=== morse_char_queue ===
`config.mk`:
```
export PLATFORM = sky130hd
export DESIGN_NAME = morse_char_queue
export DESIGN_NICKNAME = d
export VERILOG_FILES = /design/src/rtl/morse_char_queue.sv
export SDC_FILE = /design/constraint.sdc
export NUM_CORES = 1
export LEC_CHECK = 0
export CAP_MARGIN = 20
export CORE_UTILIZATION = 63
export DETAILED_ROUTE_END_ITERATION = 7
export DONT_BUFFER_PORTS = 1
export PLACE_DENSITY = 0.79
export SETUP_SLACK_MARGIN = 0.05
export SLEW_MARGIN = 20
export SYNTH_ARGS = -nofsm -noshare
export SYNTH_HDL_FRONTEND = slang
export SYNTH_SLANG_ARGS = --single-unit
export TNS_END_PERCENT = 1
```
`constraint.sdc`:
```
create_clock -name i_clk -period 3 [get_ports i_clk]
set_input_delay 0.6 -clock i_clk [delete_from_list [all_inputs] [get_ports i_clk]]
set_output_delay 0.6 -clock i_clk [all_outputs]
set_load 0.02 [all_outputs]
```
`src/rtl/morse_char_queue.sv`:
```
// -----------------------------------------------------------------------------
// morse_char_queue
//
// Buffered character sequencer sitting between the UART receiver and the
// ASCII-to-Morse translator / blinker path.
//
// Each rising edge of i_rx_ready delivers one byte. The byte is normalised:
// CR (0x0D) and LF (0x0A) are dropped, and lowercase a-z is folded to
// uppercase. All other bytes pass unchanged. Normalised bytes go into a
// DEPTH-entry circular FIFO. A small sequencer pops one character at a time
// and pulses o_start once the blinker reports idle. Only one character is in
// flight at a time. A character counts as sent when the blinker has gone busy
// and then idle again. It also counts as sent when the blinker never goes
// busy within BUSY_TIMEOUT cycles.
//
// Parameters
//   DEPTH         FIFO entries (power of two, >= 2)
//   BUSY_TIMEOUT  cycles to wait for the blinker to drop ready after o_start
//
// Ports
//   i_clk        system clock
//   i_rst        synchronous, active-high reset
//   i_rx_data    receiver byte, valid while i_rx_ready is high
//   i_rx_ready   receiver level flag; each rising edge is one new byte
//   i_blk_ready  blinker idle (1) / playing (0)
//   o_char       character for the translator, held until the next pop
//   o_start      one-cycle pulse: blinker should load o_char's Morse code
//   o_count      current FIFO occupancy
//   o_empty      occupancy == 0
//   o_full       occupancy == DEPTH
//   o_overflow   sticky: a byte was dropped because the FIFO was full
// -----------------------------------------------------------------------------
module morse_char_queue #(
  parameter int DEPTH        = 16,
  parameter int BUSY_TIMEOUT = 1024
) (
  input  logic                     i_clk,
  input  logic                     i_rst,
  input  logic [7:0]               i_rx_data,
  input  logic                     i_rx_ready,
  input  logic                     i_blk_ready,
  output logic [7:0]               o_char,
  output logic                     o_start,
  output logic [$clog2(DEPTH):0]   o_count,
  output logic                     o_empty,
  output logic                     o_full,
  output logic                     o_overflow
);

  localparam int AW = $clog2(DEPTH);
  localparam int CW = AW + 1;
  localparam int TW = (BUSY_TIMEOUT > 1) ? $clog2(BUSY_TIMEOUT) : 1;

  typedef enum logic [1:0] {
    S_IDLE,
    S_ISSUE,
    S_WAIT_BUSY,
    S_WAIT_DONE
  } state_t;

  // ---------------------------------------------------------------------------
  // Registers
  // ---------------------------------------------------------------------------
  state_t          r_state;
  logic            r_rx_q;
  logic [7:0]      r_mem [DEPTH];
  logic [AW-1:0]   r_wr_ptr;
  logic [AW-1:0]   r_rd_ptr;
  logic [CW-1:0]   r_count;
  logic            r_empty;
  logic            r_full;
  logic            r_overflow;
  logic [7:0]      r_char;
  logic            r_start;
  logic [TW-1:0]   r_to_cnt;

  // ---------------------------------------------------------------------------
  // Wires
  // ---------------------------------------------------------------------------
  state_t          w_state_next;
  logic            w_push;
  logic            w_is_eol;
  logic            w_is_lower;
  logic [7:0]      w_wr_data;
  logic            w_wr_req;
  logic            w_wr_en;
  logic            w_drop;
  logic            w_pop;
  logic            w_to_clr;
  logic            w_to_inc;
  logic [CW-1:0]   w_count_next;

  // ---------------------------------------------------------------------------
  // Receive edge detect and byte normalisation
  // ---------------------------------------------------------------------------
  // A held-high receiver flag must push only once, so only the 0->1 edge counts.
  assign w_push     = i_rx_ready & ~r_rx_q;
  assign w_is_eol   = (i_rx_data == 8'h0D) | (i_rx_data == 8'h0A);
  assign w_is_lower = (i_rx_data >= 8'h61) & (i_rx_data <= 8'h7A);

  // Every byte in 0x61..0x7A has bit 5 set. Subtracting 0x20 is therefore the
  // same as clearing that bit, with no carry into the other bits.
  genvar gi;
  generate
    for (gi = 0; gi < 8; gi++) begin : g_fold
      if (gi == 5) begin : g_case_bit
        assign w_wr_data[gi] = i_rx_data[gi] & ~w_is_lower;
      end else begin : g_pass_bit
        assign w_wr_data[gi] = i_rx_data[gi];
      end
    end
  endgenerate

  assign w_wr_req = w_push & ~w_is_eol;
  // A pop in the same cycle frees a slot, so a write into a full FIFO is accepted.
  assign w_wr_en  = w_wr_req & (~r_full | w_pop);
  assign w_drop   = w_wr_req & r_full & ~w_pop;

  always_ff @(posedge i_clk) begin
    if (i_rst) begin
      r_rx_q <= 1'b0;
    end else begin
      r_rx_q <= i_rx_ready;
    end
  end

  // ---------------------------------------------------------------------------
  // FIFO storage: plain array, no reset, registered read into o_char
  // ---------------------------------------------------------------------------
  always_ff @(posedge i_clk) begin
    if (w_wr_en && !i_rst) begin
      r_mem[r_wr_ptr] <= w_wr_data;
    end
  end

  always_ff @(posedge i_clk) begin
    if (i_rst) begin
      r_char <= 8'h00;
    end else if (w_pop) begin
      r_char <= r_mem[r_rd_ptr];
    end
  end

  // ---------------------------------------------------------------------------
  // Pointers, occupancy and status flags
  // ---------------------------------------------------------------------------
  always_comb begin
    w_count_next = r_count;
    if (w_wr_en && !w_pop) begin
      w_count_next = r_count + CW'(1);
    end else if (!w_wr_en && w_pop) begin
      w_count_next = r_count - CW'(1);
    end
  end

  always_ff @(posedge i_clk) begin
    if (i_rst) begin
      r_wr_ptr   <= '0;
      r_rd_ptr   <= '0;
      r_count    <= '0;
      r_empty    <= 1'b1;
      r_full     <= 1'b0;
      r_overflow <= 1'b0;
    end else begin
      if (w_wr_en) begin
        r_wr_ptr <= r_wr_ptr + AW'(1);
      end
      if (w_pop) begin
        r_rd_ptr <= r_rd_ptr + AW'(1);
      end
      r_count <= w_count_next;
      // Flags come from the next count, so they always agree with o_count.
      r_empty <= (w_count_next == '0);
      r_full  <= (w_count_next == CW'(DEPTH));
      if (w_drop) begin
        r_overflow <= 1'b1;
      end
    end
  end

  // ---------------------------------------------------------------------------
  // Sequencer FSM
  // ---------------------------------------------------------------------------
  always_ff @(posedge i_clk) begin
    if (i_rst) begin
      r_state <= S_IDLE;
    end else begin
      r_state <= w_state_next;
    end
  end

  always_comb begin
    w_state_next = r_state;
    w_pop        = 1'b0;
    w_to_clr     = 1'b0;
    w_to_inc     = 1'b0;
    case (r_state)
      S_IDLE: begin
        if (!r_empty && i_blk_ready) begin
          w_pop        = 1'b1;
          w_state_next = S_ISSUE;
        end
      end
      S_ISSUE: begin
        w_to_clr     = 1'b1;
        w_state_next = S_WAIT_BUSY;
      end
      S_WAIT_BUSY: begin
        if (!i_blk_ready) begin
          w_state_next = S_WAIT_DONE;
        end else if (r_to_cnt == TW'(BUSY_TIMEOUT - 1)) begin
          // The blinker never acknowledged. Treat the character as sent so
          // that a dead blinker cannot stall the queue.
          w_state_next = S_IDLE;
        end else begin
          w_to_inc = 1'b1;
        end
      end
      S_WAIT_DONE: begin
        if (i_blk_ready) begin
          w_state_next = S_IDLE;
        end
      end
      default: begin
        w_state_next = S_IDLE;
      end
    endcase
  end

  // o_start is registered and is high for exactly the cycle spent in ISSUE.
  always_ff @(posedge i_clk) begin
    if (i_rst) begin
      r_start <= 1'b0;
    end else begin
      r_start <= (w_state_next == S_ISSUE);
    end
  end

  always_ff @(posedge i_clk) begin
    if (i_rst) begin
      r_to_cnt <= '0;
    end else if (w_to_clr) begin
      r_to_cnt <= '0;
    end else if (w_to_inc) begin
      r_to_cnt <= r_to_cnt + TW'(1);
    end
  end

  // ---------------------------------------------------------------------------
  // Outputs
  // ---------------------------------------------------------------------------
  assign o_char     = r_char;
  assign o_start    = r_start;
  assign o_count    = r_count;
  assign o_empty    = r_empty;
  assign o_full     = r_full;
  assign o_overflow = r_overflow;

endmodule

```
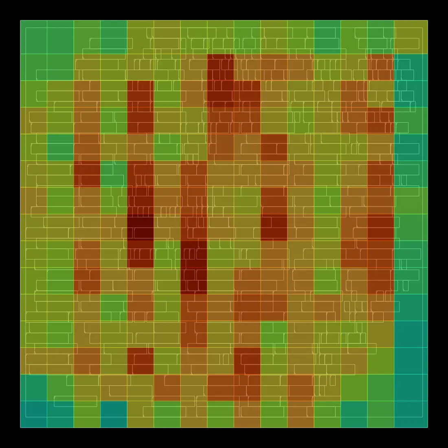
Figure 1: morse_char_queue, track usage over the die.
busiest grt layer: met2
grt met3 use: 5.999%

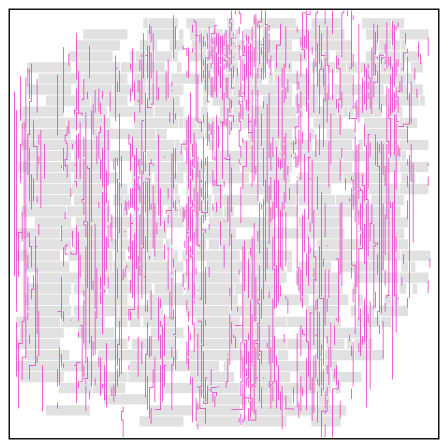
Figure 2: morse_char_queue, the metal 2 layer.
Cells faint in the background.
The layer holds 50% of the routed length. 399 nets have wire on it. The layer carries 6600 um of wire.
Total Wirelength: 13250 um
vias post-DR: 3670

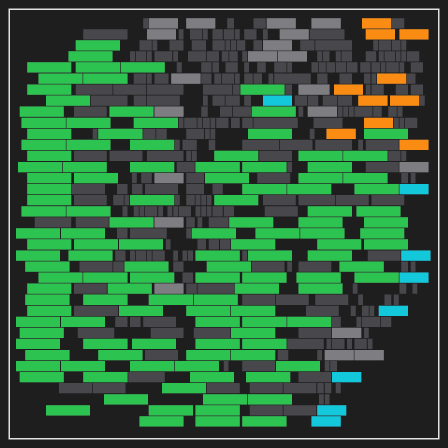
Figure 3: morse_char_queue, where the registers sit.
Other sequential cells in the stronger grey, the rest of the logic in the fainter grey.
Key: `r_mem` = green [placed flops 128, where widely spread]; `o_char` = cyan [placed flops 8]; `r_to_cnt` = orange [placed flops 10, where north-east]
Another 20 sequential cells are not coloured.

==> impl_metrics.py <==
# Metrics from the implementation run
metrics = {
    "run_status": {
        "outcome": "completed",
    },
    "synthesis": {
        "async_flop_share_pct": 0,
        "yosys_area_um2": 6718,
        "ys_warn_count": 0,
        "yosysTopAreaCell": "edfxtp_1",
    },
    "clock_network": {
        "cts_tree": "built",
        "cts_sinks": 166,
        "post_cts_buffers": 0,
        "clk_pin_slew_ps": 60,
        "cts_resized": 0,
    },
    "placement": {
        "place_ws_ps": 562.9,
        "gp_congestion": 0.8392,
        "dpl.cell_count": 552,
    },
    "global_route": {
        "grtUsageTotal_pct": 26.38,
    },
    "critical_path": {
        "cp_num_buf_inv": 1,
        "r2r_end": "r_mem[2][7]$_DFFE_PP_",
        "cp.depth": 5,
        "cp-end-kind": "flop",
        "r2r_slack_ps": 650,
        "critPathTopFamily": "simple AND/OR/NAND/NOR gates",
    },
    "floorplan": {
        "core_um2": 10320,
        "die_height_um": 105.3,
        "rows": 37,
    },
    "sta": {
        "relSlewSlack_pct": 45.65,
        "max_slew.worst_pin.slew_ps": 815.3,
        "hold_slack_ps": 141.7,
    },
    "layout": {
        "stdcell_count": 585,
        "final_util_pct": 73.29,
        "area_growth_pct": 12.63,
        "mostFrequentLayoutCells": "edfxtp_1 (128), nor2_1 (48), mux4_2 (40)",
        "regMostFlops": "r_mem",
        "nFillCells": 599,
    },
    "power": {
        "p_leak_nw": 2.482,
        "pg_seq_mw": 2.67,
        "internal-power_mw": 4.127,
    },
    "flow_run": {
        "tool_warnings": 30,
    },
}
[cell families (layout without fill, tap and decap cells)]
| logic type | Yosys count | after routing | synth area share [%] |
|---|---|---|---|
| compound gates | 36 | 36 | 3.986 |
| xor+xnor | 16 | 16 | 2.086 |
| fa+ha+maj | 8 | 8 | 1.490 |
| buf+inv | 24 | 58 | 1.453 |
| flops | 166 | 166 | 68.54 |
| mux | 43 | 43 | 13.86 |
| other cells | 0 | 1 | 0 |
| simple gates | 121 | 121 | 8.586 |
[cells in the mapped netlist, types with 4 or more instances]
| library cell | number |
|---|---|
| edfxtp_1 | 128 |
| nor2_1 | 48 |
| mux4_2 | 40 |
| dfxtp_1 | 38 |
| nand2_1 | 36 |
| a21oi_1 | 14 |
| clkbuf_1 | 10 |
| xor2_1 | 9 |
| ha_1 | 8 |
| xnor2_1 | 7 |
| buf_2 | 6 |
| inv_1 | 6 |
| nand4_1 | 5 |
| nand3_1 | 4 |
[cell type report]
class	count	area [um2]	area share, %
multi-input cells	224	2024	26.76
clock buffers	20	425.4	5.623
well taps	136	170.2	2.249
flip-flops and latches	166	4606	60.87
inverters	6	22.52	0.2977
repair buffers	20	162.7	2.150
clock inverters	12	152.6	2.018
diodes	1	2.502	0.03307

=== register_writeback_unit ===
Figure 4. Metal 1 (register_writeback_unit).
Supply wires on this layer in grey. Cells faint in the background.
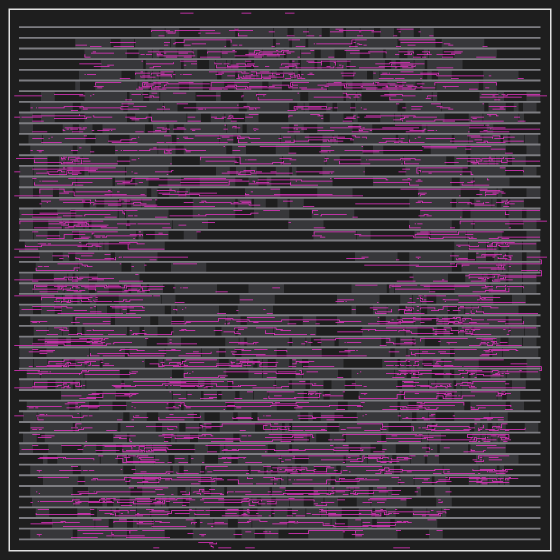
Figure 5. The metal 2 layer (register_writeback_unit).
Cells faint in the background.
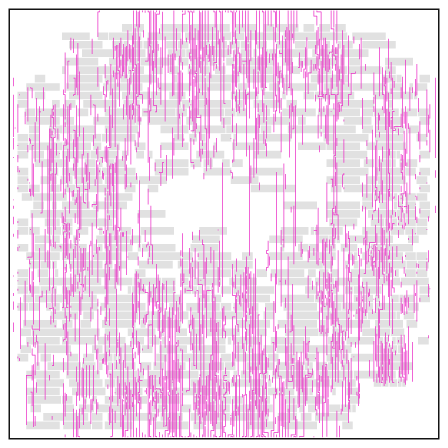
===== config.mk =====
export PLATFORM = sky130hd
export DESIGN_NAME = register_writeback_unit
export DESIGN_NICKNAME = d
export VERILOG_FILES = /design/src/rtl/register_writeback_unit.sv
export SDC_FILE = /design/constraint.sdc
export NUM_CORES = 1
export LEC_CHECK = 0
export CORE_MARGIN = 2
export CORE_UTILIZATION = 49
export CTS_CLUSTER_SIZE = 10
export DETAILED_ROUTE_END_ITERATION = 12
export HOLD_SLACK_MARGIN = 0.1
export PLACE_DENSITY = 0.8
export SKIP_CTS_REPAIR_TIMING = 1
export SYNTH_ARGS = -nofsm -noshare
export SYNTH_HDL_FRONTEND = slang
export SYNTH_SLANG_ARGS = --single-unit
export TNS_END_PERCENT = 5

===== constraint.sdc =====
create_clock -name clk_in -period 5.05 [get_ports clk_in]
set_input_delay 0.505 -clock clk_in [delete_from_list [all_inputs] [get_ports clk_in]]
set_output_delay 0.505 -clock clk_in [all_outputs]
set_load 0.01 [all_outputs]

===== src/rtl/register_writeback_unit.sv =====
// register_writeback_unit
// Drives the register-file write port (one write per cycle) from two sources.
// Single-cycle ALU results always win arbitration. Multi-cycle load results
// wait in a small FIFO. A load whose destination is overwritten by a younger
// ALU result is killed: it still pops in order but writes nothing.
// An anti-starvation counter raises bubble_req_out when loads wait too long.
// Optional feature macro: WB_LOAD_EXTEND_EN. When it is defined, load data is
// sign/zero-extended per ld_funct3_in as it pops. Otherwise the data is
// written unmodified.
// Load handshake: a load transfers on a rising edge where ld_valid_in and
// ld_ready_out are both high. ld_ready_out depends only on registered state.
module register_writeback_unit #(
   parameter int LD_DEPTH     = 2,
   parameter int STARVE_LIMIT = 4
) (
   input  logic        clk_in,
   input  logic        rst_n_in,
   input  logic        alu_valid_in,
   input  logic [4:0]  alu_rd_in,
   input  logic [63:0] alu_data_in,
   input  logic        ld_valid_in,
   output logic        ld_ready_out,
   input  logic [4:0]  ld_rd_in,
   input  logic [63:0] ld_data_in,
   input  logic [2:0]  ld_funct3_in,
   input  logic        stall_signal_in,
   output logic [63:0] wr_data_out,
   output logic [4:0]  rd_out,
   output logic        rd_write_signal_out,
   output logic        bubble_req_out,
   output logic        err_out
);

   localparam int PW = (LD_DEPTH > 1) ? $clog2(LD_DEPTH) : 1;
   localparam int CW = $clog2(LD_DEPTH + 1);
   localparam int SW = $clog2(STARVE_LIMIT + 1);

   logic [63:0]         fifo_data [LD_DEPTH];
   logic [4:0]          fifo_rd   [LD_DEPTH];
   logic [LD_DEPTH-1:0] fifo_kill;
   logic [PW-1:0]       wr_ptr;
   logic [PW-1:0]       rd_ptr;
   logic [CW-1:0]       count;
   logic [SW-1:0]       starve_cnt;

   logic        fifo_empty;
   logic        push;
   logic        pop;
   logic        alu_accept;
   logic [63:0] head_data;
   logic        head_writes;

`ifdef WB_LOAD_EXTEND_EN
   logic [2:0]  fifo_f3 [LD_DEPTH];

   // RV64 load extension: LB/LH/LW sign-extend, LBU/LHU/LWU zero-extend,
   // LD and the undefined encoding pass through.
   function automatic logic [63:0] load_extend(input logic [63:0] d, input logic [2:0] f3);
      logic [63:0] r;
      case (f3)
         3'b000:  r = {{56{d[7]}},  d[7:0]};
         3'b001:  r = {{48{d[15]}}, d[15:0]};
         3'b010:  r = {{32{d[31]}}, d[31:0]};
         3'b100:  r = {56'd0, d[7:0]};
         3'b101:  r = {48'd0, d[15:0]};
         3'b110:  r = {32'd0, d[31:0]};
         default: r = d;
      endcase
      return r;
   endfunction

   // Load width travels with the entry so extension happens at pop time.
   always_ff @(posedge clk_in) begin
      if (push) fifo_f3[wr_ptr] <= ld_funct3_in;
   end

   assign head_data = load_extend(fifo_data[rd_ptr], fifo_f3[rd_ptr]);
`else
   logic unused_funct3;
   assign unused_funct3 = ^ld_funct3_in;
   assign head_data     = fifo_data[rd_ptr];
`endif

   assign fifo_empty     = (count == '0);
   assign ld_ready_out   = (count != CW'(LD_DEPTH));
   assign bubble_req_out = (starve_cnt >= SW'(STARVE_LIMIT));
   assign push           = ld_valid_in & ld_ready_out;
   assign alu_accept     = alu_valid_in & ~stall_signal_in;
   assign pop            = ~stall_signal_in & ~alu_valid_in & ~fifo_empty;
   assign head_writes    = ~fifo_kill[rd_ptr] & (fifo_rd[rd_ptr] != 5'd0);

   // Payload storage; only the occupancy and kill state need a reset.
   always_ff @(posedge clk_in) begin
      if (push) begin
         fifo_data[wr_ptr] <= ld_data_in;
         fifo_rd[wr_ptr]   <= ld_rd_in;
      end
   end

   // FIFO pointers, occupancy and kill bits. A push this cycle clears its own
   // kill bit, so a load arriving alongside the ALU result is never killed.
   always_ff @(posedge clk_in or negedge rst_n_in) begin
      if (!rst_n_in) begin
         wr_ptr    <= '0;
         rd_ptr    <= '0;
         count     <= '0;
         fifo_kill <= '0;
      end else begin
         for (int i = 0; i < LD_DEPTH; i++) begin
            if (alu_accept && (alu_rd_in != 5'd0) && (fifo_rd[i] == alu_rd_in))
               fifo_kill[i] <= 1'b1;
         end
         if (push) begin
            fifo_kill[wr_ptr] <= 1'b0;
            wr_ptr            <= wr_ptr + 1'b1;
         end
         if (pop) rd_ptr <= rd_ptr + 1'b1;
         count <= count + CW'(push) - CW'(pop);
      end
   end

   // Starvation counter: counts ALU wins over a waiting load, saturating.
   always_ff @(posedge clk_in or negedge rst_n_in) begin
      if (!rst_n_in) begin
         starve_cnt <= '0;
      end else if (!stall_signal_in) begin
         if (alu_valid_in && !fifo_empty) begin
            if (starve_cnt != SW'(STARVE_LIMIT)) starve_cnt <= starve_cnt + 1'b1;
         end else begin
            starve_cnt <= '0;
         end
      end else if (fifo_empty) begin
         starve_cnt <= '0;
      end
   end

   // Write port: ALU first, then FIFO head; stall holds data with enable low.
   always_ff @(posedge clk_in or negedge rst_n_in) begin
      if (!rst_n_in) begin
         wr_data_out         <= '0;
         rd_out              <= '0;
         rd_write_signal_out <= 1'b0;
      end else if (stall_signal_in) begin
         rd_write_signal_out <= 1'b0;
      end else if (alu_valid_in) begin
         rd_out              <= alu_rd_in;
         wr_data_out         <= (alu_rd_in != 5'd0) ? alu_data_in : 64'd0;
         rd_write_signal_out <= (alu_rd_in != 5'd0);
      end else if (!fifo_empty) begin
         rd_out              <= head_writes ? fifo_rd[rd_ptr] : 5'd0;
         wr_data_out         <= head_writes ? head_data : 64'd0;
         rd_write_signal_out <= head_writes;
      end else begin
         rd_write_signal_out <= 1'b0;
      end
   end

   // Sticky error: an ALU result arrived while stalled and was dropped.
   always_ff @(posedge clk_in or negedge rst_n_in) begin
      if (!rst_n_in) err_out <= 1'b0;
      else if (stall_signal_in && alu_valid_in) err_out <= 1'b1;
   end

endmodule


==> impl_metrics.py <==
# Metrics from the implementation run
metrics = {
    "run_status": {
        "outcome": "completed",
    },
    "power": {
        "internal-power_mw": 4.305,
        "seq_power_share_pct": 44.8,
        "p_leak_nw": 4.452,
        "powerDensity_nw_per_um2": 526.1,
    },
    "global_route": {
        "top_usage_layer": "met2",
        "grt_max_degree": 81,
        "antenna_found_initial": 0,
    },
    "synthesis": {
        "ys_warn_count": 0,
        "yosysUniqueCellTypes": 33,
        "mux_share_pct": 8.076,
        "edf_count": 138,
        "async_flop_share_pct": 36.70,
        "syn_area_um2": 8753,
    },
    "clock_network": {
        "clock_latency_ps": 510,
        "clockRootBuffer": "clkbuf_16",
    },
    "sta": {
        "setup_viol": 0,
        "min_period_over_period_pct": 55.46,
    },
    "routing": {
        "wl_met1_um": 7876,
        "num_vias": 5865,
    },
    "flow_run": {
        "max-cap-violations": 0,
        "tool_warnings": 30,
    },
    "placement": {
        "placed_area_um2": 11030,
    },
    "critical_path": {
        "cp-endpoint": "wr_data_out[12]$_DFFE_PN0P_",
        "slowest_stage": "clkdlybuf4s50_1",
        "crit_start": "alu_valid_in",
    },
    "floorplan": {
        "fp_util_pct": 50.43,
        "die_width_um": 137.7,
        "ios": 219,
    },
    "layout": {
        "register_area_um2": 6150,
    },
}
## Picture notes: Figure 4
The layer holds 38% of the routed length. The wires run mostly horizontal.
Total Wirelength: 20960 um
GRT met1 Usage: 26.49%

## Picture notes: Figure 5
The wires run mostly vertical. The layer carries 10700 um of wire.

cells in the mapped netlist, drive strengths merged, types with 2 or more instances:
| cell | instances | area share (%) |
|---|---|---|
| nor3 | 11 | 0.63 |
| o21a | 2 | 0.17 |
| a21oi | 8 | 0.46 |
| mux2i | 68 | 7.8 |
| inv | 4 | 0.17 |
| buf | 21 | 2.1 |
| xor2 | 11 | 1.1 |
| dfrtp | 80 | 23 |
| clkbuf | 19 | 0.81 |
| a31oi | 3 | 0.21 |
| nand3 | 65 | 3.7 |
| edfxtp | 138 | 47 |
| nand2 | 73 | 3.1 |
| o21ai | 9 | 0.51 |
| o211ai | 64 | 6.6 |
| nor2 | 7 | 0.30 |
| ha | 4 | 0.57 |
| mux2 | 2 | 0.30 |
| xnor2 | 3 | 0.30 |
| and3 | 2 | 0.14 |
logic make-up (layout without fill, tap and decap cells):
group | count (synthesis) | in the layout
flip-flops | 218 | 218
multiplexers | 70 | 70
buffers and inverters | 44 | 272
AND/OR/NAND/NOR | 164 | 164
AND-OR/OR-AND | 89 | 89
adder cells (fa/ha/maj) | 4 | 4
XOR/XNOR | 14 | 14

=== exec_cond_unit_flat ===
===== config.mk =====
export PLATFORM = sky130hd
export DESIGN_NAME = exec_cond_unit_flat
export DESIGN_NICKNAME = d
export VERILOG_FILES = /design/src/rtl/exec_cond_pkg.sv /design/src/rtl/exec_cond_if.sv /design/src/rtl/exec_cond_cond_check.sv /design/src/rtl/exec_cond_unit.sv /design/src/flat_wrapper.sv
export SDC_FILE = /design/constraint.sdc
export NUM_CORES = 1
export LEC_CHECK = 0
export CORE_AREA = 3 3 100 102
export CTS_CLUSTER_DIAMETER = 200
export DETAILED_ROUTE_END_ITERATION = 8
export DIE_AREA = 0 0 103 105
export REMOVE_ABC_BUFFERS = 1
export SYNTH_ARGS = -nofsm -noshare
export SYNTH_HDL_FRONTEND = slang
export SYNTH_HIERARCHICAL = 1
export SYNTH_SLANG_ARGS = --single-unit

===== constraint.sdc =====
create_clock -name clk -period 9.38 [get_ports clk]
set_input_delay 2.814 -clock clk [delete_from_list [all_inputs] [get_ports clk]]
set_output_delay 2.814 -clock clk [all_outputs]
set_load 0.02 [all_outputs]

===== src/rtl/exec_cond_pkg.sv =====
// Shared types and constants for the execute-stage condition unit.
package exec_cond_pkg;

  // ARM-style condition codes
  typedef enum logic [3:0] {
    COND_EQ = 4'b0000,
    COND_NE = 4'b0001,
    COND_CS = 4'b0010,
    COND_CC = 4'b0011,
    COND_MI = 4'b0100,
    COND_PL = 4'b0101,
    COND_VS = 4'b0110,
    COND_VC = 4'b0111,
    COND_HI = 4'b1000,
    COND_LS = 4'b1001,
    COND_GE = 4'b1010,
    COND_LT = 4'b1011,
    COND_GT = 4'b1100,
    COND_LE = 4'b1101,
    COND_AL = 4'b1110,
    COND_NV = 4'b1111
  } cond_e;

  // Bit positions inside an NZCV nibble
  localparam int FLAG_N = 3;
  localparam int FLAG_Z = 2;
  localparam int FLAG_C = 1;
  localparam int FLAG_V = 0;

  typedef logic [3:0] flags_t;

endpackage


===== src/rtl/exec_cond_if.sv =====
// Execute-stage bundle: ungated E-stage controls/data in, gated M-stage
// register plus combinational flush/flag feedback out.
// There is no valid/ready handshake: every signal is meaningful on every
// cycle; a flushed or bubble slot is simply all-zero controls.
interface exec_cond_if #(
  parameter int WIDTH = 32
);
  import exec_cond_pkg::*;

  logic [3:0]       CondE;
  flags_t           FlagsE;
  logic [1:0]       FlagWriteE;
  flags_t           ALUFlagsE;
  logic             PCSrcE;
  logic             RegWriteE;
  logic             MemWriteE;
  logic             MemtoRegE;
  logic             BranchE;
  logic [3:0]       WA3E;
  logic [WIDTH-1:0] ALUResultE;
  logic [WIDTH-1:0] WriteDataE;

  flags_t           FlagsD;
  logic             FlushE;
  logic             FlushD;
  logic             CondExE;
  logic             PCSrcM;
  logic             RegWriteM;
  logic             MemWriteM;
  logic             MemtoRegM;
  logic [3:0]       WA3M;
  logic [WIDTH-1:0] ALUResultM;
  logic [WIDTH-1:0] WriteDataM;

  // Pipeline side that feeds the execute stage
  modport master (
    output CondE, FlagsE, FlagWriteE, ALUFlagsE, PCSrcE, RegWriteE,
           MemWriteE, MemtoRegE, BranchE, WA3E, ALUResultE, WriteDataE,
    input  FlagsD, FlushE, FlushD, CondExE, PCSrcM, RegWriteM,
           MemWriteM, MemtoRegM, WA3M, ALUResultM, WriteDataM
  );

  // The condition unit itself
  modport slave (
    input  CondE, FlagsE, FlagWriteE, ALUFlagsE, PCSrcE, RegWriteE,
           MemWriteE, MemtoRegE, BranchE, WA3E, ALUResultE, WriteDataE,
    output FlagsD, FlushE, FlushD, CondExE, PCSrcM, RegWriteM,
           MemWriteM, MemtoRegM, WA3M, ALUResultM, WriteDataM
  );
endinterface


===== src/rtl/exec_cond_cond_check.sv =====
// Combinational condition evaluation of a 4-bit code against NZCV.
module cond_check
  import exec_cond_pkg::*;
(
  input  logic [3:0] cond,
  input  flags_t     flags,
  output logic       pass
);

  logic n, z, c, v;

  assign n = flags[FLAG_N];
  assign z = flags[FLAG_Z];
  assign c = flags[FLAG_C];
  assign v = flags[FLAG_V];

  // Decode the condition code into a pass/fail decision
  always_comb begin
    pass = 1'b0;
    case (cond_e'(cond))
      COND_EQ: pass = z;
      COND_NE: pass = ~z;
      COND_CS: pass = c;
      COND_CC: pass = ~c;
      COND_MI: pass = n;
      COND_PL: pass = ~n;
      COND_VS: pass = v;
      COND_VC: pass = ~v;
      COND_HI: pass = c & ~z;
      COND_LS: pass = ~c | z;
      COND_GE: pass = (n == v);
      COND_LT: pass = (n != v);
      COND_GT: pass = ~z & (n == v);
      COND_LE: pass = z | (n != v);
      COND_AL: pass = 1'b1;
      default: pass = 1'b0;
    endcase
  end

endmodule


===== src/rtl/exec_cond_unit.sv =====
// Execute-stage condition unit: evaluates the condition, owns the NZCV
// register, gates side-effecting controls into the execute->memory
// register and raises the branch flush.
module exec_cond_unit
  import exec_cond_pkg::*;
#(
  parameter int WIDTH = 32
) (
  input  logic        clk,
  input  logic        reset,
  exec_cond_if.slave  bus
);

  flags_t flags_q;
  flags_t flags_next;
  logic   cond_ex;
  logic   wr_nz;
  logic   wr_cv;

  cond_check u_cond_check (
    .cond  (bus.CondE),
    .flags (bus.FlagsE),
    .pass  (cond_ex)
  );

  // Flag writes are suppressed while reset is asserted so the bypass
  // never advertises a value the register will not take.
  assign wr_nz = reset & cond_ex & bus.FlagWriteE[1];
  assign wr_cv = reset & cond_ex & bus.FlagWriteE[0];

  // Next-state flags: N,Z and C,V halves update independently
  always_comb begin
    flags_next = flags_q;
    if (wr_nz) begin
      flags_next[FLAG_N] = bus.ALUFlagsE[FLAG_N];
      flags_next[FLAG_Z] = bus.ALUFlagsE[FLAG_Z];
    end
    if (wr_cv) begin
      flags_next[FLAG_C] = bus.ALUFlagsE[FLAG_C];
      flags_next[FLAG_V] = bus.ALUFlagsE[FLAG_V];
    end
  end

  // Architectural NZCV register
  always_ff @(posedge clk) begin
    if (!reset) flags_q <= '0;
    else        flags_q <= flags_next;
  end

  // Same-cycle bypass lets the decode instruction capture fresh flags
  assign bus.FlagsD  = flags_next;
  assign bus.CondExE = cond_ex;
  assign bus.FlushE  = (bus.BranchE | bus.PCSrcE) & cond_ex;
  assign bus.FlushD  = (bus.BranchE | bus.PCSrcE) & cond_ex;

  // Execute->memory register; data loads even when the condition fails
  always_ff @(posedge clk) begin
    if (!reset) begin
      bus.PCSrcM     <= 1'b0;
      bus.RegWriteM  <= 1'b0;
      bus.MemWriteM  <= 1'b0;
      bus.MemtoRegM  <= 1'b0;
      bus.WA3M       <= '0;
      bus.ALUResultM <= '0;
      bus.WriteDataM <= '0;
    end else begin
      bus.PCSrcM     <= bus.PCSrcE & cond_ex;
      bus.RegWriteM  <= bus.RegWriteE & cond_ex;
      bus.MemWriteM  <= bus.MemWriteE & cond_ex;
      bus.MemtoRegM  <= bus.MemtoRegE;
      bus.WA3M       <= bus.WA3E;
      bus.ALUResultM <= bus.ALUResultE;
      bus.WriteDataM <= bus.WriteDataE;
    end
  end

endmodule


===== src/flat_wrapper.sv =====
// flat-port wrapper written by rule: the top's interface ports become plain ports
module exec_cond_unit_flat import exec_cond_pkg::*;
#(
  parameter int WIDTH = 32
)
  (clk, reset, bus_CondE, bus_FlagsE, bus_FlagWriteE, bus_ALUFlagsE, bus_PCSrcE, bus_RegWriteE, bus_MemWriteE, bus_MemtoRegE, bus_BranchE, bus_WA3E, bus_ALUResultE, bus_WriteDataE, bus_FlagsD, bus_FlushE, bus_FlushD, bus_CondExE, bus_PCSrcM, bus_RegWriteM, bus_MemWriteM, bus_MemtoRegM, bus_WA3M, bus_ALUResultM, bus_WriteDataM);
  exec_cond_if #(.WIDTH(WIDTH)) bus_i ();
  input  logic clk;
  input  logic reset;
  input wire logic [$bits(bus_i.CondE)-1:0] bus_CondE;
  input wire logic [$bits(bus_i.FlagsE)-1:0] bus_FlagsE;
  input wire logic [$bits(bus_i.FlagWriteE)-1:0] bus_FlagWriteE;
  input wire logic [$bits(bus_i.ALUFlagsE)-1:0] bus_ALUFlagsE;
  input wire logic [$bits(bus_i.PCSrcE)-1:0] bus_PCSrcE;
  input wire logic [$bits(bus_i.RegWriteE)-1:0] bus_RegWriteE;
  input wire logic [$bits(bus_i.MemWriteE)-1:0] bus_MemWriteE;
  input wire logic [$bits(bus_i.MemtoRegE)-1:0] bus_MemtoRegE;
  input wire logic [$bits(bus_i.BranchE)-1:0] bus_BranchE;
  input wire logic [$bits(bus_i.WA3E)-1:0] bus_WA3E;
  input wire logic [$bits(bus_i.ALUResultE)-1:0] bus_ALUResultE;
  input wire logic [$bits(bus_i.WriteDataE)-1:0] bus_WriteDataE;
  output wire logic [$bits(bus_i.FlagsD)-1:0] bus_FlagsD;
  output wire logic [$bits(bus_i.FlushE)-1:0] bus_FlushE;
  output wire logic [$bits(bus_i.FlushD)-1:0] bus_FlushD;
  output wire logic [$bits(bus_i.CondExE)-1:0] bus_CondExE;
  output wire logic [$bits(bus_i.PCSrcM)-1:0] bus_PCSrcM;
  output wire logic [$bits(bus_i.RegWriteM)-1:0] bus_RegWriteM;
  output wire logic [$bits(bus_i.MemWriteM)-1:0] bus_MemWriteM;
  output wire logic [$bits(bus_i.MemtoRegM)-1:0] bus_MemtoRegM;
  output wire logic [$bits(bus_i.WA3M)-1:0] bus_WA3M;
  output wire logic [$bits(bus_i.ALUResultM)-1:0] bus_ALUResultM;
  output wire logic [$bits(bus_i.WriteDataM)-1:0] bus_WriteDataM;
  assign bus_i.CondE = bus_CondE;
  assign bus_i.FlagsE = bus_FlagsE;
  assign bus_i.FlagWriteE = bus_FlagWriteE;
  assign bus_i.ALUFlagsE = bus_ALUFlagsE;
  assign bus_i.PCSrcE = bus_PCSrcE;
  assign bus_i.RegWriteE = bus_RegWriteE;
  assign bus_i.MemWriteE = bus_MemWriteE;
  assign bus_i.MemtoRegE = bus_MemtoRegE;
  assign bus_i.BranchE = bus_BranchE;
  assign bus_i.WA3E = bus_WA3E;
  assign bus_i.ALUResultE = bus_ALUResultE;
  assign bus_i.WriteDataE = bus_WriteDataE;
  assign bus_FlagsD = bus_i.FlagsD;
  assign bus_FlushE = bus_i.FlushE;
  assign bus_FlushD = bus_i.FlushD;
  assign bus_CondExE = bus_i.CondExE;
  assign bus_PCSrcM = bus_i.PCSrcM;
  assign bus_RegWriteM = bus_i.RegWriteM;
  assign bus_MemWriteM = bus_i.MemWriteM;
  assign bus_MemtoRegM = bus_i.MemtoRegM;
  assign bus_WA3M = bus_i.WA3M;
  assign bus_ALUResultM = bus_i.ALUResultM;
  assign bus_WriteDataM = bus_i.WriteDataM;
  exec_cond_unit #(.WIDTH(WIDTH)) u_core (.clk(clk), .reset(reset), .bus(bus_i));
endmodule

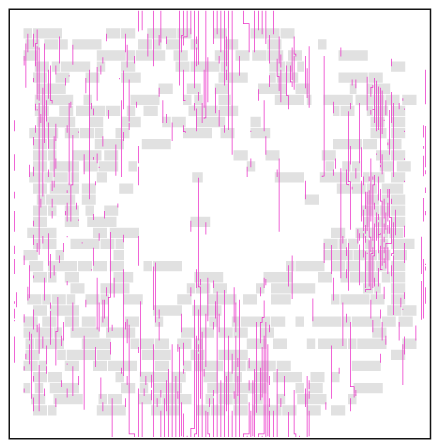
Figure 6: exec_cond_unit_flat, the metal 2 layer.
Cells faint in the background.
The longest straight run is 37.1 um. The layer carries 3100 um of wire.

==> impl_metrics.py <==
# Metrics from the implementation run
metrics = {
    "layout": {
        "layout_top_cell": "clkdlybuf4s50_1",
        "mostFrequentLayoutCells": "clkdlybuf4s50_1 (166), dfxtp_1 (76), and2_1 (69)",
        "stdcell_area_um2": 4325,
        "logic_area_um2": 788.3,
        "seq_share_pct": 35.18,
        "register_area_um2": 1521,
        "n_all_buffers": 168,
    },
    "critical_path": {
        "cp.depth": 8,
        "timing.critical_path.mode_cell": "clkdlybuf4s50_1",
        "cp.required_ps": 6570,
        "r2r-start": "u_core/flags_q[2]$_SDFF_PN0_",
        "cp_num_buf_inv": 2,
        "crit_path_cell_trace": "clkdlybuf4s50_1 -> mux2_4 -> a21oi_1 -> o211ai_1 -> a211o_1 -> nand3_2 -> mux2_1 -> clkdlybuf4s50_1",
    },
    "synthesis": {
        "edf_count": 0,
        "netlist_instances": 206,
        "yosys_cells": 206,
        "syn_area_per_cell_um2": 11.57,
        "adder_share_pct": 0,
    },
    "power": {
        "combPwrFrac_pct": 18.2,
        "internal-power_uw": 547.9,
        "powerDensity_nw_per_um2": 168.6,
    },
    "clock_network": {
        "cts_sinks": 76,
        "post_cts_buffers": 0,
        "clockRootBuffer": "clkbuf_8",
    },
    "routing": {
        "num_vias": 2004,
        "drt-pass1-iter-count": 4,
    },
    "hold_path": {
        "worstHoldPathType": "flop to flop",
        "min_path_cells": 2,
    },
    "flow_run": {
        "tool_warnings": 25,
    },
    "placement": {
        "gp_congestion": 0.6990,
    },
    "run_status": {
        "outcome": "completed",
    },
    "floorplan": {
        "ios": 168,
        "fp_util_pct": 25.92,
    },
}
-- per-stage QoR --
step                      setup slack, ps  hold WS [ps]  cells
after global routing                842.9         590.9    488
final                               991.2         575.2    488
after CTS                           992.3         580.6    488
after floorplan                      2177         552.1    194
after detailed placement             1002         569.3    473
after global placement               1062         569.7    473
-- metal layers --
layer | wire [um] | global-route usage, %
met1 | 2517 | 12.77
met2 | 3098 | 20.39
met3 | 1019 | 7.677
met4 | 114 | 5.550
met5 | 0 | 0
-- cells by family (layout without fill, tap and decap cells) --
kind of cell	count (synthesis)	in the layout
xor gates and xnor gates	2	2
buffers and inverters	13	184
muxes	5	5
DFF	76	76
and+or+nand+nor	90	90
AOI/OAI and AO/OA	20	20
-- worst min-delay path: stages (launching register included) --
cell and delay (ps):
dfxtp_1 310, a21bo_2 170, a21oi_1 50
-- worst max path at each step --
stage	startpoint	endpoint
2_1_floorplan	bus_FlagsE[3]	bus_FlagsD[0]
3_3_place_gp	bus_CondE[2]	bus_FlagsD[3]
3_5_place_dp	bus_CondE[2]	bus_FlagsD[1]
4_1_cts	bus_CondE[2]	bus_FlagsD[1]
5_1_grt	bus_CondE[3]	bus_FlagsD[1]
6_report	bus_CondE[2]	bus_FlagsD[1]

=== fetch_unit ===
===== src/rtl/cpu_pkg.sv =====
// Shared types and constants for the 16-bit core's fetch stage: state encoding,
// redirect classification and the word width.
package cpu_pkg;

  localparam int WORD_W = 16;
  localparam logic [WORD_W-1:0] RESET_PC_DEFAULT = 16'h0000;

  typedef enum logic [1:0] {
    RUN    = 2'd0,
    BUBBLE = 2'd1,
    HALT   = 2'd2
  } fetch_state_t;

  // Which source won the next-PC priority mux this cycle.
  typedef enum logic [2:0] {
    RK_RESET = 3'd0,
    RK_MEM   = 3'd1,
    RK_EVAC  = 3'd2,
    RK_HOLD  = 3'd3,
    RK_PRED  = 3'd4,
    RK_SEQ   = 3'd5
  } redirect_kind_t;

  function automatic logic is_miss(input redirect_kind_t kind);
    return (kind == RK_MEM) || (kind == RK_EVAC);
  endfunction

endpackage


===== src/rtl/pc_next_sel.sv =====
// Pure-combinational next-PC priority mux; also reports which source was chosen
// so the fetch FSM can tell misprediction recoveries from ordinary steering.
module pc_next_sel
  import cpu_pkg::*;
#(
  parameter logic [WORD_W-1:0] RESET_PC = RESET_PC_DEFAULT
) (
  input  logic              reset,
  input  logic              adr_miss,
  input  logic              pred_miss,
  input  logic              hold,
  input  logic              pred_take,
  input  logic [WORD_W-1:0] alu_res,
  input  logic [WORD_W-1:0] evac_adr,
  input  logic [WORD_W-1:0] pred_adr,
  input  logic [WORD_W-1:0] pc,
  output logic [WORD_W-1:0] pc_next,
  output redirect_kind_t    redirect_kind
);

  always_comb begin
    pc_next       = pc + 16'd1;
    redirect_kind = RK_SEQ;
    if (reset) begin
      pc_next       = RESET_PC;
      redirect_kind = RK_RESET;
    end else if (adr_miss) begin
      pc_next       = alu_res;
      redirect_kind = RK_MEM;
    end else if (pred_miss) begin
      pc_next       = evac_adr;
      redirect_kind = RK_EVAC;
    end else if (hold) begin
      pc_next       = pc;
      redirect_kind = RK_HOLD;
    end else if (pred_take) begin
      pc_next       = pred_adr;
      redirect_kind = RK_PRED;
    end
  end

endmodule


===== src/rtl/fetch_unit.sv =====
// Instruction-fetch / PC-steering stage: owns the PC, the synchronous imem
// address, the ID valid bit, back-end flush, halt and the redirect counter.
module fetch_unit
  import cpu_pkg::*;
#(
  parameter logic [15:0] RESET_PC = RESET_PC_DEFAULT,
  parameter int          CNT_W    = 16
) (
  input  logic             clk,
  input  logic             reset,
  input  logic             stall,
  input  logic             halt_req,
  input  logic             jump_pred,
  input  logic [15:0]      jump_pred_adr,
  input  logic             jump_pred_miss,
  input  logic             jump_pred_adr_miss,
  input  logic [15:0]      pcinc_evac,
  input  logic [15:0]      ALUres_mem,
  output logic [15:0]      imem_adr,
  input  logic [15:0]      imem_rdata,
  output logic [15:0]      inst_id,
  output logic [15:0]      pcinc_id,
  output logic             valid_id,
  output logic             flush_back,
  output logic             halted,
  output logic [CNT_W-1:0] redirect_cnt
);

  logic [15:0]      pc_q, pc_d;
  logic [15:0]      pcinc_id_q, pcinc_id_d;
  fetch_state_t     state_q, state_d;
  logic [CNT_W-1:0] cnt_q, cnt_d;

  logic           hold;
  logic           pred_take;
  logic           miss;
  redirect_kind_t redirect_kind;

  assign hold      = stall || (state_q == HALT);
  assign pred_take = jump_pred && (state_q == RUN);

  pc_next_sel #(
    .RESET_PC(RESET_PC)
  ) u_pc_next_sel (
    .reset        (reset),
    .adr_miss     (jump_pred_adr_miss),
    .pred_miss    (jump_pred_miss),
    .hold         (hold),
    .pred_take    (pred_take),
    .alu_res      (ALUres_mem),
    .evac_adr     (pcinc_evac),
    .pred_adr     (jump_pred_adr),
    .pc           (pc_q),
    .pc_next      (pc_d),
    .redirect_kind(redirect_kind)
  );

  // Reset is classified as its own kind, so a miss seen during reset never flushes.
  assign miss = is_miss(redirect_kind);

  always_comb begin
    state_d = state_q;
    if (miss) begin
      // HALT is sticky until reset; a late miss still steers the PC but not the FSM.
      state_d = (state_q == HALT) ? HALT : BUBBLE;
    end else if (state_q == HALT || stall) begin
      state_d = state_q;
    end else if (state_q == RUN && halt_req) begin
      state_d = HALT;
    end else if (state_q == RUN && jump_pred) begin
      state_d = BUBBLE;
    end else begin
      state_d = RUN;
    end
  end

  always_comb begin
    pcinc_id_d = (stall && !miss) ? pcinc_id_q : pc_q + 16'd1;
    cnt_d      = cnt_q;
    if (miss && (cnt_q != {CNT_W{1'b1}})) begin
      cnt_d = cnt_q + CNT_W'(1);
    end
  end

  always_ff @(posedge clk) begin
    if (reset) begin
      pc_q       <= RESET_PC;
      pcinc_id_q <= RESET_PC + 16'd1;
      state_q    <= BUBBLE;
      cnt_q      <= '0;
    end else begin
      pc_q       <= pc_d;
      pcinc_id_q <= pcinc_id_d;
      state_q    <= state_d;
      cnt_q      <= cnt_d;
    end
  end

  assign imem_adr     = pc_d;
  assign inst_id      = imem_rdata;
  assign pcinc_id     = pcinc_id_q;
  assign valid_id     = (state_q == RUN);
  assign halted       = (state_q == HALT);
  assign flush_back   = miss;
  assign redirect_cnt = cnt_q;

endmodule

===== config.mk =====
export PLATFORM = sky130hd
export DESIGN_NAME = fetch_unit
export DESIGN_NICKNAME = d
export VERILOG_FILES = /design/src/rtl/cpu_pkg.sv /design/src/rtl/pc_next_sel.sv /design/src/rtl/fetch_unit.sv
export SDC_FILE = /design/constraint.sdc
export NUM_CORES = 1
export LEC_CHECK = 0
export ABC_AREA = 0
export CAP_MARGIN = 0
export CORE_MARGIN = 8
export CORE_UTILIZATION = 39
export CTS_BUF_LIST = sky130_fd_sc_hd__clkbuf_16
export CTS_CLUSTER_DIAMETER = 100
export DETAILED_ROUTE_END_ITERATION = 16
export GPL_ROUTABILITY_DRIVEN = 0
export PLACE_DENSITY = 0.77
export SLEW_MARGIN = 20
export SYNTH_ARGS = -nofsm -noshare
export SYNTH_HDL_FRONTEND = slang
export SYNTH_SLANG_ARGS = --single-unit

===== constraint.sdc =====
create_clock -name clk -period 2.19 [get_ports clk]
set_input_delay 0.438 -clock clk [delete_from_list [all_inputs] [get_ports clk]]
set_output_delay 0.438 -clock clk [all_outputs]
set_load 0.05 [all_outputs]

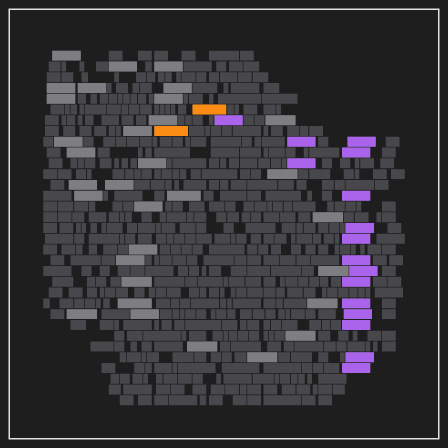
Figure 7: fetch_unit, where the registers sit.
Other sequential cells in the stronger grey, the rest of the logic in the fainter grey.
Key: `state_q` = orange [placed flops 2]; `pcinc_id` = purple [placed flops 16]
Reg area: 1028 um2
Final Core Density: 73.79%
Seq group: 1.02 mW
sequential share of cell area: 16.96%

==> impl_metrics.py <==
# Metrics from the implementation run
metrics = {
    "clock_network": {
        "numCtsBuffers": 5,
        "cts_htree_levels": 2,
    },
    "sta": {
        "post-route-min-period_ps": 2638,
        "fin_ws_ps": -448.3,
        "rsz0062_at_grt": "yes",
        "fmax_mhz": 379.0,
        "setup_tns_ps": -4689,
        "setup_viol": 16,
    },
    "critical_path": {
        "r2r_end": "pc_q[14]$_SDFF_PP0_",
    },
    "floorplan": {
        "die_height_um": 108.1,
        "core_um2": 8217,
        "ios": 138,
    },
    "global_route": {
        "grt_pass1_vias": 4123,
        "grt_pass1_wl_um": 21360,
        "grtUsageTotal_pct": 22.94,
    },
    "routing": {
        "routed_via_density": 6.050,
        "drtIter0Drc": 316,
        "drc": 0,
    },
    "run_status": {
        "outcome": "finished with violations",
        "violations": "setup timing",
    },
    "hold_path": {
        "hp-start": "pcinc_id[1]$_SDFFE_PP0N_",
        "holdPathEnd": "pcinc_id[1]$_SDFFE_PP0N_",
    },
    "synthesis": {
        "edf_count": 0,
        "async_flop_share_pct": 0,
        "dominantRegCellSynth": "dfxtp_1",
    },
    "layout": {
        "nFillCells": 516,
        "stdcell_area_um2": 6063,
        "n_all_buffers": 222,
    },
    "flow_run": {
        "max-cap-violations": 0,
    },
    "power": {
        "total_power_mw": 3.005,
    },
}
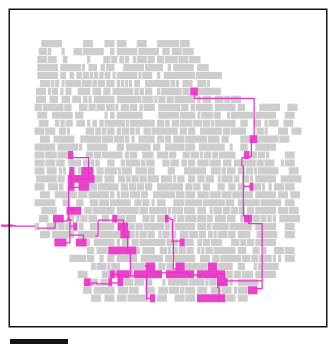
Figure 8: fetch_unit, wires at chosen ports, followed through buffers.
Scale bar: 20 um.
Key: `jump_pred_adr_miss` = magenta [direction input, end cells 40, buffers 3, wire 360 um]

[metal layers]
layer  routed length, um  vias to the layer above  part of all wire [%]  global-route usage, %
met3                1322                       89                   8.8                  5.354
met5                   0                        -                     0                      0
met1                5631                     1976                    37                  26.69
met2                7263                      300                    48                  39.19
li1                    -                     1882                     -                      -
met4                 861                        0                   5.7                  10.21
[power breakdown]
| group | switching, mW | total [mW] | leakage [nW] | internal [mW] |
|---|---|---|---|---|
| clock network | 0.380 | 0.917 | 0.0812 | 0.537 |
| registers | 0.0584 | 1.02 | 0.416 | 0.963 |
| logic | 0.575 | 1.07 | 1.82 | 0.492 |
[logic make-up after synthesis]
group	after synthesis	share of synthesized area, %
buf+inv	63	9.875
xor+xnor	24	6.357
compound gates	126	26.83
flops	50	30.27
mux	2	0.6054
fa+ha+maj	2	0.7566
simple gates	145	25.31
[worst max path at each step]
| stage | cells after the start | end | slack (ps) |
|---|---|---|---|
| floorplan | 6 | imem_adr[2] | -100 |
| global placement | 7 | imem_adr[2] | -540 |
| detailed placement | 7 | imem_adr[9] | -560 |
| CTS | 6 | imem_adr[2] | -310 |
| global route | 6 | imem_adr[14] | -490 |
| finish | 6 | imem_adr[14] | -450 |

=== mem_stage ===
File: config.mk
export PLATFORM = sky130hd
export DESIGN_NAME = mem_stage
export DESIGN_NICKNAME = d
export VERILOG_FILES = /design/src/rtl/cpu_pkg.sv /design/src/rtl/mem_wb_reg.sv /design/src/rtl/mem_stage.sv
export SDC_FILE = /design/constraint.sdc
export NUM_CORES = 1
export LEC_CHECK = 0
export ABC_AREA = 1
export CAP_MARGIN = 30
export CORE_ASPECT_RATIO = 1.4
export CORE_MARGIN = 4
export CORE_UTILIZATION = 31
export CTS_CLUSTER_SIZE = 25
export DETAILED_ROUTE_END_ITERATION = 16
export HOLD_SLACK_MARGIN = 0.12
export PLACE_DENSITY = 0.86
export SLEW_MARGIN = 0
export SYNTH_ARGS = -nofsm -noshare
export SYNTH_HDL_FRONTEND = slang
export SYNTH_SLANG_ARGS = --single-unit
export TNS_END_PERCENT = 1
File: constraint.sdc
create_clock -name Clk -period 1.3 [get_ports Clk]
set_clock_uncertainty 0.05 [all_clocks]
set_input_delay 0.26 -clock Clk [delete_from_list [all_inputs] [get_ports Clk]]
set_output_delay 0.26 -clock Clk [all_outputs]
set_load 0.01 [all_outputs]
File: src/rtl/cpu_pkg.sv
// Shared CPU definitions: control-bit indices, MEM/WB payload and MEM-stage FSM states.
package cpu_pkg;

  localparam int unsigned CTL_W        = 5;
  localparam int unsigned CTL_REGWRITE = 4;
  localparam int unsigned CTL_MEMTOREG = 3;
  localparam int unsigned CTL_MEMREAD  = 2;
  localparam int unsigned CTL_MEMWRITE = 1;
  localparam int unsigned CTL_BRANCH   = 0;

  localparam int unsigned DATA_W = 16;
  localparam int unsigned REG_W  = 3;

  typedef enum logic {
    IDLE = 1'b0,
    BUSY = 1'b1
  } memStateT;

  typedef struct packed {
    logic              regWrite;
    logic              memToReg;
    logic [DATA_W-1:0] result;
    logic [DATA_W-1:0] readData;
    logic [REG_W-1:0]  reg1;
  } memWbT;

  localparam int unsigned MEMWB_W = $bits(memWbT);

  localparam memWbT MEMWB_BUBBLE = '0;

endpackage

File: src/rtl/mem_wb_reg.sv
// MEM/WB pipeline register; loads a bubble instead of WbIn whenever Bubble is high.
module mem_wb_reg
  import cpu_pkg::*;
(
  input  logic               Clk,
  input  logic               Reset,
  input  logic               Bubble,
  input  logic [MEMWB_W-1:0] WbIn,
  output logic [MEMWB_W-1:0] WbOut
);

  always_ff @(posedge Clk) begin
    if (Reset) begin
      WbOut <= MEMWB_BUBBLE;
    end else if (Bubble) begin
      WbOut <= MEMWB_BUBBLE;
    end else begin
      WbOut <= WbIn;
    end
  end

endmodule

File: src/rtl/mem_stage.sv
// MEM pipeline stage: data-memory handshake with stall/timeout, JEQ resolution, MEM/WB register.
module mem_stage
  import cpu_pkg::*;
#(
  parameter int unsigned TIMEOUT = 64,
  parameter int unsigned CNT_W   = 7
) (
  input  logic        Clk,
  input  logic        Reset,
  input  logic [4:0]  ControlsIn,
  input  logic [15:0] ResultIn,
  input  logic        ZeroIn,
  input  logic [15:0] DataIn,
  input  logic [15:0] MemAddrIn,
  input  logic [15:0] JEQAddrIn,
  input  logic [2:0]  Reg1In,
  output logic        MemReq,
  output logic        MemWe,
  output logic [15:0] MemAddr,
  output logic [15:0] MemWData,
  input  logic        MemReady,
  input  logic [15:0] MemRData,
  output logic        Stall,
  output logic        BranchTaken,
  output logic [15:0] BranchTarget,
  output logic        MemErr,
  output logic        RegWriteOut,
  output logic        MemToRegOut,
  output logic [15:0] ResultOut,
  output logic [15:0] ReadDataOut,
  output logic [2:0]  Reg1Out
);

  localparam logic [CNT_W-1:0] CNT_MAX = CNT_W'(TIMEOUT);

  memStateT         state, stateNext;
  logic [CNT_W-1:0] cnt, cntNext;
  logic             memReq, stall, done, timeoutHit, errSet;
  memWbT            wbNext, wbQ;

  wire memRead  = ControlsIn[CTL_MEMREAD];
  wire memWrite = ControlsIn[CTL_MEMWRITE];
  wire branch   = ControlsIn[CTL_BRANCH];
  wire memOp    = memRead | memWrite;

  always_ff @(posedge Clk) begin
    if (Reset) begin
      state  <= IDLE;
      cnt    <= '0;
      MemErr <= 1'b0;
    end else begin
      state <= stateNext;
      cnt   <= cntNext;
      if (errSet) begin
        MemErr <= 1'b1;
      end
    end
  end

  // Next state, handshake and stall; Reset overrides any in-flight request.
  always_comb begin
    stateNext  = state;
    cntNext    = cnt;
    memReq     = 1'b0;
    stall      = 1'b0;
    done       = 1'b0;
    timeoutHit = 1'b0;
    case (state)
      IDLE: begin
        if (memOp) begin
          memReq = 1'b1;
          if (MemReady) begin
            done = 1'b1;
          end else begin
            stall     = 1'b1;
            stateNext = BUSY;
            cntNext   = CNT_W'(1);
          end
        end
      end
      BUSY: begin
        memReq = 1'b1;
        if (MemReady) begin
          done      = 1'b1;
          stateNext = IDLE;
          cntNext   = '0;
        end else if (cnt < CNT_MAX) begin
          stall   = 1'b1;
          cntNext = cnt + CNT_W'(1);
        end else begin
          timeoutHit = 1'b1;
          stateNext  = IDLE;
          cntNext    = '0;
        end
      end
      default: begin
        stateNext = IDLE;
        cntNext   = '0;
      end
    endcase
    if (Reset) begin
      memReq     = 1'b0;
      stall      = 1'b0;
      done       = 1'b0;
      timeoutHit = 1'b0;
    end
  end

  assign errSet = timeoutHit | (memReq & memRead & memWrite) | (branch & memOp);

  assign MemReq   = memReq;
  assign Stall    = stall;
  assign MemWe    = memReq & memWrite;
  assign MemAddr  = memReq ? MemAddrIn : '0;
  assign MemWData = memReq ? DataIn : '0;

  assign BranchTaken  = branch & ZeroIn & ~memOp;
  assign BranchTarget = JEQAddrIn;

  // Load data only on a completed read; illegal read+write executes as a write.
  always_comb begin
    wbNext          = MEMWB_BUBBLE;
    wbNext.regWrite = ControlsIn[CTL_REGWRITE];
    wbNext.memToReg = ControlsIn[CTL_MEMTOREG];
    wbNext.result   = ResultIn;
    wbNext.reg1     = Reg1In;
    wbNext.readData = (done && !memWrite) ? MemRData : '0;
  end

  mem_wb_reg uMemWb (
    .Clk   (Clk),
    .Reset (Reset),
    .Bubble(stall | timeoutHit),
    .WbIn  (wbNext),
    .WbOut (wbQ)
  );

  assign RegWriteOut = wbQ.regWrite;
  assign MemToRegOut = wbQ.memToReg;
  assign ResultOut   = wbQ.result;
  assign ReadDataOut = wbQ.readData;
  assign Reg1Out     = wbQ.reg1;

endmodule

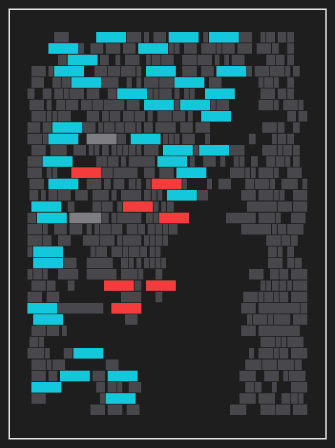
Figure 9: mem_stage, where the registers sit.
Other sequential cells in the stronger grey, the rest of the logic in the fainter grey.
Key: `uMemWb.WbOut` = cyan [placed flops 37]; `cnt` = red [placed flops 7, where centre]
Seq group: 1.48 mW
Reg area: 922.1 um2

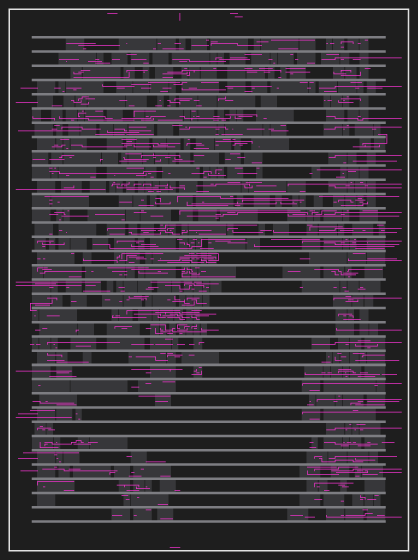
Figure 10: mem_stage, metal 1.
Supply wires on this layer in grey. Cells faint in the background.
442 nets have wire on it. The wires run mostly horizontal. The layer holds 36% of the routed length. The layer carries 2330 um of wire. The longest straight run is 26.7 um.
GRT met1 Usage: 15.15%
Total Wirelength: 6474 um

==> impl_metrics.py <==
# Metrics from the implementation run
metrics = {
    "critical_path": {
        "reg2regPathDepth": 7,
        "cp-end-kind": "output pin",
        "cp-start-kind": "flop",
        "critPathTopFamily": "buffers and inverters",
        "r2r_end": "uMemWb.WbOut[5]$_SDFF_PP0_",
        "r2r_slack_ps": -30,
        "crit_path_cell_trace": "inv_2 -> a21oi_4 -> inv_4 -> buf_12 -> buf_16 -> nor2_4 -> buf_6",
        "cp-endpoint": "MemAddr[9]",
    },
    "sta": {
        "max_slew.worst_pin.slew_ps": 289.6,
        "hold_slack_ps": 418.5,
        "fmax_mhz": 578.3,
        "post-route-min-period_ps": 1729,
        "fin_ws_ps": -429.1,
        "hold_violations": 0,
        "setup_tns_ps": -12100,
        "setup_viol": 40,
        "relSlewSlack_pct": 80.62,
    },
    "synthesis": {
        "yosys_area_um2": 2004,
        "synth_top_area_share_pct": 45.94,
        "dominantRegCellSynth": "dfxtp_1",
        "yosysTopAreaCell": "dfxtp_1",
    },
    "run_status": {
        "violations": "setup timing",
        "outcome": "finished with violations",
    },
    "hold_path": {
        "worstHoldPathType": "primary input to flop",
    },
    "layout": {
        "nonClockInverterCount": 84,
        "final_util_pct": 60.86,
        "flops": 46,
        "largestClassByArea": "buffers",
        "buf_share_pct": 42.14,
        "stdcell_count": 508,
        "mostFrequentLayoutCells": "inv_1 (79), clkdlybuf4s50_1 (70), nor2_2 (47)",
        "clkCellAreaFrac_pct": 3.090,
    },
    "global_route": {
        "grt.overflow.total": 0,
        "grt_pass1_wl_um": 9701,
    },
    "routing": {
        "drt-wirelength-per-cell_um": 12.74,
        "drc": 0,
        "drt-pass1-iter-count": 4,
    },
    "clock_network": {
        "clockRootBuffer": "clkbuf_8",
        "hold_buffers": 0,
    },
    "placement": {
        "hpwl_um": 5074,
    },
    "power": {
        "swShare_pct": 26.36,
        "internal-power_mw": 2.536,
    },
    "floorplan": {
        "fp_util_pct": 32.05,
    },
}
==> per-layer routing <==
| layer | vias to the layer above | global-route usage (%) |
|---|---|---|
| li1 | 1066 | - |
| met1 | 945 | 15.15 |
| met2 | 123 | 28.63 |
| met3 | 21 | 6.993 |
| met4 | 0 | 6.438 |
| met5 | - | 0 |
==> state kept, by name (all words and copies together), names as in the netlist <==
name / flops
MemErr: 1
cnt: 7
state: 1
uMemWb.WbOut: 37
==> cells by family after synthesis <==
| logic type | synth area share, % |
|---|---|
| DFF | 45.94 |
| and+or+nand+nor | 25.03 |
| buffers and inverters | 24.16 |
| AOI/OAI and AO/OA | 4.245 |
| adders and majority gates | 0.6241 |
==> power groups by stage <==
stage                     Combinational [mW]  Sequential, mW  Clock (mW)
after floorplan                        0.322            1.55           0
after global placement                 0.833            1.52           0
after detailed placement               0.850            1.52           0
after global routing                   0.920            1.49        1.20
final                                  0.855            1.48        1.10
after CTS                              0.835            1.49        1.13
==> repair_timing <==
item,CTS,global route
endpoints found under the setup margin,99,71
buffers inserted,4,1
cloned,2,0
pin swaps,4,2
gates resized,207,15
==> tightest hold or removal path: stages <==
cell             delay [ps]
clkdlybuf4s50_1         390
inv_1                    60
nor2_1                   40

=== collision_detector_multi ===
Figure 11. Where the registers sit (collision_detector_multi).
Other sequential cells in the stronger grey, the rest of the logic in the fainter grey.
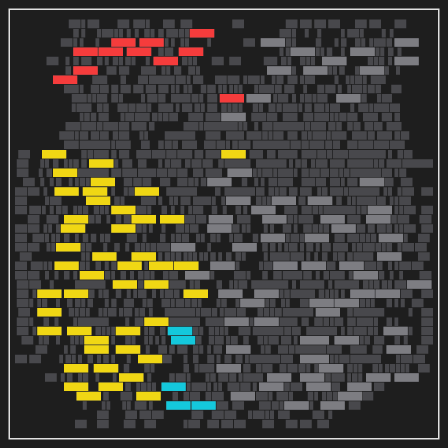
## src/rtl/collision_detector_multi.sv

```systemverilog
// collision_detector_multi
// Scans the bird against NUM_PIPES pipes (one per clock) and the screen walls on
// each frame strobe, latches the first collision with its cause and pipe index,
// and holds off detection for a number of frames after a restart.
module collision_detector_multi #(
    parameter int NUM_PIPES    = 4,
    parameter int COORD_W      = 11,
    parameter int PIPE_W       = 70,
    parameter int GAP          = 80,
    parameter int BIRD_R       = 5,
    parameter int WALL_TOP     = 11,
    parameter int WALL_BOT     = 474,
    parameter int GRACE_FRAMES = 30,
    localparam int IDX_W = (NUM_PIPES > 1) ? $clog2(NUM_PIPES) : 1
) (
    input  logic                           clk,
    input  logic                           reset,
    input  logic                           sample,
    input  logic                           restart,
    input  logic [COORD_W-1:0]             bird_x,
    input  logic [COORD_W-1:0]             bird_y,
    input  logic [NUM_PIPES*COORD_W-1:0]   pipe_x,
    input  logic [NUM_PIPES*COORD_W-1:0]   pipe_y,
    input  logic [NUM_PIPES-1:0]           pipe_valid,
    output logic                           collision,
    output logic [1:0]                     cause,
    output logic [IDX_W-1:0]               hit_idx,
    output logic                           busy,
    output logic                           check_done,
    output logic                           grace
);

    // Two extra bits: one for sign, one headroom so x-PIPE_W etc. never wrap.
    localparam int SW    = COORD_W + 2;
    localparam int CNT_W = (GRACE_FRAMES > 0) ? $clog2(GRACE_FRAMES + 1) : 1;

    localparam logic signed [SW-1:0] PW_S  = SW'(PIPE_W);
    localparam logic signed [SW-1:0] GAP_S = SW'(GAP);
    localparam logic signed [SW-1:0] R_S   = SW'(BIRD_R);
    localparam logic signed [SW-1:0] WT_S  = SW'(WALL_TOP);
    localparam logic signed [SW-1:0] WB_S  = SW'(WALL_BOT);

    localparam logic [1:0] CAUSE_NONE = 2'd0;
    localparam logic [1:0] CAUSE_WALL = 2'd1;
    localparam logic [1:0] CAUSE_PIPE = 2'd2;

    typedef enum logic [1:0] {ARMED, SCAN, DEAD, GRACE} state_t;

    state_t                          state_q, state_d;
    logic [IDX_W-1:0]                idx_q, idx_d;
    logic [1:0]                      cause_q, cause_d;
    logic [IDX_W-1:0]                hit_idx_q, hit_idx_d;
    logic [CNT_W-1:0]                cnt_q, cnt_d;
    logic                            done_q, done_d;
    logic                            snap_en;

    logic [COORD_W-1:0]              bx_q, by_q;
    logic [NUM_PIPES*COORD_W-1:0]    px_q, py_q;
    logic [NUM_PIPES-1:0]            pv_q;

    logic [COORD_W-1:0]              cur_px, cur_py;
    logic                            cur_v;
    logic signed [SW-1:0]            bx_s, by_s, px_s, py_s;
    logic                            wall_hit, pipe_hit, last_pipe;

    function automatic logic signed [SW-1:0] to_s(input logic [COORD_W-1:0] v);
        return $signed({2'b00, v});
    endfunction

    // Select the snapshot pipe under test and evaluate wall/pipe overlap.
    always_comb begin
        cur_px = '0;
        cur_py = '0;
        cur_v  = 1'b0;
        for (int i = 0; i < NUM_PIPES; i++) begin
            if (idx_q == IDX_W'(i)) begin
                cur_px = px_q[i*COORD_W +: COORD_W];
                cur_py = py_q[i*COORD_W +: COORD_W];
                cur_v  = pv_q[i];
            end
        end
        bx_s      = to_s(bx_q);
        by_s      = to_s(by_q);
        px_s      = to_s(cur_px);
        py_s      = to_s(cur_py);
        wall_hit  = (by_s < WT_S) || (by_s > WB_S);
        pipe_hit  = cur_v
                    && (bx_s + R_S >= px_s - PW_S)
                    && (bx_s - R_S <= px_s)
                    && ((by_s + R_S >= py_s) || (by_s - R_S <= py_s - GAP_S));
        last_pipe = (idx_q == IDX_W'(NUM_PIPES - 1));
    end

    // Next-state logic; restart overrides every state, sample is only seen in ARMED/GRACE.
    always_comb begin
        state_d   = state_q;
        idx_d     = idx_q;
        cause_d   = cause_q;
        hit_idx_d = hit_idx_q;
        cnt_d     = cnt_q;
        done_d    = 1'b0;
        snap_en   = 1'b0;
        if (restart) begin
            state_d   = GRACE;
            cnt_d     = CNT_W'(GRACE_FRAMES);
            cause_d   = CAUSE_NONE;
            hit_idx_d = '0;
        end else begin
            unique case (state_q)
                ARMED: begin
                    if (sample) begin
                        snap_en = 1'b1;
                        idx_d   = '0;
                        state_d = SCAN;
                    end
                end
                SCAN: begin
                    if ((idx_q == '0) && wall_hit) begin
                        state_d   = DEAD;
                        cause_d   = CAUSE_WALL;
                        hit_idx_d = '0;
                    end else if (pipe_hit) begin
                        state_d   = DEAD;
                        cause_d   = CAUSE_PIPE;
                        hit_idx_d = idx_q;
                    end else if (last_pipe) begin
                        state_d = ARMED;
                        done_d  = 1'b1;
                    end else begin
                        idx_d = idx_q + 1'b1;
                    end
                end
                DEAD: begin
                    state_d = DEAD;
                end
                GRACE: begin
                    // A zero counter only occurs when GRACE_FRAMES is 0.
                    if (cnt_q == '0) begin
                        state_d = ARMED;
                    end else if (sample) begin
                        cnt_d = cnt_q - 1'b1;
                        if (cnt_q == CNT_W'(1)) begin
                            state_d = ARMED;
                        end
                    end
                end
                default: state_d = ARMED;
            endcase
        end
    end

    // State, result and snapshot registers.
    always_ff @(posedge clk) begin
        if (reset) begin
            state_q   <= ARMED;
            idx_q     <= '0;
            cause_q   <= CAUSE_NONE;
            hit_idx_q <= '0;
            cnt_q     <= '0;
            done_q    <= 1'b0;
            bx_q      <= '0;
            by_q      <= '0;
            px_q      <= '0;
            py_q      <= '0;
            pv_q      <= '0;
        end else begin
            state_q   <= state_d;
            idx_q     <= idx_d;
            cause_q   <= cause_d;
            hit_idx_q <= hit_idx_d;
            cnt_q     <= cnt_d;
            done_q    <= done_d;
            if (snap_en) begin
                bx_q <= bird_x;
                by_q <= bird_y;
                px_q <= pipe_x;
                py_q <= pipe_y;
                pv_q <= pipe_valid;
            end
        end
    end

    assign collision  = (state_q == DEAD);
    assign busy       = (state_q == SCAN);
    assign grace      = (state_q == GRACE);
    assign cause      = cause_q;
    assign hit_idx    = hit_idx_q;
    assign check_done = done_q;

endmodule
```

## config.mk

```make
export PLATFORM = sky130hd
export DESIGN_NAME = collision_detector_multi
export DESIGN_NICKNAME = d
export VERILOG_FILES = /design/src/rtl/collision_detector_multi.sv
export SDC_FILE = /design/constraint.sdc
export NUM_CORES = 1
export LEC_CHECK = 0
export CAP_MARGIN = 10
export CORE_UTILIZATION = 49
export CTS_CLUSTER_SIZE = 12
export DETAILED_ROUTE_END_ITERATION = 10
export GPL_TIMING_DRIVEN = 0
export PLACE_DENSITY_LB_ADDON = 0.25
export RECOVER_POWER = 25
export SKIP_LAST_GASP = 1
export SLEW_MARGIN = 5
export SYNTH_ARGS = -nofsm -noshare
export SYNTH_HDL_FRONTEND = slang
export SYNTH_SLANG_ARGS = --single-unit
```

## constraint.sdc

```tcl
create_clock -name clk -period 4.2 [get_ports clk]
set_clock_uncertainty 0.05 [all_clocks]
set_input_delay 1.26 -clock clk [delete_from_list [all_inputs] [get_ports clk]]
set_output_delay 1.26 -clock clk [all_outputs]
set_load 0.1 [all_outputs]
```

==> impl_metrics.py <==
# Metrics from the implementation run
metrics = {
    "run_status": {
        "outcome": "finished with violations",
        "violations": "DRC, setup timing",
    },
    "synthesis": {
        "async_flop_share_pct": 0,
        "xor_area_share_pct": 6.016,
        "ys_top_cells_by_area": "dfxtp_1 (35%), nand2_1 (15%), a21oi_1 (12%), ha_1 (9.8%), xnor2_1 (3.7%)",
        "syn_area_per_cell_um2": 7.286,
        "edf_count": 0,
        "yosysSeqAreaShare_pct": 34.51,
        "yosysUniqueCellTypes": 61,
        "yosysMostFrequentCell": "nand2_1",
        "yosys.area_share.aoi_pct": 20.22,
    },
    "power": {
        "clkPwrFrac_pct": 44.3,
        "internal-power_mw": 2.524,
        "swShare_pct": 27.19,
        "switching_power_uw": 942.5,
        "powerDensity_nw_per_um2": 341.1,
    },
    "critical_path": {
        "crit_type": "flop to flop",
        "cp-start-kind": "flop",
        "critPathTopFamily": "AND-OR/OR-AND gates",
        "cp-endpoint": "state_q[0]$_SDFFE_PP0P_",
    },
    "floorplan": {
        "die_height_um": 125.1,
        "ios": 126,
    },
    "sta": {
        "setup_tns_ps": -440.3,
        "setup_viol": 5,
        "max_slew.worst_pin.slew_ps": 970.8,
        "fin_ws_ps": -123.2,
    },
    "layout": {
        "reg_top3": "px_q: 44 flops, py_q: 44 flops",
        "mostFrequentLayoutCells": "nand2_1 (285), a21oi_1 (164), dfxtp_1 (126)",
    },
    "routing": {
        "top_layer_used": "met4",
        "drc": 6,
        "drtIter0Drc": 567,
        "met2WireLength_um": 10690,
        "routed_via_density": 5.583,
        "drt-pass1-iter-count": 10,
    },
    "global_route": {
        "grt_max_degree": 17,
    },
}
## Picture notes: Figure 11
Key: `py_q` = yellow [placed flops 44]; `by_q` = red [placed flops 11]; `cnt_q` = cyan [placed flops 5, where south]
Another 68 sequential cells are not coloured.
sequential share of cell area: 25.28%
Reg area: 2570 um2
Final Core Density: 69.41%
Seq group: 1.29 mW

==> layout make-up <==
| cell class | instances | area, um2 |
|---|---|---|
| multi-input cells | 789 | 4772 |
| fillers | 1188 | 4479 |
| flip-flops and latches | 128 | 2570 |
| repair buffers | 155 | 1499 |
| clock buffers | 19 | 452.9 |
| plain buffers | 66 | 337.8 |
| well taps | 184 | 230.2 |
| clock inverters | 13 | 161.4 |
| inverters | 33 | 141.4 |
==> power by group through the flow <==
stage          Sequential, mW  Combinational (mW)  Clock (mW)
3_5_place_dp             1.31               0.553           0
5_1_grt                  1.29               0.706        1.59
6_report                 1.29               0.643        1.53
3_3_place_gp             1.31               0.542           0
2_1_floorplan            1.31               0.342           0
4_1_cts                  1.29               0.597        1.54
==> worst register-to-register path, cell delays in order (launching register included) <==
cell and delay (ps):
dfxtp_4 360, inv_4 80, ha_4 160, buf_8 140, nand2_1 60, o211ai_1 270
o211a_1 250, a21oi_4 50, buf_4 160, o21ai_0 340, xnor2_1 130, ha_1 320
nand4_1 230, nor2_2 230, o31ai_4 80, a21o_1 220, a2111o_1 380, o311a_4 140
or3b_1 370, a221oi_2 210

=== secuenciador_comparador_serial ===
Figure 12. The metal 2 layer (secuenciador_comparador_serial).
Cells faint in the background.
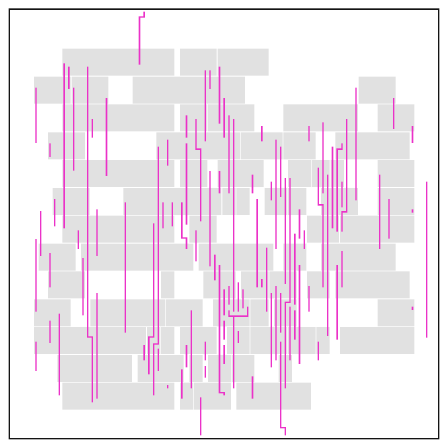
Figure 13. Metal 1 (secuenciador_comparador_serial).
Supply wires on this layer in grey. Cells faint in the background.
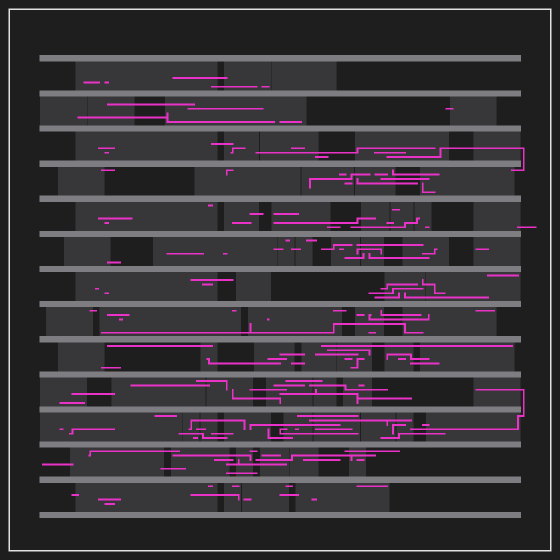
--- src/rtl/secuenciador_comparador_serial.sv ---
// secuenciador_comparador_serial
//
// Serial magnitude comparator controller. On an accepted start the operand
// pair is captured into shadow registers. The pair is then walked one bit per
// clock, MSB first. The first differing bit decides the result. When the walk
// ends, exactly one of mayor/menor/igual is driven and done pulses for one
// cycle. The result is held until the next accepted start.
//
// Build option:
//   COMPARA_SALIDA_TEMPRANA_EN - when defined, the comparison ends on the edge
//   that sees the first differing bit (latency K-j for first difference at
//   bit j). Equal operands still take K edges. When undefined, latency is
//   always K edges.
//
// Ports:
//   clk      system clock, rising edge
//   rst_n    synchronous active-low reset
//   start    request a comparison of the operands present this cycle
//   A_valor  operand A (K bits, unsigned), sampled on an accepted start
//   B_valor  operand B (K bits, unsigned), sampled on an accepted start
//   busy     high while a comparison is in progress
//   done     one-cycle pulse, result valid
//   mayor    A > B, registered
//   menor    A < B, registered
//   igual    A == B, registered
module secuenciador_comparador_serial #(
    parameter int K = 4
) (
    input  logic         clk,
    input  logic         rst_n,
    input  logic         start,
    input  logic [K-1:0] A_valor,
    input  logic [K-1:0] B_valor,
    output logic         busy,
    output logic         done,
    output logic         mayor,
    output logic         menor,
    output logic         igual
);

    localparam int IW = (K > 1) ? $clog2(K) : 1;

    typedef enum logic {
        IDLE,
        COMPARA
    } state_t;

    state_t        state, state_n;
    logic [K-1:0]  a_sh, a_n;
    logic [K-1:0]  b_sh, b_n;
    logic [IW-1:0] idx, idx_n;
    logic          decided, decided_n;
    logic          pend, pend_n;      // 1 when the deciding bit had A=1, B=0
    logic          busy_n, done_n;
    logic          mayor_n, menor_n, igual_n;

    // Current bit pair and the result it implies together with history.
    logic bit_a, bit_b, diff;
    logic res_gt, res_lt, res_eq;
    logic fin;

    assign bit_a = a_sh[idx];
    assign bit_b = b_sh[idx];
    assign diff  = bit_a ^ bit_b;

    // A previously decided bit dominates; otherwise the current bit decides.
    assign res_gt = decided ? pend  : (diff & bit_a);
    assign res_lt = decided ? ~pend : (diff & bit_b);
    assign res_eq = ~decided & ~diff;

`ifdef COMPARA_SALIDA_TEMPRANA_EN
    assign fin = (idx == '0) || (!decided && diff);
`else
    assign fin = (idx == '0);
`endif

    always_comb begin
        state_n   = state;
        a_n       = a_sh;
        b_n       = b_sh;
        idx_n     = idx;
        decided_n = decided;
        pend_n    = pend;
        busy_n    = busy;
        done_n    = 1'b0;
        mayor_n   = mayor;
        menor_n   = menor;
        igual_n   = igual;

        case (state)
            IDLE: begin
                if (start) begin
                    a_n       = A_valor;
                    b_n       = B_valor;
                    idx_n     = IW'(K - 1);
                    decided_n = 1'b0;
                    pend_n    = 1'b0;
                    mayor_n   = 1'b0;
                    menor_n   = 1'b0;
                    igual_n   = 1'b0;
                    busy_n    = 1'b1;
                    state_n   = COMPARA;
                end
            end

            COMPARA: begin
                if (!decided && diff) begin
                    decided_n = 1'b1;
                    pend_n    = bit_a;
                end
                if (fin) begin
                    mayor_n = res_gt;
                    menor_n = res_lt;
                    igual_n = res_eq;
                    done_n  = 1'b1;
                    busy_n  = 1'b0;
                    state_n = IDLE;
                end else begin
                    idx_n = idx - IW'(1);
                end
            end

            default: begin
                state_n = IDLE;
                busy_n  = 1'b0;
            end
        endcase
    end

    // Control and result registers
    always_ff @(posedge clk) begin
        if (!rst_n) begin
            state   <= IDLE;
            idx     <= '0;
            decided <= 1'b0;
            pend    <= 1'b0;
            busy    <= 1'b0;
            done    <= 1'b0;
            mayor   <= 1'b0;
            menor   <= 1'b0;
            igual   <= 1'b0;
        end else begin
            state   <= state_n;
            idx     <= idx_n;
            decided <= decided_n;
            pend    <= pend_n;
            busy    <= busy_n;
            done    <= done_n;
            mayor   <= mayor_n;
            menor   <= menor_n;
            igual   <= igual_n;
        end
    end

    // Operand shadow registers; only meaningful after a capture, so no reset
    always_ff @(posedge clk) begin
        a_sh <= a_n;
        b_sh <= b_n;
    end

endmodule

--- config.mk ---
export PLATFORM = sky130hd
export DESIGN_NAME = secuenciador_comparador_serial
export DESIGN_NICKNAME = d
export VERILOG_FILES = /design/src/rtl/secuenciador_comparador_serial.sv
export SDC_FILE = /design/constraint.sdc
export NUM_CORES = 1
export LEC_CHECK = 0
export CAP_MARGIN = 30
export CORE_MARGIN = 2
export CORE_UTILIZATION = 51
export CTS_CLUSTER_SIZE = 10
export DETAILED_ROUTE_END_ITERATION = 16
export PLACE_DENSITY = 0.91
export SYNTH_ARGS = -nofsm -noshare
export SYNTH_HDL_FRONTEND = slang
export SYNTH_SLANG_ARGS = --single-unit
--- constraint.sdc ---
create_clock -name clk -period 4.95 [get_ports clk]
set_clock_uncertainty 0.15 [all_clocks]
set_input_delay 1.485 -clock clk [delete_from_list [all_inputs] [get_ports clk]]
set_output_delay 1.485 -clock clk [all_outputs]
set_load 0.01 [all_outputs]
==> impl_metrics.py <==
# Metrics from the implementation run
metrics = {
    "critical_path": {
        "r2r_slack_ps": 2830,
        "cp_max_fo": 2,
    },
    "clock_network": {
        "cts_resized": 0,
        "hold_buffers": 0,
    },
    "power": {
        "clkPwrFrac_pct": 27.5,
        "swShare_pct": 23.18,
        "pg_comb_uw": 53.2,
        "largestPowerGroup": "sequential cells",
    },
    "flow_run": {
        "max-cap-violations": 0,
    },
    "routing": {
        "ant_nets": 0,
        "routed_via_density": 5.348,
    },
    "synthesis": {
        "top_cells_by_count": "dfxtp_1 (10), edfxtp_1 (8), inv_1 (6)",
        "netlist_instances": 55,
        "async_flop_share_pct": 0,
    },
    "sta": {
        "fmax_mhz": 358.4,
        "report.final.slew_viol_count": 0,
        "min_period_over_period_pct": 56.36,
    },
    "global_route": {
        "antenna_found_initial": 0,
        "grt_max_degree": 11,
    },
    "floorplan": {
        "die_height_um": 41.82,
    },
    "run_status": {
        "outcome": "completed",
    },
    "placement": {
        "place_ws_ps": 2086,
    },
}
## Picture notes: Figure 12
The layer holds 53% of the routed length. The longest straight run is 26.4 um. The layer carries 582 um of wire.

## Picture notes: Figure 13
74 nets have wire on it. The wires run mostly horizontal.
vias post-DR: 476
GRT met1 Usage: 13.31%

## routing by layer
metal  global-route usage (%)  vias up  wire length [um]
li1                         -      236                 -
met1                    13.31      221               440
met2                    27.19       15               581
met3                    3.043        4                54
met4                    10.32        0                28
met5                        0        -                 0
## layout make-up
class / instances / area [um2]
Sequential cell: 18 / 440.4
Fill cell: 95 / 382.9
Multi-Input combinational cell: 31 / 266.5
Timing Repair Buffer: 15 / 150.1
Clock buffer: 4 / 36.28
Inverter: 6 / 22.52
Tap cell: 15 / 18.77
## kinds of logic after synthesis
family          count (synthesis)  synth area share [%]
mux                             3                 8.234
fa+ha+maj                       3                 5.146
compound gates                 10                 11.15
flops                          18                 60.38
buf+inv                         6                 3.087
simple gates                   15                 12.01
## flip-flops by register name, summed over array words and instances (netlist names)
register / count
a_sh: 4
b_sh: 4
busy: 1
decided: 1
done: 1
idx: 2
igual: 1
mayor: 1
menor: 1
pend: 1
state: 1
## cell usage in the layout, fill, tap and decap left out, types with 2 or more instances in the layout
cell	count
and3_1	2
o211a_1	2
edfxtp_1	8
dfxtp_1	10
nor2b_1	3
inv_1	6
ha_1	3
clkdlybuf4s50_1	15
clkbuf_4	3
a22o_1	2
nand2b_1	2
nand2_1	4

=== iiitb_elc_req_sched ===
[src/rtl/iiitb_elc_pkg.sv]
// Shared types and one-hot floor helpers for the elevator request scheduler.
// The helpers work on floor_t, so override N_FLOORS_DEF and the top's N_FLOORS together.
package iiitb_elc_pkg;

    localparam int N_FLOORS_DEF = 8;

    typedef logic [N_FLOORS_DEF-1:0] floor_t;

    typedef enum logic [1:0] {
        IDLE,
        MOVING,
        ARRIVED
    } state_t;

    function automatic floor_t lowest_set(input floor_t v);
        return v & (~v + floor_t'(1));
    endfunction

    function automatic floor_t highest_set(input floor_t v);
        floor_t r;
        r = '0;
        for (int i = 0; i < N_FLOORS_DEF; i++) begin
            if (v[i]) r = floor_t'(1) << i;
        end
        return r;
    endfunction

    function automatic logic is_onehot(input floor_t v);
        return (v != '0) && ((v & (v - floor_t'(1))) == '0);
    endfunction

    // Bits strictly above a one-hot floor; the shift drops out naturally at the top floor.
    function automatic floor_t above_mask(input floor_t cur);
        return ~((cur << 1) - floor_t'(1));
    endfunction

    function automatic floor_t below_mask(input floor_t cur);
        return cur - floor_t'(1);
    endfunction

endpackage

[src/rtl/iiitb_elc_target_sel.sv]
// Combinational SCAN selector: serve the current floor first, then continue the sweep,
// reversing direction only when nothing is left ahead.
module iiitb_elc_target_sel
    import iiitb_elc_pkg::*;
(
    input  floor_t pending,
    input  floor_t current_floor,
    input  logic   sweep_up,
    output floor_t target,
    output logic   next_sweep_up
);

    floor_t above;
    floor_t below;
    floor_t here;

    assign above = pending & above_mask(current_floor);
    assign below = pending & below_mask(current_floor);
    assign here  = pending & current_floor;

    always_comb begin
        target        = current_floor;
        next_sweep_up = sweep_up;
        if (here == '0) begin
            if (sweep_up) begin
                if (above != '0) begin
                    target = lowest_set(above);
                end else begin
                    target        = highest_set(below);
                    next_sweep_up = 1'b0;
                end
            end else begin
                if (below != '0) begin
                    target = highest_set(below);
                end else begin
                    target        = lowest_set(above);
                    next_sweep_up = 1'b1;
                end
            end
        end
    end

endmodule

[src/rtl/iiitb_elc_req_sched.sv]
// Request scheduler in front of the elevator controller: latches calls, picks the next
// floor by SCAN, retargets to calls passed en route and times the door dwell.
module iiitb_elc_req_sched
    import iiitb_elc_pkg::*;
#(
    parameter int N_FLOORS     = N_FLOORS_DEF,
    parameter int DWELL_CYCLES = 4
) (
    input  logic                clk,
    input  logic                reset,
    input  logic [N_FLOORS-1:0] floor_call,
    input  logic [N_FLOORS-1:0] current_floor,
    input  logic                complete,
    input  logic                over_time,
    input  logic                over_weight,
    output logic [N_FLOORS-1:0] request_floor,
    output logic [N_FLOORS-1:0] pending,
    output logic                busy,
    output logic                door_open,
    output logic                served,
    output logic                sweep_up,
    output logic                floor_err
);

    localparam int CW = (DWELL_CYCLES > 1) ? $clog2(DWELL_CYCLES) : 1;
    localparam logic [CW-1:0] DWELL_LOAD = CW'(DWELL_CYCLES - 1);

    state_t        state_reg;
    floor_t        pending_reg;
    floor_t        request_reg;
    logic          sweep_reg;
    logic          door_reg;
    logic          served_reg;
    logic          busy_reg;
    logic          ferr_reg;
    logic [CW-1:0] dwell_reg;

    floor_t sel_target;
    logic   sel_sweep;
    floor_t enroute;
    floor_t pickup;
    floor_t clear_mask;
    floor_t call_mask;
    floor_t pending_next;
    logic   alert;
    logic   floor_bad;
    logic   closing;
    logic   do_sel;
    logic   sel_arrive;
    logic   mov_arrive;

    iiitb_elc_target_sel u_sel (
        .pending       (pending_reg),
        .current_floor (current_floor),
        .sweep_up      (sweep_reg),
        .target        (sel_target),
        .next_sweep_up (sel_sweep)
    );

    always_comb begin
        alert      = over_time | over_weight;
        floor_bad  = !is_onehot(current_floor);
        closing    = (state_reg == ARRIVED) && (dwell_reg == '0) && !alert;
        // Door closing with work left re-selects on the same edge, so no idle cycle.
        do_sel     = ((state_reg == IDLE) || closing) && !floor_bad && (pending_reg != '0);
        sel_arrive = do_sel && (sel_target == current_floor);
        mov_arrive = (state_reg == MOVING) && !floor_bad && complete
                     && (current_floor == request_reg);
        if (sweep_reg)
            enroute = pending_reg & above_mask(current_floor) & below_mask(request_reg);
        else
            enroute = pending_reg & below_mask(current_floor) & above_mask(request_reg);
        pickup       = sweep_reg ? lowest_set(enroute) : highest_set(enroute);
        clear_mask   = sel_arrive ? sel_target : (mov_arrive ? request_reg : '0);
        call_mask    = door_reg ? ~request_reg : '1;
        pending_next = (pending_reg | (floor_call & call_mask)) & ~clear_mask;
    end

    always_ff @(posedge clk or negedge reset) begin
        if (!reset) begin
            state_reg   <= IDLE;
            pending_reg <= '0;
            request_reg <= floor_t'(1);
            sweep_reg   <= 1'b1;
            door_reg    <= 1'b0;
            served_reg  <= 1'b0;
            busy_reg    <= 1'b0;
            ferr_reg    <= 1'b0;
            dwell_reg   <= '0;
        end else begin
            pending_reg <= pending_next;
            ferr_reg    <= floor_bad;
            served_reg  <= 1'b0;
            if (do_sel) begin
                request_reg <= sel_target;
                sweep_reg   <= sel_sweep;
            end
            if (sel_arrive || mov_arrive) begin
                state_reg  <= ARRIVED;
                busy_reg   <= 1'b1;
                served_reg <= 1'b1;
                door_reg   <= 1'b1;
                dwell_reg  <= DWELL_LOAD;
            end else if (do_sel) begin
                state_reg <= MOVING;
                busy_reg  <= 1'b1;
                door_reg  <= 1'b0;
            end else begin
                case (state_reg)
                    MOVING: begin
                        if (floor_bad) begin
                            state_reg <= IDLE;
                            busy_reg  <= 1'b0;
                        end else if (enroute != '0) begin
                            request_reg <= pickup;
                        end
                    end
                    ARRIVED: begin
                        if (alert) begin
                            dwell_reg <= DWELL_LOAD;
                        end else if (dwell_reg == '0) begin
                            door_reg  <= 1'b0;
                            state_reg <= IDLE;
                            busy_reg  <= 1'b0;
                        end else begin
                            dwell_reg <= dwell_reg - CW'(1);
                        end
                    end
                    default: ;
                endcase
            end
        end
    end

    assign request_floor = request_reg;
    assign pending       = pending_reg;
    assign busy          = busy_reg;
    assign door_open     = door_reg;
    assign served        = served_reg;
    assign sweep_up      = sweep_reg;
    assign floor_err     = ferr_reg;

endmodule

[config.mk]
export PLATFORM = sky130hd
export DESIGN_NAME = iiitb_elc_req_sched
export DESIGN_NICKNAME = d
export VERILOG_FILES = /design/src/rtl/iiitb_elc_pkg.sv /design/src/rtl/iiitb_elc_target_sel.sv /design/src/rtl/iiitb_elc_req_sched.sv
export SDC_FILE = /design/constraint.sdc
export NUM_CORES = 1
export LEC_CHECK = 0
export ABC_CLOCK_PERIOD_IN_PS = 3520
export CORE_MARGIN = 4
export CORE_UTILIZATION = 45
export DETAILED_ROUTE_END_ITERATION = 7
export PLACE_DENSITY_LB_ADDON = 0.05
export SLEW_MARGIN = 20
export SYNTH_ARGS = -nofsm -noshare
export SYNTH_HDL_FRONTEND = slang
export SYNTH_SLANG_ARGS = --single-unit
[constraint.sdc]
create_clock -name clk -period 3.52 [get_ports clk]
set_clock_uncertainty 0.05 [all_clocks]
set_input_delay 0.528 -clock clk [delete_from_list [all_inputs] [get_ports clk]]
set_output_delay 0.528 -clock clk [all_outputs]
set_load 0.01 [all_outputs]
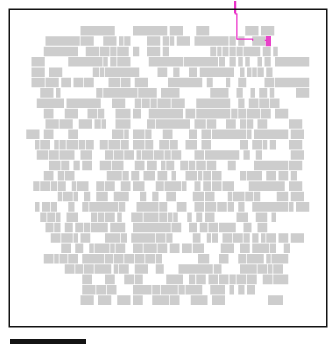
Figure 14: iiitb_elc_req_sched, wires at chosen ports, followed through buffers.
Scale bar: 20 um.
Key: `over_time` = magenta [direction input, end cells 1, buffers 1, wire 12.7 um]

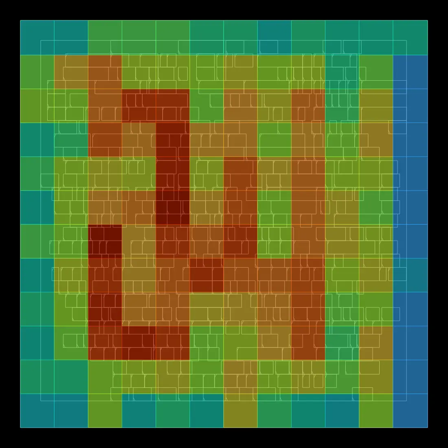
Figure 15: iiitb_elc_req_sched, track usage over the die.
busiest grt layer: met2
grt met3 use: 5.754%
GRT met1 Usage: 34.26%
Final Core Density: 65.20%
wire per inst: 17.93 um

==> impl_metrics.py <==
# Metrics from the implementation run
metrics = {
    "layout": {
        "stdcell_area_um2": 3568,
        "mostFrequentLayoutCells": "buf_4 (61), clkdlybuf4s50_1 (36), nand2_1 (28)",
        "drive_above_1_share_pct": 23.66,
        "largestClassByArea": "combinational gates",
        "n_all_buffers": 108,
        "nFillCells": 480,
    },
    "sta": {
        "hold_slack_ps": 183.5,
        "setup_viol": 0,
        "rsz0062_at_grt": "no",
        "post-route-min-period_ps": 3416,
    },
    "synthesis": {
        "synth_nets": 353,
        "ys_warn_count": 0,
        "ys_ff": 25,
        "yosysUniqueCellTypes": 57,
        "async_flop_share_pct": 100.0,
    },
    "routing": {
        "wl_met1_um": 3946,
        "ant_nets": 0,
        "met2WireLength_um": 3934,
        "top_layer_used": "met4",
        "routed_via_density": 6.002,
    },
    "hold_path": {
        "worstHoldPathType": "primary input to async pin",
    },
    "critical_path": {
        "cp.arrival_ps": 3520,
        "r2r_slack_ps": 690,
        "cp.required_ps": 3620,
        "r2r_end": "request_floor[4]$_DFF_PN0_",
        "reg2regPathDepth": 10,
    },
    "floorplan": {
        "core_um2": 5473,
        "die_width_um": 82.96,
        "ios": 42,
        "rows": 27,
        "fp.dieArea_um2": 6882,
    },
    "placement": {
        "gp_congestion": 0.9367,
    },
    "global_route": {
        "grt.overflow.total": 0,
        "grt_max_degree": 25,
    },
    "clock_network": {
        "post_cts_buffers": 5,
        "cts_htree_levels": 1,
        "clk_pin_slew_ps": 90,
        "hold_buffers": 0,
        "cts_resized": 24,
        "cts_sinks": 25,
    },
    "run_status": {
        "outcome": "completed",
    },
    "flow_run": {
        "max-cap-violations": 0,
        "tool_warnings": 30,
    },
}
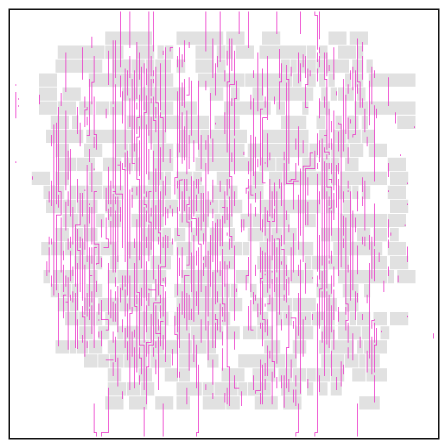
Figure 16: iiitb_elc_req_sched, the metal 2 layer.
Cells faint in the background.
The layer holds 46% of the routed length. 375 nets have wire on it.

==> logic make-up after synthesis <==
group	share of synthesized area, %
compound gates	27.76
xor+xnor	4.453
fa+ha+maj	5.443
buf+inv	5.888
flops	24.84
mux	3.612
simple gates	28.01
==> power breakdown <==
part	switching [mW]	total (mW)	internal, mW
clock network	0.0864	0.165	0.0789
registers	0.109	0.443	0.334
logic	0.285	0.601	0.315
==> critical path: stages <==
cell	delay (ps)
buf_2	110
or3_4	370
or3_4	340
or3_1	310
ha_1	280
nand2b_4	120
and3_4	200
a41oi_4	120
buf_6	160
o22a_4	210
xor2_2	180
a31oi_4	130
buf_6	160
o31a_1	290
==> worst max path at each step <==
stage	start	cells past startpoint	slack [ps]	endpoint
after floorplan	current_floor[2]	13	-60	state_reg[0]$_DFFE_PN0P_
after detailed placement	current_floor[1]	14	-570	pending[6]$_DFF_PN0_
final	current_floor[1]	14	100	pending[4]$_DFF_PN0_
after global routing	current_floor[4]	13	10	pending[4]$_DFF_PN0_
after global placement	current_floor[1]	14	-470	pending[6]$_DFF_PN0_
after CTS	current_floor[2]	14	-40	pending[4]$_DFF_PN0_

=== fb_write_arbiter ===
Figure 17. Where the registers sit (fb_write_arbiter).
Other sequential cells in the stronger grey, the rest of the logic in the fainter grey.
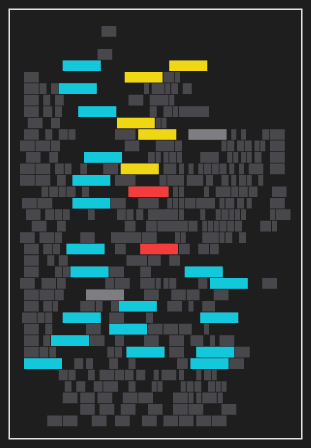
Figure 18. Metal 1 (fb_write_arbiter).
Supply wires on this layer in grey. Cells faint in the background.
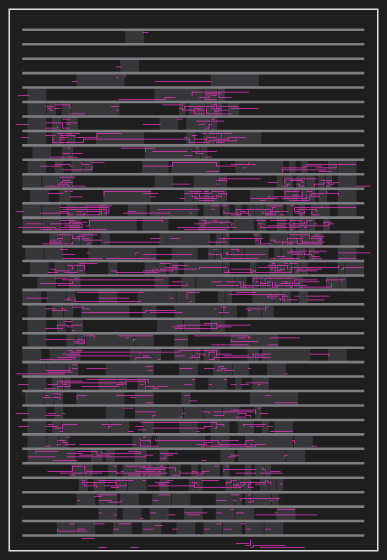
Figure 19. Wires at chosen ports, followed through buffers (fb_write_arbiter).
Scale bar: 20 um.
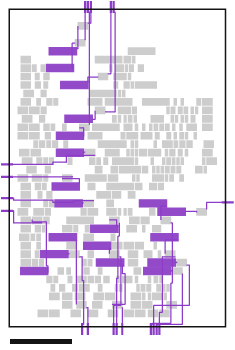
--- src/rtl/fb_write_arbiter.sv ---
// Round-robin, burst-bounded arbiter that merges N pixel writers onto the single
// frame_buffer write port using a valid/ready handshake. The output stage is registered.
module fb_write_arbiter #(
  parameter int N                 = 3,
  parameter int HOR_ACTIVE_PIXELS = 640,
  parameter int VER_ACTIVE_PIXELS = 480,
  parameter int BURST_LEN         = 16,
  localparam int ADDR_WIDTH       = $clog2(HOR_ACTIVE_PIXELS * VER_ACTIVE_PIXELS)
) (
  input  logic                    clk,
  input  logic                    rst,
  input  logic [N-1:0]            req_valid,
  input  logic [N*ADDR_WIDTH-1:0] req_addr,
  input  logic [N-1:0]            req_data,
  output logic [N-1:0]            req_ready,
  input  logic                    hold,
  output logic                    write_enable,
  output logic [ADDR_WIDTH-1:0]   write_addr,
  output logic                    write_data,
  output logic                    busy
);

  localparam int IDX_W = (N > 1) ? $clog2(N) : 1;
  localparam int CNT_W = $clog2(BURST_LEN + 1);

  logic [IDX_W-1:0]      owner;
  logic [CNT_W-1:0]      burst_cnt;

  logic [IDX_W-1:0]      sel_p0;
  logic [IDX_W-1:0]      idx;
  logic                  xfer_p0;
  logic [ADDR_WIDTH-1:0] addr_p0;
  logic                  data_p0;

  // Stage p0: combinational grant from owner/burst state and live requests.
  // burst_cnt==0 only occurs straight after reset, meaning no burst is in progress,
  // so the owner does not get priority and the search starts at owner+1.
  always_comb begin
    sel_p0  = owner;
    xfer_p0 = 1'b0;
    idx     = owner;
    if (!rst && !hold) begin
      if (req_valid[owner] && (burst_cnt != '0) && (burst_cnt < CNT_W'(BURST_LEN))) begin
        sel_p0  = owner;
        xfer_p0 = 1'b1;
      end else begin
        for (int k = 1; k <= N; k++) begin
          idx = IDX_W'((int'(owner) + k) % N);
          if (!xfer_p0 && req_valid[idx]) begin
            sel_p0  = idx;
            xfer_p0 = 1'b1;
          end
        end
      end
    end
  end

  always_comb begin
    req_ready = '0;
    for (int i = 0; i < N; i++)
      req_ready[i] = xfer_p0 && (sel_p0 == IDX_W'(i));
  end

  assign addr_p0 = req_addr[int'(sel_p0) * ADDR_WIDTH +: ADDR_WIDTH];
  assign data_p0 = req_data[sel_p0];

  // Stage p1: arbitration state update and registered write port (zeros when idle).
  always_ff @(posedge clk or posedge rst) begin
    if (rst) begin
      owner        <= IDX_W'(N - 1);
      burst_cnt    <= '0;
      write_enable <= 1'b0;
      write_addr   <= '0;
      write_data   <= 1'b0;
    end else begin
      write_enable <= xfer_p0;
      write_addr   <= xfer_p0 ? addr_p0 : '0;
      write_data   <= xfer_p0 ? data_p0 : 1'b0;
      if (xfer_p0) begin
        if (sel_p0 == owner) begin
          if (burst_cnt < CNT_W'(BURST_LEN))
            burst_cnt <= burst_cnt + CNT_W'(1);
        end else begin
          owner     <= sel_p0;
          burst_cnt <= CNT_W'(1);
        end
      end
    end
  end

  assign busy = (|req_valid) | write_enable;

endmodule
--- config.mk ---
export PLATFORM = sky130hd
export DESIGN_NAME = fb_write_arbiter
export DESIGN_NICKNAME = d
export VERILOG_FILES = /design/src/rtl/fb_write_arbiter.sv
export SDC_FILE = /design/constraint.sdc
export NUM_CORES = 1
export LEC_CHECK = 0
export ABC_AREA = 1
export CORE_ASPECT_RATIO = 1.5
export CORE_MARGIN = 2
export CORE_UTILIZATION = 30
export CTS_CLUSTER_DIAMETER = 60
export DETAILED_ROUTE_END_ITERATION = 8
export PLACE_DENSITY = 0.68
export SYNTH_ARGS = -nofsm -noshare
export SYNTH_HDL_FRONTEND = slang
export SYNTH_SLANG_ARGS = --single-unit
--- constraint.sdc ---
create_clock -name clk -period 3.12 [get_ports clk]
set_input_delay 0.468 -clock clk [delete_from_list [all_inputs] [get_ports clk]]
set_output_delay 0.468 -clock clk [all_outputs]
set_load 0.01 [all_outputs]
==> impl_metrics.py <==
# Metrics from the implementation run
metrics = {
    "critical_path": {
        "cpPeakStageDelay_ps": 590,
        "cp_max_fo": 13,
        "cp.required_ps": 2650,
        "crit_path_cell_trace": "inv_1 -> ha_1 -> inv_2 -> nand3_2 -> nand2_2 -> nand3_2 -> nor2_2 -> nor2_2 -> nand2_4 -> nand2_8 -> nor3_2 -> clkbuf_2",
        "cp_num_buf_inv": 3,
    },
    "layout": {
        "buf_share_pct": 33.63,
        "flops": 28,
        "clkCellAreaFrac_pct": 1.888,
        "nonClockInverterCount": 15,
        "combAreaFraction_pct": 35.05,
        "nFillCells": 635,
        "n_all_buffers": 101,
        "largestClassByArea": "combinational gates",
        "final_util_pct": 47.57,
        "stdcell_area_um2": 2917,
    },
    "sta": {
        "post-route-min-period_ps": 2875,
        "fin_skew_ps": 7.586,
    },
    "floorplan": {
        "fp.dieArea_um2": 7023,
        "die_height_um": 101.6,
        "taps": 74,
    },
    "clock_network": {
        "cts.path.max_buffers": 2,
        "clockRootBuffer": "clkbuf_8",
        "post_cts_buffers": 0,
        "cts_tree": "built",
    },
    "synthesis": {
        "xor_area_share_pct": 0.9186,
        "ys_top_logic_family": "simple AND/OR/NAND/NOR gates",
        "syn_area_um2": 1907,
        "async_flop_share_pct": 100.0,
        "top_cells_by_count": "nand3_1 (52), nand2_1 (46), nand4_1 (29)",
        "yosysTopAreaCell": "dfrtp_1",
    },
    "routing": {
        "wl_met1_um": 1992,
        "met3_length_um": 275,
        "ant_nets": 0,
        "drt-pass1-iter-count": 4,
    },
    "run_status": {
        "outcome": "completed",
    },
    "placement": {
        "gp_congestion": 0.8209,
        "placed_area_um2": 2877,
    },
    "hold_path": {
        "min_path_cells": 2,
    },
    "power": {
        "swShare_pct": 48.33,
        "switching_power_mw": 1.124,
        "powerDensity_nw_per_um2": 797.2,
    },
    "flow_run": {
        "max-cap-violations": 0,
    },
    "global_route": {
        "grt.overflow.total": 0,
    },
}
About Figure 17:
Key: `write_addr` = cyan [placed flops 19]; `owner` = red [placed flops 2]; `burst_cnt` = yellow [placed flops 5, where north]
Another 2 sequential cells are not coloured.

About Figure 18:
The wires run mostly horizontal. The layer carries 1990 um of wire. The layer holds 37% of the routed length. The longest straight run is 24.4 um. 332 nets have wire on it.
vias post-DR: 1994
Total Wirelength: 5453 um
GRT met1 Usage: 16.33%

About Figure 19:
Key: `write_addr` = purple [direction output, end cells 19, buffers 19, wire 553 um]

==> path summary, 6_finish.rpt <==
path	slack (ps)	to
hold reg to reg	580	burst_cnt[3]$_DFFE_PP0P_
setup reg to reg	580	burst_cnt[2]$_DFFE_PP0P_
max in group asynchronous	2210	owner[1]$_DFFE_PP1P_
setup / recovery	250	req_ready[2]
hold / removal	580	burst_cnt[3]$_DFFE_PP0P_
min in group asynchronous	590	write_addr[4]$_DFF_PP0_
==> flip-flops by register name, summed over array words and instances (netlist names) <==
register      flops
write_addr       19
burst_cnt         5
owner             2
write_enable      1
write_data        1
==> power by group through the flow <==
stage                     registers [mW]  logic, mW  clock network (mW)
final                              0.520       1.58               0.224
after CTS                          0.521       1.60               0.229
after global routing               0.533       1.74               0.246
after global placement             0.526       1.59                   0
after floorplan                    0.570       1.09                   0
after detailed placement           0.530       1.60                   0
==> cells in the final DEF, fill, tap and decap left out, drive strengths merged, types with 5 or more instances in the layout <==
master and n:
nand2 54, a21oi 9, nand3 58, nand4 29
o21ai 5, nor2 12, buf 11, clkbuf 7
clkdlybuf4s50 87, inv 15, dfrtp 27

=== apb_status_bank ===
Figure 20. Wires at chosen ports, followed through buffers (apb_status_bank).
Scale bar: 20 um.
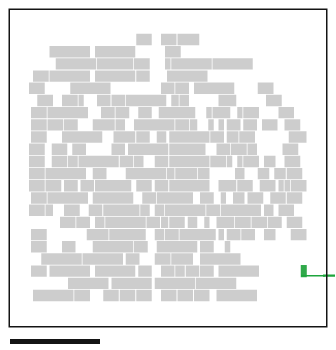
Figure 21. Track usage over the die (apb_status_bank).
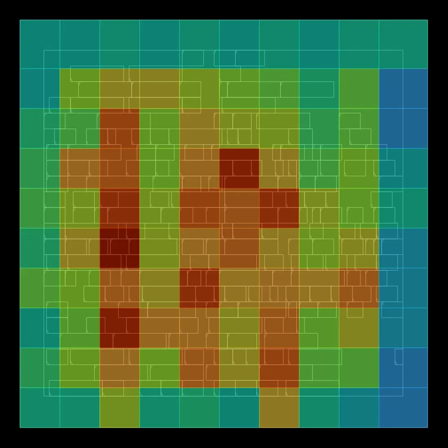
`src/rtl/apb_status_bank.sv`:
```
// rtl/apb_status_bank.sv - APB status bank: sampled channels, W1C change flags, irq mask (option: APB_STATUS_SYNC_EN)
module apb_status_bank #(
    parameter int DWIDTH = 8,
    parameter int NCH    = 4,
    parameter int AWIDTH = 8
) (
    input  logic                    PCLK,
    input  logic                    PRESETn,
    input  logic                    PSEL,
    input  logic                    PENABLE,
    input  logic                    PWRITE,
    input  logic [AWIDTH-1:0]       PADDR,
    input  logic [DWIDTH-1:0]       PWDATA,
    output logic [DWIDTH-1:0]       PRDATA,
    output logic                    PREADY,
    output logic                    PSLVERR,
    input  logic [NCH*DWIDTH-1:0]   status_in,
    output logic                    irq
);
    localparam int WW = AWIDTH - 2;
    localparam logic [WW-1:0] W_CHG  = WW'(NCH);
    localparam logic [WW-1:0] W_MASK = WW'(NCH + 1);

    logic [WW-1:0]          w;
    logic                   access;
    logic                   err;
    logic                   wr_en;
    logic [NCH*DWIDTH-1:0]  s;
    logic [NCH*DWIDTH-1:0]  val_q;
    logic [NCH-1:0]         chg_q;
    logic [NCH-1:0]         mask_q;
    logic [NCH-1:0]         chg_set;
    logic [NCH-1:0]         chg_clr;
    logic [DWIDTH-1:0]      rdata;
    logic                   unused_bits;

    assign w      = PADDR[AWIDTH-1:2];
    assign access = PSEL & PENABLE;
    assign err    = access & ((w > W_MASK) | (PWRITE & (w < W_CHG)));
    assign wr_en  = access & PWRITE & ~err;

`ifdef APB_STATUS_SYNC_EN
    logic [NCH*DWIDTH-1:0] sync_q1;
    logic [NCH*DWIDTH-1:0] sync_q2;

    always_ff @(posedge PCLK or negedge PRESETn) begin
        if (!PRESETn) begin
            sync_q1 <= '0;
            sync_q2 <= '0;
        end else begin
            sync_q1 <= status_in;
            sync_q2 <= sync_q1;
        end
    end

    assign s = sync_q2;
`else
    assign s = status_in;
`endif

    // A flag is raised on exactly the edge where val_q picks up a new value.
    always_comb begin
        chg_set = '0;
        for (int i = 0; i < NCH; i++) begin
            chg_set[i] = (s[i*DWIDTH +: DWIDTH] != val_q[i*DWIDTH +: DWIDTH]);
        end
    end

    assign chg_clr = (wr_en && (w == W_CHG)) ? PWDATA[NCH-1:0] : '0;

    always_ff @(posedge PCLK or negedge PRESETn) begin
        if (!PRESETn) begin
            val_q  <= '0;
            chg_q  <= '0;
            mask_q <= '0;
        end else begin
            val_q <= s;
            chg_q <= (chg_q & ~chg_clr) | chg_set;
            if (wr_en && (w == W_MASK)) begin
                mask_q <= PWDATA[NCH-1:0];
            end
        end
    end

    always_comb begin
        rdata = '0;
        if (access && !PWRITE && !err) begin
            for (int i = 0; i < NCH; i++) begin
                if (w == WW'(i)) begin
                    rdata = val_q[i*DWIDTH +: DWIDTH];
                end
            end
            if (w == W_CHG) begin
                rdata[NCH-1:0] = chg_q;
            end
            if (w == W_MASK) begin
                rdata[NCH-1:0] = mask_q;
            end
        end
    end

    assign PRDATA      = rdata;
    assign PREADY      = 1'b1;
    assign PSLVERR     = err;
    assign irq         = |(chg_q & mask_q);
    assign unused_bits = ^{PADDR[1:0], PWDATA};

endmodule

```
`config.mk`:
```
export PLATFORM = sky130hd
export DESIGN_NAME = apb_status_bank
export DESIGN_NICKNAME = d
export VERILOG_FILES = /design/src/rtl/apb_status_bank.sv
export SDC_FILE = /design/constraint.sdc
export NUM_CORES = 1
export LEC_CHECK = 0
export CORE_MARGIN = 4
export CORE_UTILIZATION = 48
export CTS_BUF_LIST = sky130_fd_sc_hd__clkbuf_8 sky130_fd_sc_hd__clkbuf_16
export DETAILED_ROUTE_END_ITERATION = 12
export PLACE_DENSITY = 0.95
export SETUP_SLACK_MARGIN = 0.05
export SKIP_LAST_GASP = 1
export SYNTH_ARGS = -nofsm -noshare
export SYNTH_HDL_FRONTEND = slang
export SYNTH_SLANG_ARGS = --single-unit
```
`constraint.sdc`:
```
create_clock -name PCLK -period 5.1 [get_ports PCLK]
set_input_delay 1.275 -clock PCLK [delete_from_list [all_inputs] [get_ports PCLK]]
set_output_delay 1.275 -clock PCLK [all_outputs]
set_load 0.01 [all_outputs]
```
==> impl_metrics.py <==
# Metrics from the implementation run
metrics = {
    "routing": {
        "num_vias": 1330,
        "drc": 0,
    },
    "floorplan": {
        "core_um2": 3716,
        "fp_util_pct": 50.47,
    },
    "synthesis": {
        "synth_top_area_share_pct": 53.37,
        "synth_nets": 194,
    },
    "sta": {
        "fin_ws_ps": 323.9,
        "fmax_mhz": 209.4,
        "min_period_over_period_pct": 93.65,
        "setup_tns_ps": 0,
        "max_slew.worst_pin.slew_ps": 856.2,
    },
    "layout": {
        "stdcell_area_um2": 2561,
        "layout_top_cell": "clkdlybuf4s50_1",
        "drive_above_1_share_pct": 10.45,
        "nonClockInverterCount": 4,
    },
    "clock_network": {
        "clockRootBuffer": "clkbuf_8",
        "clk_pin_slew_ps": 70,
        "cts_tree": "built",
    },
    "power": {
        "total_power_uw": 656.4,
    },
    "critical_path": {
        "cp.required_ps": 3830,
    },
    "hold_path": {
        "worstHoldPathType": "flop to flop",
        "min_path_cells": 1,
    },
    "flow_run": {
        "max-cap-violations": 0,
    },
    "run_status": {
        "outcome": "completed",
    },
}
About Figure 20:
Key: `PREADY` = green [direction output, end cells 1, buffers 0, wire 5.20 um]
PortBufs: 56
IO Count: 64

About Figure 21:
Total GRT Usage: 18.97%
busiest grt layer: met2
grt met3 use: 5.036%
wire per inst: 17.67 um

## registers in the layout, indices dropped and copies added, names as in the netlist
name,flops
val_q,32
chg_q,4
mask_q,4
## per-layer routing
layer	global-route usage [%]	vias up	part of all wire, %
met5	0	-	0
met4	6.809	0	1.8
met3	5.036	7	7.8
met2	30.98	61	48
met1	24.37	639	42
li1	-	623	-
## report_power, final
group | switching [mW] | internal (mW) | total [mW]
combinational | 0.0428 | 0.0629 | 0.106
sequential | 0.0111 | 0.332 | 0.343
clock | 0.102 | 0.106 | 0.208
## synth_stat cells (all sizes together)
| cell type | n |
|---|---|
| dfrtp | 40 |
| xor2 | 32 |
| mux4 | 8 |
| nor4 | 8 |
| nand2 | 7 |
| buf | 6 |
| nor2b | 5 |
| mux2 | 4 |
| mux2i | 4 |
| nand3 | 4 |
| o32ai | 4 |
| o41ai | 4 |
| inv | 3 |
| a22oi | 2 |
| a211oi | 1 |
| clkbuf | 1 |
| clkinv | 1 |
| conb | 1 |
| nand4b | 1 |
| nor2 | 1 |
| nor3 | 1 |
| or2 | 1 |
| or3 | 1 |
| or4 | 1 |
## critical path, delay by kind of cell
kind	cells	cell delay, ps
buf+inv	2	990
simple gates	2	1030
compound gates	1	200

=== interface_spimaster_flat ===
Figure 22. The metal 2 layer (interface_spimaster_flat).
Cells faint in the background.
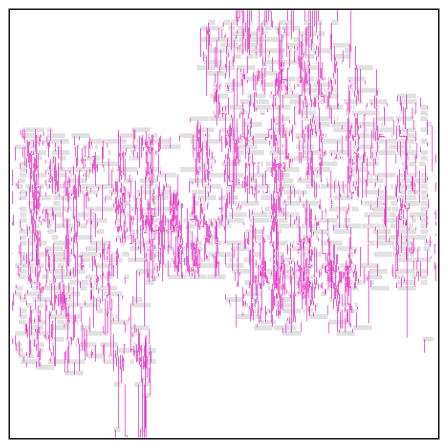
Figure 23. Wires at chosen ports, followed through buffers (interface_spimaster_flat).
Scale bar: 50 um.
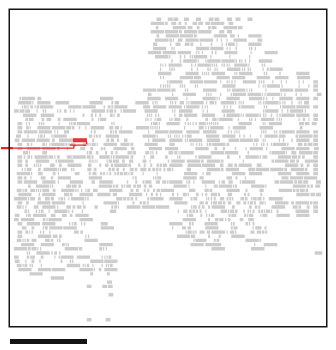
**src/rtl/interface_spimaster_if.sv**
```systemverilog
// Host-side handshake bundle for interface_spimaster: frame request/data in, received frame and status out.
interface interface_spimaster_if #(
  parameter int unsigned BUFFER_SIZE = 64
);
  logic                   start;
  logic [BUFFER_SIZE-1:0] tx_data;
  logic [BUFFER_SIZE-1:0] rx_data;
  logic                   rx_valid;
  logic                   frame_error;
  logic                   busy;

  // Host that requests frames.
  modport master (
    output start, tx_data,
    input  rx_data, rx_valid, frame_error, busy
  );

  // The SPI master engine serving the host.
  modport slave (
    input  start, tx_data,
    output rx_data, rx_valid, frame_error, busy
  );
endinterface

```
**src/rtl/interface_spimaster.sv**
```systemverilog
// Full-duplex SPI master for the LinuxCNC-RIO link: one BUFFER_SIZE-bit frame per request, MSGID-checked rx, link timeout.
// Optional macro SPI_MASTER_AUTOSTART_EN: back-to-back frames without waiting for start.
module interface_spimaster #(
  parameter int unsigned BUFFER_SIZE = 64,
  parameter logic [31:0] MSGID       = 32'h74697277,
  parameter int unsigned CLK_DIV     = 4,
  parameter int unsigned CS_SETUP    = 2,
  parameter int unsigned CS_HOLD     = 2,
  parameter int unsigned GAP         = 8,
  parameter logic [31:0] TIMEOUT     = 32'd4800000
) (
  input  logic                  clk,
  input  logic                  rst_n,
  interface_spimaster_if.slave  bus,
  output logic                  SPI_SCK,
  output logic                  SPI_SSEL,
  output logic                  SPI_MOSI,
  input  logic                  SPI_MISO,
  output logic                  pkg_timeout
);
  localparam int unsigned BW = $clog2(BUFFER_SIZE + 1);
  localparam logic [15:0] SETUP_LAST = 16'(CS_SETUP - 1);
  localparam logic [15:0] DIV_LAST   = 16'(CLK_DIV - 1);
  localparam logic [15:0] HOLD_LAST  = 16'(CS_HOLD - 1);
  localparam logic [15:0] GAP_LAST   = 16'(GAP - 1);
  localparam logic [BW-1:0] BIT_LAST = BW'(BUFFER_SIZE - 1);

  typedef enum logic [2:0] {S_IDLE, S_SETUP, S_LOW, S_HIGH, S_HOLD, S_GAP} state_t;

  state_t                 state, state_n;
  logic [15:0]            cnt, cnt_n;
  logic [BW-1:0]          bitcnt, bitcnt_n;
  logic [BUFFER_SIZE-1:0] tx_shift, tx_n, rx_shift, rx_n, rx_data_q, rxd_n;
  logic                   sck_n, ssel_n, mosi_n, rxv_q, rxv_n, ferr_q, ferr_n, busy_q, busy_n;
  logic                   miso_meta, miso_sync, frame_ok, go;
  logic [31:0]            to_cnt;

`ifdef SPI_MASTER_AUTOSTART_EN
  assign go = 1'b1;
`else
  assign go = bus.start;
`endif

  assign bus.rx_data     = rx_data_q;
  assign bus.rx_valid    = rxv_q;
  assign bus.frame_error = ferr_q;
  assign bus.busy        = busy_q;

  always_ff @(posedge clk or negedge rst_n) begin
    if (!rst_n) begin
      state       <= S_IDLE;
      cnt         <= '0;
      bitcnt      <= '0;
      tx_shift    <= '0;
      rx_shift    <= '0;
      rx_data_q   <= '0;
      rxv_q       <= 1'b0;
      ferr_q      <= 1'b0;
      busy_q      <= 1'b0;
      SPI_SCK     <= 1'b0;
      SPI_SSEL    <= 1'b1;
      SPI_MOSI    <= 1'b0;
      miso_meta   <= 1'b0;
      miso_sync   <= 1'b0;
      to_cnt      <= '0;
      pkg_timeout <= 1'b1;
    end else begin
      state     <= state_n;
      cnt       <= cnt_n;
      bitcnt    <= bitcnt_n;
      tx_shift  <= tx_n;
      rx_shift  <= rx_n;
      rx_data_q <= rxd_n;
      rxv_q     <= rxv_n;
      ferr_q    <= ferr_n;
      busy_q    <= busy_n;
      SPI_SCK   <= sck_n;
      SPI_SSEL  <= ssel_n;
      SPI_MOSI  <= mosi_n;
      miso_meta <= SPI_MISO;
      miso_sync <= miso_meta;
      // Flag is sticky from reset until the first good frame, then tracks the saturating counter.
      if (frame_ok) begin
        to_cnt      <= '0;
        pkg_timeout <= 1'b0;
      end else if (to_cnt < TIMEOUT) begin
        to_cnt <= to_cnt + 32'd1;
        if (to_cnt + 32'd1 >= TIMEOUT) pkg_timeout <= 1'b1;
      end else begin
        pkg_timeout <= 1'b1;
      end
    end
  end

  always_comb begin
    state_n  = state;
    cnt_n    = cnt;
    bitcnt_n = bitcnt;
    tx_n     = tx_shift;
    rx_n     = rx_shift;
    rxd_n    = rx_data_q;
    rxv_n    = 1'b0;
    ferr_n   = 1'b0;
    busy_n   = busy_q;
    sck_n    = SPI_SCK;
    ssel_n   = SPI_SSEL;
    mosi_n   = SPI_MOSI;
    frame_ok = 1'b0;
    case (state)
      S_IDLE: begin
        if (go) begin
          tx_n     = bus.tx_data;
          ssel_n   = 1'b0;
          busy_n   = 1'b1;
          mosi_n   = bus.tx_data[BUFFER_SIZE-1];
          cnt_n    = '0;
          bitcnt_n = '0;
          state_n  = S_SETUP;
        end
      end
      S_SETUP: begin
        if (cnt == SETUP_LAST) begin
          cnt_n   = '0;
          state_n = S_LOW;
        end else cnt_n = cnt + 16'd1;
      end
      S_LOW: begin
        sck_n  = 1'b0;
        mosi_n = tx_shift[BUFFER_SIZE-1];
        if (cnt == DIV_LAST) begin
          cnt_n   = '0;
          sck_n   = 1'b1;
          state_n = S_HIGH;
        end else cnt_n = cnt + 16'd1;
      end
      S_HIGH: begin
        if (cnt == DIV_LAST) begin
          cnt_n    = '0;
          rx_n     = {rx_shift[BUFFER_SIZE-2:0], miso_sync};
          tx_n     = {tx_shift[BUFFER_SIZE-2:0], 1'b0};
          sck_n    = 1'b0;
          bitcnt_n = bitcnt + 1'b1;
          if (bitcnt == BIT_LAST) begin
            mosi_n  = 1'b0;
            state_n = S_HOLD;
          end else begin
            mosi_n  = tx_shift[BUFFER_SIZE-2];
            state_n = S_LOW;
          end
        end else cnt_n = cnt + 16'd1;
      end
      S_HOLD: begin
        sck_n = 1'b0;
        if (cnt == HOLD_LAST) begin
          cnt_n   = '0;
          ssel_n  = 1'b1;
          state_n = S_GAP;
          if (rx_shift[BUFFER_SIZE-1 -: 32] == MSGID) begin
            rxd_n    = rx_shift;
            rxv_n    = 1'b1;
            frame_ok = 1'b1;
          end else ferr_n = 1'b1;
        end else cnt_n = cnt + 16'd1;
      end
      S_GAP: begin
        ssel_n = 1'b1;
        mosi_n = 1'b0;
        if (cnt == GAP_LAST) begin
          cnt_n   = '0;
          busy_n  = 1'b0;
          state_n = S_IDLE;
        end else cnt_n = cnt + 16'd1;
      end
      default: state_n = S_IDLE;
    endcase
  end
endmodule

```
**src/flat_wrapper.sv**
```systemverilog
// flat-port wrapper written by rule: the top's interface ports become plain ports
module interface_spimaster_flat 
#(
  parameter int unsigned BUFFER_SIZE = 64,
  parameter logic [31:0] MSGID       = 32'h74697277,
  parameter int unsigned CLK_DIV     = 4,
  parameter int unsigned CS_SETUP    = 2,
  parameter int unsigned CS_HOLD     = 2,
  parameter int unsigned GAP         = 8,
  parameter logic [31:0] TIMEOUT     = 32'd4800000
)
  (clk, rst_n, SPI_SCK, SPI_SSEL, SPI_MOSI, SPI_MISO, pkg_timeout, bus_start, bus_tx_data, bus_rx_data, bus_rx_valid, bus_frame_error, bus_busy);
  interface_spimaster_if #(.BUFFER_SIZE(BUFFER_SIZE)) bus_i ();
  input  logic clk;
  input  logic rst_n;
  output logic SPI_SCK;
  output logic SPI_SSEL;
  output logic SPI_MOSI;
  input  logic SPI_MISO;
  output logic pkg_timeout;
  input wire logic [$bits(bus_i.start)-1:0] bus_start;
  input wire logic [$bits(bus_i.tx_data)-1:0] bus_tx_data;
  output wire logic [$bits(bus_i.rx_data)-1:0] bus_rx_data;
  output wire logic [$bits(bus_i.rx_valid)-1:0] bus_rx_valid;
  output wire logic [$bits(bus_i.frame_error)-1:0] bus_frame_error;
  output wire logic [$bits(bus_i.busy)-1:0] bus_busy;
  assign bus_i.start = bus_start;
  assign bus_i.tx_data = bus_tx_data;
  assign bus_rx_data = bus_i.rx_data;
  assign bus_rx_valid = bus_i.rx_valid;
  assign bus_frame_error = bus_i.frame_error;
  assign bus_busy = bus_i.busy;
  interface_spimaster #(.BUFFER_SIZE(BUFFER_SIZE), .MSGID(MSGID), .CLK_DIV(CLK_DIV), .CS_SETUP(CS_SETUP), .CS_HOLD(CS_HOLD), .GAP(GAP), .TIMEOUT(TIMEOUT)) u_core (.clk(clk), .rst_n(rst_n), .bus(bus_i), .SPI_SCK(SPI_SCK), .SPI_SSEL(SPI_SSEL), .SPI_MOSI(SPI_MOSI), .SPI_MISO(SPI_MISO), .pkg_timeout(pkg_timeout));
endmodule
```
**config.mk**
```make
export PLATFORM = sky130hd
export DESIGN_NAME = interface_spimaster_flat
export DESIGN_NICKNAME = d
export VERILOG_FILES = /design/src/rtl/interface_spimaster_if.sv /design/src/rtl/interface_spimaster.sv /design/src/flat_wrapper.sv
export SDC_FILE = /design/constraint.sdc
export NUM_CORES = 1
export LEC_CHECK = 0
export CAP_MARGIN = 20
export CORE_MARGIN = 2
export CORE_UTILIZATION = 27
export CTS_CLUSTER_SIZE = 20
export DETAILED_ROUTE_END_ITERATION = 7
export HOLD_SLACK_MARGIN = 0.06
export SLEW_MARGIN = 20
export SYNTH_ARGS = -nofsm -noshare
export SYNTH_HDL_FRONTEND = slang
export SYNTH_SLANG_ARGS = --single-unit
```
**constraint.sdc**
```tcl
create_clock -name clk -period 4.7 [get_ports clk]
set_input_delay 0.94 -clock clk [delete_from_list [all_inputs] [get_ports clk]]
set_output_delay 0.94 -clock clk [all_outputs]
set_load 0.03 [all_outputs]
```
==> impl_metrics.py <==
# Metrics from the implementation run
metrics = {
    "sta": {
        "report.final.slew_viol_count": 0,
        "fin_skew_ps": 23.22,
        "rsz0062_at_grt": "no",
    },
    "power": {
        "swShare_pct": 28.77,
    },
    "routing": {
        "drt_wl_total_um": 24510,
        "drt-pass1-iter-count": 7,
        "met2WireLength_um": 10540,
        "drtIter0Drc": 507,
    },
    "placement": {
        "io_buffers": 138,
    },
    "critical_path": {
        "crit_start": "u_core.cnt[0]$_DFFE_PN0P_",
        "cp-end-kind": "flop",
        "r2r_slack_ps": 1700,
        "slowest_stage": "buf_4",
        "reg2regPathDepth": 9,
    },
    "layout": {
        "antenna_cells": 0,
        "nFillCells": 4099,
        "final_util_pct": 34.73,
    },
    "global_route": {
        "grtUsageTotal_pct": 11.75,
    },
    "synthesis": {
        "yosys_cells": 1179,
        "yosysUniqueCellTypes": 62,
        "synth_nets": 1251,
        "dominantRegCellSynth": "dfrtp_1",
        "ys_warn_count": 0,
        "edf_count": 0,
    },
    "run_status": {
        "outcome": "completed",
    },
    "hold_path": {
        "worstHoldPathType": "flop to flop",
    },
    "clock_network": {
        "clockRootBuffer": "clkbuf_16",
    },
}
About Figure 22:
The layer holds 43% of the routed length. The layer carries 10500 um of wire. 1040 nets have wire on it.

About Figure 23:
Key: `SPI_MOSI` = red [direction output, end cells 1, buffers 1, wire 55.8 um]

-- cell usage in the layout (no fill, tap or decap), types with 4 or more instances in the layout --
master | netlist | final
nand2_1 | 327 | 326
nand4b_1 | 4 | 4
xor2_1 | 13 | 13
clkbuf_16 | 0 | 29
nand3_1 | 23 | 22
buf_4 | 1 | 11
a31oi_1 | 7 | 7
clkinv_2 | 0 | 8
nor2b_1 | 7 | 7
ha_1 | 4 | 4
nor4_2 | 5 | 5
nor4b_1 | 5 | 5
and3_1 | 11 | 9
o21ai_0 | 23 | 23
nor3_1 | 24 | 24
nor2_1 | 170 | 170
nand4_1 | 12 | 12
xnor2_1 | 19 | 19
o22ai_1 | 63 | 63
a21oi_1 | 19 | 19
and2_1 | 27 | 27
clkdlybuf4s50_1 | 0 | 137
dfrtp_1 | 257 | 257
nand2b_1 | 20 | 20
inv_1 | 10 | 10
clkbuf_8 | 0 | 9
nor4bb_1 | 4 | 4
-- area by class of cell --
type	instances	share of cell area (%)
flip-flops and latches	259	46.66
multi-input cells	842	30.44
repair buffers	150	10.72
clock buffers	41	6.195
well taps	525	4.728
clock inverters	13	0.9905
inverters	10	0.2701

=== logic_gate_unit ===
### config.mk
export PLATFORM = sky130hd
export DESIGN_NAME = logic_gate_unit
export DESIGN_NICKNAME = d
export VERILOG_FILES = /design/src/rtl/logic_gate_pkg.sv /design/src/rtl/lgu_fifo.sv /design/src/rtl/logic_gate_unit.sv
export SDC_FILE = /design/constraint.sdc
export NUM_CORES = 1
export LEC_CHECK = 0
export CORE_ASPECT_RATIO = 1.5
export CORE_MARGIN = 2
export CORE_UTILIZATION = 53
export DETAILED_ROUTE_END_ITERATION = 8
export PLACE_DENSITY_LB_ADDON = 0.08
export SLEW_MARGIN = 20
export SYNTH_ARGS = -nofsm -noshare
export SYNTH_HDL_FRONTEND = slang
export SYNTH_SLANG_ARGS = --single-unit
### constraint.sdc
create_clock -name clk -period 1.9 [get_ports clk]
set_input_delay 0.285 -clock clk [delete_from_list [all_inputs] [get_ports clk]]
set_output_delay 0.285 -clock clk [all_outputs]
set_load 0.01 [all_outputs]
### src/rtl/logic_gate_pkg.sv
// Shared types for the logic gate unit: operation codes, beat modes and the
// frame-tracking FSM state.
package logic_gate_pkg;

    typedef enum logic [2:0] {
        OP_AND    = 3'd0,
        OP_OR     = 3'd1,
        OP_XOR    = 3'd2,
        OP_NAND   = 3'd3,
        OP_NOR    = 3'd4,
        OP_XNOR   = 3'd5,
        OP_NOT_A  = 3'd6,
        OP_PASS_A = 3'd7
    } op_e;

    localparam logic MODE_PAIR   = 1'b0;
    localparam logic MODE_REDUCE = 1'b1;

    typedef enum logic {
        ST_IDLE  = 1'b0,
        ST_ACCUM = 1'b1
    } state_e;

    // Unary ops ignore the accumulator in reduce mode: the beat's own in_a wins.
    function automatic logic is_unary(input op_e op);
        return (op == OP_NOT_A) || (op == OP_PASS_A);
    endfunction

endpackage

### src/rtl/lgu_fifo.sv
// Synchronous FIFO with a combinational head; push and pop may occur on the same edge.
module lgu_fifo #(
    parameter int W     = 16,
    parameter int DEPTH = 4
) (
    input  logic         clk,
    input  logic         rst,
    input  logic         i_push,
    input  logic [W-1:0] i_din,
    input  logic         i_pop,
    output logic [W-1:0] o_dout,
    output logic         o_full,
    output logic         o_empty
);

    localparam int AW = $clog2(DEPTH);

    logic [W-1:0] r_mem [DEPTH];
    logic [AW:0]  r_wr;
    logic [AW:0]  r_rd;
    logic         w_do_push;
    logic         w_do_pop;

    // The extra pointer bit tells a full ring apart from an empty one.
    assign o_empty   = (r_wr == r_rd);
    assign o_full    = (r_wr[AW] != r_rd[AW]) && (r_wr[AW-1:0] == r_rd[AW-1:0]);
    assign w_do_push = i_push & ~o_full;
    assign w_do_pop  = i_pop & ~o_empty;
    assign o_dout    = r_mem[r_rd[AW-1:0]];

    always_ff @(posedge clk or posedge rst) begin
        if (rst) begin
            r_wr <= '0;
            r_rd <= '0;
        end else begin
            if (w_do_push) r_wr <= r_wr + 1'b1;
            if (w_do_pop)  r_rd <= r_rd + 1'b1;
        end
    end

    always_ff @(posedge clk) begin
        if (w_do_push) r_mem[r_wr[AW-1:0]] <= i_din;
    end

endmodule

### src/rtl/logic_gate_unit.sv
// Bitwise logic unit: pairwise beats produce one result each; reduce frames fold
// in_a across beats and emit a single result on the last beat.
module logic_gate_unit
    import logic_gate_pkg::*;
#(
    parameter int WIDTH = 8,
    parameter int DEPTH = 4,
    parameter int CW    = 8
) (
    input  logic             clk,
    input  logic             rst,
    input  logic             in_valid,
    output logic             in_ready,
    input  logic [WIDTH-1:0] in_a,
    input  logic [WIDTH-1:0] in_b,
    input  logic [2:0]       in_op,
    input  logic             in_mode,
    input  logic             in_last,
    output logic             out_valid,
    input  logic             out_ready,
    output logic [WIDTH-1:0] out_y,
    output logic [CW-1:0]    out_count,
    output logic             out_zero,
    output logic             out_ones,
    output state_e           dbg_state
);

    // Handshake: a beat transfers on a rising edge where valid and ready are both high.
    state_e           r_state;
    state_e           w_state_nxt;
    op_e              r_op;
    op_e              w_op_nxt;
    op_e              w_beat_op;
    logic [WIDTH-1:0] r_acc;
    logic [WIDTH-1:0] w_acc_nxt;
    logic [CW-1:0]    r_count;
    logic [CW-1:0]    w_count_nxt;
    logic [WIDTH-1:0] w_first;
    logic [WIDTH-1:0] w_fold;
    logic [CW-1:0]    w_count_inc;
    logic             w_accept;
    logic             w_push;
    logic [WIDTH-1:0] w_push_y;
    logic [CW-1:0]    w_push_cnt;
    logic             w_pop;
    logic             w_full;
    logic             w_empty;
    logic [WIDTH-1:0] w_head_y;
    logic [CW-1:0]    w_head_cnt;

    function automatic logic [WIDTH-1:0] f_apply(input op_e op, input logic [WIDTH-1:0] a,
                                                 input logic [WIDTH-1:0] b);
        case (op)
            OP_AND:    return a & b;
            OP_OR:     return a | b;
            OP_XOR:    return a ^ b;
            OP_NAND:   return ~(a & b);
            OP_NOR:    return ~(a | b);
            OP_XNOR:   return ~(a ^ b);
            OP_NOT_A:  return ~a;
            default:   return a;
        endcase
    endfunction

    assign in_ready  = ~w_full;
    assign w_accept  = in_valid & in_ready;
    assign w_beat_op = op_e'(in_op);
    assign dbg_state = r_state;

    always_ff @(posedge clk or posedge rst) begin
        if (rst) begin
            r_state <= ST_IDLE;
            r_op    <= OP_AND;
            r_acc   <= '0;
            r_count <= '0;
        end else begin
            r_state <= w_state_nxt;
            r_op    <= w_op_nxt;
            r_acc   <= w_acc_nxt;
            r_count <= w_count_nxt;
        end
    end

    always_comb begin
        w_state_nxt = r_state;
        w_op_nxt    = r_op;
        w_acc_nxt   = r_acc;
        w_count_nxt = r_count;
        w_push      = 1'b0;
        w_push_y    = '0;
        w_push_cnt  = '0;
        w_first     = is_unary(w_beat_op) ? f_apply(w_beat_op, in_a, in_a) : in_a;
        w_fold      = is_unary(r_op) ? f_apply(r_op, in_a, in_a) : f_apply(r_op, r_acc, in_a);
        w_count_inc = (r_count == '1) ? r_count : r_count + CW'(1);
        case (r_state)
            ST_IDLE: begin
                if (w_accept) begin
                    if (in_mode == MODE_PAIR) begin
                        w_push     = 1'b1;
                        w_push_y   = f_apply(w_beat_op, in_a, in_b);
                        w_push_cnt = CW'(1);
                    end else if (in_mode == MODE_REDUCE) begin
                        if (in_last) begin
                            w_push     = 1'b1;
                            w_push_y   = w_first;
                            w_push_cnt = CW'(1);
                        end else begin
                            w_state_nxt = ST_ACCUM;
                            w_op_nxt    = w_beat_op;
                            w_acc_nxt   = w_first;
                            w_count_nxt = CW'(1);
                        end
                    end
                end
            end
            ST_ACCUM: begin
                // Op and mode stay as latched at frame start; in_op/in_mode are ignored here.
                if (w_accept) begin
                    if (in_last) begin
                        w_push      = 1'b1;
                        w_push_y    = w_fold;
                        w_push_cnt  = w_count_inc;
                        w_state_nxt = ST_IDLE;
                        w_acc_nxt   = '0;
                        w_count_nxt = '0;
                    end else begin
                        w_acc_nxt   = w_fold;
                        w_count_nxt = w_count_inc;
                    end
                end
            end
            default: w_state_nxt = ST_IDLE;
        endcase
    end

    assign w_pop = out_valid & out_ready;

    lgu_fifo #(
        .W     (WIDTH + CW),
        .DEPTH (DEPTH)
    ) u_fifo (
        .clk     (clk),
        .rst     (rst),
        .i_push  (w_push),
        .i_din   ({w_push_y, w_push_cnt}),
        .i_pop   (w_pop),
        .o_dout  ({w_head_y, w_head_cnt}),
        .o_full  (w_full),
        .o_empty (w_empty)
    );

    // Outputs are forced to zero while empty so stale FIFO storage never shows.
    assign out_valid = ~w_empty;
    assign out_y     = out_valid ? w_head_y : '0;
    assign out_count = out_valid ? w_head_cnt : '0;
    assign out_zero  = (out_y == '0);
    assign out_ones  = out_valid & (w_head_y == '1);

endmodule

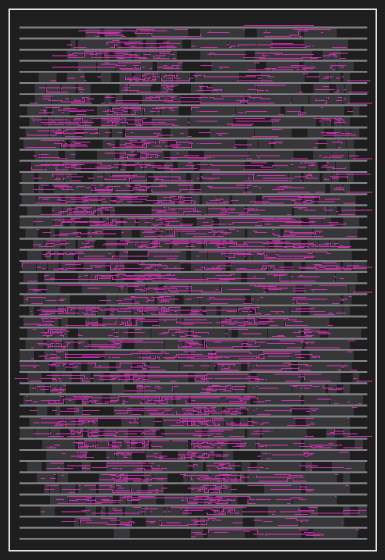
Figure 24: logic_gate_unit, metal 1.
Supply wires on this layer in grey. Cells faint in the background.
The longest straight run is 29.9 um. 672 nets have wire on it. The wires run mostly horizontal. The layer holds 36% of the routed length. The layer carries 5970 um of wire.
GRT met1 Usage: 29.33%
vias post-DR: 4962

==> impl_metrics.py <==
# Metrics from the implementation run
metrics = {
    "run_status": {
        "outcome": "finished with violations",
        "violations": "setup timing",
    },
    "flow_run": {
        "tool_warnings": 47,
        "max-cap-violations": 0,
    },
    "clock_network": {
        "clock_latency_ps": 350,
        "cts_tree": "built",
    },
    "critical_path": {
        "r2r_slack_ps": -470,
    },
    "layout": {
        "area_growth_pct": 39.43,
        "mostFrequentLayoutCells": "buf_4 (95), edfxtp_1 (64), ha_1 (37)",
        "seq_share_pct": 31.85,
    },
    "synthesis": {
        "yosysSeqAreaShare_pct": 44.37,
        "ys_warn_count": 0,
        "yosys_cells": 521,
        "xor_area_share_pct": 2.827,
        "yosys.area_share.aoi_pct": 14.37,
        "adder_share_pct": 8.200,
    },
    "sta": {
        "fin_ws_ps": -469.1,
        "relSlewSlack_pct": 36.98,
        "fin_skew_ps": 9.600,
        "setup_viol": 172,
    },
    "power": {
        "clkPwrFrac_pct": 14.8,
        "internal-power_mw": 7.153,
        "combPwrFrac_pct": 59.8,
        "powerDensity_nw_per_um2": 1470,
    },
}
[logic make-up (layout without fill, tap and decap cells)]
group | Yosys count | in the layout
mux | 52 | 52
xor+xnor | 17 | 17
fa+ha+maj | 38 | 38
simple gates | 138 | 142
compound gates | 123 | 123
flops | 90 | 90
buf+inv | 63 | 219
[metal layers]
metal	track usage, %	part of all wire (%)	vias up
met1	29.33	36	2438
met4	13.18	4.5	0
met5	0	0	-
met3	3.632	3.9	61
li1	-	-	2285
met2	50.70	56	178
[through the flow]
step                area [um2]  utilization [%]  setup slack, ps
floorplan                 5807                -            27.50
global placement          7146            67.11           -565.2
detailed placement        7146            67.11           -596.6
CTS                       7818            73.42           -469.7
global route              8084            75.92           -491.3
finish                    8084            75.92           -469.1
[registers in the layout, summed over array words and instances (netlist names)]
register and count:
dbg_state 1, r_acc 8, r_count 8, r_op 3, u_fifo.r_mem 64, u_fifo.r_rd 3, u_fifo.r_wr 3
[worst max-delay path, cell delays in order (launching register included)]
cell and delay [ps]:
dfrtp_2 420, buf_4 150, buf_16 140, buf_6 130
xor2_4 160, buf_4 160, o31a_4 390, and3_4 240
a32o_2 310

=== zoom_line_writer ===
Figure 25. Track usage over the die (zoom_line_writer).
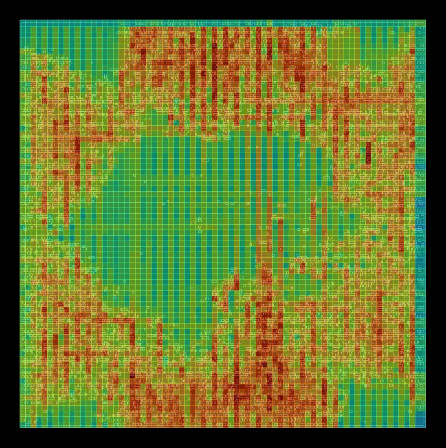
Figure 26. The metal 2 layer (zoom_line_writer).
Cells faint in the background.
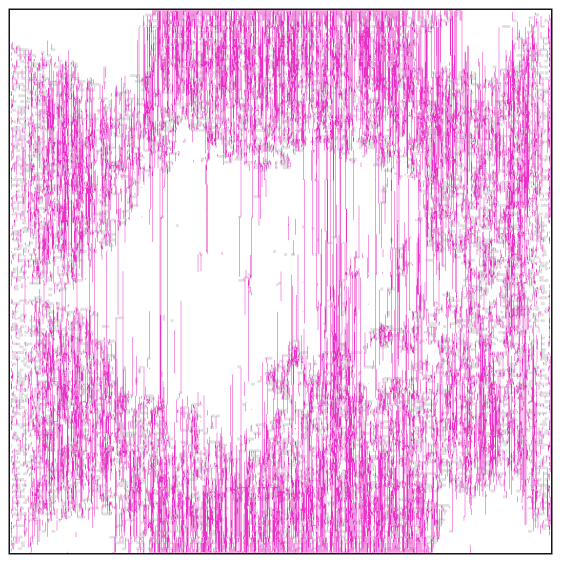
[src/rtl/zoom_line_writer_pkg.sv]
`default_nettype none
// ============================================================================
//  Module  : zoom_line_writer_pkg
//  Brief   : State encoding and sizing helpers for the vertical zoom-out
//            line writer.
//  Rev     : 1.0  initial release
// ============================================================================
package zoom_line_writer_pkg;

  // FSM state encoding, explicit 2-bit width
  localparam logic [1:0] ST_IDLE  = 2'd0;
  localparam logic [1:0] ST_WRITE = 2'd1;
  localparam logic [1:0] ST_DONE  = 2'd2;

  // Default geometry (the block is normally parameterised from above)
  localparam int LARGURA_DEF = 320;
  localparam int ALTURA_DEF  = 240;
  localparam int FATOR_DEF   = 2;

  // $clog2 that never returns 0, so a 1-entry counter still gets a bit
  function automatic int safe_clog2(input int value);
    int r;
    r = $clog2(value);
    return (r < 1) ? 1 : r;
  endfunction

  // Output line width after decimation
  function automatic int calc_w_out(input int largura, input int fator);
    return largura / fator;
  endfunction

  // Output frame height after decimation
  function automatic int calc_h_out(input int altura, input int fator);
    return altura / fator;
  endfunction

endpackage : zoom_line_writer_pkg
`default_nettype wire

[src/rtl/zoom_line_writer.sv]
`default_nettype none
// ============================================================================
//  Module  : zoom_line_writer
//  Brief   : Vertical half of a nearest-neighbour zoom-out. Accepts one packed,
//            horizontally decimated line per handshake, keeps every fator-th
//            row and serialises kept rows one pixel per clock into a linear
//            framebuffer write port. Pulses frame_done after the last row.
//  Rev     : 1.0  initial release
// ============================================================================
module zoom_line_writer
  import zoom_line_writer_pkg::*;
#(
  parameter int largura = LARGURA_DEF,
  parameter int altura  = ALTURA_DEF,
  parameter int fator   = FATOR_DEF,
  parameter int ADDR_W  = 17
) (
  input  logic                                    clk,
  input  logic                                    reset,
  input  logic                                    line_valid,
  output logic                                    line_ready,
  input  logic [calc_w_out(largura, fator)*8-1:0] line_in,
  output logic                                    wr_en,
  output logic [ADDR_W-1:0]                       wr_addr,
  output logic [7:0]                              wr_data,
  output logic                                    busy,
  output logic                                    frame_done
);

  // Derived geometry
  localparam int W_OUT  = calc_w_out(largura, fator);
  localparam int H_OUT  = calc_h_out(altura, fator);
  localparam int COL_W  = safe_clog2(W_OUT);
  localparam int ROW_W  = safe_clog2(altura);
  localparam int OROW_W = safe_clog2(H_OUT);
  localparam int LINE_W = W_OUT * 8;

  // fator is a power of two, so "row % fator == 0" is a mask test
  localparam logic [ROW_W-1:0]  FATOR_MASK   = ROW_W'(fator - 1);
  localparam logic [ROW_W-1:0]  LAST_IN_ROW  = ROW_W'(altura - 1);
  localparam logic [COL_W-1:0]  LAST_COL     = COL_W'(W_OUT - 1);
  localparam logic [OROW_W-1:0] LAST_OUT_ROW = OROW_W'(H_OUT - 1);
  localparam logic [ADDR_W-1:0] W_OUT_A      = ADDR_W'(W_OUT);

  logic [1:0]        state;
  logic [1:0]        state_next;
  logic [ROW_W-1:0]  in_row;
  logic [OROW_W-1:0] out_row;
  logic [COL_W-1:0]  col;
  logic [LINE_W-1:0] line_q;
  logic              last_row_q;   // the row being written closes the frame

  logic accept;
  logic row_kept;
  logic row_last;
  logic col_last;

  // Handshake and row classification for the line currently offered
  assign accept   = line_valid && line_ready;
  assign row_kept = (in_row & FATOR_MASK) == '0;
  assign row_last = (in_row == LAST_IN_ROW);
  assign col_last = (col == LAST_COL);

  // State register; reset aborts any write or done cycle immediately
  always_ff @(posedge clk) begin
    if (reset) begin
      state <= ST_IDLE;
    end else begin
      state <= state_next;
    end
  end

  // Next-state selection
  always_comb begin
    state_next = state;
    case (state)
      ST_IDLE: begin
        if (accept) begin
          if (row_kept) begin
            state_next = ST_WRITE;
          end else if (row_last) begin
            state_next = ST_DONE;
          end
        end
      end
      ST_WRITE: begin
        if (col_last) begin
          state_next = last_row_q ? ST_DONE : ST_IDLE;
        end
      end
      ST_DONE: begin
        state_next = ST_IDLE;
      end
      default: begin
        state_next = ST_IDLE;
      end
    endcase
  end

  // Outputs decoded from state; address and data are zero outside WRITE
  always_comb begin
    line_ready = 1'b0;
    wr_en      = 1'b0;
    wr_addr    = '0;
    wr_data    = 8'h00;
    busy       = 1'b0;
    frame_done = 1'b0;
    case (state)
      ST_IDLE: begin
        line_ready = !reset;
      end
      ST_WRITE: begin
        busy    = 1'b1;
        wr_en   = 1'b1;
        wr_addr = (ADDR_W'(out_row) * W_OUT_A) + ADDR_W'(col);
        wr_data = line_q[{col, 3'b000} +: 8];
      end
      ST_DONE: begin
        busy       = 1'b1;
        frame_done = 1'b1;
      end
      default: begin
        line_ready = 1'b0;
      end
    endcase
  end

  // Row/column counters and the line latch
  always_ff @(posedge clk) begin
    if (reset) begin
      in_row     <= '0;
      out_row    <= '0;
      col        <= '0;
      line_q     <= '0;
      last_row_q <= 1'b0;
    end else begin
      case (state)
        ST_IDLE: begin
          if (accept) begin
            in_row <= row_last ? '0 : in_row + 1'b1;
            if (row_kept) begin
              line_q     <= line_in;
              col        <= '0;
              last_row_q <= row_last;
            end
          end
        end
        ST_WRITE: begin
          if (col_last) begin
            col <= '0;
            // Wrap explicitly so out_row stays inside the output frame
            if (last_row_q || (out_row == LAST_OUT_ROW)) begin
              out_row <= '0;
            end else begin
              out_row <= out_row + 1'b1;
            end
          end else begin
            col <= col + 1'b1;
          end
        end
        ST_DONE: begin
          out_row <= '0;
        end
        default: begin
          col <= '0;
        end
      endcase
    end
  end

endmodule : zoom_line_writer
`default_nettype wire

[config.mk]
export PLATFORM = sky130hd
export DESIGN_NAME = zoom_line_writer
export DESIGN_NICKNAME = d
export VERILOG_FILES = /design/src/rtl/zoom_line_writer_pkg.sv /design/src/rtl/zoom_line_writer.sv
export SDC_FILE = /design/constraint.sdc
export NUM_CORES = 2
export LEC_CHECK = 0
export CAP_MARGIN = 20
export CORE_AREA = 2 2 508 510
export CTS_BUF_LIST = sky130_fd_sc_hd__clkbuf_4
export DETAILED_ROUTE_END_ITERATION = 10
export DIE_AREA = 0 0 510 512
export PLACE_DENSITY = 0.44
export SLEW_MARGIN = 5
export SYNTH_ARGS = -nofsm -noshare
export SYNTH_HDL_FRONTEND = slang
export SYNTH_SLANG_ARGS = --single-unit
[constraint.sdc]
create_clock -name clk -period 8.3 [get_ports clk]
set_clock_uncertainty 0.05 [all_clocks]
set_input_delay 2.075 -clock clk [delete_from_list [all_inputs] [get_ports clk]]
set_output_delay 2.075 -clock clk [all_outputs]
set_load 0.02 [all_outputs]
==> impl_metrics.py <==
# Metrics from the implementation run
metrics = {
    "synthesis": {
        "netlist_instances": 6638,
        "ys_warn_count": 0,
        "adder_share_pct": 0.5002,
        "yosys_cells": 6638,
        "ys_ff": 1306,
        "simple_gate_share_pct": 18.83,
        "syn_area_per_cell_um2": 8.365,
    },
    "routing": {
        "drt-pass1-iter-count": 6,
        "drtIter0Drc": 4618,
    },
    "critical_path": {
        "r2r_end": "line_q[1128]$_SDFFE_PP0P_",
        "r2r-start": "state[0]$_SDFFE_PP0P_",
        "cp_max_fo": 36,
        "cp-start-kind": "flop",
        "cp.depth": 8,
    },
    "sta": {
        "setup_viol": 0,
        "report.final.slew_viol_count": 0,
    },
    "global_route": {
        "grtUsageTotal_pct": 22.20,
        "grt_pass1_vias": 55040,
    },
    "layout": {
        "nFillCells": 27500,
        "largest_reg_flops": 1280,
        "nonClockInverterCount": 7,
        "logic_gates": 4767,
        "flops": 1306,
        "nets": 9183,
        "seq_share_pct": 34.34,
    },
    "clock_network": {
        "cts.path.max_buffers": 4,
        "numCtsBuffers": 392,
        "post_cts_buffers": 0,
    },
    "floorplan": {
        "core_um2": 255800,
        "ios": 1312,
    },
    "hold_path": {
        "hp-start": "line_q[401]$_SDFFE_PP0P_",
    },
    "run_status": {
        "outcome": "completed",
    },
    "power": {
        "ir_drop_uv": 121.4,
    },
}
## Picture notes: Figure 25
grt met3 use: 4.383%
GRT met1 Usage: 28.23%
Final Core Density: 29.79%

## Picture notes: Figure 26
The longest straight run is 222 um. The layer carries 145 mm of wire.

-- where the power goes --
part / switching [mW] / total [mW] / internal, mW / leakage, nW
Clock: 2.97 / 6.17 / 3.20 / 2.82
Combinational: 1.98 / 3.30 / 1.32 / 12.2
Sequential: 0.440 / 7.31 / 6.87 / 10.6
Total: 5.39 / 16.8 / 11.4 / 25.7
-- placed cells by master (no fill, tap or decap), types with 23 or more instances in the layout --
cell type / n
a21oi_1: 1327
a221oi_1: 33
buf_12: 24
buf_4: 72
clkbuf_4: 567
clkdlybuf4s50_1: 1308
clkinv_1: 71
dfxtp_1: 1301
diode_2: 23
mux2_2: 25
mux2i_1: 142
mux4_2: 257
nand2_1: 2596
nor2_1: 49
nor3_1: 24
o21ai_0: 29
o221ai_1: 36
o22ai_1: 45
-- metal layers --
layer | GRT usage [%] | wire, um | vias up | share of wire [%]
met1 | 28.23 | 128100 | 26540 | 42
met3 | 4.383 | 20360 | 428 | 6.7
li1 | - | - | 25220 | -
met2 | 37.40 | 145000 | 2265 | 48
met4 | 7.162 | 9226 | 18 | 3.0
met5 | 0 | 117 | - | 0.039

=== uart_transceiver ===
Figure 27. The metal 2 layer (uart_transceiver).
Cells faint in the background.
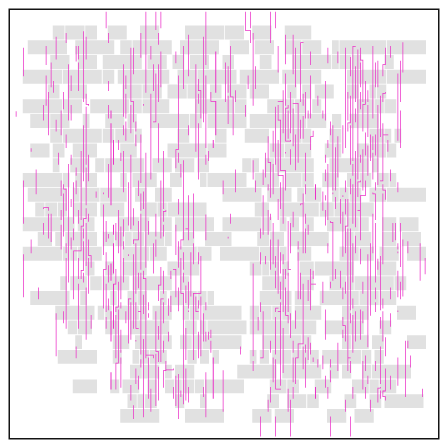
Figure 28. Wires at chosen ports, followed through buffers (uart_transceiver).
Scale bar: 20 um.
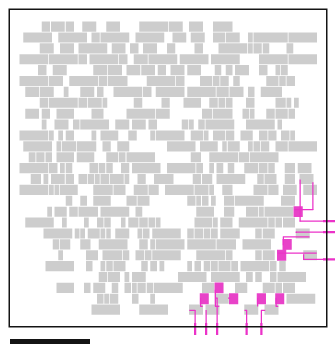
[src/rtl/uart_transceiver_pkg.sv]
// State encodings shared by the UART transmitter and receiver.
package uart_transceiver_pkg;
    typedef enum logic [0:0] {TX_IDLE, TX_SEND} tx_state_e;
    typedef enum logic [1:0] {RX_IDLE, RX_RECV, RX_WAIT_HIGH} rx_state_e;
endpackage

[src/rtl/uart_transceiver_rx.sv]
// 8N1 receiver: mid-bit sampling after a 2-flop synchronizer, one-deep output holding register.
module uart_rx
    import uart_transceiver_pkg::*;
#(
    parameter int CLOCK_FREQ = 125_000_000,
    parameter int BAUD_RATE  = 115_200
) (
    input  logic       clk,
    input  logic       reset,
    input  logic       serial_in,
    output logic [7:0] data_out,
    output logic       data_out_valid,
    input  logic       data_out_ready
);
    localparam int SYMBOL_EDGE_TIME = CLOCK_FREQ / BAUD_RATE;
    localparam int SAMPLE_TIME = SYMBOL_EDGE_TIME / 2;
    localparam int CW = (SYMBOL_EDGE_TIME > 1) ? $clog2(SYMBOL_EDGE_TIME) : 1;
    localparam logic [CW-1:0] CNT_LAST   = CW'(SYMBOL_EDGE_TIME - 1);
    localparam logic [CW-1:0] CNT_SAMPLE = CW'(SAMPLE_TIME);

    rx_state_e     state_q, state_d;
    logic          sync1_q, sync1_d, sync2_q, sync2_d;
    logic [CW-1:0] cnt_q, cnt_d;
    logic [3:0]    bit_q, bit_d;
    logic [7:0]    shift_q, shift_d;
    logic [7:0]    data_q, data_d;
    logic          valid_q, valid_d;
    logic          accept;

    always_comb begin
        sync1_d = serial_in;
        sync2_d = sync1_q;
        state_d = state_q;
        cnt_d   = cnt_q;
        bit_d   = bit_q;
        shift_d = shift_q;
        data_d  = data_q;
        accept  = valid_q && data_out_ready;
        valid_d = accept ? 1'b0 : valid_q;
        case (state_q)
            RX_IDLE: begin
                if (!sync2_q) begin
                    state_d = RX_RECV;
                    cnt_d   = '0;
                    bit_d   = '0;
                end
            end
            RX_RECV: begin
                if (cnt_q == CNT_LAST) begin
                    cnt_d = '0;
                    bit_d = bit_q + 4'd1;
                end else begin
                    cnt_d = cnt_q + CW'(1);
                end
                if (cnt_q == CNT_SAMPLE) begin
                    if (bit_q == 4'd0) begin
                        if (sync2_q) state_d = RX_IDLE;
                    end else if (bit_q <= 4'd8) begin
                        shift_d = {sync2_q, shift_q[7:1]};
                    end else if (sync2_q) begin
                        state_d = RX_IDLE;
                        // A completed byte is dropped when the previous one is still unconsumed.
                        if (!valid_q || accept) begin
                            data_d  = shift_q;
                            valid_d = 1'b1;
                        end
                    end else begin
                        state_d = RX_WAIT_HIGH;
                    end
                end
            end
            RX_WAIT_HIGH: begin
                if (sync2_q) state_d = RX_IDLE;
            end
            default: state_d = RX_IDLE;
        endcase
    end

    always_ff @(posedge clk) begin
        if (reset) begin
            sync1_q <= 1'b1;
            sync2_q <= 1'b1;
            state_q <= RX_IDLE;
            cnt_q   <= '0;
            bit_q   <= '0;
            shift_q <= '0;
            data_q  <= '0;
            valid_q <= 1'b0;
        end else begin
            sync1_q <= sync1_d;
            sync2_q <= sync2_d;
            state_q <= state_d;
            cnt_q   <= cnt_d;
            bit_q   <= bit_d;
            shift_q <= shift_d;
            data_q  <= data_d;
            valid_q <= valid_d;
        end
    end

    assign data_out       = data_q;
    assign data_out_valid = valid_q;
endmodule

[src/rtl/uart_transceiver_tx.sv]
// 8N1 transmitter: latches a byte on handshake, drives start, 8 data bits LSB first, stop.
module uart_tx
    import uart_transceiver_pkg::*;
#(
    parameter int CLOCK_FREQ = 125_000_000,
    parameter int BAUD_RATE  = 115_200
) (
    input  logic       clk,
    input  logic       reset,
    input  logic [7:0] data_in,
    input  logic       data_in_valid,
    output logic       data_in_ready,
    output logic       serial_out
);
    localparam int SYMBOL_EDGE_TIME = CLOCK_FREQ / BAUD_RATE;
    localparam int CW = (SYMBOL_EDGE_TIME > 1) ? $clog2(SYMBOL_EDGE_TIME) : 1;
    localparam int FRAME_BITS = 10;
    localparam logic [CW-1:0] CNT_LAST = CW'(SYMBOL_EDGE_TIME - 1);
    localparam logic [3:0] BIT_LAST = 4'(FRAME_BITS - 1);

    tx_state_e     state_q, state_d;
    logic [CW-1:0] cnt_q, cnt_d;
    logic [3:0]    bit_q, bit_d;
    logic [8:0]    shift_q, shift_d;
    logic          ready_q, ready_d;
    logic          out_q, out_d;

    always_comb begin
        state_d = state_q;
        cnt_d   = cnt_q;
        bit_d   = bit_q;
        shift_d = shift_q;
        ready_d = ready_q;
        out_d   = out_q;
        case (state_q)
            TX_IDLE: begin
                ready_d = 1'b1;
                if (data_in_valid && ready_q) begin
                    state_d = TX_SEND;
                    // Stop bit rides in the top of the shift register behind the data.
                    shift_d = {1'b1, data_in};
                    out_d   = 1'b0;
                    cnt_d   = '0;
                    bit_d   = '0;
                    ready_d = 1'b0;
                end
            end
            TX_SEND: begin
                if (cnt_q == CNT_LAST) begin
                    cnt_d = '0;
                    if (bit_q == BIT_LAST) begin
                        state_d = TX_IDLE;
                        ready_d = 1'b1;
                        out_d   = 1'b1;
                    end else begin
                        bit_d   = bit_q + 4'd1;
                        out_d   = shift_q[0];
                        shift_d = {1'b1, shift_q[8:1]};
                    end
                end else begin
                    cnt_d = cnt_q + CW'(1);
                end
            end
            default: state_d = TX_IDLE;
        endcase
    end

    always_ff @(posedge clk) begin
        if (reset) begin
            state_q <= TX_IDLE;
            cnt_q   <= '0;
            bit_q   <= '0;
            shift_q <= '0;
            ready_q <= 1'b0;
            out_q   <= 1'b1;
        end else begin
            state_q <= state_d;
            cnt_q   <= cnt_d;
            bit_q   <= bit_d;
            shift_q <= shift_d;
            ready_q <= ready_d;
            out_q   <= out_d;
        end
    end

    assign data_in_ready = ready_q;
    assign serial_out    = out_q;
endmodule

[src/rtl/uart_transceiver.sv]
// Full-duplex 8N1 UART: independent transmitter and receiver sharing only clock and reset.
module uart_transceiver #(
    parameter int CLOCK_FREQ = 125_000_000,
    parameter int BAUD_RATE  = 115_200
) (
    input  logic       clk,
    input  logic       reset,
    input  logic [7:0] data_in,
    input  logic       data_in_valid,
    output logic       data_in_ready,
    output logic [7:0] data_out,
    output logic       data_out_valid,
    input  logic       data_out_ready,
    input  logic       serial_in,
    output logic       serial_out
);
    uart_tx #(.CLOCK_FREQ(CLOCK_FREQ), .BAUD_RATE(BAUD_RATE)) u_tx (
        .clk           (clk),
        .reset         (reset),
        .data_in       (data_in),
        .data_in_valid (data_in_valid),
        .data_in_ready (data_in_ready),
        .serial_out    (serial_out)
    );

    uart_rx #(.CLOCK_FREQ(CLOCK_FREQ), .BAUD_RATE(BAUD_RATE)) u_rx (
        .clk            (clk),
        .reset          (reset),
        .serial_in      (serial_in),
        .data_out       (data_out),
        .data_out_valid (data_out_valid),
        .data_out_ready (data_out_ready)
    );
endmodule

[config.mk]
export PLATFORM = sky130hd
export DESIGN_NAME = uart_transceiver
export DESIGN_NICKNAME = d
export VERILOG_FILES = /design/src/rtl/uart_transceiver_pkg.sv /design/src/rtl/uart_transceiver_rx.sv /design/src/rtl/uart_transceiver_tx.sv /design/src/rtl/uart_transceiver.sv
export SDC_FILE = /design/constraint.sdc
export NUM_CORES = 1
export LEC_CHECK = 0
export CAP_MARGIN = 10
export CORE_MARGIN = 2
export CORE_UTILIZATION = 55
export DETAILED_ROUTE_END_ITERATION = 10
export MAX_ROUTING_LAYER = met4
export PLACE_DENSITY = 0.72
export SLEW_MARGIN = 40
export SYNTH_ARGS = -nofsm -noshare
export SYNTH_HDL_FRONTEND = slang
export SYNTH_HIERARCHICAL = 1
export SYNTH_SLANG_ARGS = --single-unit
[constraint.sdc]
create_clock -name clk -period 3.3 [get_ports clk]
set_input_delay 0.99 -clock clk [delete_from_list [all_inputs] [get_ports clk]]
set_output_delay 0.99 -clock clk [all_outputs]
set_load 0.01 [all_outputs]
==> impl_metrics.py <==
# Metrics from the implementation run
metrics = {
    "critical_path": {
        "cp_num_buf_inv": 2,
        "cp_max_fo": 49,
        "reg2regPathDepth": 6,
        "slowest_stage": "a21oi_1",
        "timing.critical_path.mode_cell": "a21oi_1",
        "r2r_slack_ps": 1260,
        "crit_path_cell_trace": "clkdlybuf4s50_1 -> buf_4 -> a21oi_1 -> a21oi_1 -> mux2i_1",
    },
    "layout": {
        "stdcell_area_um2": 3522,
        "drive_above_1_share_pct": 8.672,
    },
    "run_status": {
        "outcome": "completed",
    },
    "global_route": {
        "grtUsageMet3_pct": 3.523,
        "grt_pass1_vias": 2383,
        "top_usage_layer": "met2",
    },
    "clock_network": {
        "cts_tree": "built",
        "numCtsBuffers": 9,
        "clk_pin_slew_ps": 70,
    },
    "hold_path": {
        "worstHoldPathType": "flop to flop",
        "hp-start": "u_rx/sync1_q$_SDFF_PP1_",
    },
    "synthesis": {
        "edf_count": 0,
        "syn_area_per_cell_um2": 9.033,
        "yosysSeqAreaShare_pct": 40.83,
        "ys_ff": 63,
        "yosysTopAreaCell": "dfxtp_1",
        "top_cells_by_count": "dfxtp_1 (63), nand2_1 (26), nand3_1 (24)",
        "yosysMostFrequentCell": "dfxtp_1",
        "netlist_instances": 342,
    },
    "sta": {
        "hold_violations": 0,
        "report.final.slew_viol_count": 0,
        "fin_ws_ps": 957.1,
        "min_period_over_period_pct": 71.00,
        "fin_skew_ps": 5.995,
    },
    "floorplan": {
        "die_width_um": 78.95,
        "rows": 27,
    },
    "power": {
        "clkPwrFrac_pct": 39.6,
        "p_leak_nw": 1.358,
    },
}
## Picture notes: Figure 27
The longest straight run is 26.2 um. The layer carries 2710 um of wire. The layer holds 45% of the routed length.
vias post-DR: 2535
GR Util met2: 34.02%
Total Wirelength: 6065 um

## Picture notes: Figure 28
Key: `data_in` = magenta [direction input, end cells 8, buffers 8, wire 96.5 um]
PortBufs: 23
IO Count: 24

## area by class of cell
cell class	count	share of cell area (%)
clock inverters	7	1.385
multi-input cells	252	48.28
flip-flops and latches	63	35.81
inverters	12	1.279
clock buffers	9	3.517
well taps	72	2.558
repair buffers	26	7.176
## routing by layer
layer / part of all wire [%] / up-vias
met3: 2.7 / 11
met2: 45 / 29
li1: - / 1307
met5: 0 / -
met1: 51 / 1188
met4: 2.0 / 0
## logic make-up after synthesis
kind of cell | share of synthesized area [%]
AND/OR/NAND/NOR | 30.17
flip-flops | 40.83
AND-OR/OR-AND | 12.96
buffers and inverters | 4.131
multiplexers | 7.128
adder cells (fa/ha/maj) | 3.645
XOR/XNOR | 1.134
## flip-flops by register name (all words and copies together), names as in the netlist
| signal | flops |
|---|---|
| u_rx/bit_q | 4 |
| u_rx/data_out | 8 |
| u_rx/state_q | 2 |
| u_tx/serial_out | 1 |
| u_rx/sync2_q | 1 |
| u_tx/bit_q | 4 |
| u_rx/sync1_q | 1 |
| u_rx/shift_q | 8 |
| u_rx/data_out_valid | 1 |
| u_tx/cnt_q | 11 |
| u_tx/data_in_ready | 1 |
| u_tx/shift_q | 9 |
| u_rx/cnt_q | 11 |
| u_tx/state_q | 1 |

=== coef_loader ===
Figure 29. Metal 1 (coef_loader).
Supply wires on this layer in grey. Cells faint in the background.
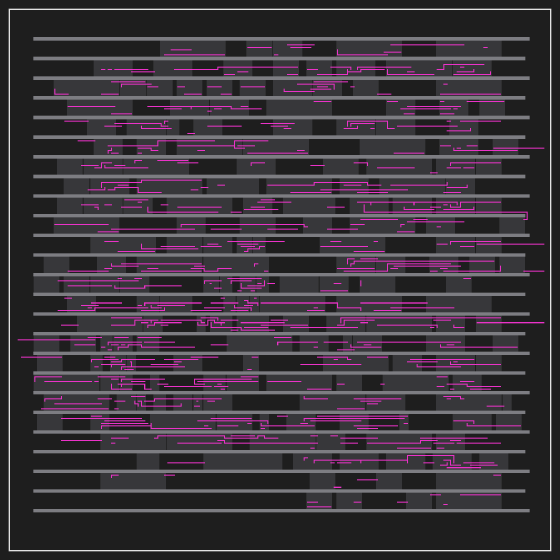
Figure 30. Wires at chosen ports, followed through buffers (coef_loader).
Scale bar: 20 um.
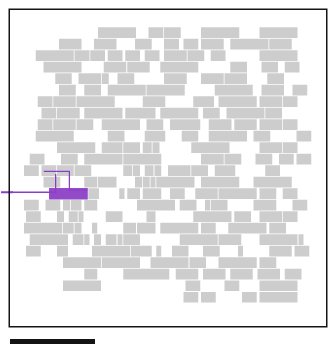
$ cat config.mk
export PLATFORM = sky130hd
export DESIGN_NAME = coef_loader
export DESIGN_NICKNAME = d
export VERILOG_FILES = /design/src/rtl/coef_loader.sv
export SDC_FILE = /design/constraint.sdc
export NUM_CORES = 1
export LEC_CHECK = 0
export CAP_MARGIN = 20
export CORE_MARGIN = 3
export CORE_UTILIZATION = 51
export CTS_CLUSTER_SIZE = 8
export DETAILED_ROUTE_END_ITERATION = 8
export GPL_TIMING_DRIVEN = 0
export PLACE_DENSITY = 0.77
export RECOVER_POWER = 100
export SETUP_SLACK_MARGIN = 0.2
export SYNTH_ARGS = -nofsm -noshare
export SYNTH_HDL_FRONTEND = slang
export SYNTH_SLANG_ARGS = --single-unit
$ cat constraint.sdc
create_clock -name ph1 -period 3.8 [get_ports ph1]
set_input_delay 0.76 -clock ph1 [delete_from_list [all_inputs] [get_ports ph1]]
set_output_delay 0.76 -clock ph1 [all_outputs]
set_load 0.01 [all_outputs]
$ cat src/rtl/coef_loader.sv
// Serialises NTAPS*WIDTH parallel coefficients into a downstream shift chain,
// driving a two-phase non-overlapping shift clock with one gap cycle on each side.
module coef_loader #(
    parameter int unsigned NTAPS = 4,
    parameter int unsigned WIDTH = 8
) (
    input  logic                   ph1,
    input  logic                   reset_n,
    input  logic                   start,
    input  logic [NTAPS*WIDTH-1:0] coefIn,
    output logic                   shiftIn,
    output logic                   shiftClk1,
    output logic                   shiftClk2,
    output logic                   busy,
    output logic                   done
);

    localparam int unsigned N    = NTAPS * WIDTH;
    localparam int unsigned CntW = (N > 1) ? $clog2(N) : 1;
    localparam logic [CntW-1:0] LastBit = CntW'(N - 1);

    typedef enum logic [2:0] {
        StIdle,
        StSetup,
        StClk1,
        StGap1,
        StClk2,
        StGap2,
        StFin
    } state_e;

    state_e          state_q, state_d;
    logic [N-1:0]    sreg_q, sreg_d;
    logic [CntW-1:0] cnt_q, cnt_d;
    logic            clk1_q, clk1_d;
    logic            clk2_q, clk2_d;
    logic            busy_q, busy_d;
    logic            done_q, done_d;

    always_comb begin
        state_d = state_q;
        sreg_d  = sreg_q;
        cnt_d   = cnt_q;
        unique case (state_q)
            StIdle: begin
                if (start) begin
                    sreg_d  = coefIn;
                    cnt_d   = '0;
                    state_d = StSetup;
                end
            end
            StSetup: state_d = StClk1;
            StClk1:  state_d = StGap1;
            StGap1:  state_d = StClk2;
            StClk2:  state_d = StGap2;
            StGap2: begin
                // The last bit is left in place so shiftIn holds it through FIN.
                if (cnt_q == LastBit) begin
                    state_d = StFin;
                end else begin
                    cnt_d   = cnt_q + 1'b1;
                    sreg_d  = sreg_q << 1;
                    state_d = StSetup;
                end
            end
            StFin:   state_d = StIdle;
            default: state_d = StIdle;
        endcase
    end

    // Outputs are decoded from the next state and registered, so they are glitch-free
    // and line up exactly with the cycle the FSM spends in each state.
    always_comb begin
        clk1_d = (state_d == StClk1);
        clk2_d = (state_d == StClk2);
        busy_d = (state_d != StIdle);
        done_d = (state_d == StFin);
    end

    always_ff @(posedge ph1 or negedge reset_n) begin
        if (!reset_n) begin
            state_q <= StIdle;
            sreg_q  <= '0;
            cnt_q   <= '0;
            clk1_q  <= 1'b0;
            clk2_q  <= 1'b0;
            busy_q  <= 1'b0;
            done_q  <= 1'b0;
        end else begin
            state_q <= state_d;
            sreg_q  <= sreg_d;
            cnt_q   <= cnt_d;
            clk1_q  <= clk1_d;
            clk2_q  <= clk2_d;
            busy_q  <= busy_d;
            done_q  <= done_d;
        end
    end

    assign shiftIn   = sreg_q[N-1];
    assign shiftClk1 = clk1_q;
    assign shiftClk2 = clk2_q;
    assign busy      = busy_q;
    assign done      = done_q;

endmodule

==> impl_metrics.py <==
# Metrics from the implementation run
metrics = {
    "layout": {
        "largest_reg_flops": 32,
        "clkCellAreaFrac_pct": 3.792,
        "logic_area_um2": 1042,
        "drive_above_1_share_pct": 24.62,
        "clockBufferCount": 6,
        "logic_gates": 94,
        "nFillCells": 353,
        "flops": 44,
    },
    "clock_network": {
        "cts_sinks": 44,
        "cts_resized": 0,
        "hold_buffers": 0,
    },
    "sta": {
        "report.final.slew_viol_count": 33,
        "setup_tns_ps": 0,
        "fmax_mhz": 383.4,
        "max_slew.worst_pin.slew_ps": 1739,
        "rsz0062_at_grt": "no",
    },
    "synthesis": {
        "ys_warn_count": 0,
        "yosys_area_um2": 2407,
        "yosysSeqAreaShare_pct": 45.74,
        "ys_top_logic_family": "multiplexers",
        "ys_ff": 44,
    },
    "power": {
        "total_power_mw": 1.850,
        "switching_power_uw": 534.1,
        "largestPowerGroup": "sequential cells",
    },
    "run_status": {
        "outcome": "finished with violations",
        "violations": "capacitance limit, slew limit",
    },
    "placement": {
        "dpl.cell_count": 243,
    },
    "routing": {
        "num_vias": 1339,
    },
    "flow_run": {
        "max-cap-violations": 1,
    },
    "global_route": {
        "antenna_found_initial": 0,
        "grt_pass1_wl_um": 6858,
    },
    "critical_path": {
        "cp.required_ps": 3970,
        "reg2regPathDepth": 8,
        "crit_type": "primary input to flop",
    },
}
About Figure 29:
The layer carries 1760 um of wire. 208 nets have wire on it.

About Figure 30:
Key: `busy` = purple [direction output, end cells 1, buffers 1, wire 29.1 um]
IO Count: 40
PortBufs: 39

-- cell usage after synthesis --
cell type / count
a22o_1: 3
nor2_1: 3
o21ai_0: 4
a211oi_1: 1
nor3_1: 1
a21oi_1: 3
buf_12: 2
or3_1: 2
inv_1: 3
buf_4: 1
mux2_2: 2
and4bb_1: 1
nand2b_1: 1
nand3b_4: 1
dfrtp_1: 44
nor4_1: 1
nor3b_1: 1
mux2i_1: 1
and3_1: 1
xnor2_1: 1
a21o_1: 1
o21bai_1: 1
buf_8: 1
mux2_1: 2
nand4bb_1: 1
nand3_1: 1
buf_6: 5
nor4b_4: 1
ha_1: 2
mux2_4: 58
buf_2: 1
-- per-layer routing --
metal | wire length [um] | up-vias
met4 | 37 | 0
met1 | 1756 | 669
met5 | 0 | -
met3 | 187 | 5
met2 | 1817 | 29
li1 | - | 636
-- metrics by stage --
| stage | area [um2] | hold WS (ps) |
|---|---|---|
| after floorplan | 2407 | 459.0 |
| after global placement | 2863 | 483.6 |
| after detailed placement | 2878 | 484.8 |
| after CTS | 2985 | 353.1 |
| after global routing | 2838 | 512.8 |
| final | 2838 | 481.4 |

=== platform_scroller ===
Figure 31. Where the registers sit (platform_scroller).
Other sequential cells in the stronger grey, the rest of the logic in the fainter grey.
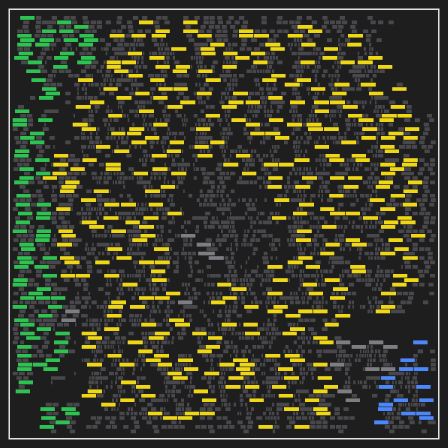
Figure 32. Metal 1 (platform_scroller).
Supply wires on this layer in grey. Cells faint in the background.
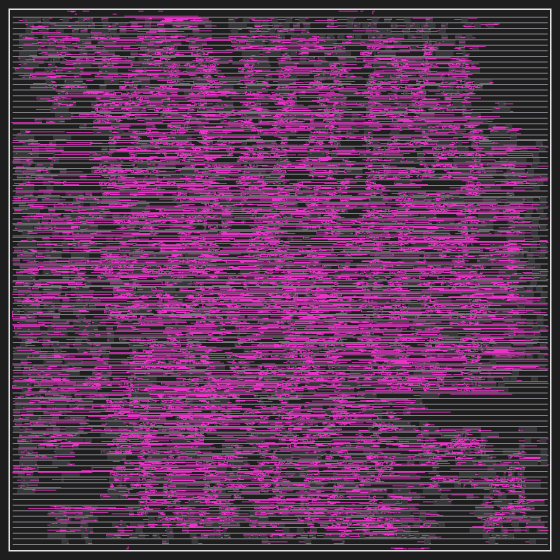
Figure 33. Track usage over the die (platform_scroller).
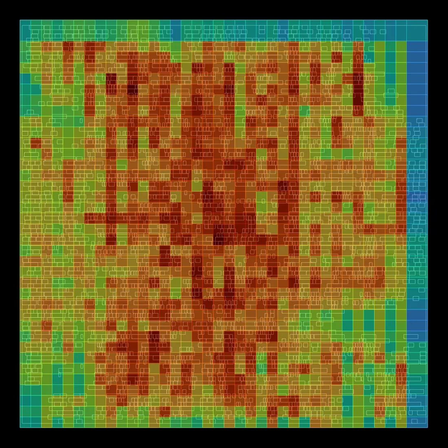
### config.mk
export PLATFORM = sky130hd
export DESIGN_NAME = platform_scroller
export DESIGN_NICKNAME = d
export VERILOG_FILES = /design/src/rtl/platform_pkg.sv /design/src/rtl/platform_refill.sv /design/src/rtl/platform_scroller.sv
export SDC_FILE = /design/constraint.sdc
export NUM_CORES = 1
export LEC_CHECK = 0
export ABC_CLOCK_PERIOD_IN_PS = 9620
export CORE_UTILIZATION = 42
export CTS_CLUSTER_DIAMETER = 200
export CTS_CLUSTER_SIZE = 20
export DETAILED_ROUTE_END_ITERATION = 10
export PLACE_DENSITY_LB_ADDON = 0.1
export SLEW_MARGIN = 20
export SYNTH_ARGS = -nofsm -noshare
export SYNTH_HDL_FRONTEND = slang
export SYNTH_HIERARCHICAL = 1
export SYNTH_SLANG_ARGS = --single-unit
### constraint.sdc
create_clock -name clk -period 9.62 [get_ports clk]
set_input_delay 2.886 -clock clk [delete_from_list [all_inputs] [get_ports clk]]
set_output_delay 2.886 -clock clk [all_outputs]
set_load 0.02 [all_outputs]
### src/rtl/platform_pkg.sv
// rtl/platform_pkg.sv - shared types and geometry for the platform scroller and renderer
package platform_pkg;
  localparam int NUM_ROWS  = 31;
  localparam int COLS      = 3;
  localparam int ROW_PITCH = 30;
  localparam int SCREEN_H  = 600;
  localparam int Y_W       = 11;

  typedef logic signed [Y_W-1:0] row_y_t;
  typedef enum logic [1:0] {IDLE, SCROLL, RECYCLE} scroll_state_t;
endpackage

### src/rtl/platform_refill.sv
// rtl/platform_refill.sv - new activation for a recycled row; never lets four rows in a row be empty
module platform_refill #(
  parameter int COLS = 3
) (
  input  logic [COLS-1:0] rnd,
  input  logic [1:0]      empty_run,
  input  logic            recycle,
  output logic [COLS-1:0] new_act,
  output logic [1:0]      next_empty_run
);
  localparam logic [COLS-1:0] MID_SLOT = (COLS)'(1 << (COLS / 2));

  always_comb begin
    new_act        = rnd;
    next_empty_run = empty_run;
    if (recycle) begin
      if (rnd != '0) begin
        next_empty_run = 2'd0;
      end else if (empty_run == 2'd3) begin
        new_act        = MID_SLOT;
        next_empty_run = 2'd0;
      end else begin
        next_empty_run = empty_run + 2'd1;
      end
    end
  end
endmodule

### src/rtl/platform_scroller.sv
// rtl/platform_scroller.sv - scrolls a ring of platform rows down the screen after each jump
// and refills rows that fall off the bottom, one row per cycle.
module platform_scroller #(
  parameter int NUM_ROWS      = 31,
  parameter int COLS          = 3,
  parameter int ROW_PITCH     = 30,
  parameter int TOP_Y         = -162,
  parameter int SCREEN_H      = 600,
  parameter int SCROLL_STEP   = 12,
  parameter int SCROLL_FRAMES = 16,
  parameter logic [NUM_ROWS*COLS-1:0] INIT_ACT = '0
) (
  input  logic                 clk,
  input  logic                 rst,
  input  logic                 frame_tick,
  input  logic                 jump_trigger,
  input  logic [15:0]          rnd,
  output platform_pkg::row_y_t row_y   [NUM_ROWS],
  output logic [COLS-1:0]      row_act [NUM_ROWS],
  output logic                 busy,
  output logic [15:0]          height
);
  import platform_pkg::row_y_t;
  import platform_pkg::scroll_state_t;
  import platform_pkg::IDLE;
  import platform_pkg::SCROLL;
  import platform_pkg::RECYCLE;

  localparam int          IDX_W      = (NUM_ROWS > 1) ? $clog2(NUM_ROWS) : 1;
  localparam int          FL_W       = $clog2(SCROLL_FRAMES + 1);
  localparam logic [IDX_W-1:0] LAST_IDX = IDX_W'(NUM_ROWS - 1);
  localparam row_y_t      RING_Y     = row_y_t'(NUM_ROWS * ROW_PITCH);
  localparam row_y_t      STEP_Y     = row_y_t'(SCROLL_STEP);
  localparam row_y_t      LIMIT_Y    = row_y_t'(SCREEN_H);
  localparam logic [15:0] STEP_H     = 16'(SCROLL_STEP);
  localparam logic [15:0] HEIGHT_SAT = 16'hFFFF - STEP_H;

  scroll_state_t    state;
  logic [FL_W-1:0]  frames_left;
  logic             tick_pending;
  logic [1:0]       empty_run;
  logic [IDX_W-1:0] scan_idx;
  logic             recycle;
  logic [COLS-1:0]  new_act;
  logic [1:0]       next_empty_run;
  logic             unused_rnd;

  assign unused_rnd = ^rnd[15:COLS];
  assign recycle    = (state == RECYCLE) && (row_y[scan_idx] >= LIMIT_Y);

  platform_refill #(.COLS(COLS)) u_refill (
    .rnd            (rnd[COLS-1:0]),
    .empty_run      (empty_run),
    .recycle        (recycle),
    .new_act        (new_act),
    .next_empty_run (next_empty_run)
  );

  always_ff @(posedge clk or negedge rst) begin
    if (!rst) begin
      state        <= IDLE;
      frames_left  <= '0;
      tick_pending <= 1'b0;
      empty_run    <= 2'd0;
      scan_idx     <= '0;
      height       <= 16'd0;
      busy         <= 1'b0;
      for (int r = 0; r < NUM_ROWS; r++) begin
        row_y[r]   <= row_y_t'(TOP_Y + r * ROW_PITCH);
        row_act[r] <= INIT_ACT[r*COLS +: COLS];
      end
    end else begin
      case (state)
        IDLE: begin
          // A tick coinciding with the jump is deliberately dropped.
          if (jump_trigger) begin
            frames_left <= FL_W'(SCROLL_FRAMES);
            state       <= SCROLL;
            busy        <= 1'b1;
          end
        end
        SCROLL: begin
          if (frame_tick || tick_pending) begin
            for (int r = 0; r < NUM_ROWS; r++) row_y[r] <= row_y[r] + STEP_Y;
            frames_left  <= jump_trigger ? FL_W'(SCROLL_FRAMES - 1) : frames_left - FL_W'(1);
            height       <= (height > HEIGHT_SAT) ? 16'hFFFF : height + STEP_H;
            tick_pending <= 1'b0;
            scan_idx     <= '0;
            state        <= RECYCLE;
          end else if (jump_trigger) begin
            frames_left <= FL_W'(SCROLL_FRAMES);
          end
        end
        RECYCLE: begin
          if (frame_tick)   tick_pending <= 1'b1;
          if (jump_trigger) frames_left  <= FL_W'(SCROLL_FRAMES);
          if (recycle) begin
            row_y[scan_idx]   <= row_y[scan_idx] - RING_Y;
            row_act[scan_idx] <= new_act;
            empty_run         <= next_empty_run;
          end
          if (scan_idx == LAST_IDX) begin
            if (frames_left != '0 || jump_trigger) begin
              state <= SCROLL;
            end else begin
              // A tick left over from the final scan must not start the next jump early.
              state        <= IDLE;
              busy         <= 1'b0;
              tick_pending <= 1'b0;
            end
          end else begin
            scan_idx <= scan_idx + IDX_W'(1);
          end
        end
        default: state <= IDLE;
      endcase
    end
  end
endmodule

==> impl_metrics.py <==
# Metrics from the implementation run
metrics = {
    "run_status": {
        "outcome": "completed",
    },
    "synthesis": {
        "netlist_instances": 3000,
        "yosysTopAreaCell": "dfrtp_1",
        "yosysUniqueCellTypes": 87,
        "synth_top_area_share_pct": 28.05,
        "ys_warn_count": 6,
        "yosysSeqAreaShare_pct": 41.67,
    },
    "floorplan": {
        "ios": 471,
        "fp_util_pct": 42.77,
        "die_width_um": 261.9,
    },
    "sta": {
        "report.final.slew_viol_count": 0,
        "min_period_over_period_pct": 65.14,
    },
    "global_route": {
        "grtUsageTotal_pct": 34.48,
    },
    "power": {
        "powerDensity_nw_per_um2": 404.0,
    },
    "layout": {
        "largest_reg_flops": 341,
        "drive_above_1_share_pct": 15.46,
        "nFillCells": 6170,
        "regMostFlops": "row_y",
        "stdcell_area_um2": 34270,
    },
    "critical_path": {
        "r2r-start": "scan_idx[0]$_DFFE_PN0P_",
        "cp-end-kind": "flop",
        "cp.required_ps": 10190,
        "cp-start-kind": "flop",
    },
    "flow_run": {
        "max-cap-violations": 0,
    },
    "routing": {
        "drt_wl_total_um": 121300,
        "num_vias": 27730,
    },
    "hold_path": {
        "worstHoldPathType": "flop to flop",
    },
    "clock_network": {
        "hold_buffers": 0,
        "clock_latency_ps": 650,
    },
}
Notes on Figure 31 above:
Key: `height` = blue [placed flops 15, where south-east]; `row_act` = green [placed flops 93, where a column on the left]; `row_y` = yellow [placed flops 341, where widely spread]
Another 16 sequential cells are not coloured.

Notes on Figure 32 above:
The wires run mostly horizontal. The layer holds 39% of the routed length. 3065 nets have wire on it. The longest straight run is 166 um.

Notes on Figure 33 above:
wire per inst: 28.86 um
GR Util met2: 51.81%
busiest grt layer: met2
GRT met1 Usage: 46.26%

[per-layer routing]
layer	routed length, um	global-route usage, %	share of wire [%]
met2	54140	51.81	45
met1	47540	46.26	39
met4	5807	15.33	4.8
met3	13780	9.635	11
met5	13	0	0.011
[logic make-up (layout without fill, tap and decap cells)]
| family | Yosys count | count (layout) | synth area share, % |
|---|---|---|---|
| flops | 465 | 465 | 41.67 |
| xor+xnor | 17 | 17 | 0.5248 |
| buf+inv | 296 | 634 | 4.755 |
| fa+ha+maj | 46 | 46 | 2.029 |
| mux | 321 | 321 | 13.45 |
| compound gates | 871 | 871 | 20.76 |
| simple gates | 984 | 984 | 16.81 |
[layout make-up]
type | instances | area [um2] | share of cell area (%)
multi-input combinational | 2239 | 15300 | 44.66
clock inverter | 2 | 36.28 | 0.1059
inverter | 90 | 337.8 | 0.9859
sequential | 465 | 11830 | 34.51
timing repair buffer | 494 | 4927 | 14.38
tap | 864 | 1081 | 3.155
clock buffer | 48 | 754.5 | 2.202
[power by group]
part / total [mW] / switching, mW / internal [mW]
clock network: 1.29 / 0.745 / 0.542
logic: 8.58 / 5.43 / 3.15
registers: 3.97 / 1.21 / 2.77

=== shift_serializer ===
--- src/rtl/shift_serializer.sv ---
// rtl/shift_serializer.sv - start/data/stop frame serializer advanced by a tick strobe
module shift_serializer #(
  parameter int DATA_WIDTH = 8
) (
  input  logic                  clk,
  input  logic                  rst,
  input  logic                  start,
  input  logic [DATA_WIDTH-1:0] data_in,
  input  logic                  tick,
  output logic                  serial_out,
  output logic                  busy,
  output logic                  done,
  output logic [15:0]           bits_left
);

  localparam int          FRAME_WIDTH = DATA_WIDTH + 2;
  localparam logic [15:0] LOAD_COUNT  = 16'(DATA_WIDTH + 1);

  typedef enum logic {
    IDLE  = 1'b0,
    SHIFT = 1'b1
  } state_t;

  state_t                 state_q, state_d;
  logic [FRAME_WIDTH-1:0] frame_q, frame_d;
  logic [15:0]            bits_left_q, bits_left_d;
  logic                   done_q, done_d;

  // State, frame and counters; the frame refills with ones so bit 0 is the idle line level.
  always_ff @(posedge clk or posedge rst) begin
    if (rst) begin
      state_q     <= IDLE;
      frame_q     <= '1;
      bits_left_q <= '0;
      done_q      <= 1'b0;
    end else begin
      state_q     <= state_d;
      frame_q     <= frame_d;
      bits_left_q <= bits_left_d;
      done_q      <= done_d;
    end
  end

  // Next-state: load on start in IDLE, shift on tick in SHIFT, exit once the stop bit has had its tick.
  always_comb begin
    state_d     = state_q;
    frame_d     = frame_q;
    bits_left_d = bits_left_q;
    done_d      = 1'b0;
    case (state_q)
      IDLE: begin
        if (start) begin
          frame_d     = {1'b1, data_in, 1'b0};
          bits_left_d = LOAD_COUNT;
          state_d     = SHIFT;
        end
      end
      SHIFT: begin
        if (tick) begin
          if (bits_left_q != 16'd0) begin
            frame_d     = {1'b1, frame_q[FRAME_WIDTH-1:1]};
            bits_left_d = bits_left_q - 16'd1;
          end else begin
            state_d = IDLE;
            done_d  = 1'b1;
          end
        end
      end
    endcase
  end

  assign serial_out = frame_q[0];
  assign busy       = (state_q == SHIFT);
  assign done       = done_q;
  assign bits_left  = bits_left_q;

endmodule

--- config.mk ---
export PLATFORM = sky130hd
export DESIGN_NAME = shift_serializer
export DESIGN_NICKNAME = d
export VERILOG_FILES = /design/src/rtl/shift_serializer.sv
export SDC_FILE = /design/constraint.sdc
export NUM_CORES = 1
export LEC_CHECK = 0
export ABC_CLOCK_PERIOD_IN_PS = 1800
export CORE_MARGIN = 8
export CORE_UTILIZATION = 45
export CTS_BUF_LIST = sky130_fd_sc_hd__clkbuf_16
export CTS_CLUSTER_SIZE = 20
export DETAILED_ROUTE_END_ITERATION = 10
export PLACE_DENSITY = 0.82
export SETUP_SLACK_MARGIN = 0.5
export SYNTH_ARGS = -nofsm -noshare
export SYNTH_HDL_FRONTEND = slang
export SYNTH_SLANG_ARGS = --single-unit
--- constraint.sdc ---
create_clock -name clk -period 1.8 [get_ports clk]
set_input_delay 0.18 -clock clk [delete_from_list [all_inputs] [get_ports clk]]
set_output_delay 0.18 -clock clk [all_outputs]
set_load 0.01 [all_outputs]
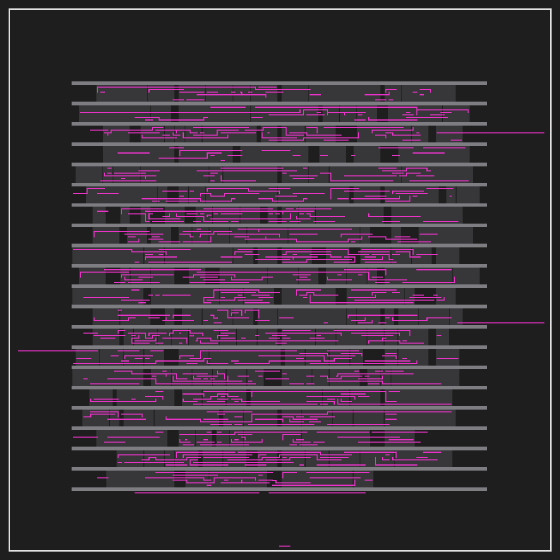
Figure 34: shift_serializer, metal 1.
Supply wires on this layer in grey. Cells faint in the background.
209 nets have wire on it. The layer holds 40% of the routed length.

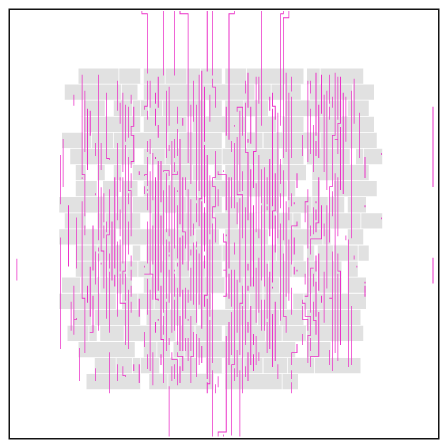
Figure 35: shift_serializer, the metal 2 layer.
Cells faint in the background.
The longest straight run is 32.3 um. 214 nets have wire on it. The layer holds 51% of the routed length.
Total Wirelength: 5509 um
vias post-DR: 1548

==> impl_metrics.py <==
# Metrics from the implementation run
metrics = {
    "critical_path": {
        "crit_path_cell_trace": "nor4_4 -> buf_4 -> buf_6 -> nand4_1 -> or3_4 -> a21oi_2",
        "slowest_stage": "dfrtp_2",
        "crit_type": "flop to flop",
        "reg2regPathDepth": 6,
    },
    "synthesis": {
        "yosysSeqAreaShare_pct": 48.03,
        "yosysMostFrequentCell": "dfrtp_1",
        "dominantRegCellSynth": "dfrtp_1",
        "netlist_instances": 141,
        "simple_gate_share_pct": 27.82,
        "syn_area_per_cell_um2": 10.14,
        "yosysUniqueCellTypes": 38,
        "top_cells_by_count": "dfrtp_1 (18), nor2_1 (12), a21oi_1 (10)",
    },
    "routing": {
        "drt-wirelength-per-cell_um": 21.35,
        "drt-pass1-iter-count": 4,
        "met2WireLength_um": 2805,
        "met3_length_um": 363,
        "wl_met1_um": 2196,
        "drc": 0,
    },
    "layout": {
        "area_growth_pct": 75.68,
        "final_util_pct": 82.98,
        "antenna_cells": 0,
    },
    "sta": {
        "hold_slack_ps": 269.8,
        "setup_viol": 6,
        "fin_ws_ps": -50.15,
    },
    "global_route": {
        "grt_pass1_wl_um": 7962,
        "antenna_found_initial": 0,
        "grtUsageTotal_pct": 19.24,
    },
    "floorplan": {
        "fp_util_pct": 47.23,
        "fp.dieArea_um2": 5238,
    },
    "clock_network": {
        "numCtsBuffers": 3,
        "cts.path.max_buffers": 2,
        "cts_htree_levels": 1,
        "cts_tree": "built",
    },
    "run_status": {
        "violations": "setup timing",
        "outcome": "finished with violations",
    },
    "flow_run": {
        "tool_warnings": 29,
    },
    "placement": {
        "hpwl_um": 2798,
    },
}
-- routing by layer --
| layer | up-vias | track usage, % |
|---|---|---|
| li1 | 684 | - |
| met2 | 72 | 33.50 |
| met1 | 778 | 21.91 |
| met3 | 14 | 4.683 |
| met5 | - | 0 |
| met4 | 0 | 7.778 |
-- stage by stage --
stage | setup TNS, ps | cells
after floorplan | 0 | 141
after global placement | -193.1 | 228
after detailed placement | -501.2 | 228
after CTS | 0 | 255
after global routing | -989.3 | 258
final | -148.5 | 258
-- layout make-up --
cell class	count	area (um2)
multi-input cells	105	998.5
flip-flops and latches	27	700.7
repair buffers	74	663.1
fillers	155	515.5
clock buffers	3	75.07
well taps	44	55.05
inverters	4	15.01
clock inverters	1	5.005
-- worst max-delay path: cells and delay by family, from the launching register on --
kind / cells / cell delay (ps)
AOI/OAI and AO/OA: 1 / 130
buffers and inverters: 2 / 320
DFF: 1 / 440
and+or+nand+nor: 3 / 890
-- power breakdown --
group / internal [mW] / total [mW] / switching (mW)
registers: 0.938 / 1.26 / 0.317
clock network: 0.300 / 0.521 / 0.221
logic: 1.55 / 3.02 / 1.47
total: 2.79 / 4.80 / 2.00

=== seq_rate_timer ===
<file path="src/rtl/seq_rate_timer.sv">
// Sequence playback tick generator: one-cycle tick every ceil(CLOCK_FREQUENCY/step)
// running cycles, with pause/resume, abort, tick counting and an optional one-shot limit.
module seq_rate_timer #(
  parameter int CLOCK_FREQUENCY = 50000000,
  parameter int SPEED_W         = 3,
  parameter int TICK_W          = 8
) (
  input  logic               clock,
  input  logic               reset,
  input  logic               start,
  input  logic               stop,
  input  logic               pause,
  input  logic [SPEED_W-1:0] speed,
  input  logic [TICK_W-1:0]  tick_limit,
  output logic               tick,
  output logic               done,
  output logic               busy,
  output logic [TICK_W-1:0]  tick_count
);

  // Headroom for the largest step (2^(2^SPEED_W-2)) on top of an accumulator below CLOCK_FREQUENCY.
  localparam int ACC_W = $clog2(CLOCK_FREQUENCY) + 2**SPEED_W;
  localparam logic [ACC_W-1:0] FREQ = ACC_W'(CLOCK_FREQUENCY);

  localparam logic [1:0] ST_IDLE   = 2'd0;
  localparam logic [1:0] ST_RUN    = 2'd1;
  localparam logic [1:0] ST_PAUSED = 2'd2;

  logic [1:0]         state;
  logic [ACC_W-1:0]   acc;
  logic [ACC_W-1:0]   step;
  logic [ACC_W-1:0]   acc_sum;
  logic [SPEED_W-1:0] spd_q;
  logic [TICK_W-1:0]  lim_q;
  logic [TICK_W-1:0]  cnt_next;
  logic               start_ok;

  assign start_ok = start && (speed != '0);
  assign step     = ACC_W'(1) << (spd_q - SPEED_W'(1));
  assign acc_sum  = acc + step;
  assign cnt_next = tick_count + TICK_W'(1);

  // NOTE: every register here is written with <= so all updates see pre-edge values.
  always_ff @(posedge clock) begin
    if (reset) begin
      state      <= ST_IDLE;
      acc        <= '0;
      tick_count <= '0;
      spd_q      <= '0;
      lim_q      <= '0;
      tick       <= 1'b0;
      done       <= 1'b0;
      busy       <= 1'b0;
    end else begin
      tick <= 1'b0;
      done <= 1'b0;
      if (start_ok) begin
        spd_q      <= speed;
        lim_q      <= tick_limit;
        acc        <= '0;
        tick_count <= '0;
        state      <= ST_RUN;
        busy       <= 1'b1;
      end else if (stop) begin
        // tick_count is left alone so the host can read how far playback got.
        state <= ST_IDLE;
        acc   <= '0;
        busy  <= 1'b0;
      end else begin
        case (state)
          ST_RUN, ST_PAUSED: begin
            if (pause) begin
              state <= ST_PAUSED;
            end else begin
              state <= ST_RUN;
              if (acc_sum >= FREQ) begin
                acc        <= '0;
                tick       <= 1'b1;
                tick_count <= cnt_next;
                if (lim_q != '0 && cnt_next == lim_q) begin
                  done  <= 1'b1;
                  state <= ST_IDLE;
                  busy  <= 1'b0;
                end
              end else begin
                acc <= acc_sum;
              end
            end
          end
          ST_IDLE: ;
          default: begin
            state <= ST_IDLE;
            busy  <= 1'b0;
          end
        endcase
      end
    end
  end

endmodule

</file>
<file path="config.mk">
export PLATFORM = sky130hd
export DESIGN_NAME = seq_rate_timer
export DESIGN_NICKNAME = d
export VERILOG_FILES = /design/src/rtl/seq_rate_timer.sv
export SDC_FILE = /design/constraint.sdc
export NUM_CORES = 1
export LEC_CHECK = 0
export CAP_MARGIN = 20
export CORE_MARGIN = 5
export CORE_UTILIZATION = 45
export CTS_CLUSTER_SIZE = 8
export DETAILED_ROUTE_END_ITERATION = 7
export GPL_ROUTABILITY_DRIVEN = 1
export HOLD_SLACK_MARGIN = 0.15
export PLACE_DENSITY_LB_ADDON = 0.15
export SETUP_SLACK_MARGIN = 0.2
export SLEW_MARGIN = 20
export SYNTH_ARGS = -nofsm -noshare
export SYNTH_HDL_FRONTEND = slang
export SYNTH_SLANG_ARGS = --single-unit
export TNS_END_PERCENT = 20
</file>
<file path="constraint.sdc">
create_clock -name clock -period 4.4 [get_ports clock]
set_input_delay 0.88 -clock clock [delete_from_list [all_inputs] [get_ports clock]]
set_output_delay 0.88 -clock clock [all_outputs]
set_load 0.01 [all_outputs]
</file>
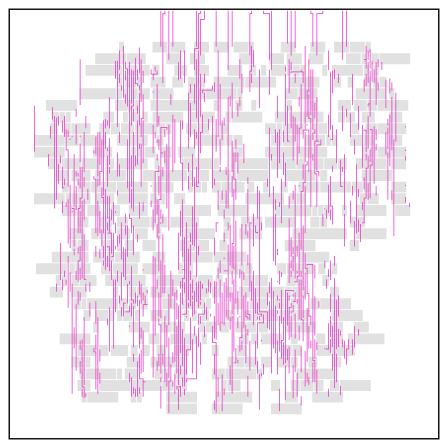
Figure 36: seq_rate_timer, the metal 2 layer.
Cells faint in the background.
The wires run mostly vertical. The layer carries 4170 um of wire. The layer holds 47% of the routed length. The longest straight run is 32.6 um.
vias post-DR: 3302
Total Wirelength: 8791 um

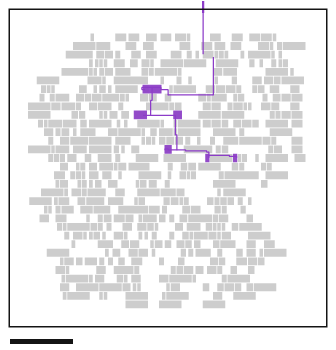
Figure 37: seq_rate_timer, wires at chosen ports, followed through buffers.
Scale bar: 20 um.
Key: `stop` = purple [direction input, end cells 7, buffers 1, wire 109 um]
IO Count: 27
PortBufs: 26

==> impl_metrics.py <==
# Metrics from the implementation run
metrics = {
    "run_status": {
        "outcome": "completed",
    },
    "layout": {
        "final_util_pct": 55.13,
        "nFillCells": 757,
        "nets": 503,
        "stdcell_count": 581,
    },
    "hold_path": {
        "hp-start": "acc[3]$_SDFFE_PP0P_",
    },
    "synthesis": {
        "ys_ff": 58,
        "yosys.area_share.aoi_pct": 19.98,
        "synth_nets": 475,
        "syn_area_um2": 3626,
        "ys_warn_count": 0,
        "edf_count": 0,
        "ys_top_logic_family": "simple AND/OR/NAND/NOR gates",
        "mux_share_pct": 0.5521,
        "xor_area_share_pct": 8.937,
        "synth_top_area_share_pct": 32.02,
        "syn_area_per_cell_um2": 8.130,
    },
    "clock_network": {
        "cts.path.max_buffers": 2,
        "clockRootBuffer": "clkbuf_8",
        "cts_resized": 5,
        "cts_htree_levels": 3,
        "post_cts_buffers": 0,
    },
    "critical_path": {
        "cp_max_fo": 17,
        "cp-end-kind": "flop",
    },
    "sta": {
        "hold_slack_ps": 456.6,
        "rsz0062_at_grt": "no",
    },
    "routing": {
        "drt-wirelength-per-cell_um": 15.13,
        "drt-pass1-iter-count": 5,
    },
    "floorplan": {
        "rows": 32,
    },
    "global_route": {
        "grt.overflow.total": 0,
        "grt_pass1_vias": 3085,
    },
    "flow_run": {
        "max-cap-violations": 0,
    },
    "power": {
        "seq_power_share_pct": 45.1,
        "ir_drop_uv": 155.1,
        "swShare_pct": 25.15,
    },
    "placement": {
        "hpwl_um": 5916,
    },
}
[path summary, 6_finish.rpt]
path	endpoint	cells past startpoint
max	tick_count[2]$_SDFFE_PP0P_	19
min	acc[3]$_SDFFE_PP0P_	2
max reg2reg	tick_count[2]$_SDFFE_PP0P_	19
min reg2reg	acc[3]$_SDFFE_PP0P_	2
[power by group through the flow]
stage	logic [mW]	clock network, mW	registers (mW)
after global routing	0.0990	0.597	0.540
after detailed placement	0.0872	0	0.551
after global placement	0.0853	0	0.551
after floorplan	0.0550	0	0.550
after CTS	0.0881	0.576	0.539
final	0.0890	0.567	0.539
[per-layer routing]
metal	GRT usage, %	part of all wire [%]	up-vias
li1	-	-	1669
met1	22.66	47	1555
met2	28.53	47	65
met3	2.525	3.5	13
met4	7.668	1.7	0
met5	0	0	-
[layout make-up]
class                   count  share of cell area (%)
well taps                 102                   2.965
repair buffers             40                   9.128
clock inverters             7                   2.355
inverters                  11                  0.9593
flip-flops and latches     58                   27.15
clock buffers               9                   2.878
multi-input cells         354                   54.56
[state kept, by name, summed over array words and instances, names as in the netlist]
register	cells
acc	34
busy	1
done	1
lim_q	8
spd_q	3
state	2
tick	1
tick_count	8

=== uart_rx_multi ===
Figure 38. Wires at chosen ports, followed through buffers (uart_rx_multi).
Scale bar: 20 um.
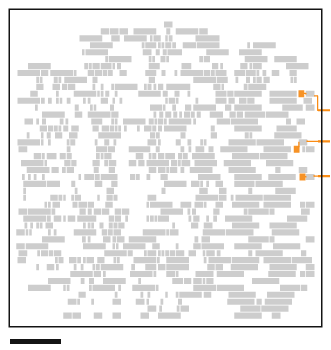
Figure 39. Track usage over the die (uart_rx_multi).
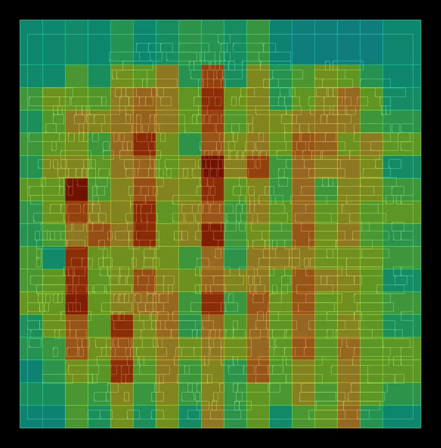
===== src/rtl/uart_pkg.sv =====
// Shared constants and types for the oversampled UART receiver.
package uart_pkg;

    // Parity selection encoding (3 behaves like none)
    localparam logic [1:0] PAR_NONE = 2'd0;
    localparam logic [1:0] PAR_EVEN = 2'd1;
    localparam logic [1:0] PAR_ODD  = 2'd2;

    // Bit positions inside the 3-bit frame status word
    localparam int unsigned STATUS_BRK  = 2;
    localparam int unsigned STATUS_PERR = 1;
    localparam int unsigned STATUS_FERR = 0;
    localparam int unsigned STATUS_W    = 3;

    // Receiver frame states
    typedef enum logic [2:0] {
        StIdle,
        StStart,
        StData,
        StParity,
        StStop1,
        StStop2
    } rx_state_e;

    // 2-of-3 majority vote
    function automatic logic maj3(input logic a, input logic b, input logic c);
        return (a & b) | (a & c) | (b & c);
    endfunction

endpackage


===== src/rtl/uart_rx_fifo.sv =====
// Show-ahead FIFO for received frames; drops pushes when full and flags an overrun.
module uart_rx_fifo #(
    parameter int unsigned WIDTH = 11,
    parameter int unsigned DEPTH = 4
) (
    input  logic             sysclk,
    input  logic             rst,
    input  logic             push,
    input  logic [WIDTH-1:0] wdata,
    input  logic             pop,
    output logic [WIDTH-1:0] rdata,
    output logic             full,
    output logic             empty,
    output logic             overrun
);

    localparam int unsigned AW = $clog2(DEPTH);

    logic [WIDTH-1:0] mem [DEPTH];
    logic [AW-1:0]    wr_ptr_q;
    logic [AW-1:0]    rd_ptr_q;
    logic [AW:0]      count_q;
    logic             overrun_q;
    logic             do_push;
    logic             do_pop;

    assign full    = (count_q == (AW + 1)'(DEPTH));
    assign empty   = (count_q == '0);
    assign do_pop  = pop && !empty;
    // A pop in the same cycle frees the slot, so push+pop while full both succeed
    assign do_push = push && (!full || do_pop);
    // Head is forced to zero when empty so stale entries never leak out
    assign rdata   = empty ? '0 : mem[rd_ptr_q];
    assign overrun = overrun_q;

    // Storage array write; contents need no reset since reads are gated by empty
    always_ff @(posedge sysclk) begin
        if (do_push) begin
            mem[wr_ptr_q] <= wdata;
        end
    end

    // Pointer, occupancy and overrun-pulse bookkeeping
    always_ff @(posedge sysclk or negedge rst) begin
        if (!rst) begin
            wr_ptr_q  <= '0;
            rd_ptr_q  <= '0;
            count_q   <= '0;
            overrun_q <= 1'b0;
        end else begin
            overrun_q <= push && !do_push;
            if (do_push) begin
                wr_ptr_q <= wr_ptr_q + AW'(1);
            end
            if (do_pop) begin
                rd_ptr_q <= rd_ptr_q + AW'(1);
            end
            case ({do_push, do_pop})
                2'b10:   count_q <= count_q + (AW + 1)'(1);
                2'b01:   count_q <= count_q - (AW + 1)'(1);
                default: count_q <= count_q;
            endcase
        end
    end

endmodule


===== src/rtl/uart_rx_multi.sv =====
// Oversampled UART receiver with run-time frame format, error status and output FIFO.
module uart_rx_multi
    import uart_pkg::*;
#(
    parameter int unsigned OVERSAMPLE = 16,
    parameter int unsigned DIV_W      = 16,
    parameter int unsigned FIFO_DEPTH = 4
) (
    input  logic             sysclk,
    input  logic             rst,
    input  logic [DIV_W-1:0] baud_div,
    input  logic [1:0]       cfg_bits,
    input  logic [1:0]       cfg_parity,
    input  logic             cfg_stop2,
    input  logic             uart_rx,
    output logic [7:0]       rx_data,
    output logic [2:0]       rx_status,
    output logic             rx_valid,
    input  logic             rx_ready,
    output logic             rx_overrun,
    output logic             rx_busy
);

    localparam int unsigned SW = $clog2(OVERSAMPLE);
    localparam logic [SW-1:0] S_LO   = SW'(OVERSAMPLE / 2 - 1);
    localparam logic [SW-1:0] S_MID  = SW'(OVERSAMPLE / 2);
    localparam logic [SW-1:0] S_HI   = SW'(OVERSAMPLE / 2 + 1);
    localparam logic [SW-1:0] S_LAST = SW'(OVERSAMPLE - 1);

    rx_state_e        state_q;
    logic [1:0]       sync_q;
    logic             line_seen_q;
    logic [DIV_W-1:0] div_q;
    logic [1:0]       bits_q;
    logic [1:0]       par_q;
    logic             stop2_q;
    logic [DIV_W-1:0] tick_cnt_q;
    logic [SW-1:0]    s_cnt_q;
    logic [1:0]       samp_q;
    logic [7:0]       data_q;
    logic [3:0]       bit_cnt_q;
    logic             par_bit_q;
    logic             zero_q;
    logic             ferr_q;
    logic             brk_q;

    logic             rxd;
    logic             fall;
    logic [DIV_W-1:0] div_eff;
    logic             tick;
    logic             vote_en;
    logic             vote;
    logic             bit_end;
    logic [3:0]       nbits;
    logic             par_on;
    logic             last_stop;
    logic             push;
    logic             brk_now;
    logic [2:0]       status_now;
    logic             fifo_empty;
    logic             fifo_full;
    logic [10:0]      fifo_rdata;

    assign rxd     = sync_q[0];
    assign fall    = sync_q[1] & ~sync_q[0];
    assign div_eff = (div_q < DIV_W'(2)) ? DIV_W'(2) : div_q;
    assign tick    = (tick_cnt_q == div_eff - DIV_W'(1));
    assign vote_en = tick && (s_cnt_q == S_HI);
    assign vote    = maj3(samp_q[0], samp_q[1], rxd);
    assign bit_end = tick && (s_cnt_q == S_LAST);
    assign nbits   = {2'b00, bits_q} + 4'd5;
    assign par_on  = (par_q == PAR_EVEN) || (par_q == PAR_ODD);
    assign rx_busy = (state_q != StIdle);

    assign last_stop = ((state_q == StStop1) && !stop2_q) || (state_q == StStop2);
    // Frame is pushed on the final stop-bit vote, mid-bit, so the next start edge is not missed
    assign push      = vote_en && last_stop;
    assign brk_now   = (state_q == StStop1) ? (zero_q & ~vote) : brk_q;

    // Status word for the frame being pushed, including the current stop-bit vote
    always_comb begin
        status_now              = '0;
        status_now[STATUS_BRK]  = brk_now;
        status_now[STATUS_FERR] = ferr_q | ~vote;
        status_now[STATUS_PERR] = par_on && ((^data_q ^ par_bit_q) ^ (par_q == PAR_ODD));
    end

    // Two-flop synchroniser; resets to idle-high so no edge is seen out of reset
    always_ff @(posedge sysclk or negedge rst) begin
        if (!rst) begin
            sync_q <= 2'b11;
        end else begin
            sync_q <= {sync_q[0], uart_rx};
        end
    end

    // Arms start detection once the line has been high; a break disarms it
    always_ff @(posedge sysclk or negedge rst) begin
        if (!rst) begin
            line_seen_q <= 1'b0;
        end else if (push && brk_now) begin
            line_seen_q <= 1'b0;
        end else if (rxd) begin
            line_seen_q <= 1'b1;
        end
    end

    // Baud tick divider, held at zero while idle so each frame starts phase-aligned
    always_ff @(posedge sysclk or negedge rst) begin
        if (!rst) begin
            tick_cnt_q <= '0;
        end else if ((state_q == StIdle) || tick) begin
            tick_cnt_q <= '0;
        end else begin
            tick_cnt_q <= tick_cnt_q + DIV_W'(1);
        end
    end

    // Oversample position within the bit and the first two mid-bit samples
    always_ff @(posedge sysclk or negedge rst) begin
        if (!rst) begin
            s_cnt_q <= '0;
            samp_q  <= 2'b00;
        end else if (state_q == StIdle) begin
            s_cnt_q <= '0;
        end else if (tick) begin
            s_cnt_q <= (s_cnt_q == S_LAST) ? '0 : s_cnt_q + SW'(1);
            if (s_cnt_q == S_LO) begin
                samp_q[0] <= rxd;
            end
            if (s_cnt_q == S_MID) begin
                samp_q[1] <= rxd;
            end
        end
    end

    // Frame FSM: config latch, data capture, parity and stop-bit checks
    always_ff @(posedge sysclk or negedge rst) begin
        if (!rst) begin
            state_q   <= StIdle;
            div_q     <= '0;
            bits_q    <= '0;
            par_q     <= PAR_NONE;
            stop2_q   <= 1'b0;
            data_q    <= '0;
            bit_cnt_q <= '0;
            par_bit_q <= 1'b0;
            zero_q    <= 1'b0;
            ferr_q    <= 1'b0;
            brk_q     <= 1'b0;
        end else begin
            case (state_q)
                StIdle: begin
                    if (fall && line_seen_q) begin
                        state_q   <= StStart;
                        div_q     <= baud_div;
                        bits_q    <= cfg_bits;
                        par_q     <= cfg_parity;
                        stop2_q   <= cfg_stop2;
                        data_q    <= '0;
                        bit_cnt_q <= '0;
                        par_bit_q <= 1'b0;
                        zero_q    <= 1'b1;
                        ferr_q    <= 1'b0;
                        brk_q     <= 1'b0;
                    end
                end
                StStart: begin
                    if (vote_en && vote) begin
                        state_q <= StIdle;
                    end else if (bit_end) begin
                        state_q <= StData;
                    end
                end
                StData: begin
                    if (vote_en) begin
                        data_q[bit_cnt_q[2:0]] <= vote;
                        bit_cnt_q <= bit_cnt_q + 4'd1;
                        if (vote) begin
                            zero_q <= 1'b0;
                        end
                    end else if (bit_end && (bit_cnt_q == nbits)) begin
                        state_q <= par_on ? StParity : StStop1;
                    end
                end
                StParity: begin
                    if (vote_en) begin
                        par_bit_q <= vote;
                        if (vote) begin
                            zero_q <= 1'b0;
                        end
                    end else if (bit_end) begin
                        state_q <= StStop1;
                    end
                end
                StStop1: begin
                    if (vote_en) begin
                        ferr_q <= ~vote;
                        brk_q  <= zero_q & ~vote;
                        if (!stop2_q) begin
                            state_q <= StIdle;
                        end
                    end else if (bit_end) begin
                        state_q <= StStop2;
                    end
                end
                StStop2: begin
                    if (vote_en) begin
                        ferr_q  <= ferr_q | ~vote;
                        state_q <= StIdle;
                    end
                end
                default: state_q <= StIdle;
            endcase
        end
    end

    uart_rx_fifo #(
        .WIDTH (11),
        .DEPTH (FIFO_DEPTH)
    ) u_fifo (
        .sysclk  (sysclk),
        .rst     (rst),
        .push    (push),
        .wdata   ({status_now, data_q}),
        .pop     (rx_ready),
        .rdata   (fifo_rdata),
        .full    (fifo_full),
        .empty   (fifo_empty),
        .overrun (rx_overrun)
    );

    assign rx_data   = fifo_rdata[7:0];
    assign rx_status = fifo_rdata[10:8];
    assign rx_valid  = !fifo_empty;

endmodule


===== config.mk =====
export PLATFORM = sky130hd
export DESIGN_NAME = uart_rx_multi
export DESIGN_NICKNAME = d
export VERILOG_FILES = /design/src/rtl/uart_pkg.sv /design/src/rtl/uart_rx_fifo.sv /design/src/rtl/uart_rx_multi.sv
export SDC_FILE = /design/constraint.sdc
export NUM_CORES = 1
export LEC_CHECK = 0
export CAP_MARGIN = 20
export CORE_AREA = 2 2 120 122
export CTS_BUF_LIST = sky130_fd_sc_hd__clkbuf_2
export CTS_CLUSTER_DIAMETER = 200
export DETAILED_ROUTE_END_ITERATION = 12
export DIE_AREA = 0 0 122 124
export SLEW_MARGIN = 20
export SYNTH_ARGS = -nofsm -noshare
export SYNTH_HDL_FRONTEND = slang
export SYNTH_HIERARCHICAL = 1
export SYNTH_SLANG_ARGS = --single-unit

===== constraint.sdc =====
create_clock -name sysclk -period 12.1 [get_ports sysclk]
set_clock_uncertainty 0.15 [all_clocks]
set_input_delay 1.815 -clock sysclk [delete_from_list [all_inputs] [get_ports sysclk]]
set_output_delay 1.815 -clock sysclk [all_outputs]
set_load 0.02 [all_outputs]

==> impl_metrics.py <==
# Metrics from the implementation run
metrics = {
    "clock_network": {
        "numCtsBuffers": 17,
        "cts.path.max_buffers": 2,
        "cts_resized": 0,
        "cts_sinks": 117,
    },
    "synthesis": {
        "synth_nets": 594,
        "syn_area_um2": 6072,
        "syn_area_per_cell_um2": 10.94,
    },
    "layout": {
        "mostFrequentLayoutCells": "nand2_1 (98), dfrtp_1 (71), nor2_1 (46)",
        "clockBufferCount": 17,
        "nonClockInverterCount": 16,
        "combAreaFraction_pct": 40.00,
        "logic_area_um2": 2733,
        "flops": 117,
    },
    "floorplan": {
        "die_height_um": 124,
        "ios": 39,
        "fp_util_pct": 44.26,
    },
    "run_status": {
        "outcome": "completed",
    },
    "power": {
        "powerDensity_nw_per_um2": 169.7,
        "clkPwrFrac_pct": 21.5,
        "swShare_pct": 38.04,
    },
    "global_route": {
        "grt_max_degree": 74,
        "grt_pass1_vias": 4275,
    },
    "critical_path": {
        "crit_start": "div_q[6]$_DFFE_PN0P_",
        "r2r-start": "div_q[6]$_DFFE_PN0P_",
        "r2r_end": "u_fifo/count_q[2]$_DFFE_PN0P_",
        "cp-start-kind": "flop",
        "cp.arrival_ps": 5450,
        "slowest_stage": "dfrtp_1",
        "cp-end-kind": "flop",
    },
    "routing": {
        "drt_wl_total_um": 12550,
        "ant_nets": 0,
        "drtIter0Drc": 199,
        "routed_via_density": 5.278,
    },
    "placement": {
        "hpwl_um": 8740,
        "placed_area_um2": 6569,
    },
    "sta": {
        "min_period_over_period_pct": 41.59,
    },
    "flow_run": {
        "max-cap-violations": 0,
    },
}
## Picture notes: Figure 38
Key: `rx_status` = orange [direction output, end cells 3, buffers 3, wire 19.5 um]

## Picture notes: Figure 39
GR Util met2: 33.69%
grt met3 use: 4.533%
Total GRT Usage: 18.62%
Final Core Density: 49.79%

## per-stage QoR
step | power [mW] | hold WS [ps] | cells
2_1_floorplan | 0.8142 | 232.1 | 555
3_3_place_gp | 0.9140 | 254.6 | 751
3_5_place_dp | 0.9214 | 253.7 | 751
4_1_cts | 1.178 | 282.9 | 783
5_1_grt | 1.245 | 288.7 | 785
6_report | 1.159 | 275.4 | 785
## flip-flops by register name (all words and copies together) (netlist names), 2 cells and up
name,count
u_fifo/rd_ptr_q,2
par_q,2
samp_q,2
div_q,16
bits_q,2
state_q,3
u_fifo/count_q,3
sync_q,2
u_fifo/wr_ptr_q,2
u_fifo/mem,44
tick_cnt_q,16
bit_cnt_q,4
s_cnt_q,4
data_q,8
## layer usage
| layer | vias to the layer above | part of all wire, % | track usage, % |
|---|---|---|---|
| li1 | 2025 | - | - |
| met2 | 72 | 53 | 33.69 |
| met4 | 0 | 2.1 | 7.256 |
| met1 | 2028 | 42 | 21.23 |
| met5 | - | 0 | 0 |
| met3 | 18 | 3.0 | 4.533 |
## worst max-delay path: cells and delay by family, from the launching register on
kind            cells  cell delay [ps]
simple gates        9             2640
fa+ha+maj           3              590
compound gates      3              590
flops               1              500
xor+xnor            2              340
buf+inv             2              120

=== vga_pixel_output ===
Figure 40. Wires at chosen ports, followed through buffers (vga_pixel_output).
Scale bar: 20 um.
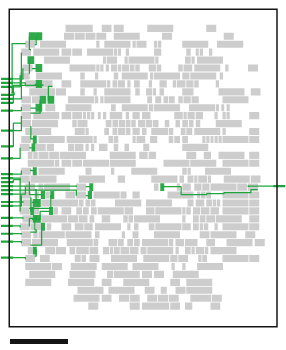
==> src/rtl/vga_pixel_output.sv <==
// VGA pixel output stage: FIFO fetch, active-area x/y tracking, RGB/sync delay.
// Optional colour-bar generator built when TEST_PATTERN_EN is defined.
module vga_pixel_output #(
    parameter int          H_ACTIVE        = 640,
    parameter int          V_ACTIVE        = 480,
    parameter logic [23:0] UNDERFLOW_COLOR = 24'hFF00FF
) (
    input  logic        vga_clk,
    input  logic        reset,
    input  logic        hs_in,
    input  logic        vs_in,
    input  logic        blank_n_in,
    input  logic        pix_valid,
    input  logic [23:0] pix_data,
    input  logic        test_mode,
    output logic        pix_rd,
    output logic [7:0]  vga_r,
    output logic [7:0]  vga_g,
    output logic [7:0]  vga_b,
    output logic        vga_hs,
    output logic        vga_vs,
    output logic        vga_blank_n,
    output logic [10:0] pos_x,
    output logic [9:0]  pos_y,
    output logic        frame_start,
    output logic [15:0] underflow_cnt
);

    typedef enum logic {WAIT_VS, RUN} state_t;

    localparam logic [9:0] Y_LAST = 10'(V_ACTIVE - 1);

    state_t      state;
    logic        hs_d;
    logic        vs_d;
    logic        bl_d;
    logic [10:0] x_cnt;
    logic [9:0]  y_cnt;
    logic [15:0] live_cnt;
    logic [23:0] rgb_q;
    logic        vs_fall;
    logic        line_end;
    logic        test_path;
    logic [23:0] bar_rgb;
    logic        running;
    logic        underflow;

    assign vs_fall  = vs_d & ~vs_in;
    assign line_end = bl_d & ~blank_n_in;
    assign running  = (state == RUN);

`ifdef TEST_PATTERN_EN
    localparam int BAR_W = H_ACTIVE / 8;

    logic [10:0] bar_idx;

    assign test_path = test_mode;
    assign bar_idx   = x_cnt / 11'(BAR_W);

    // Colour-bar lookup; anything past the eighth bar stays black.
    always_comb begin
        bar_rgb = 24'h000000;
        case (bar_idx)
            11'd0:   bar_rgb = 24'hFFFFFF;
            11'd1:   bar_rgb = 24'hFFFF00;
            11'd2:   bar_rgb = 24'h00FFFF;
            11'd3:   bar_rgb = 24'h00FF00;
            11'd4:   bar_rgb = 24'hFF00FF;
            11'd5:   bar_rgb = 24'hFF0000;
            11'd6:   bar_rgb = 24'h0000FF;
            default: bar_rgb = 24'h000000;
        endcase
    end
`else
    logic unused_test_mode;

    assign test_path        = 1'b0;
    assign bar_rgb          = 24'h000000;
    assign unused_test_mode = test_mode;
`endif

    // Pop only when a pixel is actually consumed from the FIFO.
    assign pix_rd    = running & blank_n_in & pix_valid & ~test_path;
    assign underflow = running & blank_n_in & ~pix_valid & ~test_path;

    assign vga_hs      = hs_d;
    assign vga_vs      = vs_d;
    assign vga_blank_n = bl_d;
    assign vga_r       = rgb_q[23:16];
    assign vga_g       = rgb_q[15:8];
    assign vga_b       = rgb_q[7:0];

    // Fetch stays off after reset until the first frame boundary.
    always_ff @(posedge vga_clk or posedge reset) begin
        if (reset) begin
            state <= WAIT_VS;
        end else if (state == WAIT_VS && vs_fall) begin
            state <= RUN;
        end
    end

    // Sync/blank delay line, doubling as the edge-detect history.
    always_ff @(posedge vga_clk or posedge reset) begin
        if (reset) begin
            hs_d <= 1'b1;
            vs_d <= 1'b1;
            bl_d <= 1'b0;
        end else begin
            hs_d <= hs_in;
            vs_d <= vs_in;
            bl_d <= blank_n_in;
        end
    end

    // Active-area position counters, free-running from the sync inputs.
    always_ff @(posedge vga_clk or posedge reset) begin
        if (reset) begin
            x_cnt <= '0;
            y_cnt <= '0;
        end else begin
            if (!blank_n_in) begin
                x_cnt <= '0;
            end else begin
                x_cnt <= x_cnt + 11'd1;
            end
            if (vs_fall) begin
                y_cnt <= '0;
            end else if (line_end && y_cnt != Y_LAST) begin
                y_cnt <= y_cnt + 10'd1;
            end
        end
    end

    // Registered colour and position, aligned with the delayed syncs.
    always_ff @(posedge vga_clk or posedge reset) begin
        if (reset) begin
            rgb_q <= '0;
            pos_x <= '0;
            pos_y <= '0;
        end else begin
            pos_x <= x_cnt;
            pos_y <= y_cnt;
            if (!running || !blank_n_in) begin
                rgb_q <= '0;
            end else if (test_path) begin
                rgb_q <= bar_rgb;
            end else if (pix_valid) begin
                rgb_q <= pix_data;
            end else begin
                rgb_q <= UNDERFLOW_COLOR;
            end
        end
    end

    // Per-frame underflow tally; the frame-boundary clear wins over a count.
    always_ff @(posedge vga_clk or posedge reset) begin
        if (reset) begin
            live_cnt      <= '0;
            underflow_cnt <= '0;
            frame_start   <= 1'b0;
        end else begin
            frame_start <= vs_fall;
            if (vs_fall) begin
                underflow_cnt <= live_cnt;
                live_cnt      <= '0;
            end else if (underflow && live_cnt != 16'hFFFF) begin
                live_cnt <= live_cnt + 16'd1;
            end
        end
    end

endmodule

==> config.mk <==
export PLATFORM = sky130hd
export DESIGN_NAME = vga_pixel_output
export DESIGN_NICKNAME = d
export VERILOG_FILES = /design/src/rtl/vga_pixel_output.sv
export SDC_FILE = /design/constraint.sdc
export NUM_CORES = 1
export LEC_CHECK = 0
export CAP_MARGIN = 40
export CORE_ASPECT_RATIO = 1.2
export CORE_MARGIN = 3
export CORE_UTILIZATION = 46
export CTS_BUF_LIST = sky130_fd_sc_hd__clkbuf_2
export DETAILED_ROUTE_END_ITERATION = 10
export PLACE_DENSITY = 0.78
export SLEW_MARGIN = 20
export SYNTH_ARGS = -nofsm -noshare
export SYNTH_HDL_FRONTEND = slang
export SYNTH_SLANG_ARGS = --single-unit
export TNS_END_PERCENT = 30
==> constraint.sdc <==
create_clock -name vga_clk -period 3.52 [get_ports vga_clk]
set_input_delay 1.056 -clock vga_clk [delete_from_list [all_inputs] [get_ports vga_clk]]
set_output_delay 1.056 -clock vga_clk [all_outputs]
set_load 0.01 [all_outputs]
==> impl_metrics.py <==
# Metrics from the implementation run
metrics = {
    "synthesis": {
        "synth_top_area_share_pct": 63.01,
        "simple_gate_share_pct": 19.37,
        "netlist_instances": 365,
        "yosys_area_um2": 4011,
        "yosysUniqueCellTypes": 39,
        "yosys_cells": 365,
        "yosysMostFrequentCell": "dfrtp_1",
    },
    "power": {
        "total_power_mw": 1.993,
        "powerDensity_nw_per_um2": 381.4,
        "internal-power_mw": 1.463,
        "pg_comb_uw": 236,
        "combPwrFrac_pct": 11.8,
        "pg_seq_mw": 1.27,
    },
    "clock_network": {
        "cts_resized": 0,
        "clockRootBuffer": "clkbuf_2",
        "hold_buffers": 0,
    },
    "sta": {
        "hold_violations": 0,
        "relSlewSlack_pct": 50.54,
        "setup_tns_ps": 0,
        "fin_ws_ps": 79.27,
    },
    "routing": {
        "met3_length_um": 722,
        "met2WireLength_um": 3826,
        "wl_met1_um": 3179,
        "num_vias": 2985,
        "drtIter0Drc": 150,
        "ant_nets": 0,
        "routed_via_density": 5.103,
    },
    "floorplan": {
        "core_um2": 8288,
        "ios": 97,
        "fp.dieArea_um2": 9881,
        "fp_util_pct": 48.40,
    },
    "critical_path": {
        "r2r-start": "live_cnt[6]$_DFFE_PP0P_",
        "cp-end-kind": "output pin",
        "cp_max_fo": 2,
        "reg2regPathDepth": 4,
        "crit_type": "primary input to output pin",
    },
    "global_route": {
        "grt_pass1_vias": 2892,
        "grt_max_degree": 104,
        "met2_usage_pct": 27.35,
    },
    "flow_run": {
        "tool_warnings": 30,
    },
    "run_status": {
        "outcome": "completed",
    },
    "layout": {
        "nets": 499,
    },
    "hold_path": {
        "hp-start": "x_cnt[10]$_DFF_PP0_",
        "holdPathEnd": "pos_x[10]$_DFF_PP0_",
    },
    "placement": {
        "gp_congestion": 0.7746,
    },
}
Notes on Figure 40 above:
Key: `pix_data` = green [direction input, end cells 24, buffers 24, wire 375 um]

==> worst max-delay path: stages <==
cell             delay [ps]
clkdlybuf4s50_1         560
and3_1                  220
clkdlybuf4s50_1         550
==> state kept, by name (all words and copies together) (netlist names) <==
signal,count
pos_y,10
underflow_cnt,16
vga_hs,1
x_cnt,11
frame_start,1
live_cnt,16
vga_vs,1
y_cnt,10
pos_x,11
vga_blank_n,1
running,1
rgb_q,24
==> cells in the final DEF (no fill, tap or decap), types with 2 or more instances in the layout <==
master and count:
clkdlybuf4s50_1 95, and3b_1 2, nor2_1 9, nand4_1 10
clkinvlp_4 2, nand2_1 63, o21ai_0 10, dfstp_2 2
o21a_1 2, xor2_1 5, and2_1 17, clkbuf_2 10
o31ai_1 6, and4_1 4, ha_1 3, dfrtp_1 101
nand2b_1 5, inv_6 2, and3_1 5, buf_4 8
nor3_1 5, a21oi_1 31, xnor2_1 9, inv_1 19
or4_1 7, a31o_2 2, nand3_1 10, mux2i_1 2
or3_1 8
==> layout make-up <==
cell class,count,area [um2]
diodes,1,2.502
clock buffers,10,50.05
multi-input cells,227,1296
inverters,20,78.83
clock inverters,6,45.04
repair buffers,104,1031
fillers,696,3062
well taps,114,142.6
flip-flops and latches,103,2580

=== micro_waves_control_param ===
Figure 41. Wires at chosen ports, followed through buffers (micro_waves_control_param).
Scale bar: 50 um.
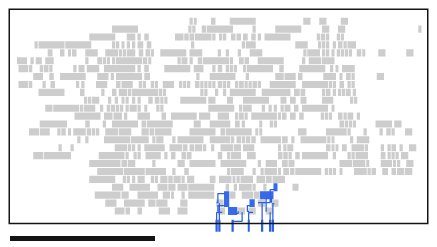
Figure 42. The metal 2 layer (micro_waves_control_param).
Cells faint in the background.
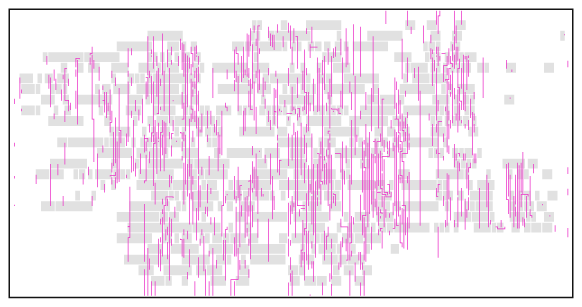
===== src/rtl/micro_waves_control_param.sv =====
// Microwave oven controller: keypad mm:ss entry, start/stop/door interlock,
// per-second countdown with prescaler, 7-segment digit outputs and
// magnetron duty-cycle power levels.
// Optional completion beeper: define MICRO_WAVES_BEEP_EN to enable it;
// otherwise beep is tied low and the beep timer is not built.
module micro_waves_control_param #(
    parameter int MIN_DIGITS    = 1,
    parameter int TICKS_PER_SEC = 1000,
    parameter int POWER_MAX     = 10,
    parameter int PWR_W         = 4
) (
    input  logic                    clk,
    input  logic                    clearn,
    input  logic                    startn,
    input  logic                    stopn,
    input  logic                    door_closed,
    input  logic [9:0]              keyboard,
    input  logic [PWR_W-1:0]        power_level,
    output logic [6:0]              sec_ones_segs,
    output logic [6:0]              sec_tens_segs,
    output logic [7*MIN_DIGITS-1:0] min_segs,
    output logic                    mag_on,
    output logic                    beep
);
    localparam int PSC_W = (TICKS_PER_SEC > 1) ? $clog2(TICKS_PER_SEC) : 1;
    localparam int LVL_W = $clog2(POWER_MAX + 1);

    localparam logic [1:0] S_IDLE  = 2'd0;
    localparam logic [1:0] S_COOK  = 2'd1;
    localparam logic [1:0] S_PAUSE = 2'd2;
    localparam logic [1:0] S_DONE  = 2'd3;

    logic [1:0]                  state_q, state_d;
    logic [3:0]                  sec_ones_q, sec_ones_d, sec_tens_q, sec_tens_d;
    logic [MIN_DIGITS-1:0][3:0]  min_q, min_d;
    logic [PSC_W-1:0]            presc_q, presc_d;
    logic [LVL_W-1:0]            elap_q, elap_d, lvl_q, lvl_d;
    logic                        mag_on_q, mag_on_d;
    logic                        startn_q, stopn_q;
    logic [9:0]                  key_q;

    logic                        start_edge, stop_edge, key_hit, time_zero, dec_zero, borrow;
    logic [3:0]                  key_val, dec_ones, dec_tens;
    logic [MIN_DIGITS-1:0][3:0]  dec_min;
    logic [LVL_W-1:0]            lvl_req;

    // Input edge detection, keypad decode, requested power level
    always_comb begin
        start_edge = startn_q & ~startn;
        stop_edge  = stopn_q & ~stopn;
        key_hit    = (key_q == '0) && $onehot(keyboard);
        key_val    = 4'd0;
        for (int k = 0; k < 10; k++)
            if (keyboard[k]) key_val = 4'(k);
        lvl_req = LVL_W'(POWER_MAX);
        if (power_level != '0 && 32'(power_level) <= POWER_MAX)
            lvl_req = LVL_W'(power_level);
        time_zero = (sec_ones_q == 4'd0) && (sec_tens_q == 4'd0) && (min_q == '0);
    end

    // One-second decrement of the held time, borrowing through the minutes
    always_comb begin
        dec_ones = sec_ones_q;
        dec_tens = sec_tens_q;
        dec_min  = min_q;
        borrow   = 1'b0;
        if (sec_ones_q != 4'd0) begin
            dec_ones = sec_ones_q - 4'd1;
        end else if (sec_tens_q != 4'd0) begin
            dec_tens = sec_tens_q - 4'd1;
            dec_ones = 4'd9;
        end else begin
            dec_ones = 4'd9;
            dec_tens = 4'd5;
            borrow   = 1'b1;
            for (int i = 0; i < MIN_DIGITS; i++) begin
                if (borrow) begin
                    if (min_q[i] != 4'd0) begin
                        dec_min[i] = min_q[i] - 4'd1;
                        borrow     = 1'b0;
                    end else begin
                        dec_min[i] = 4'd9;
                    end
                end
            end
        end
        dec_zero = (dec_ones == 4'd0) && (dec_tens == 4'd0) && (dec_min == '0);
    end

    // Controller state machine, time entry/countdown, prescaler and duty counter
    always_comb begin
        state_d    = state_q;
        sec_ones_d = sec_ones_q;
        sec_tens_d = sec_tens_q;
        min_d      = min_q;
        presc_d    = presc_q;
        elap_d     = elap_q;
        lvl_d      = lvl_q;
        case (state_q)
            S_IDLE: begin
                if (key_hit) begin
                    for (int i = MIN_DIGITS - 1; i > 0; i--) min_d[i] = min_q[i-1];
                    min_d[0]   = sec_tens_q;
                    sec_tens_d = sec_ones_q;
                    sec_ones_d = key_val;
                end
                // Start uses the time held before any same-cycle key entry
                if (start_edge && !stop_edge && door_closed && !time_zero) begin
                    state_d = S_COOK;
                    presc_d = '0;
                    elap_d  = '0;
                    lvl_d   = lvl_req;
                end
            end
            S_COOK: begin
                // Pausing takes priority; the prescaler does not advance on that cycle
                if (stop_edge || !door_closed) begin
                    state_d = S_PAUSE;
                end else if (presc_q == PSC_W'(TICKS_PER_SEC - 1)) begin
                    presc_d    = '0;
                    sec_ones_d = dec_ones;
                    sec_tens_d = dec_tens;
                    min_d      = dec_min;
                    elap_d     = (elap_q == LVL_W'(POWER_MAX - 1)) ? '0 : elap_q + 1'b1;
                    if (dec_zero) state_d = S_DONE;
                end else begin
                    presc_d = presc_q + 1'b1;
                end
            end
            S_PAUSE: begin
                if (stop_edge) begin
                    state_d    = S_IDLE;
                    sec_ones_d = 4'd0;
                    sec_tens_d = 4'd0;
                    min_d      = '0;
                end else if (start_edge && door_closed) begin
                    state_d = S_COOK;
                end
            end
            default: begin
                if (start_edge || stop_edge || key_hit || !door_closed) state_d = S_IDLE;
            end
        endcase
        mag_on_d = (state_d == S_COOK) && (elap_d < lvl_d);
    end

    // State registers and input history
    always_ff @(posedge clk or negedge clearn) begin
        if (!clearn) begin
            state_q    <= S_IDLE;
            sec_ones_q <= 4'd0;
            sec_tens_q <= 4'd0;
            min_q      <= '0;
            presc_q    <= '0;
            elap_q     <= '0;
            lvl_q      <= '0;
            mag_on_q   <= 1'b0;
            startn_q   <= 1'b1;
            stopn_q    <= 1'b1;
            key_q      <= '0;
        end else begin
            state_q    <= state_d;
            sec_ones_q <= sec_ones_d;
            sec_tens_q <= sec_tens_d;
            min_q      <= min_d;
            presc_q    <= presc_d;
            elap_q     <= elap_d;
            lvl_q      <= lvl_d;
            mag_on_q   <= mag_on_d;
            startn_q   <= startn;
            stopn_q    <= stopn;
            key_q      <= keyboard;
        end
    end

`ifdef MICRO_WAVES_BEEP_EN
    localparam int BEEP_W = $clog2(3 * TICKS_PER_SEC + 1);
    logic [BEEP_W-1:0] beep_cnt_q, beep_cnt_d;

    // Beep timer: loaded on DONE entry, counts down while in DONE, cleared on exit
    always_comb begin
        beep_cnt_d = '0;
        if (state_d == S_DONE) begin
            if (state_q != S_DONE)       beep_cnt_d = BEEP_W'(3 * TICKS_PER_SEC);
            else if (beep_cnt_q != '0)   beep_cnt_d = beep_cnt_q - 1'b1;
        end
    end

    // Beep timer register
    always_ff @(posedge clk or negedge clearn) begin
        if (!clearn) beep_cnt_q <= '0;
        else         beep_cnt_q <= beep_cnt_d;
    end

    assign beep = (beep_cnt_q != '0);
`else
    assign beep = 1'b0;
`endif

    function automatic logic [6:0] seg7(input logic [3:0] d);
        case (d)
            4'd0:    seg7 = 7'b0111111;
            4'd1:    seg7 = 7'b0000110;
            4'd2:    seg7 = 7'b1011011;
            4'd3:    seg7 = 7'b1001111;
            4'd4:    seg7 = 7'b1100110;
            4'd5:    seg7 = 7'b1101101;
            4'd6:    seg7 = 7'b1111101;
            4'd7:    seg7 = 7'b0000111;
            4'd8:    seg7 = 7'b1111111;
            4'd9:    seg7 = 7'b1101111;
            default: seg7 = 7'b0000000;
        endcase
    endfunction

    assign sec_ones_segs = seg7(sec_ones_q);
    assign sec_tens_segs = seg7(sec_tens_q);
    assign mag_on        = mag_on_q;

    for (genvar g = 0; g < MIN_DIGITS; g++) begin : g_min_seg
        assign min_segs[7*g +: 7] = seg7(min_q[g]);
    end
endmodule

===== config.mk =====
export PLATFORM = sky130hd
export DESIGN_NAME = micro_waves_control_param
export DESIGN_NICKNAME = d
export VERILOG_FILES = /design/src/rtl/micro_waves_control_param.sv
export SDC_FILE = /design/constraint.sdc
export NUM_CORES = 1
export LEC_CHECK = 0
export ABC_AREA = 1
export ABC_CLOCK_PERIOD_IN_PS = 3100
export CORE_ASPECT_RATIO = 0.5
export CORE_MARGIN = 1.5
export CORE_UTILIZATION = 35
export CTS_CLUSTER_DIAMETER = 200
export CTS_CLUSTER_SIZE = 25
export DETAILED_ROUTE_END_ITERATION = 10
export PLACE_DENSITY = 0.6
export SLEW_MARGIN = 20
export SYNTH_ARGS = -nofsm -noshare
export SYNTH_HDL_FRONTEND = slang
export SYNTH_SLANG_ARGS = --single-unit

===== constraint.sdc =====
create_clock -name clk -period 3.1 [get_ports clk]
set_clock_uncertainty 0.1 [all_clocks]
set_input_delay 0.465 -clock clk [delete_from_list [all_inputs] [get_ports clk]]
set_output_delay 0.465 -clock clk [all_outputs]
set_load 0.1 [all_outputs]

==> impl_metrics.py <==
# Metrics from the implementation run
metrics = {
    "run_status": {
        "outcome": "finished with violations",
        "violations": "setup timing",
    },
    "layout": {
        "register_area_um2": 1129,
        "final_util_pct": 46.30,
    },
    "clock_network": {
        "clock_latency_ps": 280,
        "hold_buffers": 0,
    },
    "sta": {
        "fin_ws_ps": -672.7,
        "rsz0062_at_grt": "yes",
        "setup_viol": 15,
    },
    "synthesis": {
        "yosys_cells": 469,
        "synth_nets": 523,
        "yosysTopAreaCell": "dfrtp_1",
    },
    "global_route": {
        "grt.overflow.total": 0,
    },
    "floorplan": {
        "fp.dieArea_um2": 10500,
        "rows": 25,
    },
    "critical_path": {
        "cp-end-kind": "flop",
    },
}
## Picture notes: Figure 41
Key: `sec_ones_segs` = blue [direction output, end cells 7, buffers 7, wire 71.4 um]
PortBufs: 40
IO Count: 42

## Picture notes: Figure 42
The longest straight run is 34.3 um. 447 nets have wire on it. The layer carries 3590 um of wire. The wires run mostly vertical. The layer holds 44% of the routed length.
GR Util met2: 26.07%
Total Wirelength: 8119 um
vias post-DR: 3133

[timing repair]
action	in CTS	in global routing
setup endpoints to repair	15	15
buffers inserted	5	0
resized	54	17
pin swaps	12	10
cloned	3	0
[per-layer routing]
metal  vias up  track usage, %  share of wire (%)
met2        53           26.07                 44
li1       1619               -                  -
met1      1455           23.80                 52
met3         6           2.100                3.0
met5         -               0                  0
met4         0           3.628               0.73
[final timing paths]
path / start / end / slack (ps) / cells past startpoint
setup / recovery: keyboard[0] / min_q[0]$_DFFE_PN0P_ / -670 / 17
hold reg to reg: lvl_q[0]$_DFF_PN0_ / lvl_q[0]$_DFF_PN0_ / 400 / 2
hold / removal: clearn / min_q[1]$_DFFE_PN0P_ / 70 / 1
min in group clk: keyboard[0] / key_q[0]$_DFF_PN0_ / 190 / 1
max in group asynchronous: clearn / key_q[3]$_DFF_PN0_ / 2420 / 1
setup reg to reg: sec_ones_q[0]$_DFFE_PN0P_ / mag_on$_DFF_PN0_ / 340 / 16
[registers in the layout, indices dropped and copies added (netlist names)]
name,cells
stopn_q,1
mag_on,1
presc_q,10
startn_q,1
elap_q,4
key_q,10
min_q,4
sec_ones_q,4
sec_tens_q,4
state_q,2
lvl_q,4

=== mix_columns_iter ===
Figure 43. Metal 1 (mix_columns_iter).
Supply wires on this layer in grey. Cells faint in the background.
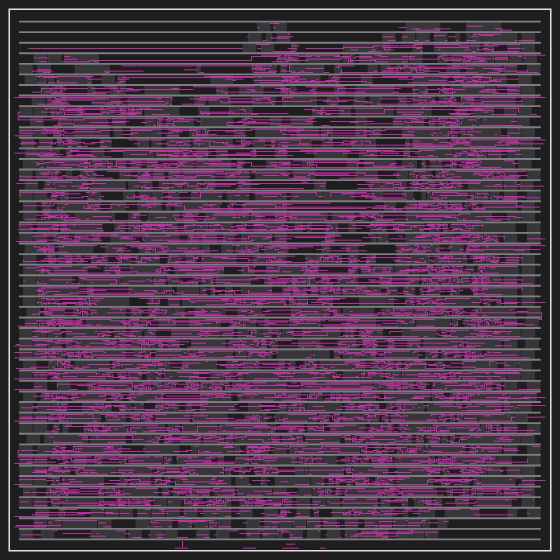
Figure 44. The metal 2 layer (mix_columns_iter).
Cells faint in the background.
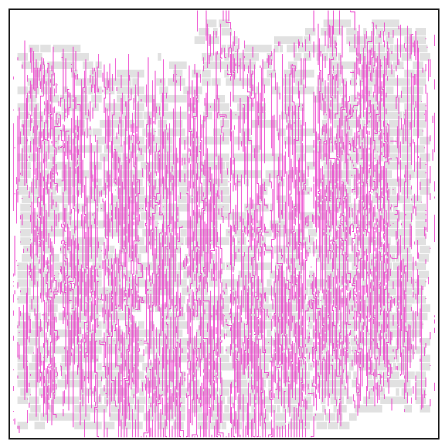
Figure 45. Track usage over the die (mix_columns_iter).
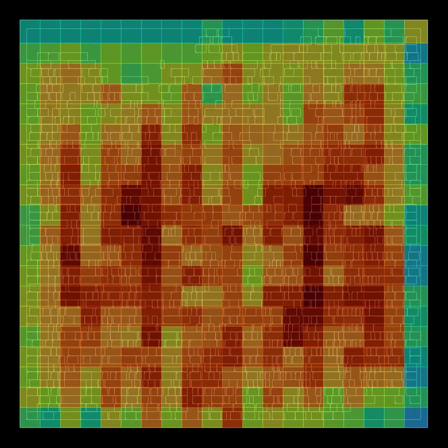
===== config.mk =====
export PLATFORM = sky130hd
export DESIGN_NAME = mix_columns_iter
export DESIGN_NICKNAME = d
export VERILOG_FILES = /design/src/rtl/mix_columns_iter.sv
export SDC_FILE = /design/constraint.sdc
export NUM_CORES = 1
export LEC_CHECK = 0
export CORE_MARGIN = 2
export CORE_UTILIZATION = 54
export DETAILED_ROUTE_END_ITERATION = 12
export PLACE_DENSITY = 0.91
export SLEW_MARGIN = 15
export SYNTH_ARGS = -nofsm -noshare
export SYNTH_HDL_FRONTEND = slang
export SYNTH_SLANG_ARGS = --single-unit

===== constraint.sdc =====
create_clock -name i_clock -period 8.8 [get_ports i_clock]
set_input_delay 0.88 -clock i_clock [delete_from_list [all_inputs] [get_ports i_clock]]
set_output_delay 0.88 -clock i_clock [all_outputs]
set_load 0.02 [all_outputs]

===== src/rtl/mix_columns_iter.sv =====
// Iterative AES MixColumns / InvMixColumns engine.
// The 128-bit state is loaded into a working register. One 32-bit column is
// transformed per cycle and written back in place. The result is then held
// behind a valid/ready handshake.
module mix_columns_iter #(
    parameter int NB_BYTE       = 8,
    parameter int N_BYTES_STATE = 16
) (
    input  logic                               i_clock,
    input  logic                               i_reset_n,
    input  logic                               i_valid,
    input  logic [NB_BYTE*N_BYTES_STATE-1:0]   i_state,
    input  logic                               i_inverse,
    output logic                               o_ready,
    input  logic                               i_ready,
    output logic                               o_valid,
    output logic [NB_BYTE*N_BYTES_STATE-1:0]   o_state
);

    localparam int W = NB_BYTE * N_BYTES_STATE;

    typedef enum logic [1:0] {
        IDLE = 2'd0,
        PROC = 2'd1,
        DONE = 2'd2
    } state_t;

    // Multiply by x in GF(2^8), reducing modulo 0x11B.
    function automatic logic [7:0] xtime(input logic [7:0] b);
        return {b[6:0], 1'b0} ^ (b[7] ? 8'h1b : 8'h00);
    endfunction

    // Multiply by a 4-bit constant using conditional shift-and-reduce stages.
    // All MixColumns coefficients fit in 4 bits.
    function automatic logic [7:0] gf_mul(input logic [7:0] a, input logic [3:0] k);
        logic [7:0] acc;
        logic [7:0] p;
        acc = 8'h00;
        p   = a;
        for (int i = 0; i < 4; i++) begin
            if (k[i]) acc = acc ^ p;
            p = xtime(p);
        end
        return acc;
    endfunction

    // Transform one column. Row i uses coefficient k[(j - i) mod 4] on byte j.
    function automatic logic [31:0] mix_col(input logic [31:0] col, input logic inv);
        logic [7:0]  a [4];
        logic [3:0]  k [4];
        logic [7:0]  r;
        logic [1:0]  idx;
        logic [31:0] res;
        for (int j = 0; j < 4; j++) a[j] = col[31-8*j -: 8];
        if (inv) begin
            k[0] = 4'he; k[1] = 4'hb; k[2] = 4'hd; k[3] = 4'h9;
        end else begin
            k[0] = 4'h2; k[1] = 4'h3; k[2] = 4'h1; k[3] = 4'h1;
        end
        res = 32'h0;
        for (int i = 0; i < 4; i++) begin
            r = 8'h00;
            for (int j = 0; j < 4; j++) begin
                idx = 2'(j - i);
                r   = r ^ gf_mul(a[j], k[idx]);
            end
            res[31-8*i -: 8] = r;
        end
        return res;
    endfunction

    state_t        state_q, state_d;
    logic [1:0]    col_q, col_d;
    logic          inv_q, inv_d;
    logic [W-1:0]  work_q, work_d;
    logic [31:0]   col_in;
    logic [31:0]   col_out;
    logic          accept;

    assign o_ready = (state_q == IDLE) || ((state_q == DONE) && i_ready);
    assign o_valid = (state_q == DONE);
    assign o_state = work_q;
    assign accept  = i_valid && o_ready;

    // Select the current column and compute its transform.
    always_comb begin
        // NOTE: every signal written here gets a default first, so no path leaves it unassigned and no latch is inferred.
        col_in = 32'h0;
        for (int c = 0; c < 4; c++) begin
            if (col_q == 2'(c)) col_in = work_q[W-1-32*c -: 32];
        end
        col_out = mix_col(col_in, inv_q);
    end

    // Next-state logic: handshake, column sequencing and in-place write-back.
    always_comb begin
        state_d = state_q;
        col_d   = col_q;
        inv_d   = inv_q;
        work_d  = work_q;
        unique case (state_q)
            PROC: begin
                for (int c = 0; c < 4; c++) begin
                    if (col_q == 2'(c)) work_d[W-1-32*c -: 32] = col_out;
                end
                col_d = col_q + 2'd1;
                if (col_q == 2'd3) state_d = DONE;
            end
            DONE: begin
                if (i_ready) state_d = IDLE;
            end
            IDLE: ;
            default: state_d = IDLE;
        endcase
        // Acceptance overrides the defaults above, including the DONE->IDLE exit.
        // This lets a transfer out and a new load share one edge.
        if (accept) begin
            work_d  = i_state;
            inv_d   = i_inverse;
            col_d   = 2'd0;
            state_d = PROC;
        end
    end

    // State registers. The working register is reset so o_state reads 0 after reset.
    always_ff @(posedge i_clock or negedge i_reset_n) begin
        if (!i_reset_n) begin
            state_q <= IDLE;
            col_q   <= 2'd0;
            inv_q   <= 1'b0;
            work_q  <= '0;
        end else begin
            // NOTE: sequential state uses non-blocking assignments so all registers update together from pre-edge values.
            state_q <= state_d;
            col_q   <= col_d;
            inv_q   <= inv_d;
            work_q  <= work_d;
        end
    end

endmodule


==> impl_metrics.py <==
# Metrics from the implementation run
metrics = {
    "sta": {
        "fin_skew_ps": 11.21,
        "fin_ws_ps": 4067,
        "report.final.slew_viol_count": 0,
        "post-route-min-period_ps": 4733,
    },
    "critical_path": {
        "slowest_stage": "and2_1",
        "timing.critical_path.mode_cell": "xnor3_2",
        "cp-start-kind": "flop",
        "cp-end-kind": "flop",
        "crit_type": "flop to flop",
    },
    "placement": {
        "place_ws_ps": 4186,
        "placed_area_um2": 12420,
        "hpwl_um": 27420,
        "dpl.cell_count": 1482,
    },
    "global_route": {
        "antenna_found_initial": 0,
        "grt.overflow.total": 0,
        "grt_max_degree": 109,
    },
    "flow_run": {
        "tool_warnings": 31,
    },
    "synthesis": {
        "netlist_instances": 1067,
        "yosys_area_um2": 9838,
        "ys_top_cells_by_area": "dfrtp_1 (34%), xnor2_1 (9.6%), xnor3_1 (6.2%), a21oi_1 (5.5%), and3_1 (5.2%)",
        "syn_area_per_cell_um2": 9.220,
        "edf_count": 0,
    },
    "hold_path": {
        "worstHoldPathType": "primary input to async pin",
    },
    "clock_network": {
        "post_cts_buffers": 0,
        "clock_latency_ps": 440,
        "cts_tree": "built",
        "hold_buffers": 0,
    },
    "layout": {
        "stdcell_area_um2": 13000,
        "register_area_um2": 3329,
        "antenna_cells": 0,
    },
    "routing": {
        "top_layer_used": "met4",
        "met2WireLength_um": 17390,
    },
    "run_status": {
        "outcome": "completed",
    },
}
Notes on Figure 43 above:
The wires run mostly horizontal. 1222 nets have wire on it. The longest straight run is 55.2 um. The layer carries 14000 um of wire.
GRT met1 Usage: 49.35%
Total Wirelength: 37480 um
vias post-DR: 9858

Notes on Figure 44 above:
The layer holds 46% of the routed length. 1225 nets have wire on it. The longest straight run is 59.2 um. The layer carries 17400 um of wire. The wires run mostly vertical.
GR Util met2: 62.79%

Notes on Figure 45 above:
Final Core Density: 72.59%
busiest grt layer: met2
Total GRT Usage: 38.32%

sequential cells by signal, indices dropped and copies added, names as in the netlist:
register and count:
o_state 128, inv_q 1, col_q 2, state_q 2
kinds of logic (layout without fill, tap and decap cells):
kind of cell             count (synthesis)  in the layout  synth area share, %
AND-OR/OR-AND                          354            354                22.41
XOR/XNOR                               189            189                22.85
adder cells (fa/ha/maj)                  4              4               0.5087
buffers and inverters                   97            313                4.578
flip-flops                             133            133                33.83
multiplexers                            12             12                1.259
AND/OR/NAND/NOR                        278            278                14.56
final cells by class:
type,instances,share of cell area [%]
Sequential cell,133,25.62
Inverter,10,0.2888
Multi-Input combinational cell,837,46.67
Tap cell,229,2.205
Timing Repair Buffer,273,20.80
Clock buffer,17,3.274
Clock inverter,13,1.146
cell usage after synthesis (all sizes together), types with 5 or more instances:
library cell    n
nor2           81
and2           11
inv            10
a21oi         109
and3           81
mux2i          12
nand2          70
clkbuf         66
xnor2         122
a211oi         16
a221o           8
xor2           37
xnor3          29
o21ai         131
o22ai          20
nor3           17
dfrtp         133
or3             5
a221oi         29
a21o           15
buf            21
nor2b           5

=== rv_decode_stage ===
## config.mk

```make
export PLATFORM = sky130hd
export DESIGN_NAME = rv_decode_stage
export DESIGN_NICKNAME = d
export VERILOG_FILES = /design/src/rtl/rv_decode_stage.sv
export SDC_FILE = /design/constraint.sdc
export NUM_CORES = 1
export LEC_CHECK = 0
export CORE_MARGIN = 2
export CORE_UTILIZATION = 40
export DETAILED_ROUTE_END_ITERATION = 8
export GPL_ROUTABILITY_DRIVEN = 0
export GPL_TIMING_DRIVEN = 0
export HOLD_SLACK_MARGIN = 0.08
export PLACE_DENSITY = 0.64
export SLEW_MARGIN = 10
export SYNTH_ARGS = -nofsm -noshare
export SYNTH_HDL_FRONTEND = slang
export SYNTH_SLANG_ARGS = --single-unit
```

## constraint.sdc

```tcl
create_clock -name clk -period 4.19 [get_ports clk]
set_clock_uncertainty 0.15 [all_clocks]
set_input_delay 0.838 -clock clk [delete_from_list [all_inputs] [get_ports clk]]
set_output_delay 0.838 -clock clk [all_outputs]
set_load 0.05 [all_outputs]
```

## src/rtl/rv_decode_stage.sv

```systemverilog
// RISC-V decode stage: combinational decode of one instruction per cycle into an op class
// and operand flags, registered through an output register backed by a one-entry skid register.
module rv_decode_stage #(
    parameter int unsigned PC_BITWIDTH    = 32,
    parameter bit          ENABLE_M       = 1'b1,
    parameter bit          ENABLE_ZICSR   = 1'b1,
    parameter bit          ENABLE_FENCE_I = 1'b1
) (
    input  logic                   clk,
    input  logic                   reset_n,
    input  logic                   flush,
    input  logic                   in_valid,
    output logic                   in_ready,
    input  logic [31:0]            in_IR,
    input  logic [PC_BITWIDTH-1:0] in_PC,
    input  logic                   in_is_compressed,
    output logic [4:0]             rs1,
    output logic [4:0]             rs2,
    output logic [11:0]            csr,
    output logic                   out_valid,
    input  logic                   out_ready,
    output logic [31:0]            out_IR,
    output logic [PC_BITWIDTH-1:0] out_PC,
    output logic [4:0]             out_rd,
    output logic [3:0]             out_op,
    output logic                   out_use_rs1,
    output logic                   out_use_rs2,
    output logic                   out_use_imm,
    output logic                   out_save_to_rd,
    output logic                   out_csr_write,
    output logic                   out_illegal,
    output logic                   out_is_compressed
);

    localparam int unsigned OP_W = 4;

    localparam logic [OP_W-1:0] OP_ALU     = OP_W'(0);
    localparam logic [OP_W-1:0] OP_MULDIV  = OP_W'(1);
    localparam logic [OP_W-1:0] OP_LUI     = OP_W'(2);
    localparam logic [OP_W-1:0] OP_AUIPC   = OP_W'(3);
    localparam logic [OP_W-1:0] OP_JAL     = OP_W'(4);
    localparam logic [OP_W-1:0] OP_JALR    = OP_W'(5);
    localparam logic [OP_W-1:0] OP_BRANCH  = OP_W'(6);
    localparam logic [OP_W-1:0] OP_LOAD    = OP_W'(7);
    localparam logic [OP_W-1:0] OP_STORE   = OP_W'(8);
    localparam logic [OP_W-1:0] OP_CSR     = OP_W'(9);
    localparam logic [OP_W-1:0] OP_MRET    = OP_W'(10);
    localparam logic [OP_W-1:0] OP_WFI     = OP_W'(11);
    localparam logic [OP_W-1:0] OP_FENCE_I = OP_W'(12);
    localparam logic [OP_W-1:0] OP_NOP     = OP_W'(13);
    localparam logic [OP_W-1:0] OP_ILL     = OP_W'(15);

    typedef struct packed {
        logic [31:0]            ir;
        logic [PC_BITWIDTH-1:0] pc;
        logic [4:0]             rd;
        logic [OP_W-1:0]        op;
        logic                   use_rs1;
        logic                   use_rs2;
        logic                   use_imm;
        logic                   save_to_rd;
        logic                   csr_write;
        logic                   illegal;
        logic                   is_compressed;
    } dec_t;

    dec_t dec;
    dec_t o_q, o_d, s_q, s_d;
    logic o_valid, o_valid_d, s_valid, s_valid_d;
    logic accept, drain;

    logic [2:0]  funct3;
    logic [6:0]  funct7;
    logic [11:0] funct12;

    assign funct3  = in_IR[14:12];
    assign funct7  = in_IR[31:25];
    assign funct12 = in_IR[31:20];

    assign rs1 = in_IR[19:15];
    assign rs2 = in_IR[24:20];
    assign csr = in_IR[31:20];

    // Instruction decode
    always_comb begin
        dec               = '0;
        dec.ir            = in_IR;
        dec.pc            = in_PC;
        dec.rd            = in_IR[11:7];
        dec.is_compressed = in_is_compressed;
        dec.op            = OP_ILL;
        if (in_IR != '0 && in_IR != '1 && in_IR[1:0] == 2'b11) begin
            case (in_IR[6:2])
                5'b01100: begin
                    if (funct7 == 7'b0000000 || funct7 == 7'b0100000) begin
                        dec.op = OP_ALU;
                        {dec.use_rs1, dec.use_rs2, dec.save_to_rd} = 3'b111;
                    end else if (funct7 == 7'b0000001 && ENABLE_M) begin
                        dec.op = OP_MULDIV;
                        {dec.use_rs1, dec.use_rs2, dec.save_to_rd} = 3'b111;
                    end
                end
                5'b00100: begin
                    dec.op = OP_ALU;
                    {dec.use_rs1, dec.use_imm, dec.save_to_rd} = 3'b111;
                end
                5'b01101: begin dec.op = OP_LUI;   dec.save_to_rd = 1'b1; end
                5'b00101: begin dec.op = OP_AUIPC; dec.save_to_rd = 1'b1; end
                5'b11011: begin dec.op = OP_JAL;   dec.save_to_rd = 1'b1; end
                5'b11001: begin
                    dec.op = OP_JALR;
                    {dec.use_rs1, dec.save_to_rd} = 2'b11;
                end
                5'b11000: begin
                    dec.op = OP_BRANCH;
                    {dec.use_rs1, dec.use_rs2} = 2'b11;
                end
                5'b00000: begin
                    dec.op = OP_LOAD;
                    {dec.use_rs1, dec.save_to_rd} = 2'b11;
                end
                5'b01000: begin
                    dec.op = OP_STORE;
                    {dec.use_rs1, dec.use_rs2} = 2'b11;
                end
                5'b00011: begin
                    if (funct3 == 3'b000)      dec.op = OP_NOP;
                    else if (funct3 == 3'b001) dec.op = ENABLE_FENCE_I ? OP_FENCE_I : OP_NOP;
                end
                5'b11100: begin
                    if (funct3 == 3'b000) begin
                        if (funct12 == 12'h302)      dec.op = OP_MRET;
                        else if (funct12 == 12'h105) dec.op = OP_WFI;
                    end else if (funct3 != 3'b100 && ENABLE_ZICSR) begin
                        dec.op         = OP_CSR;
                        dec.use_rs1    = 1'b1;
                        dec.save_to_rd = (in_IR[11:7] != 5'd0);
                        dec.csr_write  = (in_IR[19:15] != 5'd0);
                    end
                end
                default: dec.op = OP_ILL;
            endcase
        end
        dec.illegal = (dec.op == OP_ILL);
    end

    assign in_ready = ~s_valid;
    assign accept   = in_valid & ~s_valid;
    assign drain    = o_valid & out_ready;

    // Output/skid register next state; flush wins over everything
    always_comb begin
        o_d       = o_q;
        s_d       = s_q;
        o_valid_d = o_valid;
        s_valid_d = s_valid;
        if (flush) begin
            o_valid_d = 1'b0;
            s_valid_d = 1'b0;
        end else if (!o_valid || drain) begin
            if (s_valid) begin
                o_d       = s_q;
                o_valid_d = 1'b1;
                s_valid_d = accept;
                if (accept) s_d = dec;
            end else if (accept) begin
                o_d       = dec;
                o_valid_d = 1'b1;
            end else begin
                o_valid_d = 1'b0;
            end
        end else if (accept) begin
            s_d       = dec;
            s_valid_d = 1'b1;
        end
    end

    always_ff @(posedge clk) begin
        if (!reset_n) begin
            o_q     <= '0;
            s_q     <= '0;
            o_valid <= 1'b0;
            s_valid <= 1'b0;
        end else begin
            o_q     <= o_d;
            s_q     <= s_d;
            o_valid <= o_valid_d;
            s_valid <= s_valid_d;
        end
    end

    assign out_valid         = o_valid;
    assign out_IR            = o_q.ir;
    assign out_PC            = o_q.pc;
    assign out_rd            = o_q.rd;
    assign out_op            = o_q.op;
    assign out_use_rs1       = o_q.use_rs1;
    assign out_use_rs2       = o_q.use_rs2;
    assign out_use_imm       = o_q.use_imm;
    assign out_save_to_rd    = o_q.save_to_rd;
    assign out_csr_write     = o_q.csr_write;
    assign out_illegal       = o_q.illegal;
    assign out_is_compressed = o_q.is_compressed;

endmodule

```

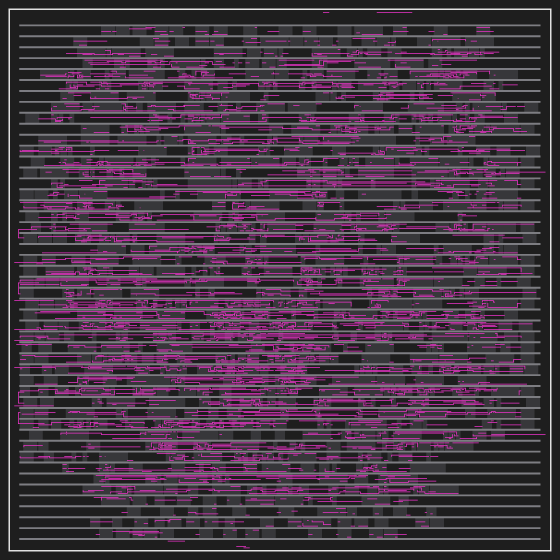
Figure 46: rv_decode_stage, metal 1.
Supply wires on this layer in grey. Cells faint in the background.
963 nets have wire on it. The layer holds 47% of the routed length. The wires run mostly horizontal. The layer carries 9320 um of wire. The longest straight run is 48.3 um.

==> impl_metrics.py <==
# Metrics from the implementation run
metrics = {
    "critical_path": {
        "crit_path_cell_trace": "clkdlybuf4s50_1 -> buf_4 -> clkdlybuf4s50_1",
        "cp-endpoint": "csr[9]",
    },
    "hold_path": {
        "hp-start": "s_q[39]$_SDFFE_PN0P_",
        "min_path_cells": 2,
    },
    "synthesis": {
        "yosys_cells": 810,
        "ys_ff": 152,
        "top_cells_by_count": "dfxtp_1 (152), nand2_1 (149), nor2_1 (90)",
        "yosys.area_share.aoi_pct": 18.34,
        "netlist_instances": 810,
        "ys_top_logic_family": "simple AND/OR/NAND/NOR gates",
    },
    "clock_network": {
        "cts_resized": 0,
        "cts.path.max_buffers": 2,
        "numCtsBuffers": 17,
    },
    "power": {
        "pg_comb_uw": 691,
        "total_power_mw": 3.914,
        "powerDensity_nw_per_um2": 415.5,
        "swShare_pct": 27.65,
    },
    "sta": {
        "report.final.slew_viol_count": 0,
        "hold_slack_ps": 303.0,
        "min_period_over_period_pct": 82.72,
        "max_slew.worst_pin.slew_ps": 775.1,
        "setup_viol": 0,
    },
    "routing": {
        "drt-wirelength-per-cell_um": 16.08,
        "drc": 0,
    },
    "placement": {
        "io_buffers": 170,
        "place_ws_ps": 724.7,
    },
    "floorplan": {
        "die_width_um": 134.4,
    },
    "run_status": {
        "outcome": "completed",
    },
    "layout": {
        "drive_above_1_share_pct": 8.300,
    },
    "global_route": {
        "grtUsageTotal_pct": 22.05,
    },
}
## layout by cell type, fill, tap and decap left out, drive strengths merged, types with 14 or more instances in the layout
master,instances
clkbuf,65
dfxtp,152
a211oi,68
buf,48
nand4,14
a21oi,80
nand2,149
nor2,91
o21ai,14
clkdlybuf4s50,170
mux2i,65
## state kept, by name, indices dropped and copies added, names as in the netlist
name               count
s_q                   75
out_IR                32
out_PC                32
out_op                 4
out_csr_write          1
out_illegal            1
out_is_compressed      1
out_save_to_rd         1
out_use_imm            1
out_use_rs1            1
out_use_rs2            1
out_valid              1
s_valid                1
## cell type report
type	instances	area [um2]	area share [%]
sequential	152	3043	32.30
inverter	5	18.77	0.1992
tap	220	275.3	2.922
clock buffer	21	450.4	4.781
multi-input combinational	561	3262	34.62
buffer	92	476.7	5.060
clock inverter	11	193.9	2.058
timing repair buffer	170	1702	18.06
## logic make-up (layout without fill, tap and decap cells)
group | count (synthesis) | after routing
buffers and inverters | 97 | 299
AND-OR/OR-AND | 192 | 192
multiplexers | 65 | 65
flip-flops | 152 | 152
AND/OR/NAND/NOR | 304 | 304
## routing by layer
layer	vias up	share of wire, %
met5	-	0
met2	179	46
met4	0	1.3
met1	3018	47
met3	23	5.4
li1	3196	-

=== sequenciador_escalar ===
--- src/rtl/sequenciador_escalar.sv ---
// Multiplies a latched 5x5 signed 8-bit matrix by a signed 8-bit scalar,
// one column per cycle through five lane multipliers, with wrap and overflow flag.

module sequenciador_escalar_lane (
  input  logic signed [7:0] a,
  input  logic signed [7:0] b,
  output logic        [7:0] p,
  output logic              ovf
);
  logic signed [15:0] prod;

  assign prod = a * b;
  assign p    = prod[7:0];
  // product fits in 8 bits only when bits [15:7] are a pure sign extension
  assign ovf  = (prod[15:7] != {9{prod[15]}});
endmodule

module sequenciador_escalar (
  input  logic                clk,
  input  logic                rst_n,
  input  logic                start,
  input  logic                cancelar,
  input  logic signed [199:0] matriz_entrada,
  input  logic signed [7:0]   escalar,
  output logic        [199:0] matriz_saida,
  output logic                busy,
  output logic                done,
  output logic                overflow
);
  localparam int NUM_LANES = 5;
  localparam int VEC_W     = 8;

  typedef enum logic [1:0] {IDLE, CALC, FIM} state_t;

  state_t state_q, state_d;
  logic [2:0] cnt_q, cnt_d;
  logic [NUM_LANES-1:0][NUM_LANES-1:0][VEC_W-1:0] mat_q, mat_d;
  logic [NUM_LANES-1:0][NUM_LANES-1:0][VEC_W-1:0] out_q, out_d;
  logic [VEC_W-1:0] esc_q, esc_d;
  logic             ovf_q, ovf_d;

  logic [NUM_LANES-1:0][VEC_W-1:0] lane_p;
  logic [NUM_LANES-1:0]            lane_ovf;

  // one lane per row of the column currently selected by the counter
  for (genvar g = 0; g < NUM_LANES; g++) begin : g_lane
    sequenciador_escalar_lane u_lane (
      .a   (mat_q[cnt_q][g]),
      .b   (esc_q),
      .p   (lane_p[g]),
      .ovf (lane_ovf[g])
    );
  end

  always_comb begin
    state_d = state_q;
    cnt_d   = cnt_q;
    mat_d   = mat_q;
    esc_d   = esc_q;
    out_d   = out_q;
    ovf_d   = ovf_q;
    done    = 1'b0;
    busy    = (state_q != IDLE);
    case (state_q)
      IDLE: begin
        if (start && !cancelar) begin
          mat_d   = matriz_entrada;
          esc_d   = escalar;
          cnt_d   = 3'd0;
          ovf_d   = 1'b0;
          state_d = CALC;
        end
      end
      CALC: begin
        if (cancelar) begin
          out_d   = '0;
          ovf_d   = 1'b0;
          state_d = IDLE;
        end else begin
          out_d[cnt_q] = lane_p;
          ovf_d        = ovf_q | (|lane_ovf);
          cnt_d        = cnt_q + 3'd1;
          if (cnt_q == 3'd4) state_d = FIM;
        end
      end
      FIM: begin
        state_d = IDLE;
        if (cancelar) begin
          out_d = '0;
          ovf_d = 1'b0;
        end else begin
          done = 1'b1;
        end
      end
      default: state_d = IDLE;
    endcase
  end

  always_ff @(posedge clk or negedge rst_n) begin
    if (!rst_n) begin
      state_q <= IDLE;
      cnt_q   <= 3'd0;
      mat_q   <= '0;
      esc_q   <= '0;
      out_q   <= '0;
      ovf_q   <= 1'b0;
    end else begin
      state_q <= state_d;
      cnt_q   <= cnt_d;
      mat_q   <= mat_d;
      esc_q   <= esc_d;
      out_q   <= out_d;
      ovf_q   <= ovf_d;
    end
  end

  assign matriz_saida = out_q;
  assign overflow     = ovf_q;
endmodule

--- config.mk ---
export PLATFORM = sky130hd
export DESIGN_NAME = sequenciador_escalar
export DESIGN_NICKNAME = d
export VERILOG_FILES = /design/src/rtl/sequenciador_escalar.sv
export SDC_FILE = /design/constraint.sdc
export NUM_CORES = 2
export LEC_CHECK = 0
export CORE_MARGIN = 2
export CORE_UTILIZATION = 56
export DETAILED_ROUTE_END_ITERATION = 6
export GPL_ROUTABILITY_DRIVEN = 0
export PLACE_DENSITY = 0.83
export SYNTH_ARGS = -nofsm -noshare
export SYNTH_HDL_FRONTEND = slang
export SYNTH_SLANG_ARGS = --single-unit
--- constraint.sdc ---
create_clock -name clk -period 8.7 [get_ports clk]
set_input_delay 0.87 -clock clk [delete_from_list [all_inputs] [get_ports clk]]
set_output_delay 0.87 -clock clk [all_outputs]
set_load 0.02 [all_outputs]
==> impl_metrics.py <==
# Metrics from the implementation run
metrics = {
    "critical_path": {
        "slowest_stage": "xnor2_1",
        "critPathTopFamily": "adder cells",
        "cp.depth": 20,
        "r2r_end": "overflow$_DFFE_PN0P_",
        "cp.arrival_ps": 7820,
        "r2r-start": "cnt_q[1]$_DFFE_PN0P_",
    },
    "layout": {
        "area_growth_pct": 21.20,
        "layout_top_cell": "clkdlybuf4s50_1",
        "nFillCells": 3788,
        "combAreaFraction_pct": 48.46,
        "clockBufferCount": 58,
        "n_all_buffers": 451,
        "logic_gates": 1775,
    },
    "routing": {
        "ant_nets": 0,
        "top_layer_used": "met5",
        "drtIter0Drc": 1771,
        "num_vias": 22570,
    },
    "floorplan": {
        "taps": 688,
        "core_um2": 52450,
        "die_width_um": 233.9,
    },
    "global_route": {
        "grtUsageTotal_pct": 32.16,
        "grt_pass1_vias": 23810,
        "grt.overflow.total": 0,
    },
    "clock_network": {
        "cts_sinks": 414,
        "post_cts_buffers": 0,
    },
    "synthesis": {
        "ys_top_cells_by_area": "dfrtp_1 (35%), fa_1 (19%), mux2_2 (7.9%), ha_1 (6.2%), inv_1 (5.0%)",
        "edf_count": 0,
    },
    "sta": {
        "fmax_mhz": 135.8,
        "relSlewSlack_pct": 14.27,
    },
    "run_status": {
        "outcome": "completed",
    },
}
[synthesized netlist by cell type (70+ instances only)]
cell      count
clkbuf_1    110
nor2_1       72
nand2_1     140
a21oi_1      70
nor2b_1     169
dfrtp_1     414
mux2_2      209
inv_1       393
o21ai_0      79
fa_1        275
ha_1        147
a22o_1      151
[metrics by stage]
| stage | utilization [%] | worst slack (ps) | area (um2) | std cells | hold WS (ps) |
|---|---|---|---|---|---|
| 2_1_floorplan | - | 2302 | 29610 | 2702 | 472.8 |
| 4_1_cts | 68.42 | 1459 | 35880 | 3792 | 377.3 |
| 3_5_place_dp | 65.82 | 1461 | 34520 | 3721 | 470.7 |
| 3_3_place_gp | 65.82 | 1583 | 34520 | 3721 | 465.9 |
| 5_1_grt | 68.42 | 1023 | 35880 | 3792 | 388.1 |
| 6_report | 68.42 | 1337 | 35890 | 3793 | 328.4 |
[kinds of logic (layout without fill, tap and decap cells)]
logic type	after synthesis	count (layout)	synth area share, %
and+or+nand+nor	586	586	10.55
buffers and inverters	513	915	6.546
AOI/OAI and AO/OA	443	443	10.95
adders and majority gates	422	422	24.80
DFF	414	414	34.99
muxes	251	251	10.00
xor gates and xnor gates	73	73	2.159
other	0	1	0
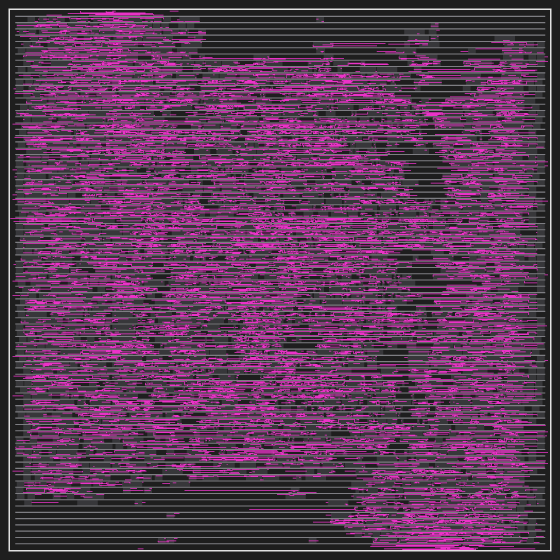
Figure 47: sequenciador_escalar, metal 1.
Supply wires on this layer in grey. Cells faint in the background.
The layer holds 40% of the routed length. 3344 nets have wire on it. The longest straight run is 78.7 um. The layer carries 34.8 mm of wire.
Total Wirelength: 86560 um
GRT met1 Usage: 42.84%

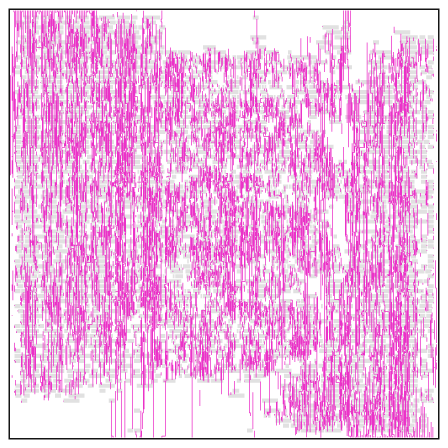
Figure 48: sequenciador_escalar, the metal 2 layer.
Cells faint in the background.
The layer carries 39.5 mm of wire. The longest straight run is 108 um. The layer holds 46% of the routed length. 3349 nets have wire on it.



==> screenshots <==
The metal 2 layer.
Cells faint in the background.
shot_01.png
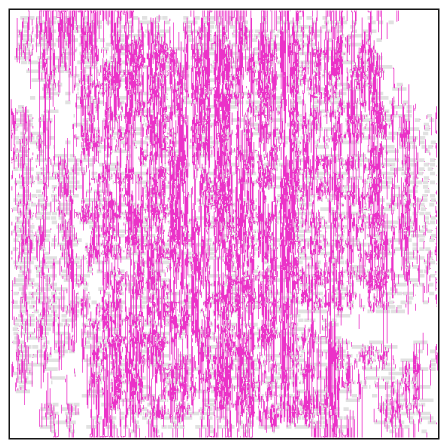
shot_02.png
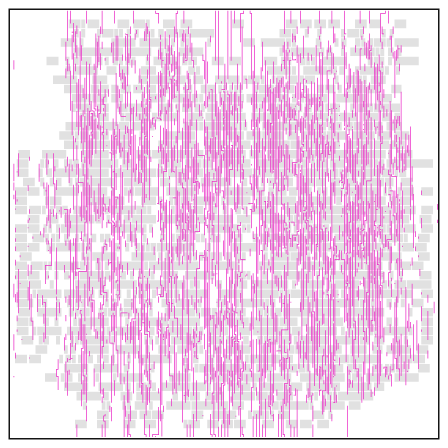
shot_03.png
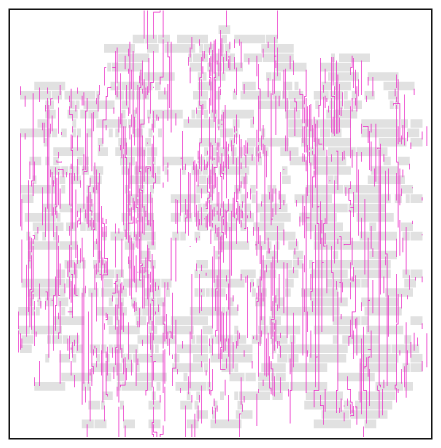
shot_04.png
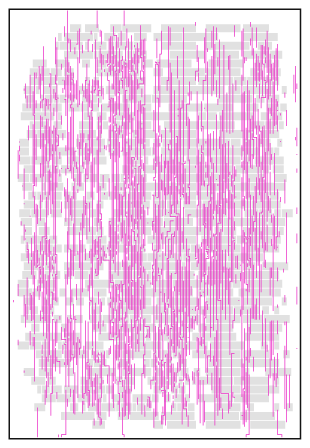
shot_05.png
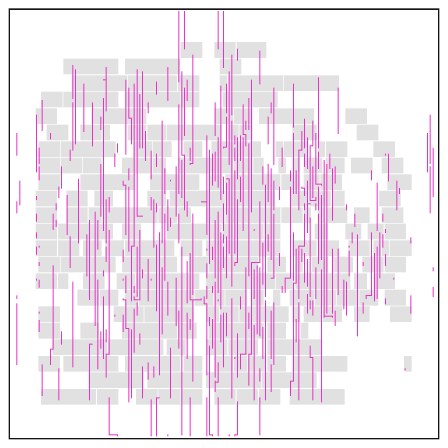
shot_06.png
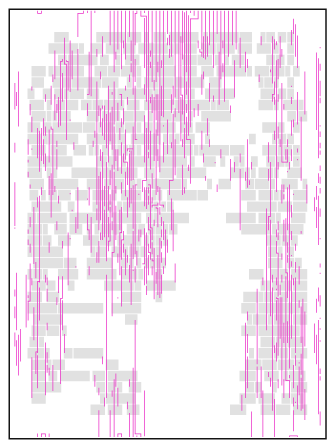
apb_status_bank is shot_05.png.
logic_gate_unit is shot_04.png.
mem_stage is shot_06.png.
collision_detector_multi is shot_02.png.
uart_rx_multi is shot_03.png.
platform_scroller is shot_01.png.


==> notes/layouts.md <==
Pictures saved along the way, in no particular order.

Track usage over the die.
(a)
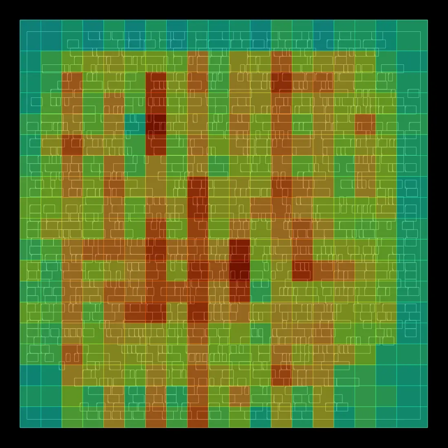
(b)
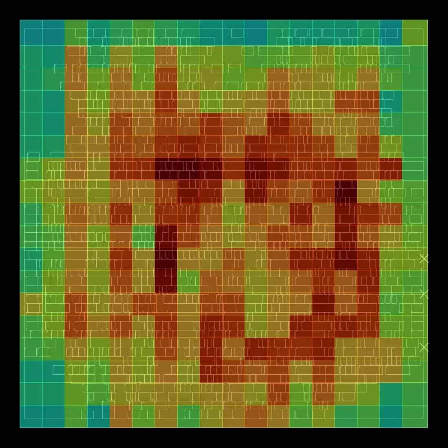
(c)
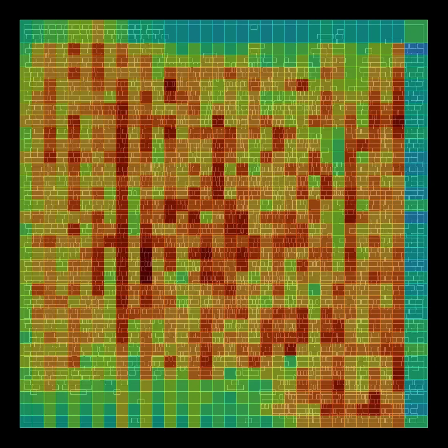
(d)
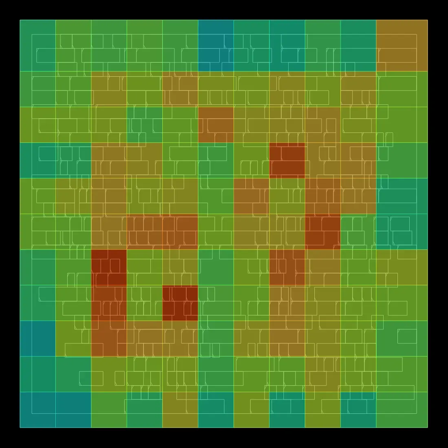
(e)
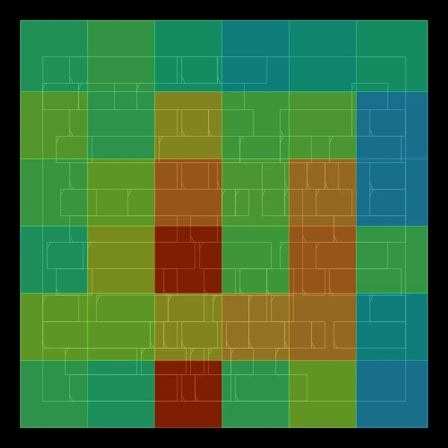
(f)
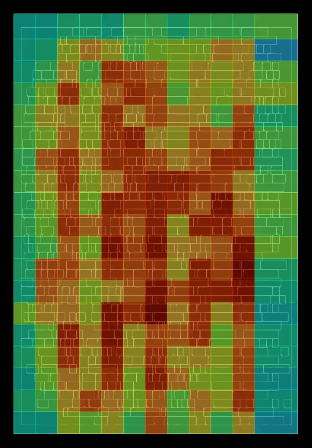
- uart_transceiver = (d)
- logic_gate_unit = (f)
- sequenciador_escalar = (c)
- collision_detector_multi = (b)
- secuenciador_comparador_serial = (e)
- rv_decode_stage = (a)
Of these, lowest track usage: (e)

Power and IR drop assume default switching activity.
